######## design 1 ########
Figure 1. Met2 routing (design 1).
Drawn at 6 px/um.
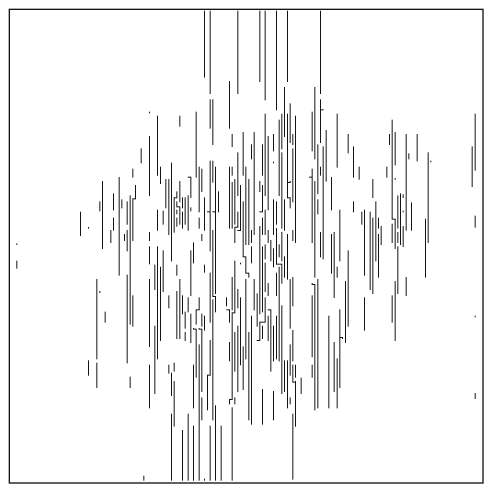

### config.mk
export PLATFORM = sky130hd
export DESIGN_NAME = riscv_bp_ctrl_flat
export DESIGN_NICKNAME = d
export VERILOG_FILES = /design/src/rtl/riscv_bp_ctrl_if.sv /design/src/rtl/riscv_bp_ctrl.sv /design/src/flat_wrapper.sv
export SDC_FILE = /design/constraint.sdc
export NUM_CORES = 1
export LEC_CHECK = 0
export CAP_MARGIN = 10
export CORE_MARGIN = 8
export CORE_UTILIZATION = 39
export DETAILED_ROUTE_END_ITERATION = 12
export GPL_ROUTABILITY_DRIVEN = 0
export PLACE_DENSITY = 0.82
export SYNTH_ARGS = -nofsm -noshare
export SYNTH_HDL_FRONTEND = slang
export SYNTH_SLANG_ARGS = --single-unit
### constraint.sdc
create_clock -name clk -period 1.5 [get_ports clk]
set_input_delay 0.3 -clock clk [delete_from_list [all_inputs] [get_ports clk]]
set_output_delay 0.3 -clock clk [all_outputs]
set_load 0.005 [all_outputs]
### src/rtl/riscv_bp_ctrl_if.sv
// Branch-prediction controller bus: branch-unit update port, flush request,
// GHR/busy status for the fetch side and the BP RAM write port.
interface riscv_bp_ctrl_if #(
    parameter int XLEN           = 32,
    parameter int BP_GLOBAL_BITS = 2,
    parameter int BP_LOCAL_BITS  = 10
);
    logic                                    bp_flush;
    logic [XLEN-1:0]                         ex_pc;
    logic [BP_GLOBAL_BITS-1:0]               bu_bp_history;
    logic [1:0]                              bu_bp_predict;
    logic                                    bu_bp_btaken;
    logic                                    bu_bp_update;
    logic [BP_GLOBAL_BITS-1:0]               bp_history;
    logic                                    bp_busy;
    logic                                    ram_we;
    logic [BP_GLOBAL_BITS+BP_LOCAL_BITS-1:0] ram_waddr;
    logic [1:0]                              ram_wdata;

    // Branch unit / pipeline side: issues updates and flushes, observes status.
    modport master (
        output bp_flush, ex_pc, bu_bp_history, bu_bp_predict, bu_bp_btaken, bu_bp_update,
        input  bp_history, bp_busy, ram_we, ram_waddr, ram_wdata
    );

    // Controller side: owns the GHR and the RAM write port.
    modport slave (
        input  bp_flush, ex_pc, bu_bp_history, bu_bp_predict, bu_bp_btaken, bu_bp_update,
        output bp_history, bp_busy, ram_we, ram_waddr, ram_wdata
    );
endinterface

### src/rtl/riscv_bp_ctrl.sv
// Branch-prediction table sequencer and write-port owner.
// INIT sweeps every table entry to INIT_PREDICTION; RUN forwards branch-unit
// updates with the new saturating 2-bit counter and maintains the GHR.
module riscv_bp_ctrl #(
    parameter int         XLEN              = 32,
    parameter int         BP_GLOBAL_BITS    = 2,
    parameter int         BP_LOCAL_BITS     = 10,
    parameter int         BP_LOCAL_BITS_LSB = 2,
    parameter logic [1:0] INIT_PREDICTION   = 2'b01
) (
    input logic            clk,
    input logic            rstn,
    riscv_bp_ctrl_if.slave bp_if
);

    localparam int AW = BP_GLOBAL_BITS + BP_LOCAL_BITS;

    typedef enum logic {
        S_INIT = 1'b0,
        S_RUN  = 1'b1
    } state_t;

    state_t                    r_state;
    logic [AW-1:0]             r_cnt;
    logic [BP_GLOBAL_BITS-1:0] r_ghr;
    logic                      r_busy;
    logic                      r_we;
    logic [AW-1:0]             r_waddr;
    logic [1:0]                r_wdata;

    state_t                    w_state_nxt;
    logic [AW-1:0]             w_cnt_nxt;
    logic [BP_GLOBAL_BITS-1:0] w_ghr_nxt;
    logic                      w_busy_nxt;
    logic                      w_we_nxt;
    logic [AW-1:0]             w_waddr_nxt;
    logic [1:0]                w_wdata_nxt;

    logic                      w_cnt_last;
    logic [1:0]                w_new_ctr;
    logic [BP_GLOBAL_BITS-1:0] w_ghr_shift;
    logic [BP_LOCAL_BITS-1:0]  w_pc_index;
    logic                      w_unused;

    // Only the index slice of the PC matters; fold the rest away.
    assign w_unused   = ^bp_if.ex_pc;
    assign w_pc_index = bp_if.ex_pc[BP_LOCAL_BITS_LSB +: BP_LOCAL_BITS];
    assign w_cnt_last = (r_cnt == {AW{1'b1}});

    // Counter walks 00 <-> 01 <-> 11 <-> 10, saturating at 00 and 10.
    assign w_new_ctr[0] = bp_if.bu_bp_predict[1] ^ bp_if.bu_bp_btaken;
    assign w_new_ctr[1] = (bp_if.bu_bp_predict[1] & ~bp_if.bu_bp_predict[0])
                        | (bp_if.bu_bp_btaken  &  bp_if.bu_bp_predict[0]);

    // Shift-in form works for any GHR width, including a single bit.
    assign w_ghr_shift = (r_ghr << 1) | BP_GLOBAL_BITS'(bp_if.bu_bp_btaken);

    // Next-state and next-output decode for the INIT sweep / RUN forwarding.
    always_comb begin
        // NOTE: every target gets a default first so no path leaves it unassigned and infers a latch.
        w_state_nxt = r_state;
        w_cnt_nxt   = r_cnt;
        w_ghr_nxt   = r_ghr;
        w_busy_nxt  = r_busy;
        w_we_nxt    = 1'b0;
        w_waddr_nxt = r_waddr;
        w_wdata_nxt = r_wdata;
        case (r_state)
            S_INIT: begin
                w_ghr_nxt  = '0;
                w_busy_nxt = 1'b1;
                if (bp_if.bp_flush) begin
                    // Restart the sweep; no write is issued on this edge.
                    w_cnt_nxt = '0;
                end else begin
                    w_we_nxt    = 1'b1;
                    w_waddr_nxt = r_cnt;
                    w_wdata_nxt = INIT_PREDICTION;
                    w_cnt_nxt   = r_cnt + AW'(1);
                    if (w_cnt_last) begin
                        w_state_nxt = S_RUN;
                        w_busy_nxt  = 1'b0;
                    end
                end
            end
            S_RUN: begin
                if (bp_if.bp_flush) begin
                    // Flush wins over a simultaneous update.
                    w_state_nxt = S_INIT;
                    w_cnt_nxt   = '0;
                    w_ghr_nxt   = '0;
                    w_busy_nxt  = 1'b1;
                end else if (bp_if.bu_bp_update) begin
                    w_we_nxt    = 1'b1;
                    w_waddr_nxt = {bp_if.bu_bp_history, w_pc_index};
                    w_wdata_nxt = w_new_ctr;
                    w_ghr_nxt   = w_ghr_shift;
                end
            end
            default: begin
                w_state_nxt = S_INIT;
                w_cnt_nxt   = '0;
                w_ghr_nxt   = '0;
                w_busy_nxt  = 1'b1;
            end
        endcase
    end

    // State register; the table RAM itself is cleared by the INIT sweep, not by reset.
    always_ff @(posedge clk or negedge rstn) begin
        if (!rstn) begin
            r_state <= S_INIT;
            r_cnt   <= '0;
            r_ghr   <= '0;
            r_busy  <= 1'b1;
            r_we    <= 1'b0;
            r_waddr <= '0;
            r_wdata <= '0;
        end else begin
            // NOTE: non-blocking so every register samples pre-edge values regardless of statement order.
            r_state <= w_state_nxt;
            r_cnt   <= w_cnt_nxt;
            r_ghr   <= w_ghr_nxt;
            r_busy  <= w_busy_nxt;
            r_we    <= w_we_nxt;
            r_waddr <= w_waddr_nxt;
            r_wdata <= w_wdata_nxt;
        end
    end

    assign bp_if.bp_history = r_ghr;
    assign bp_if.bp_busy    = r_busy;
    assign bp_if.ram_we     = r_we;
    assign bp_if.ram_waddr  = r_waddr;
    assign bp_if.ram_wdata  = r_wdata;

endmodule

### src/flat_wrapper.sv
// flat-port wrapper written by rule: the top's interface ports become plain ports
module riscv_bp_ctrl_flat 
#(
    parameter int         XLEN              = 32,
    parameter int         BP_GLOBAL_BITS    = 2,
    parameter int         BP_LOCAL_BITS     = 10,
    parameter int         BP_LOCAL_BITS_LSB = 2,
    parameter logic [1:0] INIT_PREDICTION   = 2'b01
)
  (clk, rstn, bp_if_bp_flush, bp_if_ex_pc, bp_if_bu_bp_history, bp_if_bu_bp_predict, bp_if_bu_bp_btaken, bp_if_bu_bp_update, bp_if_bp_history, bp_if_bp_busy, bp_if_ram_we, bp_if_ram_waddr, bp_if_ram_wdata);
  riscv_bp_ctrl_if #(.XLEN(XLEN), .BP_GLOBAL_BITS(BP_GLOBAL_BITS), .BP_LOCAL_BITS(BP_LOCAL_BITS)) bp_if_i ();
  input logic clk;
  input logic rstn;
  input wire logic [$bits(bp_if_i.bp_flush)-1:0] bp_if_bp_flush;
  input wire logic [$bits(bp_if_i.ex_pc)-1:0] bp_if_ex_pc;
  input wire logic [$bits(bp_if_i.bu_bp_history)-1:0] bp_if_bu_bp_history;
  input wire logic [$bits(bp_if_i.bu_bp_predict)-1:0] bp_if_bu_bp_predict;
  input wire logic [$bits(bp_if_i.bu_bp_btaken)-1:0] bp_if_bu_bp_btaken;
  input wire logic [$bits(bp_if_i.bu_bp_update)-1:0] bp_if_bu_bp_update;
  output wire logic [$bits(bp_if_i.bp_history)-1:0] bp_if_bp_history;
  output wire logic [$bits(bp_if_i.bp_busy)-1:0] bp_if_bp_busy;
  output wire logic [$bits(bp_if_i.ram_we)-1:0] bp_if_ram_we;
  output wire logic [$bits(bp_if_i.ram_waddr)-1:0] bp_if_ram_waddr;
  output wire logic [$bits(bp_if_i.ram_wdata)-1:0] bp_if_ram_wdata;
  assign bp_if_i.bp_flush = bp_if_bp_flush;
  assign bp_if_i.ex_pc = bp_if_ex_pc;
  assign bp_if_i.bu_bp_history = bp_if_bu_bp_history;
  assign bp_if_i.bu_bp_predict = bp_if_bu_bp_predict;
  assign bp_if_i.bu_bp_btaken = bp_if_bu_bp_btaken;
  assign bp_if_i.bu_bp_update = bp_if_bu_bp_update;
  assign bp_if_bp_history = bp_if_i.bp_history;
  assign bp_if_bp_busy = bp_if_i.bp_busy;
  assign bp_if_ram_we = bp_if_i.ram_we;
  assign bp_if_ram_waddr = bp_if_i.ram_waddr;
  assign bp_if_ram_wdata = bp_if_i.ram_wdata;
  riscv_bp_ctrl #(.XLEN(XLEN), .BP_GLOBAL_BITS(BP_GLOBAL_BITS), .BP_LOCAL_BITS(BP_LOCAL_BITS), .BP_LOCAL_BITS_LSB(BP_LOCAL_BITS_LSB), .INIT_PREDICTION(INIT_PREDICTION)) u_core (.clk(clk), .rstn(rstn), .bp_if(bp_if_i));
endmodule
######## design 2 ########
## src/rtl/vip_axi4s_types_pkg.sv

```systemverilog
// Shared AXI4-Stream width defaults, downsizer state encoding and ratio helpers.
package vip_axi4s_types_pkg;

  localparam int unsigned TDATA_IN_WIDTH_DEF  = 64;
  localparam int unsigned TDATA_OUT_WIDTH_DEF = 16;
  localparam int unsigned TID_WIDTH_DEF       = 2;
  localparam int unsigned TDEST_WIDTH_DEF     = 2;
  localparam int unsigned TUSER_WIDTH_DEF     = 1;

  typedef enum logic {
    EMPTY = 1'b0,
    SEND  = 1'b1
  } ds_state_e;

  function automatic int unsigned ds_ratio(input int unsigned in_w, input int unsigned out_w);
    return (out_w == 0) ? 0 : in_w / out_w;
  endfunction

  // Ratio must be an integer power of two >= 2, and both sides byte-granular.
  function automatic bit ds_ratio_ok(input int unsigned in_w, input int unsigned out_w);
    int unsigned r;
    if (out_w == 0 || (out_w % 8) != 0 || (in_w % out_w) != 0) return 1'b0;
    r = in_w / out_w;
    return (r >= 2) && ((r & (r - 1)) == 0);
  endfunction

endpackage

```

## src/rtl/axi4s_downsizer.sv

```systemverilog
// AXI4-Stream width downsizer: one wide ingress beat is emitted as R narrow
// egress segments, LSB first, trimming trailing null segments on tlast beats.
module axi4s_downsizer
  import vip_axi4s_types_pkg::*;
#(
  parameter int unsigned TDATA_IN_WIDTH_P  = TDATA_IN_WIDTH_DEF,
  parameter int unsigned TDATA_OUT_WIDTH_P = TDATA_OUT_WIDTH_DEF,
  parameter int unsigned TID_WIDTH_P       = TID_WIDTH_DEF,
  parameter int unsigned TDEST_WIDTH_P     = TDEST_WIDTH_DEF,
  parameter int unsigned TUSER_WIDTH_P     = TUSER_WIDTH_DEF
) (
  input  logic                           clk,
  input  logic                           rst_n,
  input  logic                           s_tvalid,
  output logic                           s_tready,
  input  logic [TDATA_IN_WIDTH_P-1:0]    s_tdata,
  input  logic [TDATA_IN_WIDTH_P/8-1:0]  s_tstrb,
  input  logic [TDATA_IN_WIDTH_P/8-1:0]  s_tkeep,
  input  logic                           s_tlast,
  input  logic [TID_WIDTH_P-1:0]         s_tid,
  input  logic [TDEST_WIDTH_P-1:0]       s_tdest,
  input  logic [TUSER_WIDTH_P-1:0]       s_tuser,
  output logic                           m_tvalid,
  input  logic                           m_tready,
  output logic [TDATA_OUT_WIDTH_P-1:0]   m_tdata,
  output logic [TDATA_OUT_WIDTH_P/8-1:0] m_tstrb,
  output logic [TDATA_OUT_WIDTH_P/8-1:0] m_tkeep,
  output logic                           m_tlast,
  output logic [TID_WIDTH_P-1:0]         m_tid,
  output logic [TDEST_WIDTH_P-1:0]       m_tdest,
  output logic [TUSER_WIDTH_P-1:0]       m_tuser
);

  localparam int unsigned R     = ds_ratio(TDATA_IN_WIDTH_P, TDATA_OUT_WIDTH_P);
  localparam int unsigned SEG_W = (R > 2) ? $clog2(R) : 1;
  localparam int unsigned OW    = TDATA_OUT_WIDTH_P;
  localparam int unsigned KO    = TDATA_OUT_WIDTH_P / 8;

  if (!ds_ratio_ok(TDATA_IN_WIDTH_P, TDATA_OUT_WIDTH_P)) begin : g_bad_ratio
    $error("axi4s_downsizer: TDATA_IN_WIDTH_P/TDATA_OUT_WIDTH_P must be a power of two >= 2");
  end

  ds_state_e                        state_q, state_d;
  logic [SEG_W-1:0]                 seg_q, seg_d;
  logic [SEG_W-1:0]                 last_seg_q, last_seg_d;
  logic                             rdy_q;
  logic [TDATA_IN_WIDTH_P-1:0]      data_q;
  logic [TDATA_IN_WIDTH_P/8-1:0]    strb_q, keep_q;
  logic                             tlast_q;
  logic [TID_WIDTH_P-1:0]           id_q;
  logic [TDEST_WIDTH_P-1:0]         dest_q;
  logic [TUSER_WIDTH_P-1:0]         user_q;
  logic                             seg_done;
  logic                             accept;

  assign seg_done = (seg_q == last_seg_q);
  // rdy_q keeps s_tready low through reset and for the release cycle.
  assign s_tready = rdy_q && ((state_q == EMPTY) || (m_tready && seg_done));
  assign accept   = s_tvalid && s_tready;
  assign m_tvalid = (state_q == SEND);
  assign m_tlast  = (state_q == SEND) && tlast_q && seg_done;
  assign m_tid    = id_q;
  assign m_tdest  = dest_q;
  assign m_tuser  = user_q;

  // Final segment of the beat being captured: trailing null segments of a
  // tlast beat are not sent.
  always_comb begin
    last_seg_d = SEG_W'(R - 1);
    if (s_tlast) begin
      last_seg_d = '0;
      for (int unsigned i = 0; i < R; i++) begin
        if (|s_tkeep[i*KO +: KO]) last_seg_d = SEG_W'(i);
      end
    end
  end

  always_comb begin
    state_d = state_q;
    seg_d   = seg_q;
    case (state_q)
      EMPTY: begin
        if (accept) begin
          state_d = SEND;
          seg_d   = '0;
        end
      end
      SEND: begin
        if (m_tready) begin
          if (!seg_done) begin
            seg_d = seg_q + 1'b1;
          end else begin
            seg_d   = '0;
            state_d = accept ? SEND : EMPTY;
          end
        end
      end
      default: begin
        state_d = EMPTY;
        seg_d   = '0;
      end
    endcase
  end

  always_comb begin
    m_tdata = '0;
    m_tstrb = '0;
    m_tkeep = '0;
    for (int unsigned i = 0; i < R; i++) begin
      if (seg_q == SEG_W'(i)) begin
        m_tdata = data_q[i*OW +: OW];
        m_tstrb = strb_q[i*KO +: KO];
        m_tkeep = keep_q[i*KO +: KO];
      end
    end
  end

  always_ff @(posedge clk or negedge rst_n) begin
    if (!rst_n) begin
      state_q <= EMPTY;
      seg_q   <= '0;
      rdy_q   <= 1'b0;
    end else begin
      state_q <= state_d;
      seg_q   <= seg_d;
      rdy_q   <= 1'b1;
    end
  end

  always_ff @(posedge clk) begin
    if (accept) begin
      data_q     <= s_tdata;
      strb_q     <= s_tstrb;
      keep_q     <= s_tkeep;
      tlast_q    <= s_tlast;
      id_q       <= s_tid;
      dest_q     <= s_tdest;
      user_q     <= s_tuser;
      last_seg_q <= last_seg_d;
    end
  end

endmodule

```

## config.mk

```make
export PLATFORM = sky130hd
export DESIGN_NAME = axi4s_downsizer
export DESIGN_NICKNAME = d
export VERILOG_FILES = /design/src/rtl/vip_axi4s_types_pkg.sv /design/src/rtl/axi4s_downsizer.sv
export SDC_FILE = /design/constraint.sdc
export NUM_CORES = 1
export LEC_CHECK = 0
export CORE_ASPECT_RATIO = 0.6
export CORE_MARGIN = 2
export CORE_UTILIZATION = 45
export CTS_BUF_LIST = sky130_fd_sc_hd__clkbuf_8
export DETAILED_ROUTE_END_ITERATION = 7
export GPL_ROUTABILITY_DRIVEN = 0
export PLACE_DENSITY = 0.78
export SKIP_CTS_REPAIR_TIMING = 1
export SLEW_MARGIN = 20
export SYNTH_ARGS = -nofsm -noshare
export SYNTH_HDL_FRONTEND = slang
export SYNTH_SLANG_ARGS = --single-unit
export TNS_END_PERCENT = 100
```

## constraint.sdc

```tcl
create_clock -name clk -period 10.04 [get_ports clk]
set_input_delay 3.012 -clock clk [delete_from_list [all_inputs] [get_ports clk]]
set_output_delay 3.012 -clock clk [all_outputs]
set_load 0.02 [all_outputs]
```


==> gallery <==
M3 wires.
Plate I
Drawn at 3 px/um.
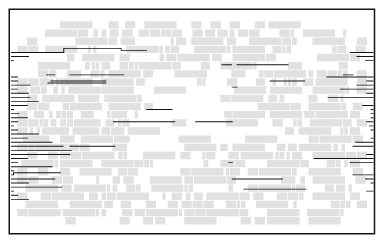
Plate II
Drawn at 4 px/um.
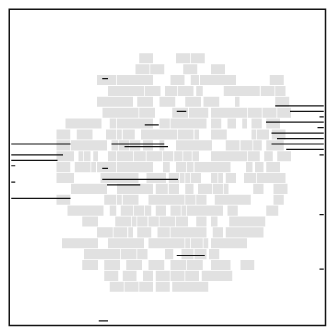
- largest die: Plate I
For design 2, see Plate I.
For design 1, see Plate II.

Key to Plate II:
share of all routed wire: 5.5%
main direction: horizontal
wire length on this layer: 205 um
longest straight run: 18.6 um
nets with wire on the layer: 23

Figure 2. Ports around the boundary (design 1).
Drawn at 6 px/um. Pins as bars across the die edge, other pins in gray.
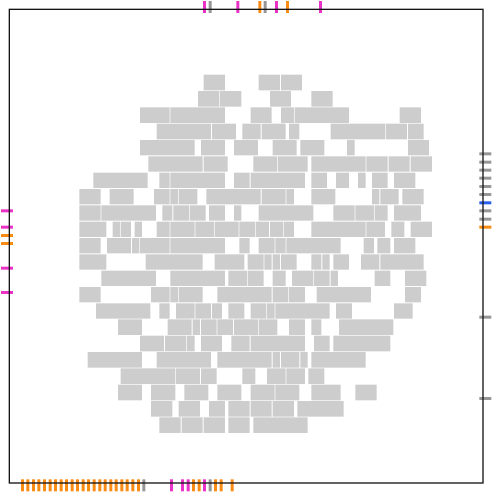
legend:
  blue:
    port: `bp_if_bp_flush`
    pins: 1
    direction: input
    edge: right
  magenta:
    port: `bp_if_ram_waddr`
    pins: 12
    direction: output
    edge: 4 left, 4 top, 4 bottom
  orange:
    port: `bp_if_ex_pc`
    pins: 32
    direction: input
    edge: 27 bottom, 2 top, 2 left, 1 right
all pins by edge: 33 bottom, 12 right, 8 top, 6 left

About Figure 1:
share of all routed wire: 50%
nets with wire on the layer: 186
longest straight run: 22.6 um
wire length on this layer: 1,880 um

==> flow_metrics.tcl, design 1 <==
# metrics dict for downstream scripts
set metrics [dict create \
    endpoint "u_core.r_cnt[11]" \
    setup-violations-final 3 \
    synth_sequential_area_ratio 0.507 \
    root_buffer "clkbuf_8" \
    grt_max_degree 15 \
    seq_area_um2 778 \
    final_hold_slack_ns 0.239 \
    netlist-cell-type-count 32 \
    violations "setup timing" \
    finalClockSkew_ns 0.00444 \
    nClkBuffers 5 \
    ys_cells 132 \
    grt_setup_unrepaired "yes" \
    final_layout_size_suffix_gt1_frac 0.328 \
    instance_tally_after_logic_synthesis 132 \
    wl_per_cell_um 15.6 \
    comb_area_share 0.333 \
    post_cts_resized 3 \
    syn_nets 174 \
    design_area_mm2 0.00223 \
    cts_tree "built" \
    critPathRequiredTime_ns 1.67 \
    run_status "complete, but fails checks" \
    portBuffers 36 \
    routed_length_on_met3_um 205 \
    final_min_period_over_clock_period 1.01 \
    final.min_clock_period_ns 1.51 \
    cp-start-kind "flop" \
    areaGrowthSynthToFinish_pct 45.6 \
    finalWorstSetupSlack_ns -0.00809 \
    ys_top_cells_by_area "dfrtp_1 (49%), mux2_2 (15%), or4_1 (2.9%)" \
]
Figure 3. Routing congestion map (design 2).
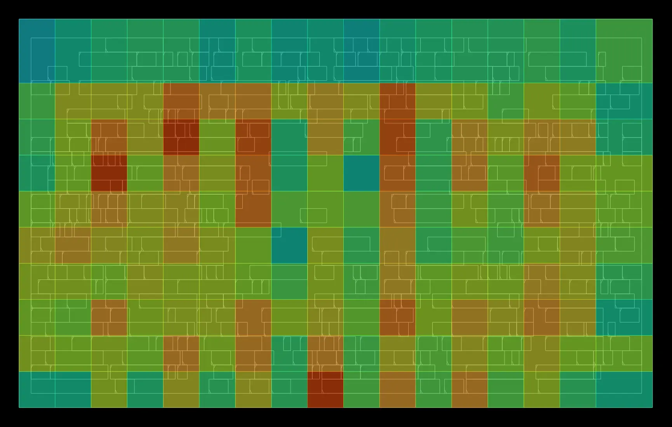
wire per inst: 15.7 um
gr busiest metal: met2
grt met1 use: 0.223

==> flow_metrics.tcl, design 2 <==
# metrics dict for downstream scripts
set metrics [dict create \
    timing.reg2reg.worst_path_depth 5 \
    power.ir.vdd_worst_mv 0.176 \
    final.min_clock_period_ns 7.51 \
    largest_register_ffs 64 \
    timing.critical_path.cells "clkdlybuf4s50_1 > a31oi_1 > nor2b_1 > clkdlybuf4s50_1" \
    final_util 0.650 \
    reported_sequential_group_power_uw 486 \
    synth.most_common_cell "edfxtp_1" \
    detailedPlacementHpwl_um 5090 \
    final_common_cell "clkdlybuf4s50_1" \
    timing.critical_path.fanout_max 4 \
    final_min_period_over_clock_period 0.748 \
    run_status "finished clean" \
    layout.filler_cells 609 \
    root_buffer "clkbuf_8" \
]

######## design 3 ########
Figure 4. Met2 routing (design 3).
Drawn at 6 px/um.
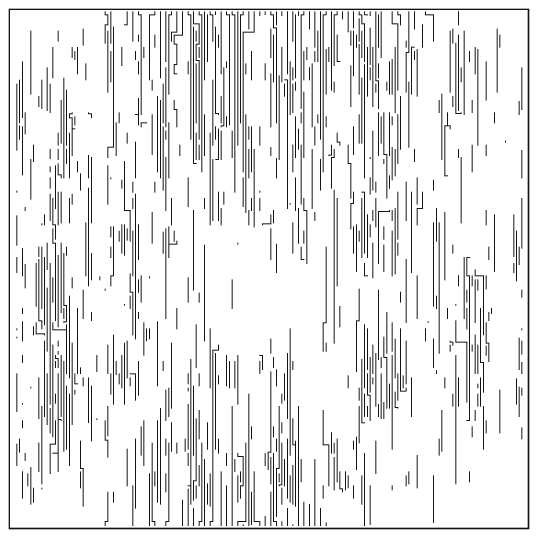

--- config.mk ---
export PLATFORM = sky130hd
export DESIGN_NAME = register_file_arbiter
export DESIGN_NICKNAME = d
export VERILOG_FILES = /design/src/rtl/register_file_arbiter.sv
export SDC_FILE = /design/constraint.sdc
export NUM_CORES = 1
export LEC_CHECK = 0
export ABC_AREA = 1
export CORE_UTILIZATION = 46
export CTS_BUF_LIST = sky130_fd_sc_hd__clkbuf_8
export DETAILED_ROUTE_END_ITERATION = 7
export GPL_TIMING_DRIVEN = 0
export PLACE_DENSITY_LB_ADDON = 0.3
export REMOVE_ABC_BUFFERS = 1
export SYNTH_ARGS = -nofsm -noshare
export SYNTH_HDL_FRONTEND = slang
export SYNTH_SLANG_ARGS = --single-unit
--- constraint.sdc ---
create_clock -name clk -period 8.3 [get_ports clk]
set_clock_uncertainty 0.2 [all_clocks]
set_input_delay 1.245 -clock clk [delete_from_list [all_inputs] [get_ports clk]]
set_output_delay 1.245 -clock clk [all_outputs]
set_load 0.03 [all_outputs]
--- src/rtl/register_file_arbiter.sv ---
// register_file_arbiter
// Shares the single register-number/data port of the register bank between
// the instruction decoder (writes) and the print module (reads). Requests are
// level-held until acknowledged. The decoder normally wins, but a waiting
// print request is served after MAX_DEC_BURST consecutive decoder grants.
// Every output comes straight from a flop.
module register_file_arbiter #(
  parameter int DATA_W        = 32,
  parameter int NUM_REGS      = 32,
  parameter int READ_LAT      = 1,
  parameter int MAX_DEC_BURST = 4
) (
  input  logic              clk,
  input  logic              reset,
  input  logic              dec_req,
  input  logic [4:0]        dec_reg,
  input  logic [DATA_W-1:0] dec_data,
  output logic              dec_ack,
  input  logic              prt_req,
  input  logic [4:0]        prt_reg,
  output logic [DATA_W-1:0] prt_data,
  output logic              prt_valid,
  output logic              mux_sel,
  output logic [4:0]        rf_reg,
  output logic [DATA_W-1:0] rf_wdata,
  output logic              rf_we,
  input  logic [DATA_W-1:0] rf_rdata,
  output logic              busy
);

  localparam int                 BURST_W   = $clog2(MAX_DEC_BURST + 1);
  localparam logic [BURST_W-1:0] BURST_MAX = BURST_W'(MAX_DEC_BURST);
  localparam logic [1:0]         WAIT_INIT = 2'(READ_LAT - 1);
  // One bit per register number; a clear bit marks a number with no register behind it.
  localparam logic [31:0]        REG_VALID = (NUM_REGS >= 32) ? 32'hFFFF_FFFF
                                           : ((32'd1 << NUM_REGS) - 32'd1);

  typedef enum logic [1:0] {IDLE, WRITE, READ, DONE} state_t;

  state_t              r_state, w_state_nxt;
  logic [1:0]          r_wait, w_wait_nxt;
  logic [BURST_W-1:0]  r_burst, w_burst_nxt;
  logic                r_dec_ack, w_dec_ack_nxt;
  logic                r_prt_valid, w_prt_valid_nxt;
  logic [DATA_W-1:0]   r_prt_data, w_prt_data_nxt;
  logic                r_mux_sel, w_mux_sel_nxt;
  logic [4:0]          r_rf_reg, w_rf_reg_nxt;
  logic [DATA_W-1:0]   r_rf_wdata, w_rf_wdata_nxt;
  logic                r_rf_we, w_rf_we_nxt;
  logic                r_busy;

  logic                w_burst_full;
  logic                w_prt_win;

  assign w_burst_full = (r_burst == BURST_MAX);
  // Print wins if the decoder is silent or has already used its burst allowance.
  assign w_prt_win    = prt_req && (!dec_req || w_burst_full);

  // State register.
  always_ff @(posedge clk or posedge reset) begin
    if (reset) r_state <= IDLE;
    else       r_state <= w_state_nxt;
  end

  // Next state plus the next value of every registered output.
  always_comb begin
    w_state_nxt     = r_state;
    w_wait_nxt      = r_wait;
    w_burst_nxt     = r_burst;
    w_dec_ack_nxt   = 1'b0;
    w_prt_valid_nxt = 1'b0;
    w_prt_data_nxt  = r_prt_data;
    w_mux_sel_nxt   = r_mux_sel;
    w_rf_reg_nxt    = r_rf_reg;
    w_rf_wdata_nxt  = r_rf_wdata;
    w_rf_we_nxt     = 1'b0;
    case (r_state)
      IDLE: begin
        if (w_prt_win) begin
          w_rf_reg_nxt  = prt_reg;
          w_mux_sel_nxt = 1'b1;
          w_burst_nxt   = '0;
          w_wait_nxt    = WAIT_INIT;
          w_state_nxt   = READ;
        end else if (dec_req) begin
          w_rf_reg_nxt   = dec_reg;
          w_rf_wdata_nxt = dec_data;
          w_mux_sel_nxt  = 1'b0;
          // Write strobe and ack are both visible during the single WRITE cycle.
          w_rf_we_nxt    = REG_VALID[dec_reg];
          w_dec_ack_nxt  = 1'b1;
          w_state_nxt    = WRITE;
          if (!prt_req)          w_burst_nxt = '0;
          else if (!w_burst_full) w_burst_nxt = r_burst + 1'b1;
        end else begin
          // Reaching here means prt_req is low, so nobody is being starved.
          w_burst_nxt = '0;
        end
      end
      WRITE: begin
        w_state_nxt = IDLE;
      end
      READ: begin
        if (r_wait == 2'd0) begin
          // Bank data has had READ_LAT cycles to settle on this edge.
          w_prt_data_nxt  = REG_VALID[r_rf_reg] ? rf_rdata : '0;
          w_prt_valid_nxt = 1'b1;
          w_state_nxt     = DONE;
        end else begin
          w_wait_nxt = r_wait - 2'd1;
        end
      end
      DONE: begin
        w_state_nxt = IDLE;
      end
      default: begin
        w_state_nxt = IDLE;
      end
    endcase
  end

  // Control counters and handshake/output registers.
  always_ff @(posedge clk or posedge reset) begin
    if (reset) begin
      r_wait      <= '0;
      r_burst     <= '0;
      r_dec_ack   <= 1'b0;
      r_prt_valid <= 1'b0;
      r_prt_data  <= '0;
      r_mux_sel   <= 1'b0;
      r_rf_reg    <= '0;
      r_rf_wdata  <= '0;
      r_rf_we     <= 1'b0;
      r_busy      <= 1'b0;
    end else begin
      r_wait      <= w_wait_nxt;
      r_burst     <= w_burst_nxt;
      r_dec_ack   <= w_dec_ack_nxt;
      r_prt_valid <= w_prt_valid_nxt;
      r_prt_data  <= w_prt_data_nxt;
      r_mux_sel   <= w_mux_sel_nxt;
      r_rf_reg    <= w_rf_reg_nxt;
      r_rf_wdata  <= w_rf_wdata_nxt;
      r_rf_we     <= w_rf_we_nxt;
      r_busy      <= (w_state_nxt != IDLE);
    end
  end

  assign dec_ack   = r_dec_ack;
  assign prt_valid = r_prt_valid;
  assign prt_data  = r_prt_data;
  assign mux_sel   = r_mux_sel;
  assign rf_reg    = r_rf_reg;
  assign rf_wdata  = r_rf_wdata;
  assign rf_we     = r_rf_we;
  assign busy      = r_busy;

endmodule

######## design 4 ########
### src/rtl/perceptron_train_ctrl.sv
// -----------------------------------------------------------------------------
// perceptron_train_ctrl
//
// Control FSM for perceptron training. It walks a sample memory of N entries
// once per epoch. For each sample it fetches the sample, latches it into the
// datapath, evaluates the output and checks it against the target. On a
// mismatch it applies one weight/bias update. Training stops when a whole
// epoch completes with no mismatches (converged) or when E epochs have run.
//
// Ports
//   clk        : clock; all state updates on the rising edge
//   rst        : synchronous active-high reset
//   start      : one-cycle training request, accepted in IDLE or DONE only
//   nBus       : sample count N, latched when start is accepted
//   maxEpoch   : epoch limit E, latched when start is accepted (0 = 256)
//   mismatch   : datapath compare result, looked at in CHECK only
//   addr       : sample memory address (current sample index)
//   memRd      : sample memory read strobe (FETCH)
//   initW      : clear weights and bias (INIT)
//   ldX        : latch X1, X2 and t from memory (LATCH)
//   eval       : compute y (EVAL)
//   ldW        : apply weight/bias update (UPDATE)
//   busy       : high in every state except IDLE and DONE
//   done       : high in DONE until the next accepted start or reset
//   converged  : valid with done; 1 = final epoch had no mismatches
//   epochCount : epochs completed in the current run
// -----------------------------------------------------------------------------
module perceptron_train_ctrl (
    input  logic       clk,
    input  logic       rst,
    input  logic       start,
    input  logic [5:0] nBus,
    input  logic [7:0] maxEpoch,
    input  logic       mismatch,
    output logic [5:0] addr,
    output logic       memRd,
    output logic       initW,
    output logic       ldX,
    output logic       eval,
    output logic       ldW,
    output logic       busy,
    output logic       done,
    output logic       converged,
    output logic [8:0] epochCount
);

    typedef enum logic [3:0] {
        S_IDLE,
        S_INIT,
        S_FETCH,
        S_LATCH,
        S_EVAL,
        S_CHECK,
        S_UPDATE,
        S_NEXT,
        S_DONE
    } state_t;

    state_t     state_reg, state_next;
    logic [5:0] idx_reg, idx_next;
    logic [5:0] n_reg, n_next;
    logic [7:0] e_reg, e_next;
    logic       err_reg, err_next;
    logic [8:0] epoch_reg, epoch_next;
    logic       done_reg, done_next;
    logic       conv_reg, conv_next;

    logic       mem_rd_reg, init_w_reg, ld_x_reg, eval_reg, ld_w_reg, busy_reg;

    // An epoch limit of 0 stands for 256 epochs, which needs the 9th bit.
    logic [8:0] epoch_limit;
    logic [8:0] epoch_inc;
    logic [5:0] last_idx;

    assign epoch_limit = (e_reg == 8'd0) ? 9'd256 : {1'b0, e_reg};
    assign epoch_inc   = epoch_reg + 9'd1;
    assign last_idx    = n_reg - 6'd1;

    // Next-state and datapath-register logic.
    always_comb begin
        state_next = state_reg;
        idx_next   = idx_reg;
        n_next     = n_reg;
        e_next     = e_reg;
        err_next   = err_reg;
        epoch_next = epoch_reg;
        done_next  = done_reg;
        conv_next  = conv_reg;

        case (state_reg)
            S_IDLE, S_DONE: begin
                if (start) begin
                    state_next = S_INIT;
                    n_next     = nBus;
                    e_next     = maxEpoch;
                    idx_next   = 6'd0;
                    err_next   = 1'b0;
                    epoch_next = 9'd0;
                    done_next  = 1'b0;
                    conv_next  = 1'b0;
                end
            end
            S_INIT: begin
                if (n_reg != 6'd0) begin
                    state_next = S_FETCH;
                end else begin
                    // An empty training set is trivially converged.
                    state_next = S_DONE;
                    done_next  = 1'b1;
                    conv_next  = 1'b1;
                end
            end
            S_FETCH:  state_next = S_LATCH;
            S_LATCH:  state_next = S_EVAL;
            S_EVAL:   state_next = S_CHECK;
            S_CHECK: begin
                if (mismatch) begin
                    state_next = S_UPDATE;
                    err_next   = 1'b1;
                end else begin
                    state_next = S_NEXT;
                end
            end
            S_UPDATE: state_next = S_NEXT;
            S_NEXT: begin
                if (idx_reg != last_idx) begin
                    idx_next   = idx_reg + 6'd1;
                    state_next = S_FETCH;
                end else begin
                    epoch_next = epoch_inc;
                    if (!err_reg) begin
                        state_next = S_DONE;
                        done_next  = 1'b1;
                        conv_next  = 1'b1;
                    end else if (epoch_inc == epoch_limit) begin
                        state_next = S_DONE;
                        done_next  = 1'b1;
                        conv_next  = 1'b0;
                    end else begin
                        idx_next   = 6'd0;
                        err_next   = 1'b0;
                        state_next = S_FETCH;
                    end
                end
            end
            default: state_next = S_IDLE;
        endcase
    end

    // State register; strobes are decoded from the next state so that each
    // one is registered and high exactly while the FSM sits in its state.
    always_ff @(posedge clk) begin
        if (rst) begin
            state_reg  <= S_IDLE;
            idx_reg    <= 6'd0;
            n_reg      <= 6'd0;
            e_reg      <= 8'd0;
            err_reg    <= 1'b0;
            epoch_reg  <= 9'd0;
            done_reg   <= 1'b0;
            conv_reg   <= 1'b0;
            mem_rd_reg <= 1'b0;
            init_w_reg <= 1'b0;
            ld_x_reg   <= 1'b0;
            eval_reg   <= 1'b0;
            ld_w_reg   <= 1'b0;
            busy_reg   <= 1'b0;
        end else begin
            state_reg  <= state_next;
            idx_reg    <= idx_next;
            n_reg      <= n_next;
            e_reg      <= e_next;
            err_reg    <= err_next;
            epoch_reg  <= epoch_next;
            done_reg   <= done_next;
            conv_reg   <= conv_next;
            mem_rd_reg <= (state_next == S_FETCH);
            init_w_reg <= (state_next == S_INIT);
            ld_x_reg   <= (state_next == S_LATCH);
            eval_reg   <= (state_next == S_EVAL);
            ld_w_reg   <= (state_next == S_UPDATE);
            busy_reg   <= (state_next != S_IDLE) && (state_next != S_DONE);
        end
    end

    assign addr       = idx_reg;
    assign memRd      = mem_rd_reg;
    assign initW      = init_w_reg;
    assign ldX        = ld_x_reg;
    assign eval       = eval_reg;
    assign ldW        = ld_w_reg;
    assign busy       = busy_reg;
    assign done       = done_reg;
    assign converged  = conv_reg;
    assign epochCount = epoch_reg;

endmodule
### config.mk
export PLATFORM = sky130hd
export DESIGN_NAME = perceptron_train_ctrl
export DESIGN_NICKNAME = d
export VERILOG_FILES = /design/src/rtl/perceptron_train_ctrl.sv
export SDC_FILE = /design/constraint.sdc
export NUM_CORES = 1
export LEC_CHECK = 0
export CELL_PAD_IN_SITES_DETAIL_PLACEMENT = 1
export CELL_PAD_IN_SITES_GLOBAL_PLACEMENT = 2
export CORE_ASPECT_RATIO = 0.7
export CORE_UTILIZATION = 33
export DETAILED_ROUTE_END_ITERATION = 10
export PLACE_DENSITY = 0.91
export SLEW_MARGIN = 20
export SYNTH_ARGS = -nofsm -noshare
export SYNTH_HDL_FRONTEND = slang
export SYNTH_SLANG_ARGS = --single-unit
### constraint.sdc
create_clock -name clk -period 3.64 [get_ports clk]
set_input_delay 0.728 -clock clk [delete_from_list [all_inputs] [get_ports clk]]
set_output_delay 0.728 -clock clk [all_outputs]
set_load 0.05 [all_outputs]
######## design 5 ########
File: src/rtl/dart_pkg.sv
// rtl/dart_pkg.sv - shared types, tables and constants for the darts scoring controller
package dart_pkg;

   localparam int PT_W    = 9;
   localparam int SCORE_W = 6;
   localparam int R2_W    = 17;

   typedef enum logic [2:0] {
      S_IDLE,
      S_SCORE,
      S_UPDATE,
      S_ACK,
      S_OVER
   } state_t;

   // Sector value per octant (2*quadrant + half)
   localparam logic [SCORE_W-1:0] SECTOR_VAL [0:7] = '{
      6'd20, 6'd1, 6'd18, 6'd4, 6'd13, 6'd6, 6'd10, 6'd15
   };

   // Ring boundaries on squared radius, inclusive
   localparam logic [R2_W-1:0] R2_BULL       = 17'd1;
   localparam logic [R2_W-1:0] R2_OUTER_BULL = 17'd4;
   localparam logic [R2_W-1:0] R2_SINGLE_IN  = 17'd36;
   localparam logic [R2_W-1:0] R2_TRIPLE     = 17'd64;
   localparam logic [R2_W-1:0] R2_SINGLE_OUT = 17'd144;
   localparam logic [R2_W-1:0] R2_DOUBLE     = 17'd196;

   localparam logic [SCORE_W-1:0] BULL_VAL       = 6'd50;
   localparam logic [SCORE_W-1:0] OUTER_BULL_VAL = 6'd25;

endpackage

File: src/rtl/dart_game_ctrl_if.sv
// rtl/dart_game_ctrl_if.sv - dart stimulus and score status bundle
interface dart_game_ctrl_if;
   import dart_pkg::*;

   logic              dart_come_i;
   logic [7:0]        dart_position_x_i;
   logic [7:0]        dart_position_y_i;
   logic              game_set_o;
   logic              player_1_done_o;
   logic              player_2_done_o;
   logic              player_1_win_o;
   logic              player_2_win_o;
   logic [PT_W-1:0]   player_1_pt_o;
   logic [PT_W-1:0]   player_2_pt_o;

   modport slave (
      input  dart_come_i, dart_position_x_i, dart_position_y_i,
      output game_set_o, player_1_done_o, player_2_done_o,
             player_1_win_o, player_2_win_o, player_1_pt_o, player_2_pt_o
   );

   modport master (
      output dart_come_i, dart_position_x_i, dart_position_y_i,
      input  game_set_o, player_1_done_o, player_2_done_o,
             player_1_win_o, player_2_win_o, player_1_pt_o, player_2_pt_o
   );

endinterface

File: src/rtl/dart_score_lut.sv
// rtl/dart_score_lut.sv - combinational board coordinate to dart score
module dart_score_lut
   import dart_pkg::*;
#(
   parameter int CX = 15,
   parameter int CY = 15
) (
   input  logic [7:0]         i_x,
   input  logic [7:0]         i_y,
   output logic [SCORE_W-1:0] o_score
);

   // Offsets kept as raw 9-bit two's complement; bit 8 is the sign
   logic [8:0]         w_dx;
   logic [8:0]         w_dy;
   logic [8:0]         w_adx;
   logic [8:0]         w_ady;
   logic [R2_W-1:0]    w_r2;
   logic [2:0]         w_octant;
   logic [SCORE_W-1:0] w_sector;
   logic [SCORE_W-1:0] w_double;
   logic [SCORE_W-1:0] w_triple;

   assign w_dx  = {1'b0, i_x} - 9'(CX);
   assign w_dy  = {1'b0, i_y} - 9'(CY);
   assign w_adx = w_dx[8] ? (~w_dx + 9'd1) : w_dx;
   assign w_ady = w_dy[8] ? (~w_dy + 9'd1) : w_dy;
   assign w_r2  = ({8'd0, w_adx} * {8'd0, w_adx}) + ({8'd0, w_ady} * {8'd0, w_ady});

   // Quadrant bits {dy<0, dx<0 xor dy<0}, then the half within it
   assign w_octant = {w_dy[8], w_dx[8] ^ w_dy[8], (w_adx < w_ady)};
   assign w_sector = SECTOR_VAL[w_octant];
   assign w_double = w_sector << 1;
   assign w_triple = w_double + w_sector;

   // Pick the ring multiplier from the squared radius, innermost first
   always_comb begin
      o_score = '0;
      if (w_r2 <= R2_BULL)            o_score = BULL_VAL;
      else if (w_r2 <= R2_OUTER_BULL) o_score = OUTER_BULL_VAL;
      else if (w_r2 <= R2_SINGLE_IN)  o_score = w_sector;
      else if (w_r2 <= R2_TRIPLE)     o_score = w_triple;
      else if (w_r2 <= R2_SINGLE_OUT) o_score = w_sector;
      else if (w_r2 <= R2_DOUBLE)     o_score = w_double;
      else                            o_score = '0;
   end

endmodule

File: src/rtl/dart_game_ctrl.sv
// rtl/dart_game_ctrl.sv - two-player countdown darts scoring and turn controller
module dart_game_ctrl
   import dart_pkg::*;
#(
   parameter int START_PT       = 301,
   parameter int CX             = 15,
   parameter int CY             = 15,
   parameter int DARTS_PER_TURN = 3
) (
   input logic              clk,
   input logic              reset,
   dart_game_ctrl_if.slave  bus
);

   localparam int CNT_W = (DARTS_PER_TURN > 1) ? $clog2(DARTS_PER_TURN) : 1;
   localparam logic [CNT_W-1:0] LAST_DART = CNT_W'(DARTS_PER_TURN - 1);
   localparam logic [PT_W-1:0]  START_VAL = PT_W'(START_PT);

   state_t              r_state;
   state_t              w_next_state;
   logic [7:0]          r_x;
   logic [7:0]          r_y;
   logic [SCORE_W-1:0]  r_score;
   logic [SCORE_W-1:0]  w_lut_score;
   logic [PT_W-1:0]     r_pt1;
   logic [PT_W-1:0]     r_pt2;
   logic [PT_W-1:0]     r_turn_start_pt;
   logic                r_cur_p2;
   logic [CNT_W-1:0]    r_dart_cnt;
   logic                r_done1;
   logic                r_done2;
   logic                r_win1;
   logic                r_win2;
   logic                r_game_set;

   logic [PT_W-1:0]     w_cur_pt;
   logic [PT_W-1:0]     w_oth_pt;
   logic signed [9:0]   w_rem;
   logic                w_bust;
   logic                w_win;
   logic                w_accept;

   dart_score_lut #(
      .CX (CX),
      .CY (CY)
   ) u_score (
      .i_x     (r_x),
      .i_y     (r_y),
      .o_score (w_lut_score)
   );

   assign w_cur_pt = r_cur_p2 ? r_pt2 : r_pt1;
   assign w_oth_pt = r_cur_p2 ? r_pt1 : r_pt2;
   assign w_rem    = $signed({1'b0, w_cur_pt}) - $signed({4'b0, r_score});
   assign w_bust   = w_rem[9];
   assign w_win    = (w_rem == 10'sd0);
   assign w_accept = bus.dart_come_i && !r_game_set;

   // State register
   always_ff @(posedge clk) begin
      if (reset) r_state <= S_IDLE;
      else       r_state <= w_next_state;
   end

   // Next-state: one dart walks IDLE->SCORE->UPDATE->ACK, a win parks in OVER
   always_comb begin
      w_next_state = r_state;
      case (r_state)
         S_IDLE:   if (w_accept) w_next_state = S_SCORE;
         S_SCORE:  w_next_state = S_UPDATE;
         S_UPDATE: w_next_state = w_win ? S_OVER : S_ACK;
         S_ACK:    w_next_state = S_IDLE;
         S_OVER:   w_next_state = S_OVER;
         default:  w_next_state = S_IDLE;
      endcase
   end

   // Datapath: latch position, register score, then apply it to the thrower
   always_ff @(posedge clk) begin
      if (reset) begin
         r_x             <= '0;
         r_y             <= '0;
         r_score         <= '0;
         r_pt1           <= START_VAL;
         r_pt2           <= START_VAL;
         r_turn_start_pt <= START_VAL;
         r_cur_p2        <= 1'b0;
         r_dart_cnt      <= '0;
         r_done1         <= 1'b0;
         r_done2         <= 1'b0;
         r_win1          <= 1'b0;
         r_win2          <= 1'b0;
         r_game_set      <= 1'b0;
      end else begin
         r_done1 <= 1'b0;
         r_done2 <= 1'b0;
         case (r_state)
            S_IDLE: begin
               if (w_accept) begin
                  r_x <= bus.dart_position_x_i;
                  r_y <= bus.dart_position_y_i;
               end
            end
            S_SCORE: r_score <= w_lut_score;
            S_UPDATE: begin
               if (r_cur_p2) r_done2 <= 1'b1;
               else          r_done1 <= 1'b1;
               if (w_bust) begin
                  // Undo the whole turn and hand over
                  if (r_cur_p2) r_pt2 <= r_turn_start_pt;
                  else          r_pt1 <= r_turn_start_pt;
                  r_cur_p2        <= ~r_cur_p2;
                  r_dart_cnt      <= '0;
                  r_turn_start_pt <= w_oth_pt;
               end else if (w_win) begin
                  if (r_cur_p2) begin
                     r_pt2  <= '0;
                     r_win2 <= 1'b1;
                  end else begin
                     r_pt1  <= '0;
                     r_win1 <= 1'b1;
                  end
                  r_game_set <= 1'b1;
               end else begin
                  if (r_cur_p2) r_pt2 <= w_rem[PT_W-1:0];
                  else          r_pt1 <= w_rem[PT_W-1:0];
                  if (r_dart_cnt == LAST_DART) begin
                     r_cur_p2        <= ~r_cur_p2;
                     r_dart_cnt      <= '0;
                     r_turn_start_pt <= w_oth_pt;
                  end else begin
                     r_dart_cnt <= r_dart_cnt + 1'b1;
                  end
               end
            end
            default: ;
         endcase
      end
   end

   assign bus.game_set_o      = r_game_set;
   assign bus.player_1_done_o = r_done1;
   assign bus.player_2_done_o = r_done2;
   assign bus.player_1_win_o  = r_win1;
   assign bus.player_2_win_o  = r_win2;
   assign bus.player_1_pt_o   = r_pt1;
   assign bus.player_2_pt_o   = r_pt2;

endmodule

File: src/flat_wrapper.sv
// flat-port wrapper written by rule: the top's interface ports become plain ports
module dart_game_ctrl_flat import dart_pkg::*;
#(
   parameter int START_PT       = 301,
   parameter int CX             = 15,
   parameter int CY             = 15,
   parameter int DARTS_PER_TURN = 3
)
  (clk, reset, bus_dart_come_i, bus_dart_position_x_i, bus_dart_position_y_i, bus_game_set_o, bus_player_1_done_o, bus_player_2_done_o, bus_player_1_win_o, bus_player_2_win_o, bus_player_1_pt_o, bus_player_2_pt_o);
  dart_game_ctrl_if bus_i ();
  input logic clk;
  input logic reset;
  input wire logic [$bits(bus_i.dart_come_i)-1:0] bus_dart_come_i;
  input wire logic [$bits(bus_i.dart_position_x_i)-1:0] bus_dart_position_x_i;
  input wire logic [$bits(bus_i.dart_position_y_i)-1:0] bus_dart_position_y_i;
  output wire logic [$bits(bus_i.game_set_o)-1:0] bus_game_set_o;
  output wire logic [$bits(bus_i.player_1_done_o)-1:0] bus_player_1_done_o;
  output wire logic [$bits(bus_i.player_2_done_o)-1:0] bus_player_2_done_o;
  output wire logic [$bits(bus_i.player_1_win_o)-1:0] bus_player_1_win_o;
  output wire logic [$bits(bus_i.player_2_win_o)-1:0] bus_player_2_win_o;
  output wire logic [$bits(bus_i.player_1_pt_o)-1:0] bus_player_1_pt_o;
  output wire logic [$bits(bus_i.player_2_pt_o)-1:0] bus_player_2_pt_o;
  assign bus_i.dart_come_i = bus_dart_come_i;
  assign bus_i.dart_position_x_i = bus_dart_position_x_i;
  assign bus_i.dart_position_y_i = bus_dart_position_y_i;
  assign bus_game_set_o = bus_i.game_set_o;
  assign bus_player_1_done_o = bus_i.player_1_done_o;
  assign bus_player_2_done_o = bus_i.player_2_done_o;
  assign bus_player_1_win_o = bus_i.player_1_win_o;
  assign bus_player_2_win_o = bus_i.player_2_win_o;
  assign bus_player_1_pt_o = bus_i.player_1_pt_o;
  assign bus_player_2_pt_o = bus_i.player_2_pt_o;
  dart_game_ctrl #(.START_PT(START_PT), .CX(CX), .CY(CY), .DARTS_PER_TURN(DARTS_PER_TURN)) u_core (.clk(clk), .reset(reset), .bus(bus_i));
endmodule
File: config.mk
export PLATFORM = sky130hd
export DESIGN_NAME = dart_game_ctrl_flat
export DESIGN_NICKNAME = d
export VERILOG_FILES = /design/src/rtl/dart_pkg.sv /design/src/rtl/dart_game_ctrl_if.sv /design/src/rtl/dart_score_lut.sv /design/src/rtl/dart_game_ctrl.sv /design/src/flat_wrapper.sv
export SDC_FILE = /design/constraint.sdc
export NUM_CORES = 1
export LEC_CHECK = 0
export CELL_PAD_IN_SITES_DETAIL_PLACEMENT = 0
export CELL_PAD_IN_SITES_GLOBAL_PLACEMENT = 2
export CORE_MARGIN = 2
export CORE_UTILIZATION = 30
export DETAILED_ROUTE_END_ITERATION = 10
export PLACE_DENSITY = 0.76
export SYNTH_ARGS = -nofsm -noshare
export SYNTH_HDL_FRONTEND = slang
export SYNTH_SLANG_ARGS = --single-unit
export TNS_END_PERCENT = 10
File: constraint.sdc
create_clock -name clk -period 16.6 [get_ports clk]
set_input_delay 1.66 -clock clk [delete_from_list [all_inputs] [get_ports clk]]
set_output_delay 1.66 -clock clk [all_outputs]
set_load 0.1 [all_outputs]
######## design 6 ########
File: src/rtl/cobra_video_pkg.sv
// Shared text-mode geometry, control codes and writer state encoding for the
// character video RAM (also used by the VGA scan-out).
package cobra_video_pkg;

  localparam int unsigned COLS       = 32;
  localparam int unsigned ROWS       = 24;
  localparam int unsigned VRAM_AW    = 11;
  localparam int unsigned VRAM_CELLS = COLS * ROWS;

  localparam logic [7:0] CH_CR    = 8'h0D;
  localparam logic [7:0] CH_LF    = 8'h0A;
  localparam logic [7:0] CH_BS    = 8'h08;
  localparam logic [7:0] CH_FF    = 8'h0C;
  localparam logic [7:0] CH_BLANK = 8'h20;

  typedef logic [2:0] writer_state_t;

  localparam writer_state_t ST_IDLE  = 3'd0;
  localparam writer_state_t ST_PUT   = 3'd1;
  localparam writer_state_t ST_COPY  = 3'd2;
  localparam writer_state_t ST_FILL  = 3'd3;
  localparam writer_state_t ST_CLEAR = 3'd4;

endpackage

File: src/rtl/vram_text_writer.sv
// Write side of the text video RAM: consumes a byte stream, keeps a cursor,
// and performs clear-screen and scroll-up using the RAM's read port.
module vram_text_writer #(
  parameter int unsigned COLS           = cobra_video_pkg::COLS,
  parameter int unsigned ROWS           = cobra_video_pkg::ROWS,
  parameter logic [7:0]  BLANK          = cobra_video_pkg::CH_BLANK,
  parameter bit          CLEAR_ON_RESET = 1'b1
) (
  input  logic                                clk,
  input  logic                                rst_n,
  input  logic                                ch_valid,
  input  logic [7:0]                          ch_data,
  output logic                                ch_ready,
  output logic [cobra_video_pkg::VRAM_AW-1:0] v_ram_wa,
  output logic [7:0]                          v_ram_do,
  output logic                                v_ram_we,
  output logic [cobra_video_pkg::VRAM_AW-1:0] v_ram_ra,
  input  logic [7:0]                          v_ram_ri,
  output logic [4:0]                          cur_col,
  output logic [4:0]                          cur_row,
  output logic                                busy
);
  import cobra_video_pkg::*;

  localparam int unsigned CELLS     = COLS * ROWS;
  localparam int unsigned COPY_LAST = (ROWS - 1) * COLS;

  localparam logic [4:0] COL_MAX       = 5'(COLS - 1);
  localparam logic [4:0] ROW_MAX       = 5'(ROWS - 1);
  localparam logic [9:0] IDX_COPY_LAST = 10'(COPY_LAST);
  localparam logic [9:0] IDX_CELL_LAST = 10'(CELLS - 1);
  localparam logic [9:0] IDX_ROW_STEP  = 10'(COLS);

  localparam writer_state_t ST_AFTER_RESET = CLEAR_ON_RESET ? ST_CLEAR : ST_IDLE;

  writer_state_t state_q, state_d;
  logic [4:0]    col_q, col_d;
  logic [4:0]    row_q, row_d;
  logic [7:0]    byte_q, byte_d;
  logic          bs_q, bs_d;
  logic [9:0]    idx_q, idx_d;
  logic [9:0]    ra_q, ra_d;

  logic          transfer;
  logic [9:0]    cell_addr;
  logic          we_c;
  logic [9:0]    wa_c;
  logic [7:0]    do_c;

  assign transfer  = ch_valid & ch_ready;
  assign cell_addr = 10'((32'(row_q) * COLS) + 32'(col_q));

  always_comb begin
    state_d = state_q;
    col_d   = col_q;
    row_d   = row_q;
    byte_d  = byte_q;
    bs_d    = bs_q;
    idx_d   = idx_q;
    ra_d    = ra_q;

    case (state_q)
      ST_IDLE: begin
        if (transfer) begin
          case (ch_data)
            CH_CR: col_d = 5'd0;
            CH_LF: begin
              col_d = 5'd0;
              if (row_q < ROW_MAX) begin
                row_d = row_q + 5'd1;
              end else begin
                state_d = ST_COPY;
                idx_d   = 10'd0;
              end
            end
            CH_BS: begin
              // Backspace never wraps to the previous row.
              if (col_q != 5'd0) begin
                col_d   = col_q - 5'd1;
                byte_d  = BLANK;
                bs_d    = 1'b1;
                state_d = ST_PUT;
              end
            end
            CH_FF: begin
              col_d   = 5'd0;
              row_d   = 5'd0;
              idx_d   = 10'd0;
              state_d = ST_CLEAR;
            end
            default: begin
              byte_d  = ch_data;
              bs_d    = 1'b0;
              state_d = ST_PUT;
            end
          endcase
        end
      end

      ST_PUT: begin
        state_d = ST_IDLE;
        if (!bs_q) begin
          if (col_q == COL_MAX) begin
            col_d = 5'd0;
            if (row_q < ROW_MAX) begin
              row_d = row_q + 5'd1;
            end else begin
              state_d = ST_COPY;
              idx_d   = 10'd0;
            end
          end else begin
            col_d = col_q + 5'd1;
          end
        end
      end

      ST_COPY: begin
        // Read runs one index ahead of the write (synchronous RAM read).
        if (idx_q < IDX_COPY_LAST) begin
          ra_d = idx_q + IDX_ROW_STEP;
        end
        if (idx_q == IDX_COPY_LAST) begin
          state_d = ST_FILL;
        end else begin
          idx_d = idx_q + 10'd1;
        end
      end

      ST_FILL, ST_CLEAR: begin
        if (idx_q == IDX_CELL_LAST) begin
          state_d = ST_IDLE;
        end else begin
          idx_d = idx_q + 10'd1;
        end
      end

      default: state_d = ST_IDLE;
    endcase
  end

  always_comb begin
    we_c = 1'b0;
    wa_c = 10'd0;
    do_c = 8'd0;
    case (state_q)
      ST_PUT: begin
        we_c = 1'b1;
        wa_c = cell_addr;
        do_c = byte_q;
      end
      ST_COPY: begin
        if (idx_q != 10'd0) begin
          we_c = 1'b1;
          wa_c = idx_q - 10'd1;
          do_c = v_ram_ri;
        end
      end
      ST_FILL, ST_CLEAR: begin
        we_c = 1'b1;
        wa_c = idx_q;
        do_c = BLANK;
      end
      default: ;
    endcase
  end

  always_ff @(posedge clk or negedge rst_n) begin
    if (!rst_n) begin
      state_q <= ST_AFTER_RESET;
      col_q   <= 5'd0;
      row_q   <= 5'd0;
      byte_q  <= 8'd0;
      bs_q    <= 1'b0;
      idx_q   <= 10'd0;
      ra_q    <= 10'd0;
    end else begin
      state_q <= state_d;
      col_q   <= col_d;
      row_q   <= row_d;
      byte_q  <= byte_d;
      bs_q    <= bs_d;
      idx_q   <= idx_d;
      ra_q    <= ra_d;
    end
  end

  // State resets straight into CLEAR so the clear starts on the first edge after
  // release; outputs are held quiet while rst_n is low.
  assign ch_ready = rst_n & (state_q == ST_IDLE);
  assign busy     = rst_n & ((state_q == ST_COPY) | (state_q == ST_FILL) |
                             (state_q == ST_CLEAR));
  assign v_ram_we = rst_n & we_c;
  assign v_ram_wa = rst_n ? {1'b0, wa_c} : '0;
  assign v_ram_do = rst_n ? do_c : 8'd0;
  assign v_ram_ra = {1'b0, ra_d};
  assign cur_col  = col_q;
  assign cur_row  = row_q;

endmodule

File: config.mk
export PLATFORM = sky130hd
export DESIGN_NAME = vram_text_writer
export DESIGN_NICKNAME = d
export VERILOG_FILES = /design/src/rtl/cobra_video_pkg.sv /design/src/rtl/vram_text_writer.sv
export SDC_FILE = /design/constraint.sdc
export NUM_CORES = 1
export LEC_CHECK = 0
export ABC_AREA = 1
export CAP_MARGIN = 0
export CORE_AREA = 5 5 99 101
export DETAILED_ROUTE_END_ITERATION = 8
export DIE_AREA = 0 0 104 106
export HOLD_SLACK_MARGIN = 0.12
export MAX_ROUTING_LAYER = met4
export PLACE_DENSITY = 0.67
export SYNTH_ARGS = -nofsm -noshare
export SYNTH_HDL_FRONTEND = slang
export SYNTH_SLANG_ARGS = --single-unit
File: constraint.sdc
create_clock -name clk -period 1.6 [get_ports clk]
set_input_delay 0.24 -clock clk [delete_from_list [all_inputs] [get_ports clk]]
set_output_delay 0.24 -clock clk [all_outputs]
set_load 0.01 [all_outputs]
Figure 5. The metal 4 layer (design 6).
Drawn at 2 px/um.
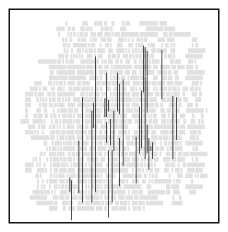
main direction: vertical
longest straight run: 67.3 um
share of all routed wire: 4.9%
wire length on this layer: 769 um

==> flow_metrics.tcl, design 6 <==
# metrics dict for downstream scripts
set metrics [dict create \
    run_status "complete, but fails checks" \
    cts_tree "built" \
    top_logic_family "simple AND/OR/NAND/NOR gates" \
    critical-path-max-stage-delay_ns 0.62 \
    grt_util_met1 0.289 \
    finalClockSkew_ns 0.0116 \
    instance_tally_after_logic_synthesis 550 \
    tritoncts.num_buffers 5 \
    layout.filler_cells 650 \
    setup-violations-final 63 \
    hp-start "ch_data[0]" \
    timing.final.hold_violations 0 \
    timing.critical_path.fanout_max 4 \
    timing.critical_path.cells "inv_2 > nand2_4 > o21ai_4 > buf_6 > buf_6 > a22oi_2 > a21oi_2 > buf_2" \
    grtUsageMet2 0.439 \
    synth-xor-area-share 0.0330 \
    floorplan.die.height_um 106 \
    timing.reg2reg.worst_path_depth 13 \
    finalWorstSetupSlack_ns -0.537 \
    inverters 56 \
    endpoint "v_ram_wa[0]" \
    placement.setup.worst_slack_ns -0.591 \
    cts_buffer_depth 2 \
    number_of_cells_traversed_by_the_worst_hold_path 3 \
    crit_arrival_ns 1.90 \
    portBuffers 59 \
    root_buffer "clkbuf_8" \
    antenna_cells 0 \
    cts_hold_buffers 1 \
    syn_area_per_cell_um2 6.28 \
    n_sequential_cell 42 \
    globalRouteTotalUtil 0.251 \
    hp-class "primary input to flop" \
    violations "setup timing" \
    drc 0 \
]
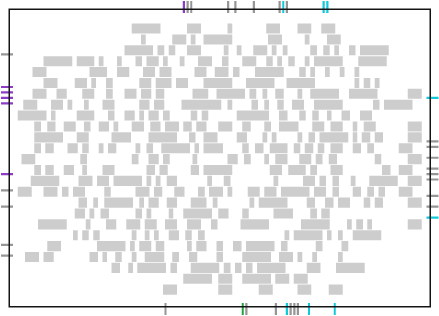
Figure 6: design 4, ports around the boundary.
Drawn at 4 px/um. Pins as bars across the die edge, other pins in gray.
legend:
  purple:
    port: `addr`
    pins: 6
    direction: output
    edge: 5 left, 1 top
  cyan:
    port: `maxEpoch`
    pins: 8
    direction: input
    edge: 3 bottom, 3 top, 2 right
  green:
    port: `initW`
    pins: 1
    direction: output
    edge: bottom
all pins by edge: 11 top, 10 left, 10 bottom, 10 right

Figure 7. Met2 routing (design 4).
Drawn at 4 px/um.
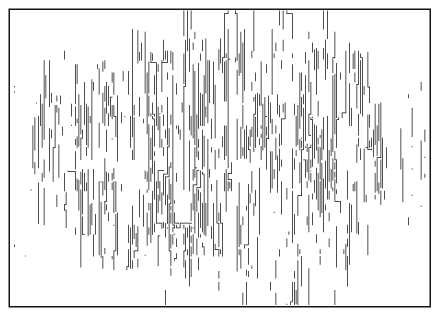
longest straight run: 37.4 um
nets with wire on the layer: 313

==> flow_metrics.tcl, design 4 <==
# metrics dict for downstream scripts
set metrics [dict create \
    instance_tally_after_logic_synthesis 309 \
    finalClockSkew_ns 0.00938 \
    grt_setup_unrepaired "no" \
    cp-start-kind "flop" \
    adder_area_share 0.0205 \
    critPathTopFamily "AND-OR/OR-AND gates" \
    timing.final.hold_violations 0 \
    synth_flops 42 \
    fp-row-count 25 \
    cell_count_after_placement 434 \
    cp_slowest_cell "dfxtp_1" \
    grt_first_pass_wirelength_um 12800 \
    layout.comb_gates.multi_input 247 \
    maxUsedRoutingLayer "met4" \
    final_hold_slack_ns 0.502 \
    floorplan.initialDensity 0.352 \
    enable_flop_cells 0 \
    critPathBufInv 0 \
    run_status "finished clean" \
    grt_max_degree 38 \
    design.final.nets 369 \
    global_route.peak_usage_layer "met2" \
    synth.most_common_cell "nand2_1" \
    final_layout_top_logic_cells "nand2_1 (46), dfxtp_1 (42), clkdlybuf4s50_1 (40)" \
    drt_iter0_markers 132 \
    yosys.area_share.simple 0.269 \
]
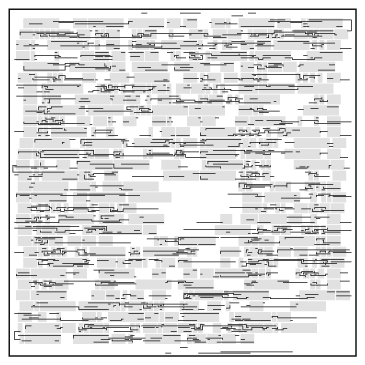
Figure 8: design 3, M1 wires.
Drawn at 4 px/um.
nets with wire on the layer: 510
main direction: horizontal
wire length on this layer: 3,290 um
longest straight run: 23.5 um
share of all routed wire: 40%

Figure 9. The metal 4 layer (design 3).
Drawn at 3 px/um.
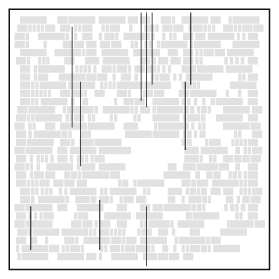
share of all routed wire: 3.0%
main direction: vertical
longest straight run: 33.3 um
nets with wire on the layer: 9

Notes on Figure 4 above:
nets with wire on the layer: 497
longest straight run: 29.6 um

==> flow_metrics.tcl, design 3 <==
# metrics dict for downstream scripts
set metrics [dict create \
    m1WireLength_um 3290 \
    final_util 0.731 \
    run_status "finished clean" \
    critPathTopFamily "buffers and inverters" \
    endpoint "rf_wdata[20]" \
    grt_antenna_before_repair 0 \
    instance_tally_after_logic_synthesis 365 \
    enable_flop_cells 0 \
    transition_time_of_the_tightest_slew_check_pin_ns 0.959 \
    synth.most_common_cell "nand2_1" \
    area_dominant_class "sequential cells" \
    clock_latency_ns 0.33 \
    endpoint_kind "flop" \
    final_min_period_over_clock_period 0.364 \
    worst_slew_margin_rel 0.360 \
    hp-class "flop to flop" \
    crit-reg2reg-capture "prt_data[23]" \
    compound_area_frac 0.00766 \
    yosys.area_share.simple 0.312 \
    areaGrowthSynthToFinish_pct 52.8 \
    cp_slowest_cell "clkdlybuf4s50_1" \
    nClkBuffers 9 \
    io_pins 152 \
    timing.reg2reg.worst_path_depth 6 \
    post_synthesis_mux_area_share 0 \
    design.final.nets 595 \
    synthTopCellsByCount "nand2_1 (209), dfrtp_1 (80), inv_1 (16), nand2_2 (12), nand3_1 (9)" \
    number_of_cells_traversed_by_the_worst_hold_path 2 \
]
Figure 10. Routing congestion map (design 5).
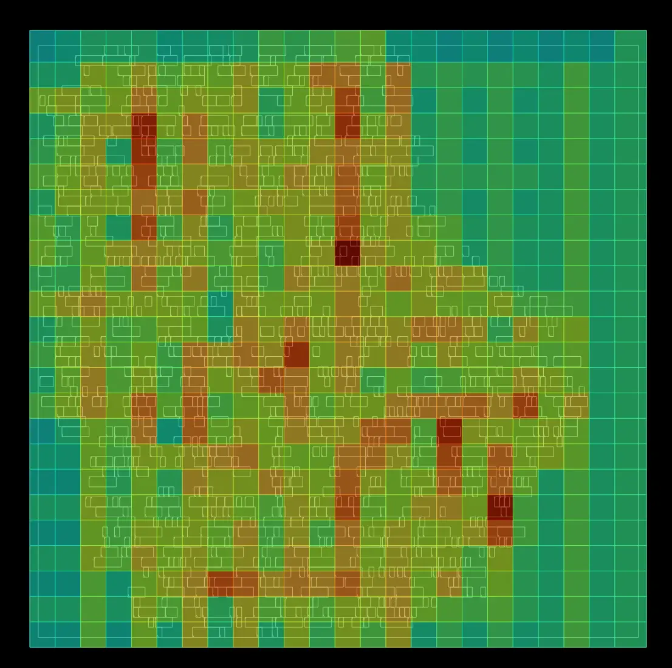
gr busiest metal: met2
wire per inst: 14.6 um
global routing met3 resource utilization: 0.0215
overall global routing resource usage: 0.151

==> flow_metrics.tcl, design 5 <==
# metrics dict for downstream scripts
set metrics [dict create \
    synth_sequential_area_ratio 0.150 \
    final_util 0.350 \
    timing.critical_path.fanout_max 13 \
    run_status "finished clean" \
    post_cts_resized 0 \
    critical-path-max-stage-delay_ns 0.77 \
    top_ff_cell_synth "dfxtp_1" \
    tritoncts.num_buffers 9 \
    crit_arrival_ns 8.72 \
    fp.coreArea_mm2 0.0261 \
    cpMostUsedCell "fa_1" \
    cts.sinks 60 \
    max_clock_freq_mhz 117 \
    number_of_global_route_vias_before_repair 6520 \
    m1WireLength_um 10100 \
    final_common_cell "inv_1" \
]

######## design 7 ########
Figure 11. Routing congestion map (design 7).
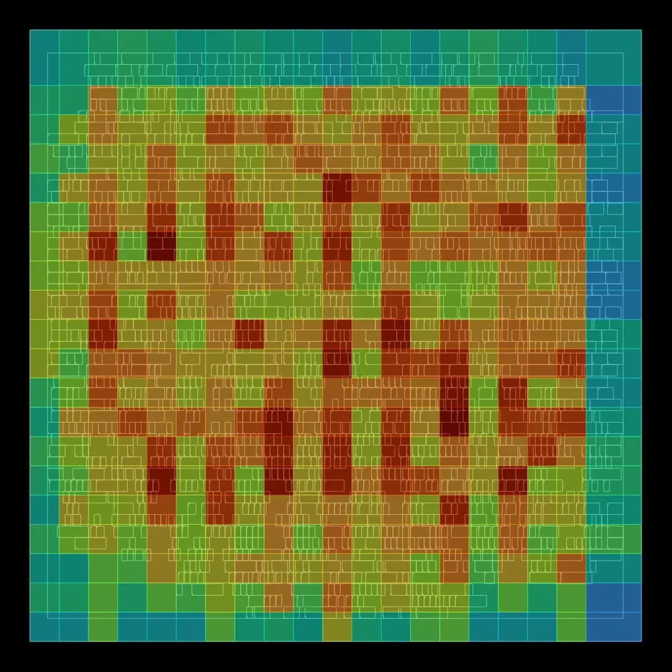

## src/rtl/div_pkg.sv

```systemverilog
// Shared definitions for the sequential divider: FSM states and width constants.
package div_pkg;

    localparam int unsigned DIV_WIDTH = 32;
    localparam int unsigned CNT_W     = $clog2(DIV_WIDTH + 1);

    typedef enum logic [1:0] {
        IDLE = 2'd0,
        BUSY = 2'd1,
        DONE = 2'd2
    } state_t;

endpackage

```

## src/rtl/seq_divider32_if.sv

```systemverilog
// Valid/ready operand and result channel between the execute stage and the divider.
interface seq_divider32_if #(
    parameter int unsigned WIDTH = div_pkg::DIV_WIDTH
);

    logic             in_valid;
    logic             in_ready;
    logic [WIDTH-1:0] dividend;
    logic [WIDTH-1:0] divisor;
    logic             signed_op;
    logic             out_valid;
    logic             out_ready;
    logic [WIDTH-1:0] quotient;
    logic [WIDTH-1:0] remainder;
    logic             div_by_zero;

    modport master (
        output in_valid, dividend, divisor, signed_op, out_ready,
        input  in_ready, out_valid, quotient, remainder, div_by_zero
    );

    modport slave (
        input  in_valid, dividend, divisor, signed_op, out_ready,
        output in_ready, out_valid, quotient, remainder, div_by_zero
    );

endinterface

```

## src/rtl/prefix_sub.sv

```systemverilog
// Combinational a - b as a + ~b + 1 on a parallel-prefix carry tree; diff MSB doubles as the sign.
module prefix_sub #(
    parameter int unsigned WIDTH = 33
) (
    input  logic [WIDTH-1:0] a,
    input  logic [WIDTH-1:0] b,
    output logic [WIDTH-1:0] diff
);

    logic [WIDTH-1:0] p;
    logic [WIDTH-1:0] g;
    logic [WIDTH-1:0] pp;
    logic [WIDTH-1:0] gn;
    logic [WIDTH-1:0] pn;

    always_comb begin
        p  = a ^ ~b;
        g  = a & ~b;
        pp = p;
        gn = '0;
        pn = '0;
        // Carry-in of 1 is folded into bit 0's group generate.
        g[0] = g[0] | p[0];
        for (int unsigned d = 1; d < WIDTH; d = d * 2) begin
            gn = g;
            pn = pp;
            for (int unsigned i = d; i < WIDTH; i++) begin
                gn[i] = g[i] | (pp[i] & g[i-d]);
                pn[i] = pp[i] & pp[i-d];
            end
            g  = gn;
            pp = pn;
        end
        diff = p ^ {g[WIDTH-2:0], 1'b1};
    end

endmodule

```

## src/rtl/seq_divider32.sv

```systemverilog
// Restoring divider, one quotient bit per clock, behind a valid/ready handshake.
// Define SIGNED_DIV_EN to honour signed_op (two's-complement operands).
module seq_divider32
    import div_pkg::*;
#(
    parameter int unsigned WIDTH = DIV_WIDTH
) (
    input logic            clk,
    input logic            rst,
    seq_divider32_if.slave bus
);

    localparam int unsigned CW = $clog2(WIDTH + 1);

    state_t           state;
    logic [WIDTH:0]   rem_q;
    logic [WIDTH-1:0] quo_q;
    logic [WIDTH-1:0] dvsr;
    logic [CW-1:0]    count;
    logic [WIDTH-1:0] quo_o;
    logic [WIDTH-1:0] rem_o;
    logic             dbz_o;

    logic [WIDTH:0]   shifted;
    logic [WIDTH:0]   diff;
    logic [WIDTH:0]   r_next;
    logic [WIDTH-1:0] q_next;

    logic [WIDTH-1:0] a_mag;
    logic [WIDTH-1:0] b_mag;
    logic             ovf;
    logic [WIDTH-1:0] q_fix;
    logic [WIDTH-1:0] r_fix;

    assign shifted = {rem_q[WIDTH-1:0], quo_q[WIDTH-1]};

    prefix_sub #(.WIDTH(WIDTH + 1)) u_sub (
        .a    (shifted),
        .b    ({1'b0, dvsr}),
        .diff (diff)
    );

    assign r_next = diff[WIDTH] ? shifted : diff;
    assign q_next = {quo_q[WIDTH-2:0], ~diff[WIDTH]};

`ifdef SIGNED_DIV_EN
    logic sign_a;
    logic sign_b;
    logic neg_q;
    logic neg_r;

    assign sign_a = bus.signed_op & bus.dividend[WIDTH-1];
    assign sign_b = bus.signed_op & bus.divisor[WIDTH-1];
    assign a_mag  = sign_a ? -bus.dividend : bus.dividend;
    assign b_mag  = sign_b ? -bus.divisor  : bus.divisor;
    assign ovf    = bus.signed_op && (bus.dividend == {1'b1, {(WIDTH-1){1'b0}}})
                    && (bus.divisor == '1);
    assign q_fix  = neg_q ? -q_next : q_next;
    assign r_fix  = neg_r ? -r_next[WIDTH-1:0] : r_next[WIDTH-1:0];
`else
    logic unused_signed_op;

    assign unused_signed_op = bus.signed_op;
    assign a_mag = bus.dividend;
    assign b_mag = bus.divisor;
    assign ovf   = 1'b0;
    assign q_fix = q_next;
    assign r_fix = r_next[WIDTH-1:0];
`endif

    always_ff @(posedge clk) begin
        if (rst) begin
            state <= IDLE;
            rem_q <= '0;
            quo_q <= '0;
            dvsr  <= '0;
            count <= '0;
            quo_o <= '0;
            rem_o <= '0;
            dbz_o <= 1'b0;
`ifdef SIGNED_DIV_EN
            neg_q <= 1'b0;
            neg_r <= 1'b0;
`endif
        end else begin
            case (state)
                IDLE: begin
                    if (bus.in_valid) begin
                        rem_q <= '0;
                        quo_q <= a_mag;
                        dvsr  <= b_mag;
                        count <= CW'(WIDTH);
`ifdef SIGNED_DIV_EN
                        neg_q <= sign_a ^ sign_b;
                        neg_r <= sign_a;
`endif
                        if (bus.divisor == '0) begin
                            quo_o <= '1;
                            rem_o <= bus.dividend;
                            dbz_o <= 1'b1;
                            state <= DONE;
                        end else if (ovf) begin
                            quo_o <= bus.dividend;
                            rem_o <= '0;
                            dbz_o <= 1'b0;
                            state <= DONE;
                        end else begin
                            dbz_o <= 1'b0;
                            state <= BUSY;
                        end
                    end
                end
                BUSY: begin
                    rem_q <= r_next;
                    quo_q <= q_next;
                    count <= count - 1'b1;
                    // Last step publishes the fixed-up result directly so latency stays WIDTH+1.
                    if (count == CW'(1)) begin
                        quo_o <= q_fix;
                        rem_o <= r_fix;
                        state <= DONE;
                    end
                end
                DONE: begin
                    if (bus.out_ready) begin
                        state <= IDLE;
                    end
                end
                default: state <= IDLE;
            endcase
        end
    end

    assign bus.in_ready    = (state == IDLE);
    assign bus.out_valid   = (state == DONE);
    assign bus.quotient    = quo_o;
    assign bus.remainder   = rem_o;
    assign bus.div_by_zero = dbz_o;

endmodule

```

## src/flat_wrapper.sv

```systemverilog
// flat-port wrapper written by rule: the top's interface ports become plain ports
module seq_divider32_flat import div_pkg::*;
#(
    parameter int unsigned WIDTH = DIV_WIDTH
)
  (clk, rst, bus_in_valid, bus_dividend, bus_divisor, bus_signed_op, bus_out_ready, bus_in_ready, bus_out_valid, bus_quotient, bus_remainder, bus_div_by_zero);
  seq_divider32_if #(.WIDTH(WIDTH)) bus_i ();
  input logic clk;
  input logic rst;
  input wire logic [$bits(bus_i.in_valid)-1:0] bus_in_valid;
  input wire logic [$bits(bus_i.dividend)-1:0] bus_dividend;
  input wire logic [$bits(bus_i.divisor)-1:0] bus_divisor;
  input wire logic [$bits(bus_i.signed_op)-1:0] bus_signed_op;
  input wire logic [$bits(bus_i.out_ready)-1:0] bus_out_ready;
  output wire logic [$bits(bus_i.in_ready)-1:0] bus_in_ready;
  output wire logic [$bits(bus_i.out_valid)-1:0] bus_out_valid;
  output wire logic [$bits(bus_i.quotient)-1:0] bus_quotient;
  output wire logic [$bits(bus_i.remainder)-1:0] bus_remainder;
  output wire logic [$bits(bus_i.div_by_zero)-1:0] bus_div_by_zero;
  assign bus_i.in_valid = bus_in_valid;
  assign bus_i.dividend = bus_dividend;
  assign bus_i.divisor = bus_divisor;
  assign bus_i.signed_op = bus_signed_op;
  assign bus_i.out_ready = bus_out_ready;
  assign bus_in_ready = bus_i.in_ready;
  assign bus_out_valid = bus_i.out_valid;
  assign bus_quotient = bus_i.quotient;
  assign bus_remainder = bus_i.remainder;
  assign bus_div_by_zero = bus_i.div_by_zero;
  seq_divider32 #(.WIDTH(WIDTH)) u_core (.clk(clk), .rst(rst), .bus(bus_i));
endmodule
```

## config.mk

```make
export PLATFORM = sky130hd
export DESIGN_NAME = seq_divider32_flat
export DESIGN_NICKNAME = d
export VERILOG_FILES = /design/src/rtl/div_pkg.sv /design/src/rtl/seq_divider32_if.sv /design/src/rtl/prefix_sub.sv /design/src/rtl/seq_divider32.sv /design/src/flat_wrapper.sv
export SDC_FILE = /design/constraint.sdc
export NUM_CORES = 1
export LEC_CHECK = 0
export ABC_AREA = 1
export CORE_MARGIN = 4
export CORE_UTILIZATION = 55
export DETAILED_ROUTE_END_ITERATION = 10
export HOLD_SLACK_MARGIN = 0.05
export PLACE_DENSITY = 0.8
export SLEW_MARGIN = 10
export SYNTH_ARGS = -nofsm -noshare
export SYNTH_HDL_FRONTEND = slang
export SYNTH_HIERARCHICAL = 1
export SYNTH_SLANG_ARGS = --single-unit
```

## constraint.sdc

```tcl
create_clock -name clk -period 3.1 [get_ports clk]
set_input_delay 0.62 -clock clk [delete_from_list [all_inputs] [get_ports clk]]
set_output_delay 0.62 -clock clk [all_outputs]
set_load 0.005 [all_outputs]
```

######## design 8 ########
## src/rtl/lsu_byte_seq.sv

```systemverilog
// Byte-serial load/store initiator for an 8-bit DMEM port.
// Ports: core req/rsp (one request at a time), DMEM addr/store/load.
module lsu_byte_seq #(
  parameter int n       = 8,
  parameter int address = 11,
  parameter int XLEN    = 32
) (
  input  logic               clk_i,
  input  logic               rst_ni,
  input  logic               req_valid_i,
  output logic               req_ready_o,
  input  logic               req_we_i,
  input  logic [1:0]         req_size_i,
  input  logic               req_unsigned_i,
  input  logic [address-1:0] req_addr_i,
  input  logic [XLEN-1:0]    req_wdata_i,
  output logic               rsp_valid_o,
  output logic [XLEN-1:0]    rsp_rdata_o,
  output logic               rsp_err_o,
  output logic [address-1:0] mem_addr_o,
  output logic [n-1:0]       mem_st_data_o,
  output logic               mem_st_en_o,
  input  logic [n-1:0]       mem_ld_data_i
);

  typedef enum logic [1:0] {
    S_IDLE,
    S_ACCESS,
    S_DRAIN,
    S_DONE
  } state_e;

  state_e             state_q, state_d;
  logic [1:0]         beat_q, beat_d;
  logic               we_q, we_d;
  logic [1:0]         size_q, size_d;
  logic               uns_q, uns_d;
  logic [address-1:0] addr_q, addr_d;
  logic [XLEN-1:0]    wdata_q, wdata_d;
  logic [XLEN-1:0]    ldbuf_q, ldbuf_d;
  logic [XLEN-1:0]    rdata_q, rdata_d;
  logic               err_q, err_d;
  logic [address-1:0] maddr_q, maddr_d;
  logic [n-1:0]       mdata_q, mdata_d;

  logic [1:0]         last_beat;
  logic [1:0]         prev_beat;
  logic [address-1:0] cur_addr;
  logic [n-1:0]       cur_wbyte;
  logic [XLEN-1:0]    ld_word;
  logic               req_err;
  logic               in_access;

  function automatic logic [XLEN-1:0] extend(
    input logic [XLEN-1:0] raw,
    input logic [1:0]      sz,
    input logic            un
  );
    logic [XLEN-1:0] r;
    r = raw;
    unique case (1'b1)
      sz == 2'b00:
        r = {{(XLEN-8){~un & raw[7]}}, raw[7:0]};
      sz == 2'b01:
        r = {{(XLEN-16){~un & raw[15]}}, raw[15:0]};
      default:
        r = raw;
    endcase
    return r;
  endfunction

  always_comb begin
    last_beat = 2'd3;
    unique case (1'b1)
      size_q == 2'b00: last_beat = 2'd0;
      size_q == 2'b01: last_beat = 2'd1;
      default:         last_beat = 2'd3;
    endcase
  end

  assign prev_beat = beat_q - 2'd1;
  assign cur_addr  = addr_q + address'(beat_q);
  assign cur_wbyte = wdata_q[{beat_q, 3'b000} +: n];
  assign in_access = (state_q == S_ACCESS);

  // Final load byte arrives in DRAIN; merge it before extension.
  always_comb begin
    ld_word = ldbuf_q;
    ld_word[{beat_q, 3'b000} +: n] = mem_ld_data_i;
  end

  assign req_err =
    (req_size_i == 2'b11) ||
    (req_size_i == 2'b01 && req_addr_i[0]) ||
    (req_size_i == 2'b10 && req_addr_i[1:0] != 2'b00);

  always_comb begin
    state_d = state_q;
    beat_d  = beat_q;
    we_d    = we_q;
    size_d  = size_q;
    uns_d   = uns_q;
    addr_d  = addr_q;
    wdata_d = wdata_q;
    ldbuf_d = ldbuf_q;
    rdata_d = rdata_q;
    err_d   = err_q;
    maddr_d = maddr_q;
    mdata_d = mdata_q;
    unique case (state_q)
      S_IDLE: begin
        if (req_valid_i) begin
          we_d    = req_we_i;
          size_d  = req_size_i;
          uns_d   = req_unsigned_i;
          addr_d  = req_addr_i;
          wdata_d = req_wdata_i;
          ldbuf_d = '0;
          beat_d  = '0;
          if (req_err) begin
            state_d = S_DONE;
            err_d   = 1'b1;
            rdata_d = '0;
          end else begin
            state_d = S_ACCESS;
          end
        end
      end
      S_ACCESS: begin
        maddr_d = cur_addr;
        if (we_q) begin
          mdata_d = cur_wbyte;
        end else if (beat_q != 2'd0) begin
          // Read data lags the address by one beat.
          ldbuf_d[{prev_beat, 3'b000} +: n] =
            mem_ld_data_i;
        end
        if (beat_q == last_beat) begin
          if (we_q) begin
            state_d = S_DONE;
            err_d   = 1'b0;
            rdata_d = '0;
          end else begin
            state_d = S_DRAIN;
          end
        end else begin
          beat_d = beat_q + 2'd1;
        end
      end
      S_DRAIN: begin
        ldbuf_d = ld_word;
        rdata_d = extend(ld_word, size_q, uns_q);
        err_d   = 1'b0;
        state_d = S_DONE;
      end
      S_DONE: begin
        state_d = S_IDLE;
      end
      default: begin
        state_d = S_IDLE;
      end
    endcase
  end

  always_ff @(posedge clk_i) begin
    if (!rst_ni) begin
      state_q <= S_IDLE;
      beat_q  <= '0;
      we_q    <= 1'b0;
      size_q  <= '0;
      uns_q   <= 1'b0;
      addr_q  <= '0;
      wdata_q <= '0;
      ldbuf_q <= '0;
      rdata_q <= '0;
      err_q   <= 1'b0;
      maddr_q <= '0;
      mdata_q <= '0;
    end else begin
      state_q <= state_d;
      beat_q  <= beat_d;
      we_q    <= we_d;
      size_q  <= size_d;
      uns_q   <= uns_d;
      addr_q  <= addr_d;
      wdata_q <= wdata_d;
      ldbuf_q <= ldbuf_d;
      rdata_q <= rdata_d;
      err_q   <= err_d;
      maddr_q <= maddr_d;
      mdata_q <= mdata_d;
    end
  end

  assign req_ready_o = (state_q == S_IDLE);
  assign rsp_valid_o = (state_q == S_DONE);
  assign rsp_rdata_o = rdata_q;
  assign rsp_err_o   = err_q;

  assign mem_addr_o =
    in_access ? cur_addr : maddr_q;
  assign mem_st_data_o =
    (in_access && we_q) ? cur_wbyte : mdata_q;
  // Reset aborts immediately: the beat in flight at the
  // reset edge must not reach DMEM.
  assign mem_st_en_o = in_access && we_q && rst_ni;

endmodule
```

## config.mk

```make
export PLATFORM = sky130hd
export DESIGN_NAME = lsu_byte_seq
export DESIGN_NICKNAME = d
export VERILOG_FILES = /design/src/rtl/lsu_byte_seq.sv
export SDC_FILE = /design/constraint.sdc
export NUM_CORES = 1
export LEC_CHECK = 0
export ABC_AREA = 1
export CAP_MARGIN = 30
export CORE_ASPECT_RATIO = 1.1
export CORE_MARGIN = 2
export CORE_UTILIZATION = 40
export CTS_CLUSTER_SIZE = 8
export DETAILED_ROUTE_END_ITERATION = 10
export PLACE_DENSITY = 0.71
export SLEW_MARGIN = 20
export SYNTH_ARGS = -nofsm -noshare
export SYNTH_HDL_FRONTEND = slang
export SYNTH_SLANG_ARGS = --single-unit
```

## constraint.sdc

```tcl
create_clock -name clk_i -period 2.2 [get_ports clk_i]
set_input_delay 0.44 -clock clk_i [delete_from_list [all_inputs] [get_ports clk_i]]
set_output_delay 0.44 -clock clk_i [all_outputs]
set_load 0.01 [all_outputs]
```

######## design 9 ########
$ cat src/rtl/param_sync_fifo.sv
// Single-clock parameterised FIFO with occupancy-derived status flags, sticky
// overflow/underflow errors and a selectable registered or first-word-fall-through read port.
module param_sync_fifo #(
    parameter int DATA_W   = 128,
    parameter int DEPTH    = 16,
    parameter int AF_LEVEL = DEPTH - 2,
    parameter int AE_LEVEL = 2,
    parameter bit FWFT     = 1'b0
) (
    input  logic                     clk,
    input  logic                     rstn,
    input  logic                     i_wren,
    input  logic [DATA_W-1:0]        i_wrdata,
    input  logic                     i_rden,
    input  logic                     i_clr_err,
    output logic [DATA_W-1:0]        o_rddata,
    output logic                     o_full,
    output logic                     o_alm_full,
    output logic                     o_empty,
    output logic                     o_alm_empty,
    output logic [$clog2(DEPTH):0]   o_count,
    output logic                     o_overflow,
    output logic                     o_underflow
);

    localparam int PTR_W = $clog2(DEPTH);
    localparam int CNT_W = PTR_W + 1;
    localparam logic [CNT_W-1:0] FULL_CNT = CNT_W'(DEPTH);
    localparam logic [CNT_W-1:0] AF_CNT   = CNT_W'(AF_LEVEL);
    localparam logic [CNT_W-1:0] AE_CNT   = CNT_W'(AE_LEVEL);

    logic [DATA_W-1:0] mem [DEPTH];
    logic [PTR_W-1:0]  wr_ptr;
    logic [PTR_W-1:0]  rd_ptr;
    logic [CNT_W-1:0]  count;
    logic [DATA_W-1:0] head;
    logic [DATA_W-1:0] rd_q;
    logic              rd_acc;
    logic              wr_acc;
    logic              wr_drop;
    logic              rd_drop;

    // Handshake: i_rden is a pop request taken only when the FIFO already holds data
    // before the edge; i_wren is a push request taken when there is room or when a
    // pop is taken on the same edge. Requests not taken are dropped, never stalled.
    always_comb begin
        rd_acc  = i_rden && (count != '0);
        wr_acc  = i_wren && ((count != FULL_CNT) || rd_acc);
        wr_drop = i_wren && !wr_acc;
        rd_drop = i_rden && (count == '0);
    end

    assign head = mem[rd_ptr];

    always_ff @(posedge clk) begin
        if (rstn && wr_acc) begin
            mem[wr_ptr] <= i_wrdata;
        end
    end

    always_ff @(posedge clk) begin
        if (!rstn) begin
            wr_ptr      <= '0;
            rd_ptr      <= '0;
            count       <= '0;
            rd_q        <= '0;
            o_overflow  <= 1'b0;
            o_underflow <= 1'b0;
        end else begin
            if (wr_acc) begin
                wr_ptr <= wr_ptr + PTR_W'(1);
            end
            if (rd_acc) begin
                rd_ptr <= rd_ptr + PTR_W'(1);
                rd_q   <= head;
            end
            if (wr_acc && !rd_acc) begin
                count <= count + CNT_W'(1);
            end else if (rd_acc && !wr_acc) begin
                count <= count - CNT_W'(1);
            end
            // A new error on the same edge as a clear wins, so no event is lost.
            if (wr_drop) begin
                o_overflow <= 1'b1;
            end else if (i_clr_err) begin
                o_overflow <= 1'b0;
            end
            if (rd_drop) begin
                o_underflow <= 1'b1;
            end else if (i_clr_err) begin
                o_underflow <= 1'b0;
            end
        end
    end

    assign o_count     = count;
    assign o_full      = (count == FULL_CNT);
    assign o_empty     = (count == '0);
    assign o_alm_full  = (count >= AF_CNT);
    assign o_alm_empty = (count <= AE_CNT);

    generate
        if (FWFT) begin : g_fwft
            // Head word shows through while occupied; the last popped word holds when empty.
            assign o_rddata = (count == '0) ? rd_q : head;
        end else begin : g_reg
            assign o_rddata = rd_q;
        end
    endgenerate

endmodule
$ cat config.mk
export PLATFORM = sky130hd
export DESIGN_NAME = param_sync_fifo
export DESIGN_NICKNAME = d
export VERILOG_FILES = /design/src/rtl/param_sync_fifo.sv
export SDC_FILE = /design/constraint.sdc
export NUM_CORES = 2
export LEC_CHECK = 0
export ABC_AREA = 1
export CAP_MARGIN = 25
export CORE_MARGIN = 2
export CORE_UTILIZATION = 45
export CTS_BUF_LIST = sky130_fd_sc_hd__clkbuf_16
export DETAILED_ROUTE_END_ITERATION = 7
export DONT_BUFFER_PORTS = 1
export GPL_TIMING_DRIVEN = 1
export PLACE_DENSITY = 0.61
export SKIP_LAST_GASP = 1
export SYNTH_ARGS = -nofsm -noshare
export SYNTH_HDL_FRONTEND = slang
export SYNTH_SLANG_ARGS = --single-unit
$ cat constraint.sdc
create_clock -name clk -period 7 [get_ports clk]
set_input_delay 1.05 -clock clk [delete_from_list [all_inputs] [get_ports clk]]
set_output_delay 1.05 -clock clk [all_outputs]
set_load 0.05 [all_outputs]
Figure 12. M1 wires (design 8).
Drawn at 3 px/um.
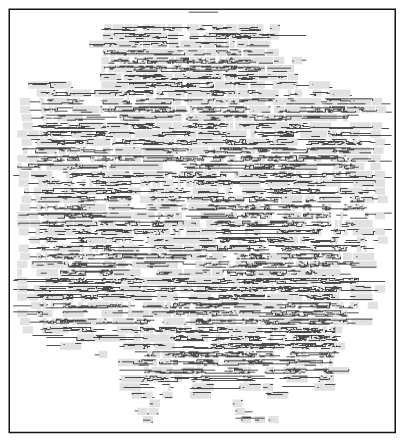
share of all routed wire: 41%
main direction: horizontal

==> flow_metrics.tcl, design 8 <==
# metrics dict for downstream scripts
set metrics [dict create \
    run_status "complete, but fails checks" \
    violations "setup timing" \
    swShare 0.390 \
    antenna_cells 0 \
    critPathTopFamily "adder cells" \
    number_of_cells_traversed_by_the_worst_hold_path 2 \
    placedInstanceArea_mm2 0.00849 \
    worst_slew_margin_rel 0.358 \
    floorplan.initialDensity 0.412 \
    finalWorstSetupSlack_ns -0.335 \
    final_hold_slack_ns 0.461 \
    global_route.peak_usage_layer "met2" \
    wl_um 22700 \
    setup-violations-final 16 \
    viasPerCell 5.36 \
    synthesis.area_mm2 0.00679 \
    sh_seq_area 0.272 \
    synth_chip_area_mm2 0.00679 \
    global_route.overflow_total 0 \
    final_util 0.605 \
    grt_first_pass_wirelength_um 34900 \
    cts_buffer_depth 2 \
    tritoncts.num_buffers 17 \
    worst_r2r_src "addr_q[0]" \
    power.ir.vdd_worst_mv 0.683 \
    endpoint_kind "output pin" \
    drt-pass1-iter-count 5 \
    log.warning_count 36 \
    grt_max_degree 80 \
]
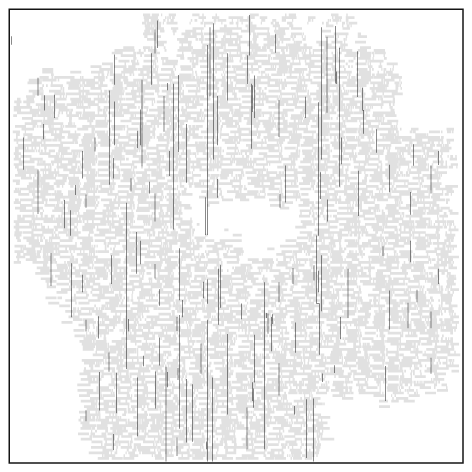
Figure 13: design 9, the metal 4 layer.
Drawn at 1 px/um.
main direction: vertical
longest straight run: 190 um
wire length on this layer: 5,570 um
share of all routed wire: 2.4%

==> flow_metrics.tcl, design 9 <==
# metrics dict for downstream scripts
set metrics [dict create \
    synthesis.area_mm2 0.0905 \
    number_of_global_route_vias_before_repair 55700 \
    run_status "finished clean" \
    crit_arrival_ns 4.47 \
    top_ff_cell_synth "edfxtp_1" \
    reported_sequential_group_power_mw 16.0 \
    hp-start "i_wrdata[56]" \
    areaGrowthSynthToFinish_pct 9.77 \
    log.warning_count 85 \
    max_flop_register "mem" \
    non_clock_buffer_count 75 \
    routed_length_on_met3_um 14600 \
    htreeDepth 4 \
    p_leak_nw 39.4 \
    cts_tree "built" \
    synth_chip_area_mm2 0.0905 \
    post_cts.repair.setup_buffers 0 \
    pg_comb_mw 6.04 \
]
Figure 14. The metal 4 layer (design 7).
Drawn at 2 px/um.
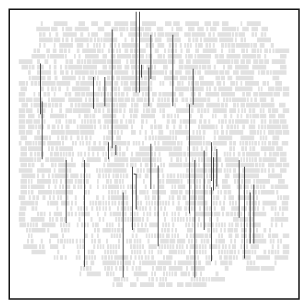
share of all routed wire: 3.3%
wire length on this layer: 946 um
main direction: vertical
nets with wire on the layer: 31
longest straight run: 59.2 um

About Figure 11:
met2 Use GR: 0.450
share of the core filled with cells: 0.676
gr busiest metal: met2

==> flow_metrics.tcl, design 7 <==
# metrics dict for downstream scripts
set metrics [dict create \
    yosys.area.top_type_share 0.332 \
    p_comb_frac 0.485 \
    layout.filler_cells 1624 \
    worst_r2r_src "u_core/quo_q[31]" \
    portBuffers 134 \
    cp-start-kind "flop" \
    top_logic_family "simple AND/OR/NAND/NOR gates" \
    cp_slowest_cell "fa_2" \
    cpMostUsedCell "nand2_1" \
    timing.final.hold_violations 0 \
    post_cts_resized 0 \
    n_sequential_cell 169 \
    clock_latency_ns 0.43 \
    run_status "finished clean" \
    design_area_mm2 0.0122 \
    synth_sequential_area_ratio 0.332 \
    drt_iter0_markers 800 \
    seq_area_mm2 0.00338 \
    tap_cells 229 \
    p_leak_nw 5.90 \
    clock_network_power_mw 2.12 \
    setup.worst_path.class "flop to flop" \
    finalWorstSetupSlack_ns 0.114 \
    routed_length_on_met3_um 1950 \
]

######## design 10 ########
Figure 15. The metal 4 layer (design 10).
Drawn at 2 px/um.
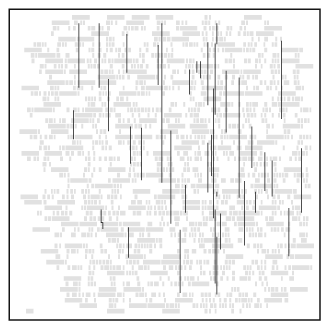

<file path="config.mk">
export PLATFORM = sky130hd
export DESIGN_NAME = regfile_bank
export DESIGN_NICKNAME = d
export VERILOG_FILES = /design/src/rtl/regfile_bank.sv
export SDC_FILE = /design/constraint.sdc
export NUM_CORES = 1
export LEC_CHECK = 0
export ABC_AREA = 1
export CORE_MARGIN = 2
export CORE_UTILIZATION = 45
export CTS_CLUSTER_SIZE = 14
export DETAILED_ROUTE_END_ITERATION = 12
export DONT_BUFFER_PORTS = 1
export PLACE_DENSITY = 0.58
export SETUP_SLACK_MARGIN = 0.05
export SLEW_MARGIN = 30
export SYNTH_ARGS = -nofsm -noshare
export SYNTH_HDL_FRONTEND = slang
export SYNTH_SLANG_ARGS = --single-unit
export TNS_END_PERCENT = 10
</file>
<file path="constraint.sdc">
create_clock -name clk -period 4.8 [get_ports clk]
set_input_delay 0.48 -clock clk [delete_from_list [all_inputs] [get_ports clk]]
set_output_delay 0.48 -clock clk [all_outputs]
set_load 0.02 [all_outputs]
</file>
<file path="src/rtl/regfile_bank.sv">
// Multi-ported register file with write-first bypass, optional zero register
// and a per-register busy scoreboard for outstanding destination reservations.
module regfile_bank #(
    parameter int DATA_W  = 16,
    parameter int ADDR_W  = 3,
    parameter int BYPASS  = 1,
    parameter int ZERO_R0 = 0
) (
    input  logic              clk,
    input  logic              rst,
    input  logic [ADDR_W-1:0] a_sel,
    output logic [DATA_W-1:0] a_data,
    output logic              a_busy,
    input  logic [ADDR_W-1:0] b_sel,
    output logic [DATA_W-1:0] b_data,
    output logic              b_busy,
    input  logic              w_en,
    input  logic [ADDR_W-1:0] w_sel,
    input  logic [DATA_W-1:0] w_data,
    input  logic              x_en,
    input  logic [ADDR_W-1:0] x_sel,
    input  logic [DATA_W-1:0] x_data,
    input  logic              lock_en,
    input  logic [ADDR_W-1:0] lock_sel,
    output logic              lock_err
);

    localparam int DEPTH = 1 << ADDR_W;

    logic [DATA_W-1:0] mem_q [DEPTH];
    logic [DATA_W-1:0] mem_d [DEPTH];
    logic [DEPTH-1:0]  busy_q;
    logic [DEPTH-1:0]  busy_d;
    logic              lock_err_q;
    logic              lock_err_d;
    logic              lock_ok;
    logic              lock_cleared;

    // X is applied first so a colliding W overwrites it.
    always_comb begin
        mem_d = mem_q;
        if (x_en) mem_d[x_sel] = x_data;
        if (w_en) mem_d[w_sel] = w_data;
        if (ZERO_R0 != 0) mem_d[0] = '0;
    end

    always_comb begin
        lock_ok      = lock_en && !((ZERO_R0 != 0) && (lock_sel == '0));
        lock_cleared = (w_en && (w_sel == lock_sel)) || (x_en && (x_sel == lock_sel));
        lock_err_d   = lock_ok && busy_q[lock_sel] && !lock_cleared;
    end

    // Writes release a reservation; a same-cycle lock re-reserves it.
    always_comb begin
        busy_d = busy_q;
        if (x_en) busy_d[x_sel] = 1'b0;
        if (w_en) busy_d[w_sel] = 1'b0;
        if (lock_ok) busy_d[lock_sel] = 1'b1;
        if (ZERO_R0 != 0) busy_d[0] = 1'b0;
    end

    always_ff @(posedge clk or posedge rst) begin
        if (rst) begin
            for (int i = 0; i < DEPTH; i++) mem_q[i] <= '0;
            busy_q     <= '0;
            lock_err_q <= 1'b0;
        end else begin
            mem_q      <= mem_d;
            busy_q     <= busy_d;
            lock_err_q <= lock_err_d;
        end
    end

    always_comb begin
        a_data = mem_q[a_sel];
        if (BYPASS != 0) begin
            if (w_en && (w_sel == a_sel))      a_data = w_data;
            else if (x_en && (x_sel == a_sel)) a_data = x_data;
        end
        if ((ZERO_R0 != 0) && (a_sel == '0)) a_data = '0;
    end

    always_comb begin
        b_data = mem_q[b_sel];
        if (BYPASS != 0) begin
            if (w_en && (w_sel == b_sel))      b_data = w_data;
            else if (x_en && (x_sel == b_sel)) b_data = x_data;
        end
        if ((ZERO_R0 != 0) && (b_sel == '0)) b_data = '0;
    end

    assign a_busy   = busy_q[a_sel];
    assign b_busy   = busy_q[b_sel];
    assign lock_err = lock_err_q;

endmodule

</file>
######## design 11 ########
### config.mk
export PLATFORM = sky130hd
export DESIGN_NAME = exec_stage_mc
export DESIGN_NICKNAME = d
export VERILOG_FILES = /design/src/rtl/exec_pkg.sv /design/src/rtl/iter_multiplier.sv /design/src/rtl/exec_stage_mc.sv
export SDC_FILE = /design/constraint.sdc
export NUM_CORES = 2
export LEC_CHECK = 0
export CORE_MARGIN = 10
export CORE_UTILIZATION = 41
export CTS_CLUSTER_DIAMETER = 80
export DETAILED_ROUTE_END_ITERATION = 16
export MAX_ROUTING_LAYER = met4
export RECOVER_POWER = 100
export SYNTH_ARGS = -nofsm -noshare
export SYNTH_HDL_FRONTEND = slang
export SYNTH_HIERARCHICAL = 1
export SYNTH_SLANG_ARGS = --single-unit
### constraint.sdc
create_clock -name clk -period 23.3 [get_ports clk]
set_input_delay 4.66 -clock clk [delete_from_list [all_inputs] [get_ports clk]]
set_output_delay 4.66 -clock clk [all_outputs]
set_load 0.005 [all_outputs]
### src/rtl/exec_pkg.sv
// Shared encodings for the multi-cycle execute stage: ALU/MUL commands,
// shift types, FSM states and NZCV bit positions.
package exec_pkg;

  localparam logic [3:0] CMD_MOV = 4'b0001;
  localparam logic [3:0] CMD_ADD = 4'b0010;
  localparam logic [3:0] CMD_ADC = 4'b0011;
  localparam logic [3:0] CMD_SUB = 4'b0100;
  localparam logic [3:0] CMD_SBC = 4'b0101;
  localparam logic [3:0] CMD_AND = 4'b0110;
  localparam logic [3:0] CMD_ORR = 4'b0111;
  localparam logic [3:0] CMD_EOR = 4'b1000;
  localparam logic [3:0] CMD_MVN = 4'b1001;
  localparam logic [3:0] CMD_MUL = 4'b1010;
  localparam logic [3:0] CMD_MLA = 4'b1011;

  localparam logic [1:0] SH_LSL = 2'b00;
  localparam logic [1:0] SH_LSR = 2'b01;
  localparam logic [1:0] SH_ASR = 2'b10;
  localparam logic [1:0] SH_ROR = 2'b11;

  typedef enum logic [1:0] {IDLE, MUL, DONE} state_e;

  localparam int FLAG_N = 3;
  localparam int FLAG_Z = 2;
  localparam int FLAG_C = 1;
  localparam int FLAG_V = 0;

  typedef struct packed {
    logic       mem_r_en;
    logic       mem_w_en;
    logic       wb_en;
    logic [3:0] dest;
  } ctrl_t;

endpackage

### src/rtl/iter_multiplier.sv
// Iterative multiply-accumulate retiring MUL_BPC multiplier bits per cycle;
// product = acc + a*b modulo 2^DATA_W, valid the cycle after done.
module iter_multiplier #(
  parameter int DATA_W  = 32,
  parameter int MUL_BPC = 2
) (
  input  logic              clk,
  input  logic              rst,
  input  logic              abort,
  input  logic              start,
  input  logic [DATA_W-1:0] a,
  input  logic [DATA_W-1:0] b,
  input  logic [DATA_W-1:0] acc,
  output logic              done,
  output logic [DATA_W-1:0] product
);

  localparam int STEPS = DATA_W / MUL_BPC;
  localparam int CNT_W = $clog2(STEPS + 1);

  logic [CNT_W-1:0]  cnt_q, cnt_d;
  logic [DATA_W-1:0] mcand_q, mcand_d, mplier_q, mplier_d, prod_q, prod_d;

  // done marks the final step; the product register updates on that same edge
  assign done    = (cnt_q == CNT_W'(1));
  assign product = prod_q;

  always_comb begin
    cnt_d    = cnt_q;
    mcand_d  = mcand_q;
    mplier_d = mplier_q;
    prod_d   = prod_q;
    if (abort) begin
      cnt_d = '0;
    end else if (start) begin
      cnt_d    = CNT_W'(STEPS);
      mcand_d  = a;
      mplier_d = b;
      prod_d   = acc;
    end else if (cnt_q != '0) begin
      prod_d   = prod_q + mcand_q * DATA_W'(mplier_q[MUL_BPC-1:0]);
      mcand_d  = mcand_q << MUL_BPC;
      mplier_d = mplier_q >> MUL_BPC;
      cnt_d    = cnt_q - CNT_W'(1);
    end
  end

  always_ff @(posedge clk) begin
    if (rst) begin
      cnt_q    <= '0;
      mcand_q  <= '0;
      mplier_q <= '0;
      prod_q   <= '0;
    end else begin
      cnt_q    <= cnt_d;
      mcand_q  <= mcand_d;
      mplier_q <= mplier_d;
      prod_q   <= prod_d;
    end
  end

endmodule

### src/rtl/exec_stage_mc.sv
// Multi-cycle execute stage: forwarding, barrel shifter, ALU, branch target,
// iterative MUL/MLA and a valid/ready output register.
//   state | meaning
//   IDLE  | accepting ops; non-MUL results load the output register directly
//   MUL   | multiplier iterating, front end stalled
//   DONE  | product ready, waiting for the output register to free up
module exec_stage_mc
  import exec_pkg::*;
#(
  parameter int DATA_W   = 32,
  parameter int FWD_SRCS = 2,
  parameter int MUL_BPC  = 2,
  parameter int SEL_W    = $clog2(FWD_SRCS + 1)
) (
  input  logic                       clk,
  input  logic                       rst,
  input  logic                       flush,
  input  logic                       in_valid,
  output logic                       in_ready,
  input  logic [DATA_W-1:0]          pc_in,
  input  logic [3:0]                 exe_cmd,
  input  logic                       mem_r_en,
  input  logic                       mem_w_en,
  input  logic                       wb_en,
  input  logic [3:0]                 dest,
  input  logic [DATA_W-1:0]          val_rn,
  input  logic [DATA_W-1:0]          val_rm,
  input  logic [DATA_W-1:0]          val_ra,
  input  logic                       imm,
  input  logic [11:0]                shift_operand,
  input  logic [23:0]                signed_imm_24,
  input  logic [3:0]                 sr,
  input  logic [SEL_W-1:0]           src1_sel,
  input  logic [SEL_W-1:0]           src2_sel,
  input  logic [SEL_W-1:0]           src3_sel,
  input  logic [FWD_SRCS*DATA_W-1:0] fwd_values,
  output logic                       out_valid,
  input  logic                       out_ready,
  output logic [DATA_W-1:0]          alu_result,
  output logic [DATA_W-1:0]          br_addr,
  output logic [DATA_W-1:0]          out_store_data,
  output logic [3:0]                 status,
  output logic                       out_mem_r_en,
  output logic                       out_mem_w_en,
  output logic                       out_wb_en,
  output logic [3:0]                 out_dest,
  output logic                       busy
);

  localparam int WW = DATA_W + 1;

  function automatic logic [DATA_W-1:0] pick(input logic [SEL_W-1:0] sel,
                                             input logic [DATA_W-1:0] reg_val,
                                             input logic [FWD_SRCS*DATA_W-1:0] fwd);
    logic [DATA_W-1:0] v;
    v = reg_val;
    for (int k = 1; k <= FWD_SRCS; k++)
      if (int'(sel) == k) v = fwd[(k-1)*DATA_W +: DATA_W];
    return v;
  endfunction

  function automatic logic [DATA_W-1:0] ror_fn(input logic [DATA_W-1:0] v, input int amt);
    return (v >> amt) | (v << (DATA_W - amt));
  endfunction

  function automatic logic [DATA_W-1:0] val2_fn(input logic is_imm, input logic is_mem,
                                                input logic [11:0] so,
                                                input logic [DATA_W-1:0] m);
    logic [DATA_W-1:0] v;
    int amt;
    amt = int'(so[11:7]);
    if (is_imm) v = ror_fn({{(DATA_W-8){1'b0}}, so[7:0]}, 2 * int'(so[11:8]));
    else if (is_mem) v = {{(DATA_W-12){1'b0}}, so};
    else begin
      case (so[6:5])
        SH_LSL:  v = m << amt;
        SH_LSR:  v = m >> amt;
        SH_ASR:  v = $signed(m) >>> amt;
        SH_ROR:  v = ror_fn(m, amt);
        default: v = m;
      endcase
    end
    return v;
  endfunction

  // returns {NZCV, result}; unknown codes give 0 and pass sr through
  function automatic logic [DATA_W+3:0] alu_fn(input logic [3:0] cmd,
                                               input logic [DATA_W-1:0] a,
                                               input logic [DATA_W-1:0] b,
                                               input logic [3:0] f_in);
    logic [DATA_W:0]   wide;
    logic [DATA_W-1:0] r;
    logic [3:0]        f;
    logic              arith, add, logic_op;
    wide     = '0;
    r        = '0;
    f        = f_in;
    add      = (cmd == CMD_ADD) || (cmd == CMD_ADC);
    arith    = add || (cmd == CMD_SUB) || (cmd == CMD_SBC);
    logic_op = 1'b1;
    case (cmd)
      CMD_MOV: r = b;
      CMD_MVN: r = ~b;
      CMD_AND: r = a & b;
      CMD_ORR: r = a | b;
      CMD_EOR: r = a ^ b;
      CMD_ADD: wide = {1'b0, a} + {1'b0, b};
      CMD_ADC: wide = {1'b0, a} + {1'b0, b} + WW'(f_in[FLAG_C]);
      CMD_SUB: wide = {1'b0, a} - {1'b0, b};
      CMD_SBC: wide = {1'b0, a} - {1'b0, b} - WW'(!f_in[FLAG_C]);
      default: logic_op = 1'b0;
    endcase
    if (arith) begin
      r         = wide[DATA_W-1:0];
      f[FLAG_C] = add ? wide[DATA_W] : !wide[DATA_W];
      f[FLAG_V] = add ? (a[DATA_W-1] == b[DATA_W-1]) && (r[DATA_W-1] != a[DATA_W-1])
                      : (a[DATA_W-1] != b[DATA_W-1]) && (r[DATA_W-1] != a[DATA_W-1]);
    end
    if (logic_op) begin
      f[FLAG_N] = r[DATA_W-1];
      f[FLAG_Z] = (r == '0);
    end
    return {f, r};
  endfunction

  state_e            state_q, state_d;
  logic              out_valid_q, out_valid_d;
  logic [DATA_W-1:0] result_q, result_d, br_q, br_d, store_q, store_d;
  logic [3:0]        status_q, status_d;
  ctrl_t             ctrl_q, ctrl_d;
  logic [DATA_W-1:0] p_br_q, p_br_d, p_store_q, p_store_d;
  logic [3:0]        p_sr_q, p_sr_d;
  ctrl_t             p_ctrl_q, p_ctrl_d;

  logic [DATA_W-1:0] op_a, op_m, op_c, val2, br_in, mul_acc, mul_prod;
  logic [DATA_W+3:0] alu_out;
  logic              is_mul, accept, mul_start, mul_done;
  ctrl_t             ctrl_in;

  assign op_a      = pick(src1_sel, val_rn, fwd_values);
  assign op_m      = pick(src2_sel, val_rm, fwd_values);
  assign op_c      = pick(src3_sel, val_ra, fwd_values);
  assign val2      = val2_fn(imm, mem_r_en || mem_w_en, shift_operand, op_m);
  assign alu_out   = alu_fn(exe_cmd, op_a, val2, sr);
  assign br_in     = pc_in + {{(DATA_W-24){signed_imm_24[23]}}, signed_imm_24};
  assign ctrl_in   = {mem_r_en, mem_w_en, wb_en, dest};
  assign is_mul    = (exe_cmd == CMD_MUL) || (exe_cmd == CMD_MLA);
  assign mul_acc   = (exe_cmd == CMD_MLA) ? op_c : '0;
  assign in_ready  = !rst && !flush && (state_q == IDLE) && (!out_valid_q || out_ready);
  assign accept    = in_valid && in_ready;
  assign mul_start = accept && is_mul;

  iter_multiplier #(
    .DATA_W  (DATA_W),
    .MUL_BPC (MUL_BPC)
  ) u_mul (
    .clk     (clk),
    .rst     (rst),
    .abort   (flush),
    .start   (mul_start),
    .a       (op_a),
    .b       (op_m),
    .acc     (mul_acc),
    .done    (mul_done),
    .product (mul_prod)
  );

  always_comb begin
    state_d     = state_q;
    out_valid_d = out_valid_q;
    result_d    = result_q;
    br_d        = br_q;
    store_d     = store_q;
    status_d    = status_q;
    ctrl_d      = ctrl_q;
    p_br_d      = p_br_q;
    p_store_d   = p_store_q;
    p_sr_d      = p_sr_q;
    p_ctrl_d    = p_ctrl_q;
    if (flush) begin
      state_d     = IDLE;
      out_valid_d = 1'b0;
    end else begin
      if (out_valid_q && out_ready) out_valid_d = 1'b0;
      case (state_q)
        IDLE: begin
          if (accept && is_mul) begin
            state_d   = MUL;
            p_br_d    = br_in;
            p_store_d = op_m;
            p_sr_d    = sr;
            p_ctrl_d  = ctrl_in;
          end else if (accept) begin
            out_valid_d = 1'b1;
            result_d    = alu_out[DATA_W-1:0];
            status_d    = alu_out[DATA_W+3:DATA_W];
            br_d        = br_in;
            store_d     = op_m;
            ctrl_d      = ctrl_in;
          end
        end
        MUL: if (mul_done) state_d = DONE;
        DONE: begin
          if (!out_valid_q || out_ready) begin
            state_d     = IDLE;
            out_valid_d = 1'b1;
            result_d    = mul_prod;
            status_d    = {mul_prod[DATA_W-1], mul_prod == '0, p_sr_q[FLAG_C], p_sr_q[FLAG_V]};
            br_d        = p_br_q;
            store_d     = p_store_q;
            ctrl_d      = p_ctrl_q;
          end
        end
        default: state_d = IDLE;
      endcase
    end
  end

  always_ff @(posedge clk) begin
    if (rst) begin
      state_q     <= IDLE;
      out_valid_q <= 1'b0;
      result_q    <= '0;
      br_q        <= '0;
      store_q     <= '0;
      status_q    <= '0;
      ctrl_q      <= '0;
      p_br_q      <= '0;
      p_store_q   <= '0;
      p_sr_q      <= '0;
      p_ctrl_q    <= '0;
    end else begin
      state_q     <= state_d;
      out_valid_q <= out_valid_d;
      result_q    <= result_d;
      br_q        <= br_d;
      store_q     <= store_d;
      status_q    <= status_d;
      ctrl_q      <= ctrl_d;
      p_br_q      <= p_br_d;
      p_store_q   <= p_store_d;
      p_sr_q      <= p_sr_d;
      p_ctrl_q    <= p_ctrl_d;
    end
  end

  assign out_valid      = out_valid_q;
  assign alu_result     = result_q;
  assign br_addr        = br_q;
  assign out_store_data = store_q;
  assign status         = status_q;
  assign out_mem_r_en   = ctrl_q.mem_r_en;
  assign out_mem_w_en   = ctrl_q.mem_w_en;
  assign out_wb_en      = ctrl_q.wb_en;
  assign out_dest       = ctrl_q.dest;
  assign busy           = (state_q == MUL);

endmodule

######## design 12 ########
## src/rtl/memory_round_engine.sv

```systemverilog
// Round sequencer for the memory game: draws a pseudo-random item each round,
// flags repeats against a short circular history, and turns a debounced key
// press into a clean one-cycle active-low strobe for the display stage.
module memory_round_engine #(
  parameter int unsigned ITEM_W          = 4,
  parameter int unsigned HIST_DEPTH      = 8,
  parameter int unsigned ROUNDS          = 20,
  parameter int unsigned SHOW_CYCLES     = 50_000_000,
  parameter int unsigned DEBOUNCE_CYCLES = 500_000,
  parameter logic [15:0] LFSR_SEED       = 16'hACE1
) (
  input  logic              clk,
  input  logic              resetn,
  input  logic              start,
  input  logic              key_n,
  output logic              key_out,
  output logic              exist,
  output logic [ITEM_W-1:0] item,
  output logic              item_valid,
  output logic [2:0]        display_state,
  output logic [6:0]        round_count
);

  localparam int unsigned PTR_W = $clog2(HIST_DEPTH);
  localparam int unsigned CNT_W = PTR_W + 1;
  localparam int unsigned TMR_W = (SHOW_CYCLES > 1) ? $clog2(SHOW_CYCLES) : 1;
  localparam int unsigned DB_W  = (DEBOUNCE_CYCLES > 1) ? $clog2(DEBOUNCE_CYCLES) : 1;

  localparam logic [15:0]      SEED      = (LFSR_SEED == 16'h0000) ? 16'h0001 : LFSR_SEED;
  localparam logic [TMR_W-1:0] SHOW_LAST = TMR_W'(SHOW_CYCLES - 1);
  localparam logic [DB_W-1:0]  DB_LAST   = DB_W'(DEBOUNCE_CYCLES - 1);
  localparam logic [CNT_W-1:0] HIST_FULL = CNT_W'(HIST_DEPTH);
  localparam logic [6:0]       LAST_RND  = 7'(ROUNDS);

  typedef enum logic [2:0] {
    S_IDLE   = 3'd0,
    S_GEN    = 3'd1,
    S_SHOW   = 3'd2,
    S_COMMIT = 3'd3
  } state_t;

  state_t state, state_n;
  logic   key_out_n;

  logic            key_s1, key_s2;
  logic            deb_level;
  logic [DB_W-1:0] deb_cnt;
  logic            press_evt;

  logic [15:0]      lfsr;
  logic [15:0]      lfsr_shift;
  logic [ITEM_W-1:0] new_item;
  logic             hit;

  logic [ITEM_W-1:0] hist [HIST_DEPTH];
  logic [PTR_W-1:0]  wr_ptr;
  logic [CNT_W-1:0]  valid_cnt;
  logic [TMR_W-1:0]  show_tmr;
  logic [6:0]        round_inc;

  assign display_state = state;
  assign round_inc     = round_count + 7'd1;

  // Synchronize the raw key, debounce it, and pulse on an accepted press
  always_ff @(posedge clk or negedge resetn) begin
    if (!resetn) begin
      key_s1    <= 1'b1;
      key_s2    <= 1'b1;
      deb_level <= 1'b1;
      deb_cnt   <= '0;
      press_evt <= 1'b0;
    end else begin
      key_s1    <= key_n;
      key_s2    <= key_s1;
      press_evt <= 1'b0;
      if (key_s2 == deb_level) begin
        deb_cnt <= '0;
      end else if (deb_cnt == DB_LAST) begin
        deb_level <= key_s2;
        deb_cnt   <= '0;
        press_evt <= ~key_s2;
      end else begin
        deb_cnt <= deb_cnt + DB_W'(1);
      end
    end
  end

  // Next LFSR value and repeat lookup against the valid history entries
  always_comb begin
    lfsr_shift = {lfsr[14:0], lfsr[15] ^ lfsr[13] ^ lfsr[12] ^ lfsr[10]};
    new_item   = lfsr_shift[ITEM_W-1:0];
    hit        = 1'b0;
    for (int unsigned i = 0; i < HIST_DEPTH; i++) begin
      if ((CNT_W'(i) < valid_cnt) && (hist[i] == new_item)) begin
        hit = 1'b1;
      end
    end
  end

  // Next-state and strobe decode; a press beats a same-cycle timeout
  always_comb begin
    state_n   = state;
    key_out_n = 1'b1;
    case (state)
      S_IDLE:   if (start) state_n = S_GEN;
      S_GEN:    state_n = S_SHOW;
      S_SHOW: begin
        if (press_evt) begin
          state_n   = S_COMMIT;
          key_out_n = 1'b0;
        end else if (show_tmr == SHOW_LAST) begin
          state_n = S_COMMIT;
        end
      end
      S_COMMIT: state_n = (round_inc == LAST_RND) ? S_IDLE : S_GEN;
      default:  state_n = S_IDLE;
    endcase
  end

  // State, outputs and round bookkeeping
  always_ff @(posedge clk or negedge resetn) begin
    if (!resetn) begin
      state       <= S_IDLE;
      key_out     <= 1'b1;
      exist       <= 1'b0;
      item        <= '0;
      item_valid  <= 1'b0;
      round_count <= '0;
      lfsr        <= SEED;
      wr_ptr      <= '0;
      valid_cnt   <= '0;
      show_tmr    <= '0;
    end else begin
      state      <= state_n;
      key_out    <= key_out_n;
      item_valid <= (state_n == S_SHOW);
      case (state)
        S_IDLE: begin
          if (start) begin
            round_count <= '0;
            valid_cnt   <= '0;
            wr_ptr      <= '0;
          end
        end
        S_GEN: begin
          lfsr     <= lfsr_shift;
          item     <= new_item;
          exist    <= hit;
          show_tmr <= '0;
        end
        S_SHOW: show_tmr <= show_tmr + TMR_W'(1);
        S_COMMIT: begin
          wr_ptr      <= wr_ptr + PTR_W'(1);
          round_count <= round_inc;
          if (valid_cnt != HIST_FULL) valid_cnt <= valid_cnt + CNT_W'(1);
        end
        default: ;
      endcase
    end
  end

  // History storage; entries beyond valid_cnt are never consulted, so no reset
  always_ff @(posedge clk) begin
    if (state == S_COMMIT) hist[wr_ptr] <= item;
  end

endmodule

```

## config.mk

```make
export PLATFORM = sky130hd
export DESIGN_NAME = memory_round_engine
export DESIGN_NICKNAME = d
export VERILOG_FILES = /design/src/rtl/memory_round_engine.sv
export SDC_FILE = /design/constraint.sdc
export NUM_CORES = 1
export LEC_CHECK = 0
export CORE_ASPECT_RATIO = 0.8
export CORE_MARGIN = 2
export CORE_UTILIZATION = 45
export DETAILED_ROUTE_END_ITERATION = 10
export PLACE_DENSITY = 0.68
export SLEW_MARGIN = 10
export SYNTH_ARGS = -nofsm -noshare
export SYNTH_HDL_FRONTEND = slang
export SYNTH_SLANG_ARGS = --single-unit
export TNS_END_PERCENT = 1
```

## constraint.sdc

```tcl
create_clock -name clk -period 4.2 [get_ports clk]
set_input_delay 0.84 -clock clk [delete_from_list [all_inputs] [get_ports clk]]
set_output_delay 0.84 -clock clk [all_outputs]
set_load 0.1 [all_outputs]
```

######## design 13 ########
File: config.mk
export PLATFORM = sky130hd
export DESIGN_NAME = pulse_train_gen
export DESIGN_NICKNAME = d
export VERILOG_FILES = /design/src/rtl/pulse_train_pkg.sv /design/src/rtl/pulse_train_gen_phase_timer.sv /design/src/rtl/pulse_train_gen.sv
export SDC_FILE = /design/constraint.sdc
export NUM_CORES = 1
export LEC_CHECK = 0
export CORE_MARGIN = 5
export CORE_UTILIZATION = 50
export CTS_BUF_LIST = sky130_fd_sc_hd__clkbuf_16
export DETAILED_ROUTE_END_ITERATION = 12
export PLACE_DENSITY = 0.76
export SYNTH_ARGS = -nofsm -noshare
export SYNTH_HDL_FRONTEND = slang
export SYNTH_SLANG_ARGS = --single-unit
File: constraint.sdc
create_clock -name clk -period 2.9 [get_ports clk]
set_input_delay 0.58 -clock clk [delete_from_list [all_inputs] [get_ports clk]]
set_output_delay 0.58 -clock clk [all_outputs]
set_load 0.02 [all_outputs]
File: src/rtl/pulse_train_pkg.sv
// ============================================================================
// pulse_train_pkg : shared state encoding and default widths for pulse_train_gen
// Revision        : 1.0
// ============================================================================
`default_nettype none

package pulse_train_pkg;

    localparam int PT_CNT_WIDTH = 8;
    localparam int PT_NUM_WIDTH = 8;

    typedef enum logic [1:0] {
        ST_IDLE = 2'd0,
        ST_HIGH = 2'd1,
        ST_LOW  = 2'd2,
        ST_DONE = 2'd3
    } state_e;

endpackage : pulse_train_pkg

`default_nettype wire

File: src/rtl/pulse_train_gen_phase_timer.sv
// ============================================================================
// phase_timer : loadable down-counter; expire marks the last cycle of a phase
// Revision    : 1.0
// ============================================================================
`default_nettype none

module phase_timer #(
    parameter int CNT_WIDTH = 8
) (
    input  logic                 clk,
    input  logic                 reset,
    input  logic                 load,
    input  logic [CNT_WIDTH-1:0] load_val,
    output logic                 expire
);

    logic [CNT_WIDTH-1:0] r_count;

    // A phase loaded with value V spans V cycles; the count reads 1 in its last one.
    always_ff @(posedge clk) begin
        if (reset) begin
            r_count <= '0;
        end else if (load) begin
            r_count <= load_val;
        end else if (r_count != '0) begin
            r_count <= r_count - CNT_WIDTH'(1);
        end
    end

    assign expire = (r_count == CNT_WIDTH'(1));

endmodule : phase_timer

`default_nettype wire

File: src/rtl/pulse_train_gen.sv
// ============================================================================
// pulse_train_gen : programmable pulse-train transmitter with handshake config
// Revision        : 1.0
// ============================================================================
`default_nettype none

module pulse_train_gen
    import pulse_train_pkg::*;
#(
    parameter int CNT_WIDTH = PT_CNT_WIDTH,
    parameter int NUM_WIDTH = PT_NUM_WIDTH
) (
    input  logic                 clk,
    input  logic                 reset,
    input  logic                 cfg_valid,
    output logic                 cfg_ready,
    input  logic [CNT_WIDTH-1:0] cfg_high,
    input  logic [CNT_WIDTH-1:0] cfg_low,
    input  logic [NUM_WIDTH-1:0] cfg_num,
    input  logic                 abort,
    output logic                 pulse_out,
    output logic                 busy,
    output logic                 done,
    output logic [NUM_WIDTH-1:0] pulses_sent
);

    state_e               r_state;
    state_e               w_state_nxt;

    logic [CNT_WIDTH-1:0] r_high;
    logic [CNT_WIDTH-1:0] r_low;
    logic [NUM_WIDTH-1:0] r_num;
    logic [NUM_WIDTH-1:0] r_sent;

    logic [CNT_WIDTH-1:0] w_cfg_high_sat;
    logic [CNT_WIDTH-1:0] w_cfg_low_sat;
    logic [CNT_WIDTH-1:0] w_load_val;
    logic                 w_load;
    logic                 w_accept;
    logic                 w_inc;
    logic                 w_expire;

    logic                 r_pulse;
    logic                 r_busy;
    logic                 r_done;
    logic                 r_ready;

    // Zero-length phases are stretched to one cycle so the timer always expires.
    assign w_cfg_high_sat = (cfg_high == '0) ? CNT_WIDTH'(1) : cfg_high;
    assign w_cfg_low_sat  = (cfg_low  == '0) ? CNT_WIDTH'(1) : cfg_low;

    phase_timer #(
        .CNT_WIDTH (CNT_WIDTH)
    ) u_phase_timer (
        .clk      (clk),
        .reset    (reset),
        .load     (w_load),
        .load_val (w_load_val),
        .expire   (w_expire)
    );

    always_comb begin
        w_state_nxt = r_state;
        w_accept    = 1'b0;
        w_load      = 1'b0;
        w_load_val  = r_high;
        w_inc       = 1'b0;

        case (r_state)
            ST_IDLE: begin
                // abort alongside cfg_valid suppresses the handshake
                if (cfg_valid && !abort) begin
                    w_accept    = 1'b1;
                    w_load      = 1'b1;
                    w_load_val  = w_cfg_high_sat;
                    w_state_nxt = ST_HIGH;
                end
            end
            ST_HIGH: begin
                if (abort) begin
                    w_state_nxt = ST_IDLE;
                end else if (w_expire) begin
                    w_inc       = 1'b1;
                    w_load      = 1'b1;
                    w_load_val  = r_low;
                    w_state_nxt = ST_LOW;
                end
            end
            ST_LOW: begin
                if (abort) begin
                    w_state_nxt = ST_IDLE;
                end else if (w_expire) begin
                    if ((r_num != '0) && (r_sent == r_num)) begin
                        w_state_nxt = ST_DONE;
                    end else begin
                        w_load      = 1'b1;
                        w_load_val  = r_high;
                        w_state_nxt = ST_HIGH;
                    end
                end
            end
            ST_DONE: begin
                w_state_nxt = ST_IDLE;
            end
            default: begin
                w_state_nxt = ST_IDLE;
            end
        endcase
    end

    always_ff @(posedge clk) begin
        if (reset) begin
            r_state <= ST_IDLE;
            r_high  <= CNT_WIDTH'(1);
            r_low   <= CNT_WIDTH'(1);
            r_num   <= '0;
            r_sent  <= '0;
            r_pulse <= 1'b0;
            r_busy  <= 1'b0;
            r_done  <= 1'b0;
            r_ready <= 1'b1;
        end else begin
            r_state <= w_state_nxt;
            if (w_accept) begin
                r_high <= w_cfg_high_sat;
                r_low  <= w_cfg_low_sat;
                r_num  <= cfg_num;
                r_sent <= '0;
            end else if (w_inc) begin
                r_sent <= r_sent + NUM_WIDTH'(1);
            end
            // Outputs are flopped decodes of the upcoming state.
            r_pulse <= (w_state_nxt == ST_HIGH);
            r_busy  <= (w_state_nxt == ST_HIGH) || (w_state_nxt == ST_LOW);
            r_done  <= (w_state_nxt == ST_DONE);
            r_ready <= (w_state_nxt == ST_IDLE);
        end
    end

    assign cfg_ready   = r_ready;
    assign pulse_out   = r_pulse;
    assign busy        = r_busy;
    assign done        = r_done;
    assign pulses_sent = r_sent;

endmodule : pulse_train_gen

`default_nettype wire

Figure 16. Ports around the boundary (design 12).
Drawn at 4 px/um. Pins as bars across the die edge, other pins in gray.
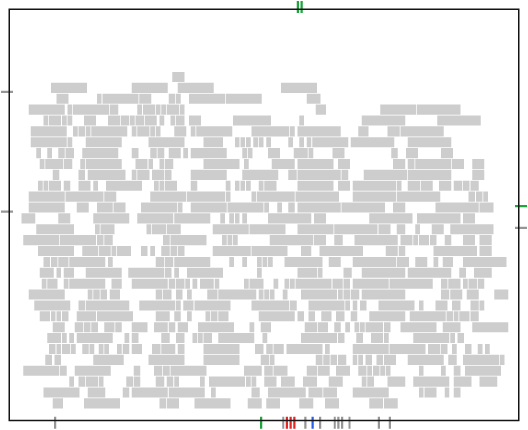
legend:
  red:
    port: `display_state`
    pins: 3
    direction: output
    edge: bottom
  green:
    port: `item`
    pins: 4
    direction: output
    edge: 2 top, 1 right, 1 bottom
  blue:
    port: `key_out`
    pins: 1
    direction: output
    edge: bottom
all pins by edge: 15 bottom, 2 left, 2 right, 2 top

Figure 17. M1 wires (design 12).
Drawn at 3 px/um.
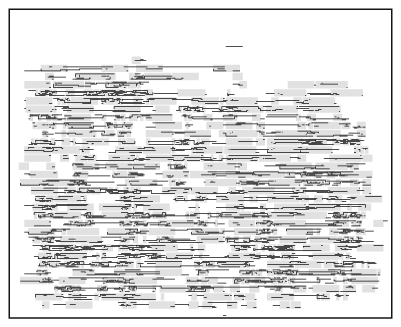
wire length on this layer: 4,980 um
share of all routed wire: 48%
nets with wire on the layer: 517
longest straight run: 28.1 um

==> flow_metrics.tcl, design 12 <==
# metrics dict for downstream scripts
set metrics [dict create \
    cp_slowest_cell "clkdlybuf4s50_1" \
    grt_first_pass_wirelength_um 18200 \
    globalRouteTotalUtil 0.177 \
    final.setup.tns_ns 0 \
    area_dominant_class "sequential cells" \
    maxUsedRoutingLayer "met4" \
    powerDensity_mw_per_mm2 508 \
    routed_length_on_met3_um 343 \
    post_cts.repair.setup_buffers 0 \
    layout.clock.cell_area_share 0.0876 \
    cp-start-kind "flop" \
    synth.most_common_cell "nand2_1" \
    drc 0 \
    cell_count_after_placement 669 \
    wl_per_cell_um 14.8 \
    non_clock_buffer_count 23 \
    crit_arrival_ns 2.17 \
    tap_cells 148 \
    fp.coreArea_mm2 0.0116 \
    synth_chip_area_mm2 0.00545 \
    floorplan.initialDensity 0.468 \
    worst_hold_path.endpoint "key_s2" \
    gpl.final_weighted_congestion 0.766 \
    viasPerCell 5.37 \
    run_status "finished clean" \
    timing.critical_path.fanout_max 11 \
    ys_warn_count 0 \
    timing.reg2reg.worst_path_depth 6 \
    synthTopCellsByCount "nand2_1 (93), dfrtp_1 (74), nor2_1 (45), xor2_1 (33), edfxtp_1 (32)" \
    timing.critical_path.from "lfsr[3]" \
    number_of_global_route_vias_before_repair 3768 \
]
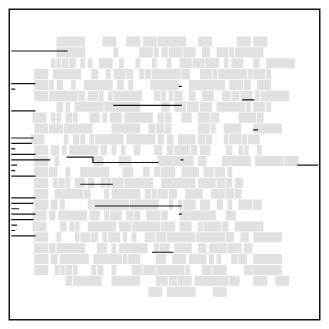
Figure 18: design 13, M3 wires.
Drawn at 4 px/um.
nets with wire on the layer: 26
share of all routed wire: 3.3%
wire length on this layer: 175 um
main direction: horizontal
longest straight run: 21.4 um

==> flow_metrics.tcl, design 13 <==
# metrics dict for downstream scripts
set metrics [dict create \
    number_of_global_route_vias_before_repair 1970 \
    syn_nets 308 \
    timing.max_cap.violations 0 \
    drtAntennaViolNets 0 \
    hp-class "flop to flop" \
    design.final.nets 349 \
    critical-path-max-stage-delay_ns 0.54 \
    drc 0 \
    layout.comb_gates.multi_input 210 \
    seqPwrFrac 0.397 \
    htreeDepth 2 \
    worst_setup_hold_path_clk_slew_ns 0.06 \
    number_of_cells_traversed_by_the_worst_hold_path 2 \
    critPathBufInv 2 \
    grt_setup_unrepaired "no" \
    setup.worst_path.class "primary input to flop" \
    chipWidth_um 77.2 \
    m1WireLength_um 2400 \
    ys_cells 273 \
    run_status "finished clean" \
    final_cells 367 \
    critPathRequiredTime_ns 3.08 \
]
Figure 19. M1 wires (design 10).
Drawn at 2 px/um.
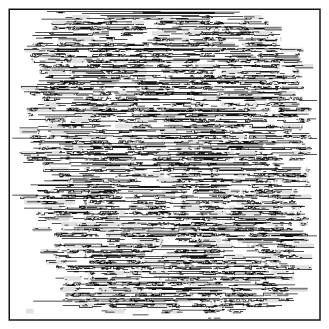
longest straight run: 75.9 um
main direction: horizontal
wire length on this layer: 17,700 um
nets with wire on the layer: 1,428

About Figure 15:
main direction: vertical
nets with wire on the layer: 26
share of all routed wire: 2.4%
wire length on this layer: 965 um
longest straight run: 79.6 um

==> flow_metrics.tcl, design 10 <==
# metrics dict for downstream scripts
set metrics [dict create \
    run_status "finished clean" \
    floorplan.initialDensity 0.455 \
    hp-class "primary input to async pin" \
    synth_sequential_area_ratio 0.336 \
    drt-pass1-iter-count 5 \
    p_leak_nw 5.19 \
    design_area_mm2 0.0106 \
    die-area_mm2 0.0239 \
    total_power_mw 3.99 \
    yosysTopAreaCell "dfrtp_1" \
    seq_area_mm2 0.00343 \
    inverters 113 \
    tap_cells 285 \
    critPathBufInv 3 \
    total_count_of_max_transition_violations_in_the_final_report 0 \
    setup-violations-final 0 \
    power.switching_mw 1.47 \
    critPathTopFamily "buffers and inverters" \
    grtUsageMet2 0.486 \
    power.ir.vdd_worst_mv 0.204 \
    dr_total_vias 11200 \
    comb_area_share 0.535 \
    instance_tally_after_logic_synthesis 1615 \
    postSynth.asyncResetShare 1.00 \
    transition_time_of_the_tightest_slew_check_pin_ns 0.850 \
    timing.reg2reg.worst_path_depth 6 \
    final_cells 1807 \
    final_util 0.473 \
    worst_slew_margin_rel 0.432 \
    routed_length_on_met3_um 5390 \
    tritoncts.num_buffers 17 \
    synthTopCellsByCount "nand2_1 (486), nand3_1 (304), nor2_1 (143), dfrtp_1 (137), inv_1 (99)" \
    synth_chip_area_mm2 0.0102 \
    power.largest_group "registers" \
    critPathRequiredTime_ns 4.32 \
]
Figure 20. M3 wires (design 11).
Drawn at 1 px/um.
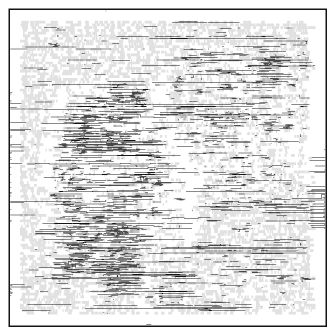
nets with wire on the layer: 859
wire length on this layer: 18,600 um
main direction: horizontal
share of all routed wire: 9.2%
longest straight run: 151 um

==> flow_metrics.tcl, design 11 <==
# metrics dict for downstream scripts
set metrics [dict create \
    routed_length_on_met3_um 18600 \
    tap_cells 1155 \
    root_buffer "clkbuf_16" \
    synth_chip_area_mm2 0.0358 \
    gpl.final_weighted_congestion 1.14 \
    final_layout_top_logic_cells "nor2_1 (529), nand2_1 (519), a21oi_1 (337)" \
    fp-row-count 108 \
    synthTopCellsByCount "nor2_1 (530), nand2_1 (518), a21oi_1 (337), dfxtp_1 (284), clkbuf_1 (273)" \
    run_status "complete, but fails checks" \
    final_min_period_over_clock_period 0.707 \
    total_power_mw 2.78 \
    seqPwrFrac 0.234 \
    instance_tally_after_logic_synthesis 4894 \
    comb_area_share 0.668 \
    post_cts.repair.setup_buffers 0 \
    violations "capacitance limit, slew limit" \
    io_pins 365 \
    total_count_of_max_transition_violations_in_the_final_report 702 \
    power.switching_mw 1.33 \
    power.ir.vdd_worst_mv 0.0697 \
    chipWidth_um 315 \
    grt_util_met1 0.471 \
    grtUsageMet2 0.616 \
    number_of_global_route_vias_before_repair 38900 \
    timing.max_cap.violations 12 \
    enable_flop_cells 0 \
    cp_slowest_cell "clkbuf_1" \
    post_synthesis_mux_area_share 0.146 \
    timing.critical_path.fanout_max 107 \
    hp-class "flop to flop" \
    cpMostUsedCell "clkbuf_1" \
    top_ff_cell_synth "dfxtp_1" \
    grt_setup_unrepaired "no" \
    synth_flops 284 \
    critPathTopFamily "buffers and inverters" \
    yosysTopAreaCell "dfxtp_1" \
    m1WireLength_um 78100 \
    timing.reg2reg.worst_path_depth 8 \
    final.min_clock_period_ns 16.46 \
    cell_count_after_placement 6141 \
    cts_tree "built" \
    crit-reg2reg-capture "u_mul/mplier_q[1]" \
    worst_setup_hold_path_clk_slew_ns 0.06 \
    fp.coreArea_mm2 0.0868 \
    drt-pass1-iter-count 7 \
]

==> gallery <==
Routing congestion map.
panel A
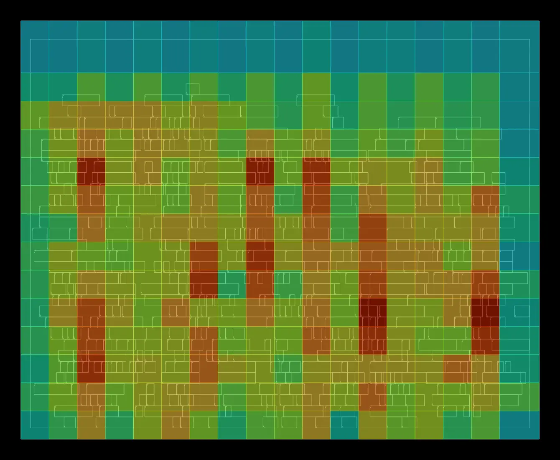
panel B
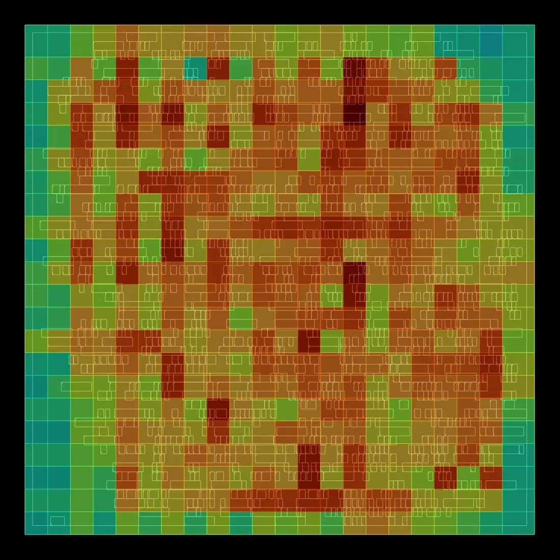
panel C
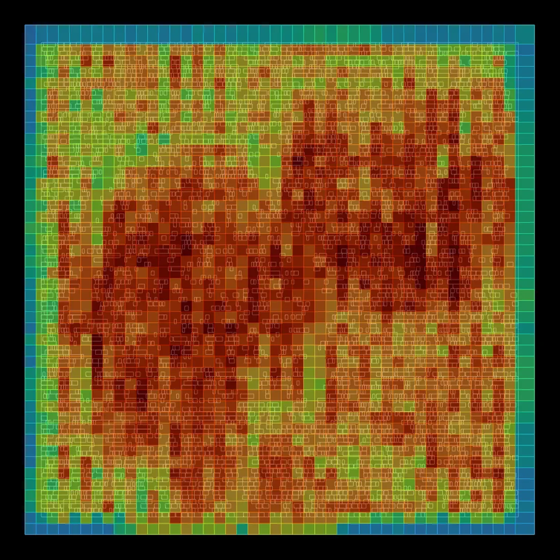
panel D
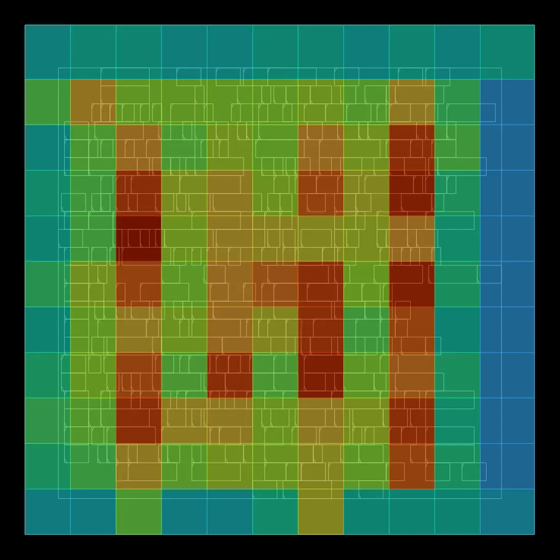
Of these, most wire per cell: panel C
- panel A = design 12
- panel C = design 11
- panel B = design 10
- panel D = design 13



==> screenshots <==
M3 wires.
picture 1
Drawn at 3 px/um.
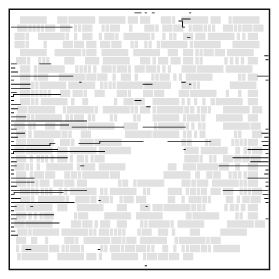
picture 2
Drawn at 2 px/um.
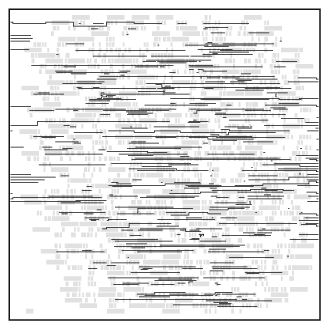
picture 3
Drawn at 2 px/um.
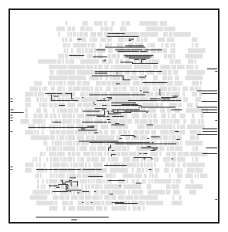
picture 4
Drawn at 1.5 px/um.
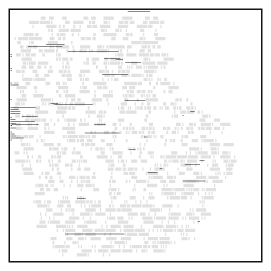
picture 5
Drawn at 2 px/um.
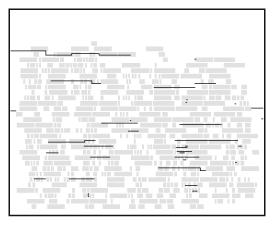
picture 6
Drawn at 2 px/um.
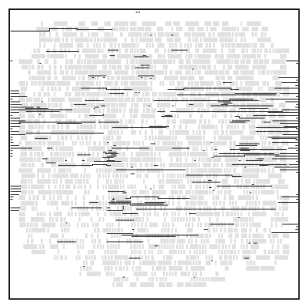
Design 6 is picture 3.
Design 10 is picture 2.
Design 12 is picture 5.
Design 7 is picture 6.
Design 5 is picture 4.
Design 3 is picture 1.
- smallest die: picture 1
- largest die: picture 4

Key to picture 5:
longest straight run: 31.3 um
share of all routed wire: 3.3%
nets with wire on the layer: 22


==> screenshots <==
Routing congestion map.
(a)
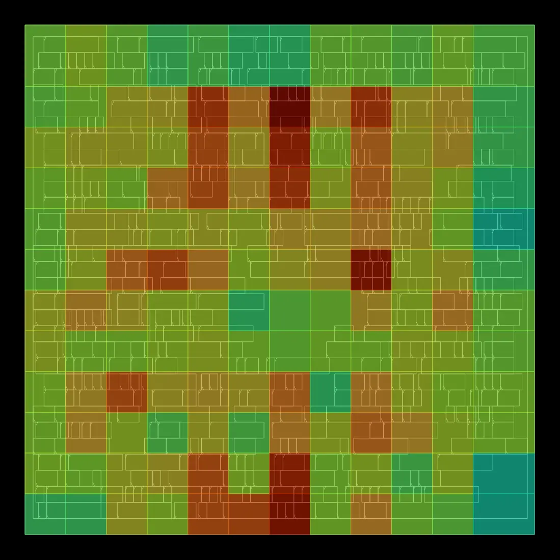
(b)
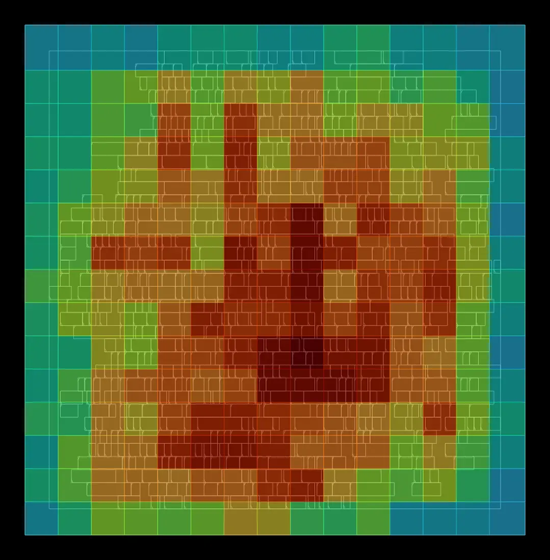
(c)
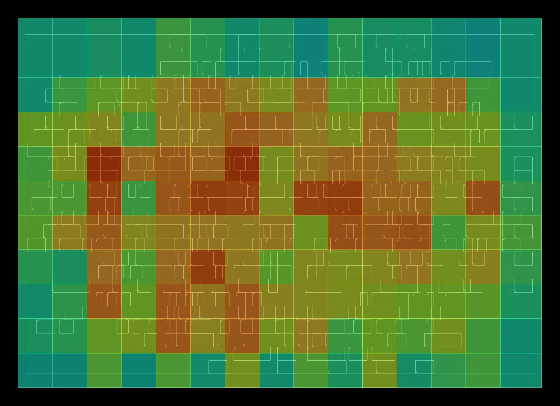
(d)
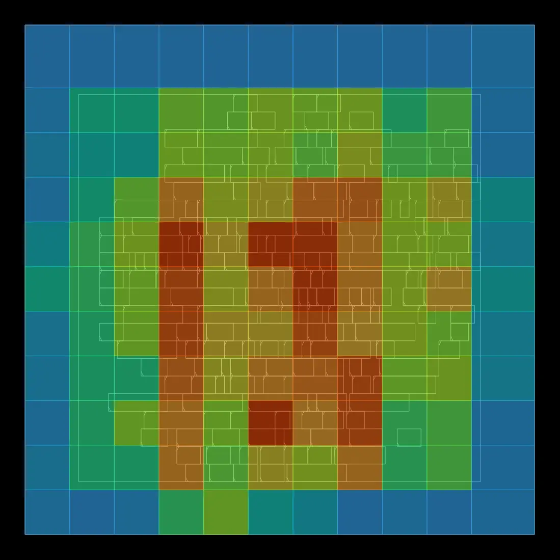
(e)
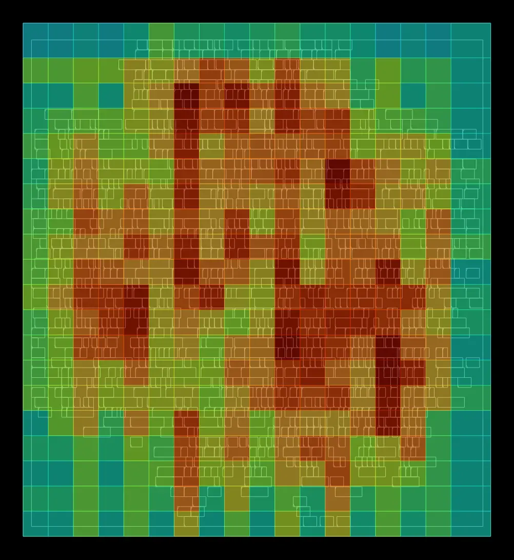
(f)
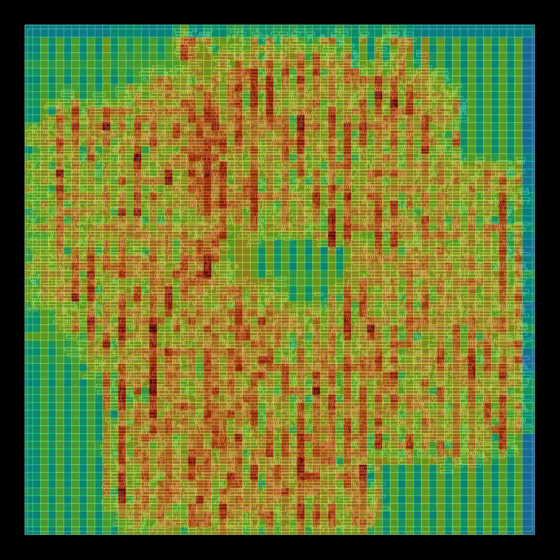
The one with the least wire per cell is (a).
The one with the most wire per cell is (f).
(e): design 8
(a): design 3
(d): design 1
(c): design 4
(b): design 6
(f): design 9

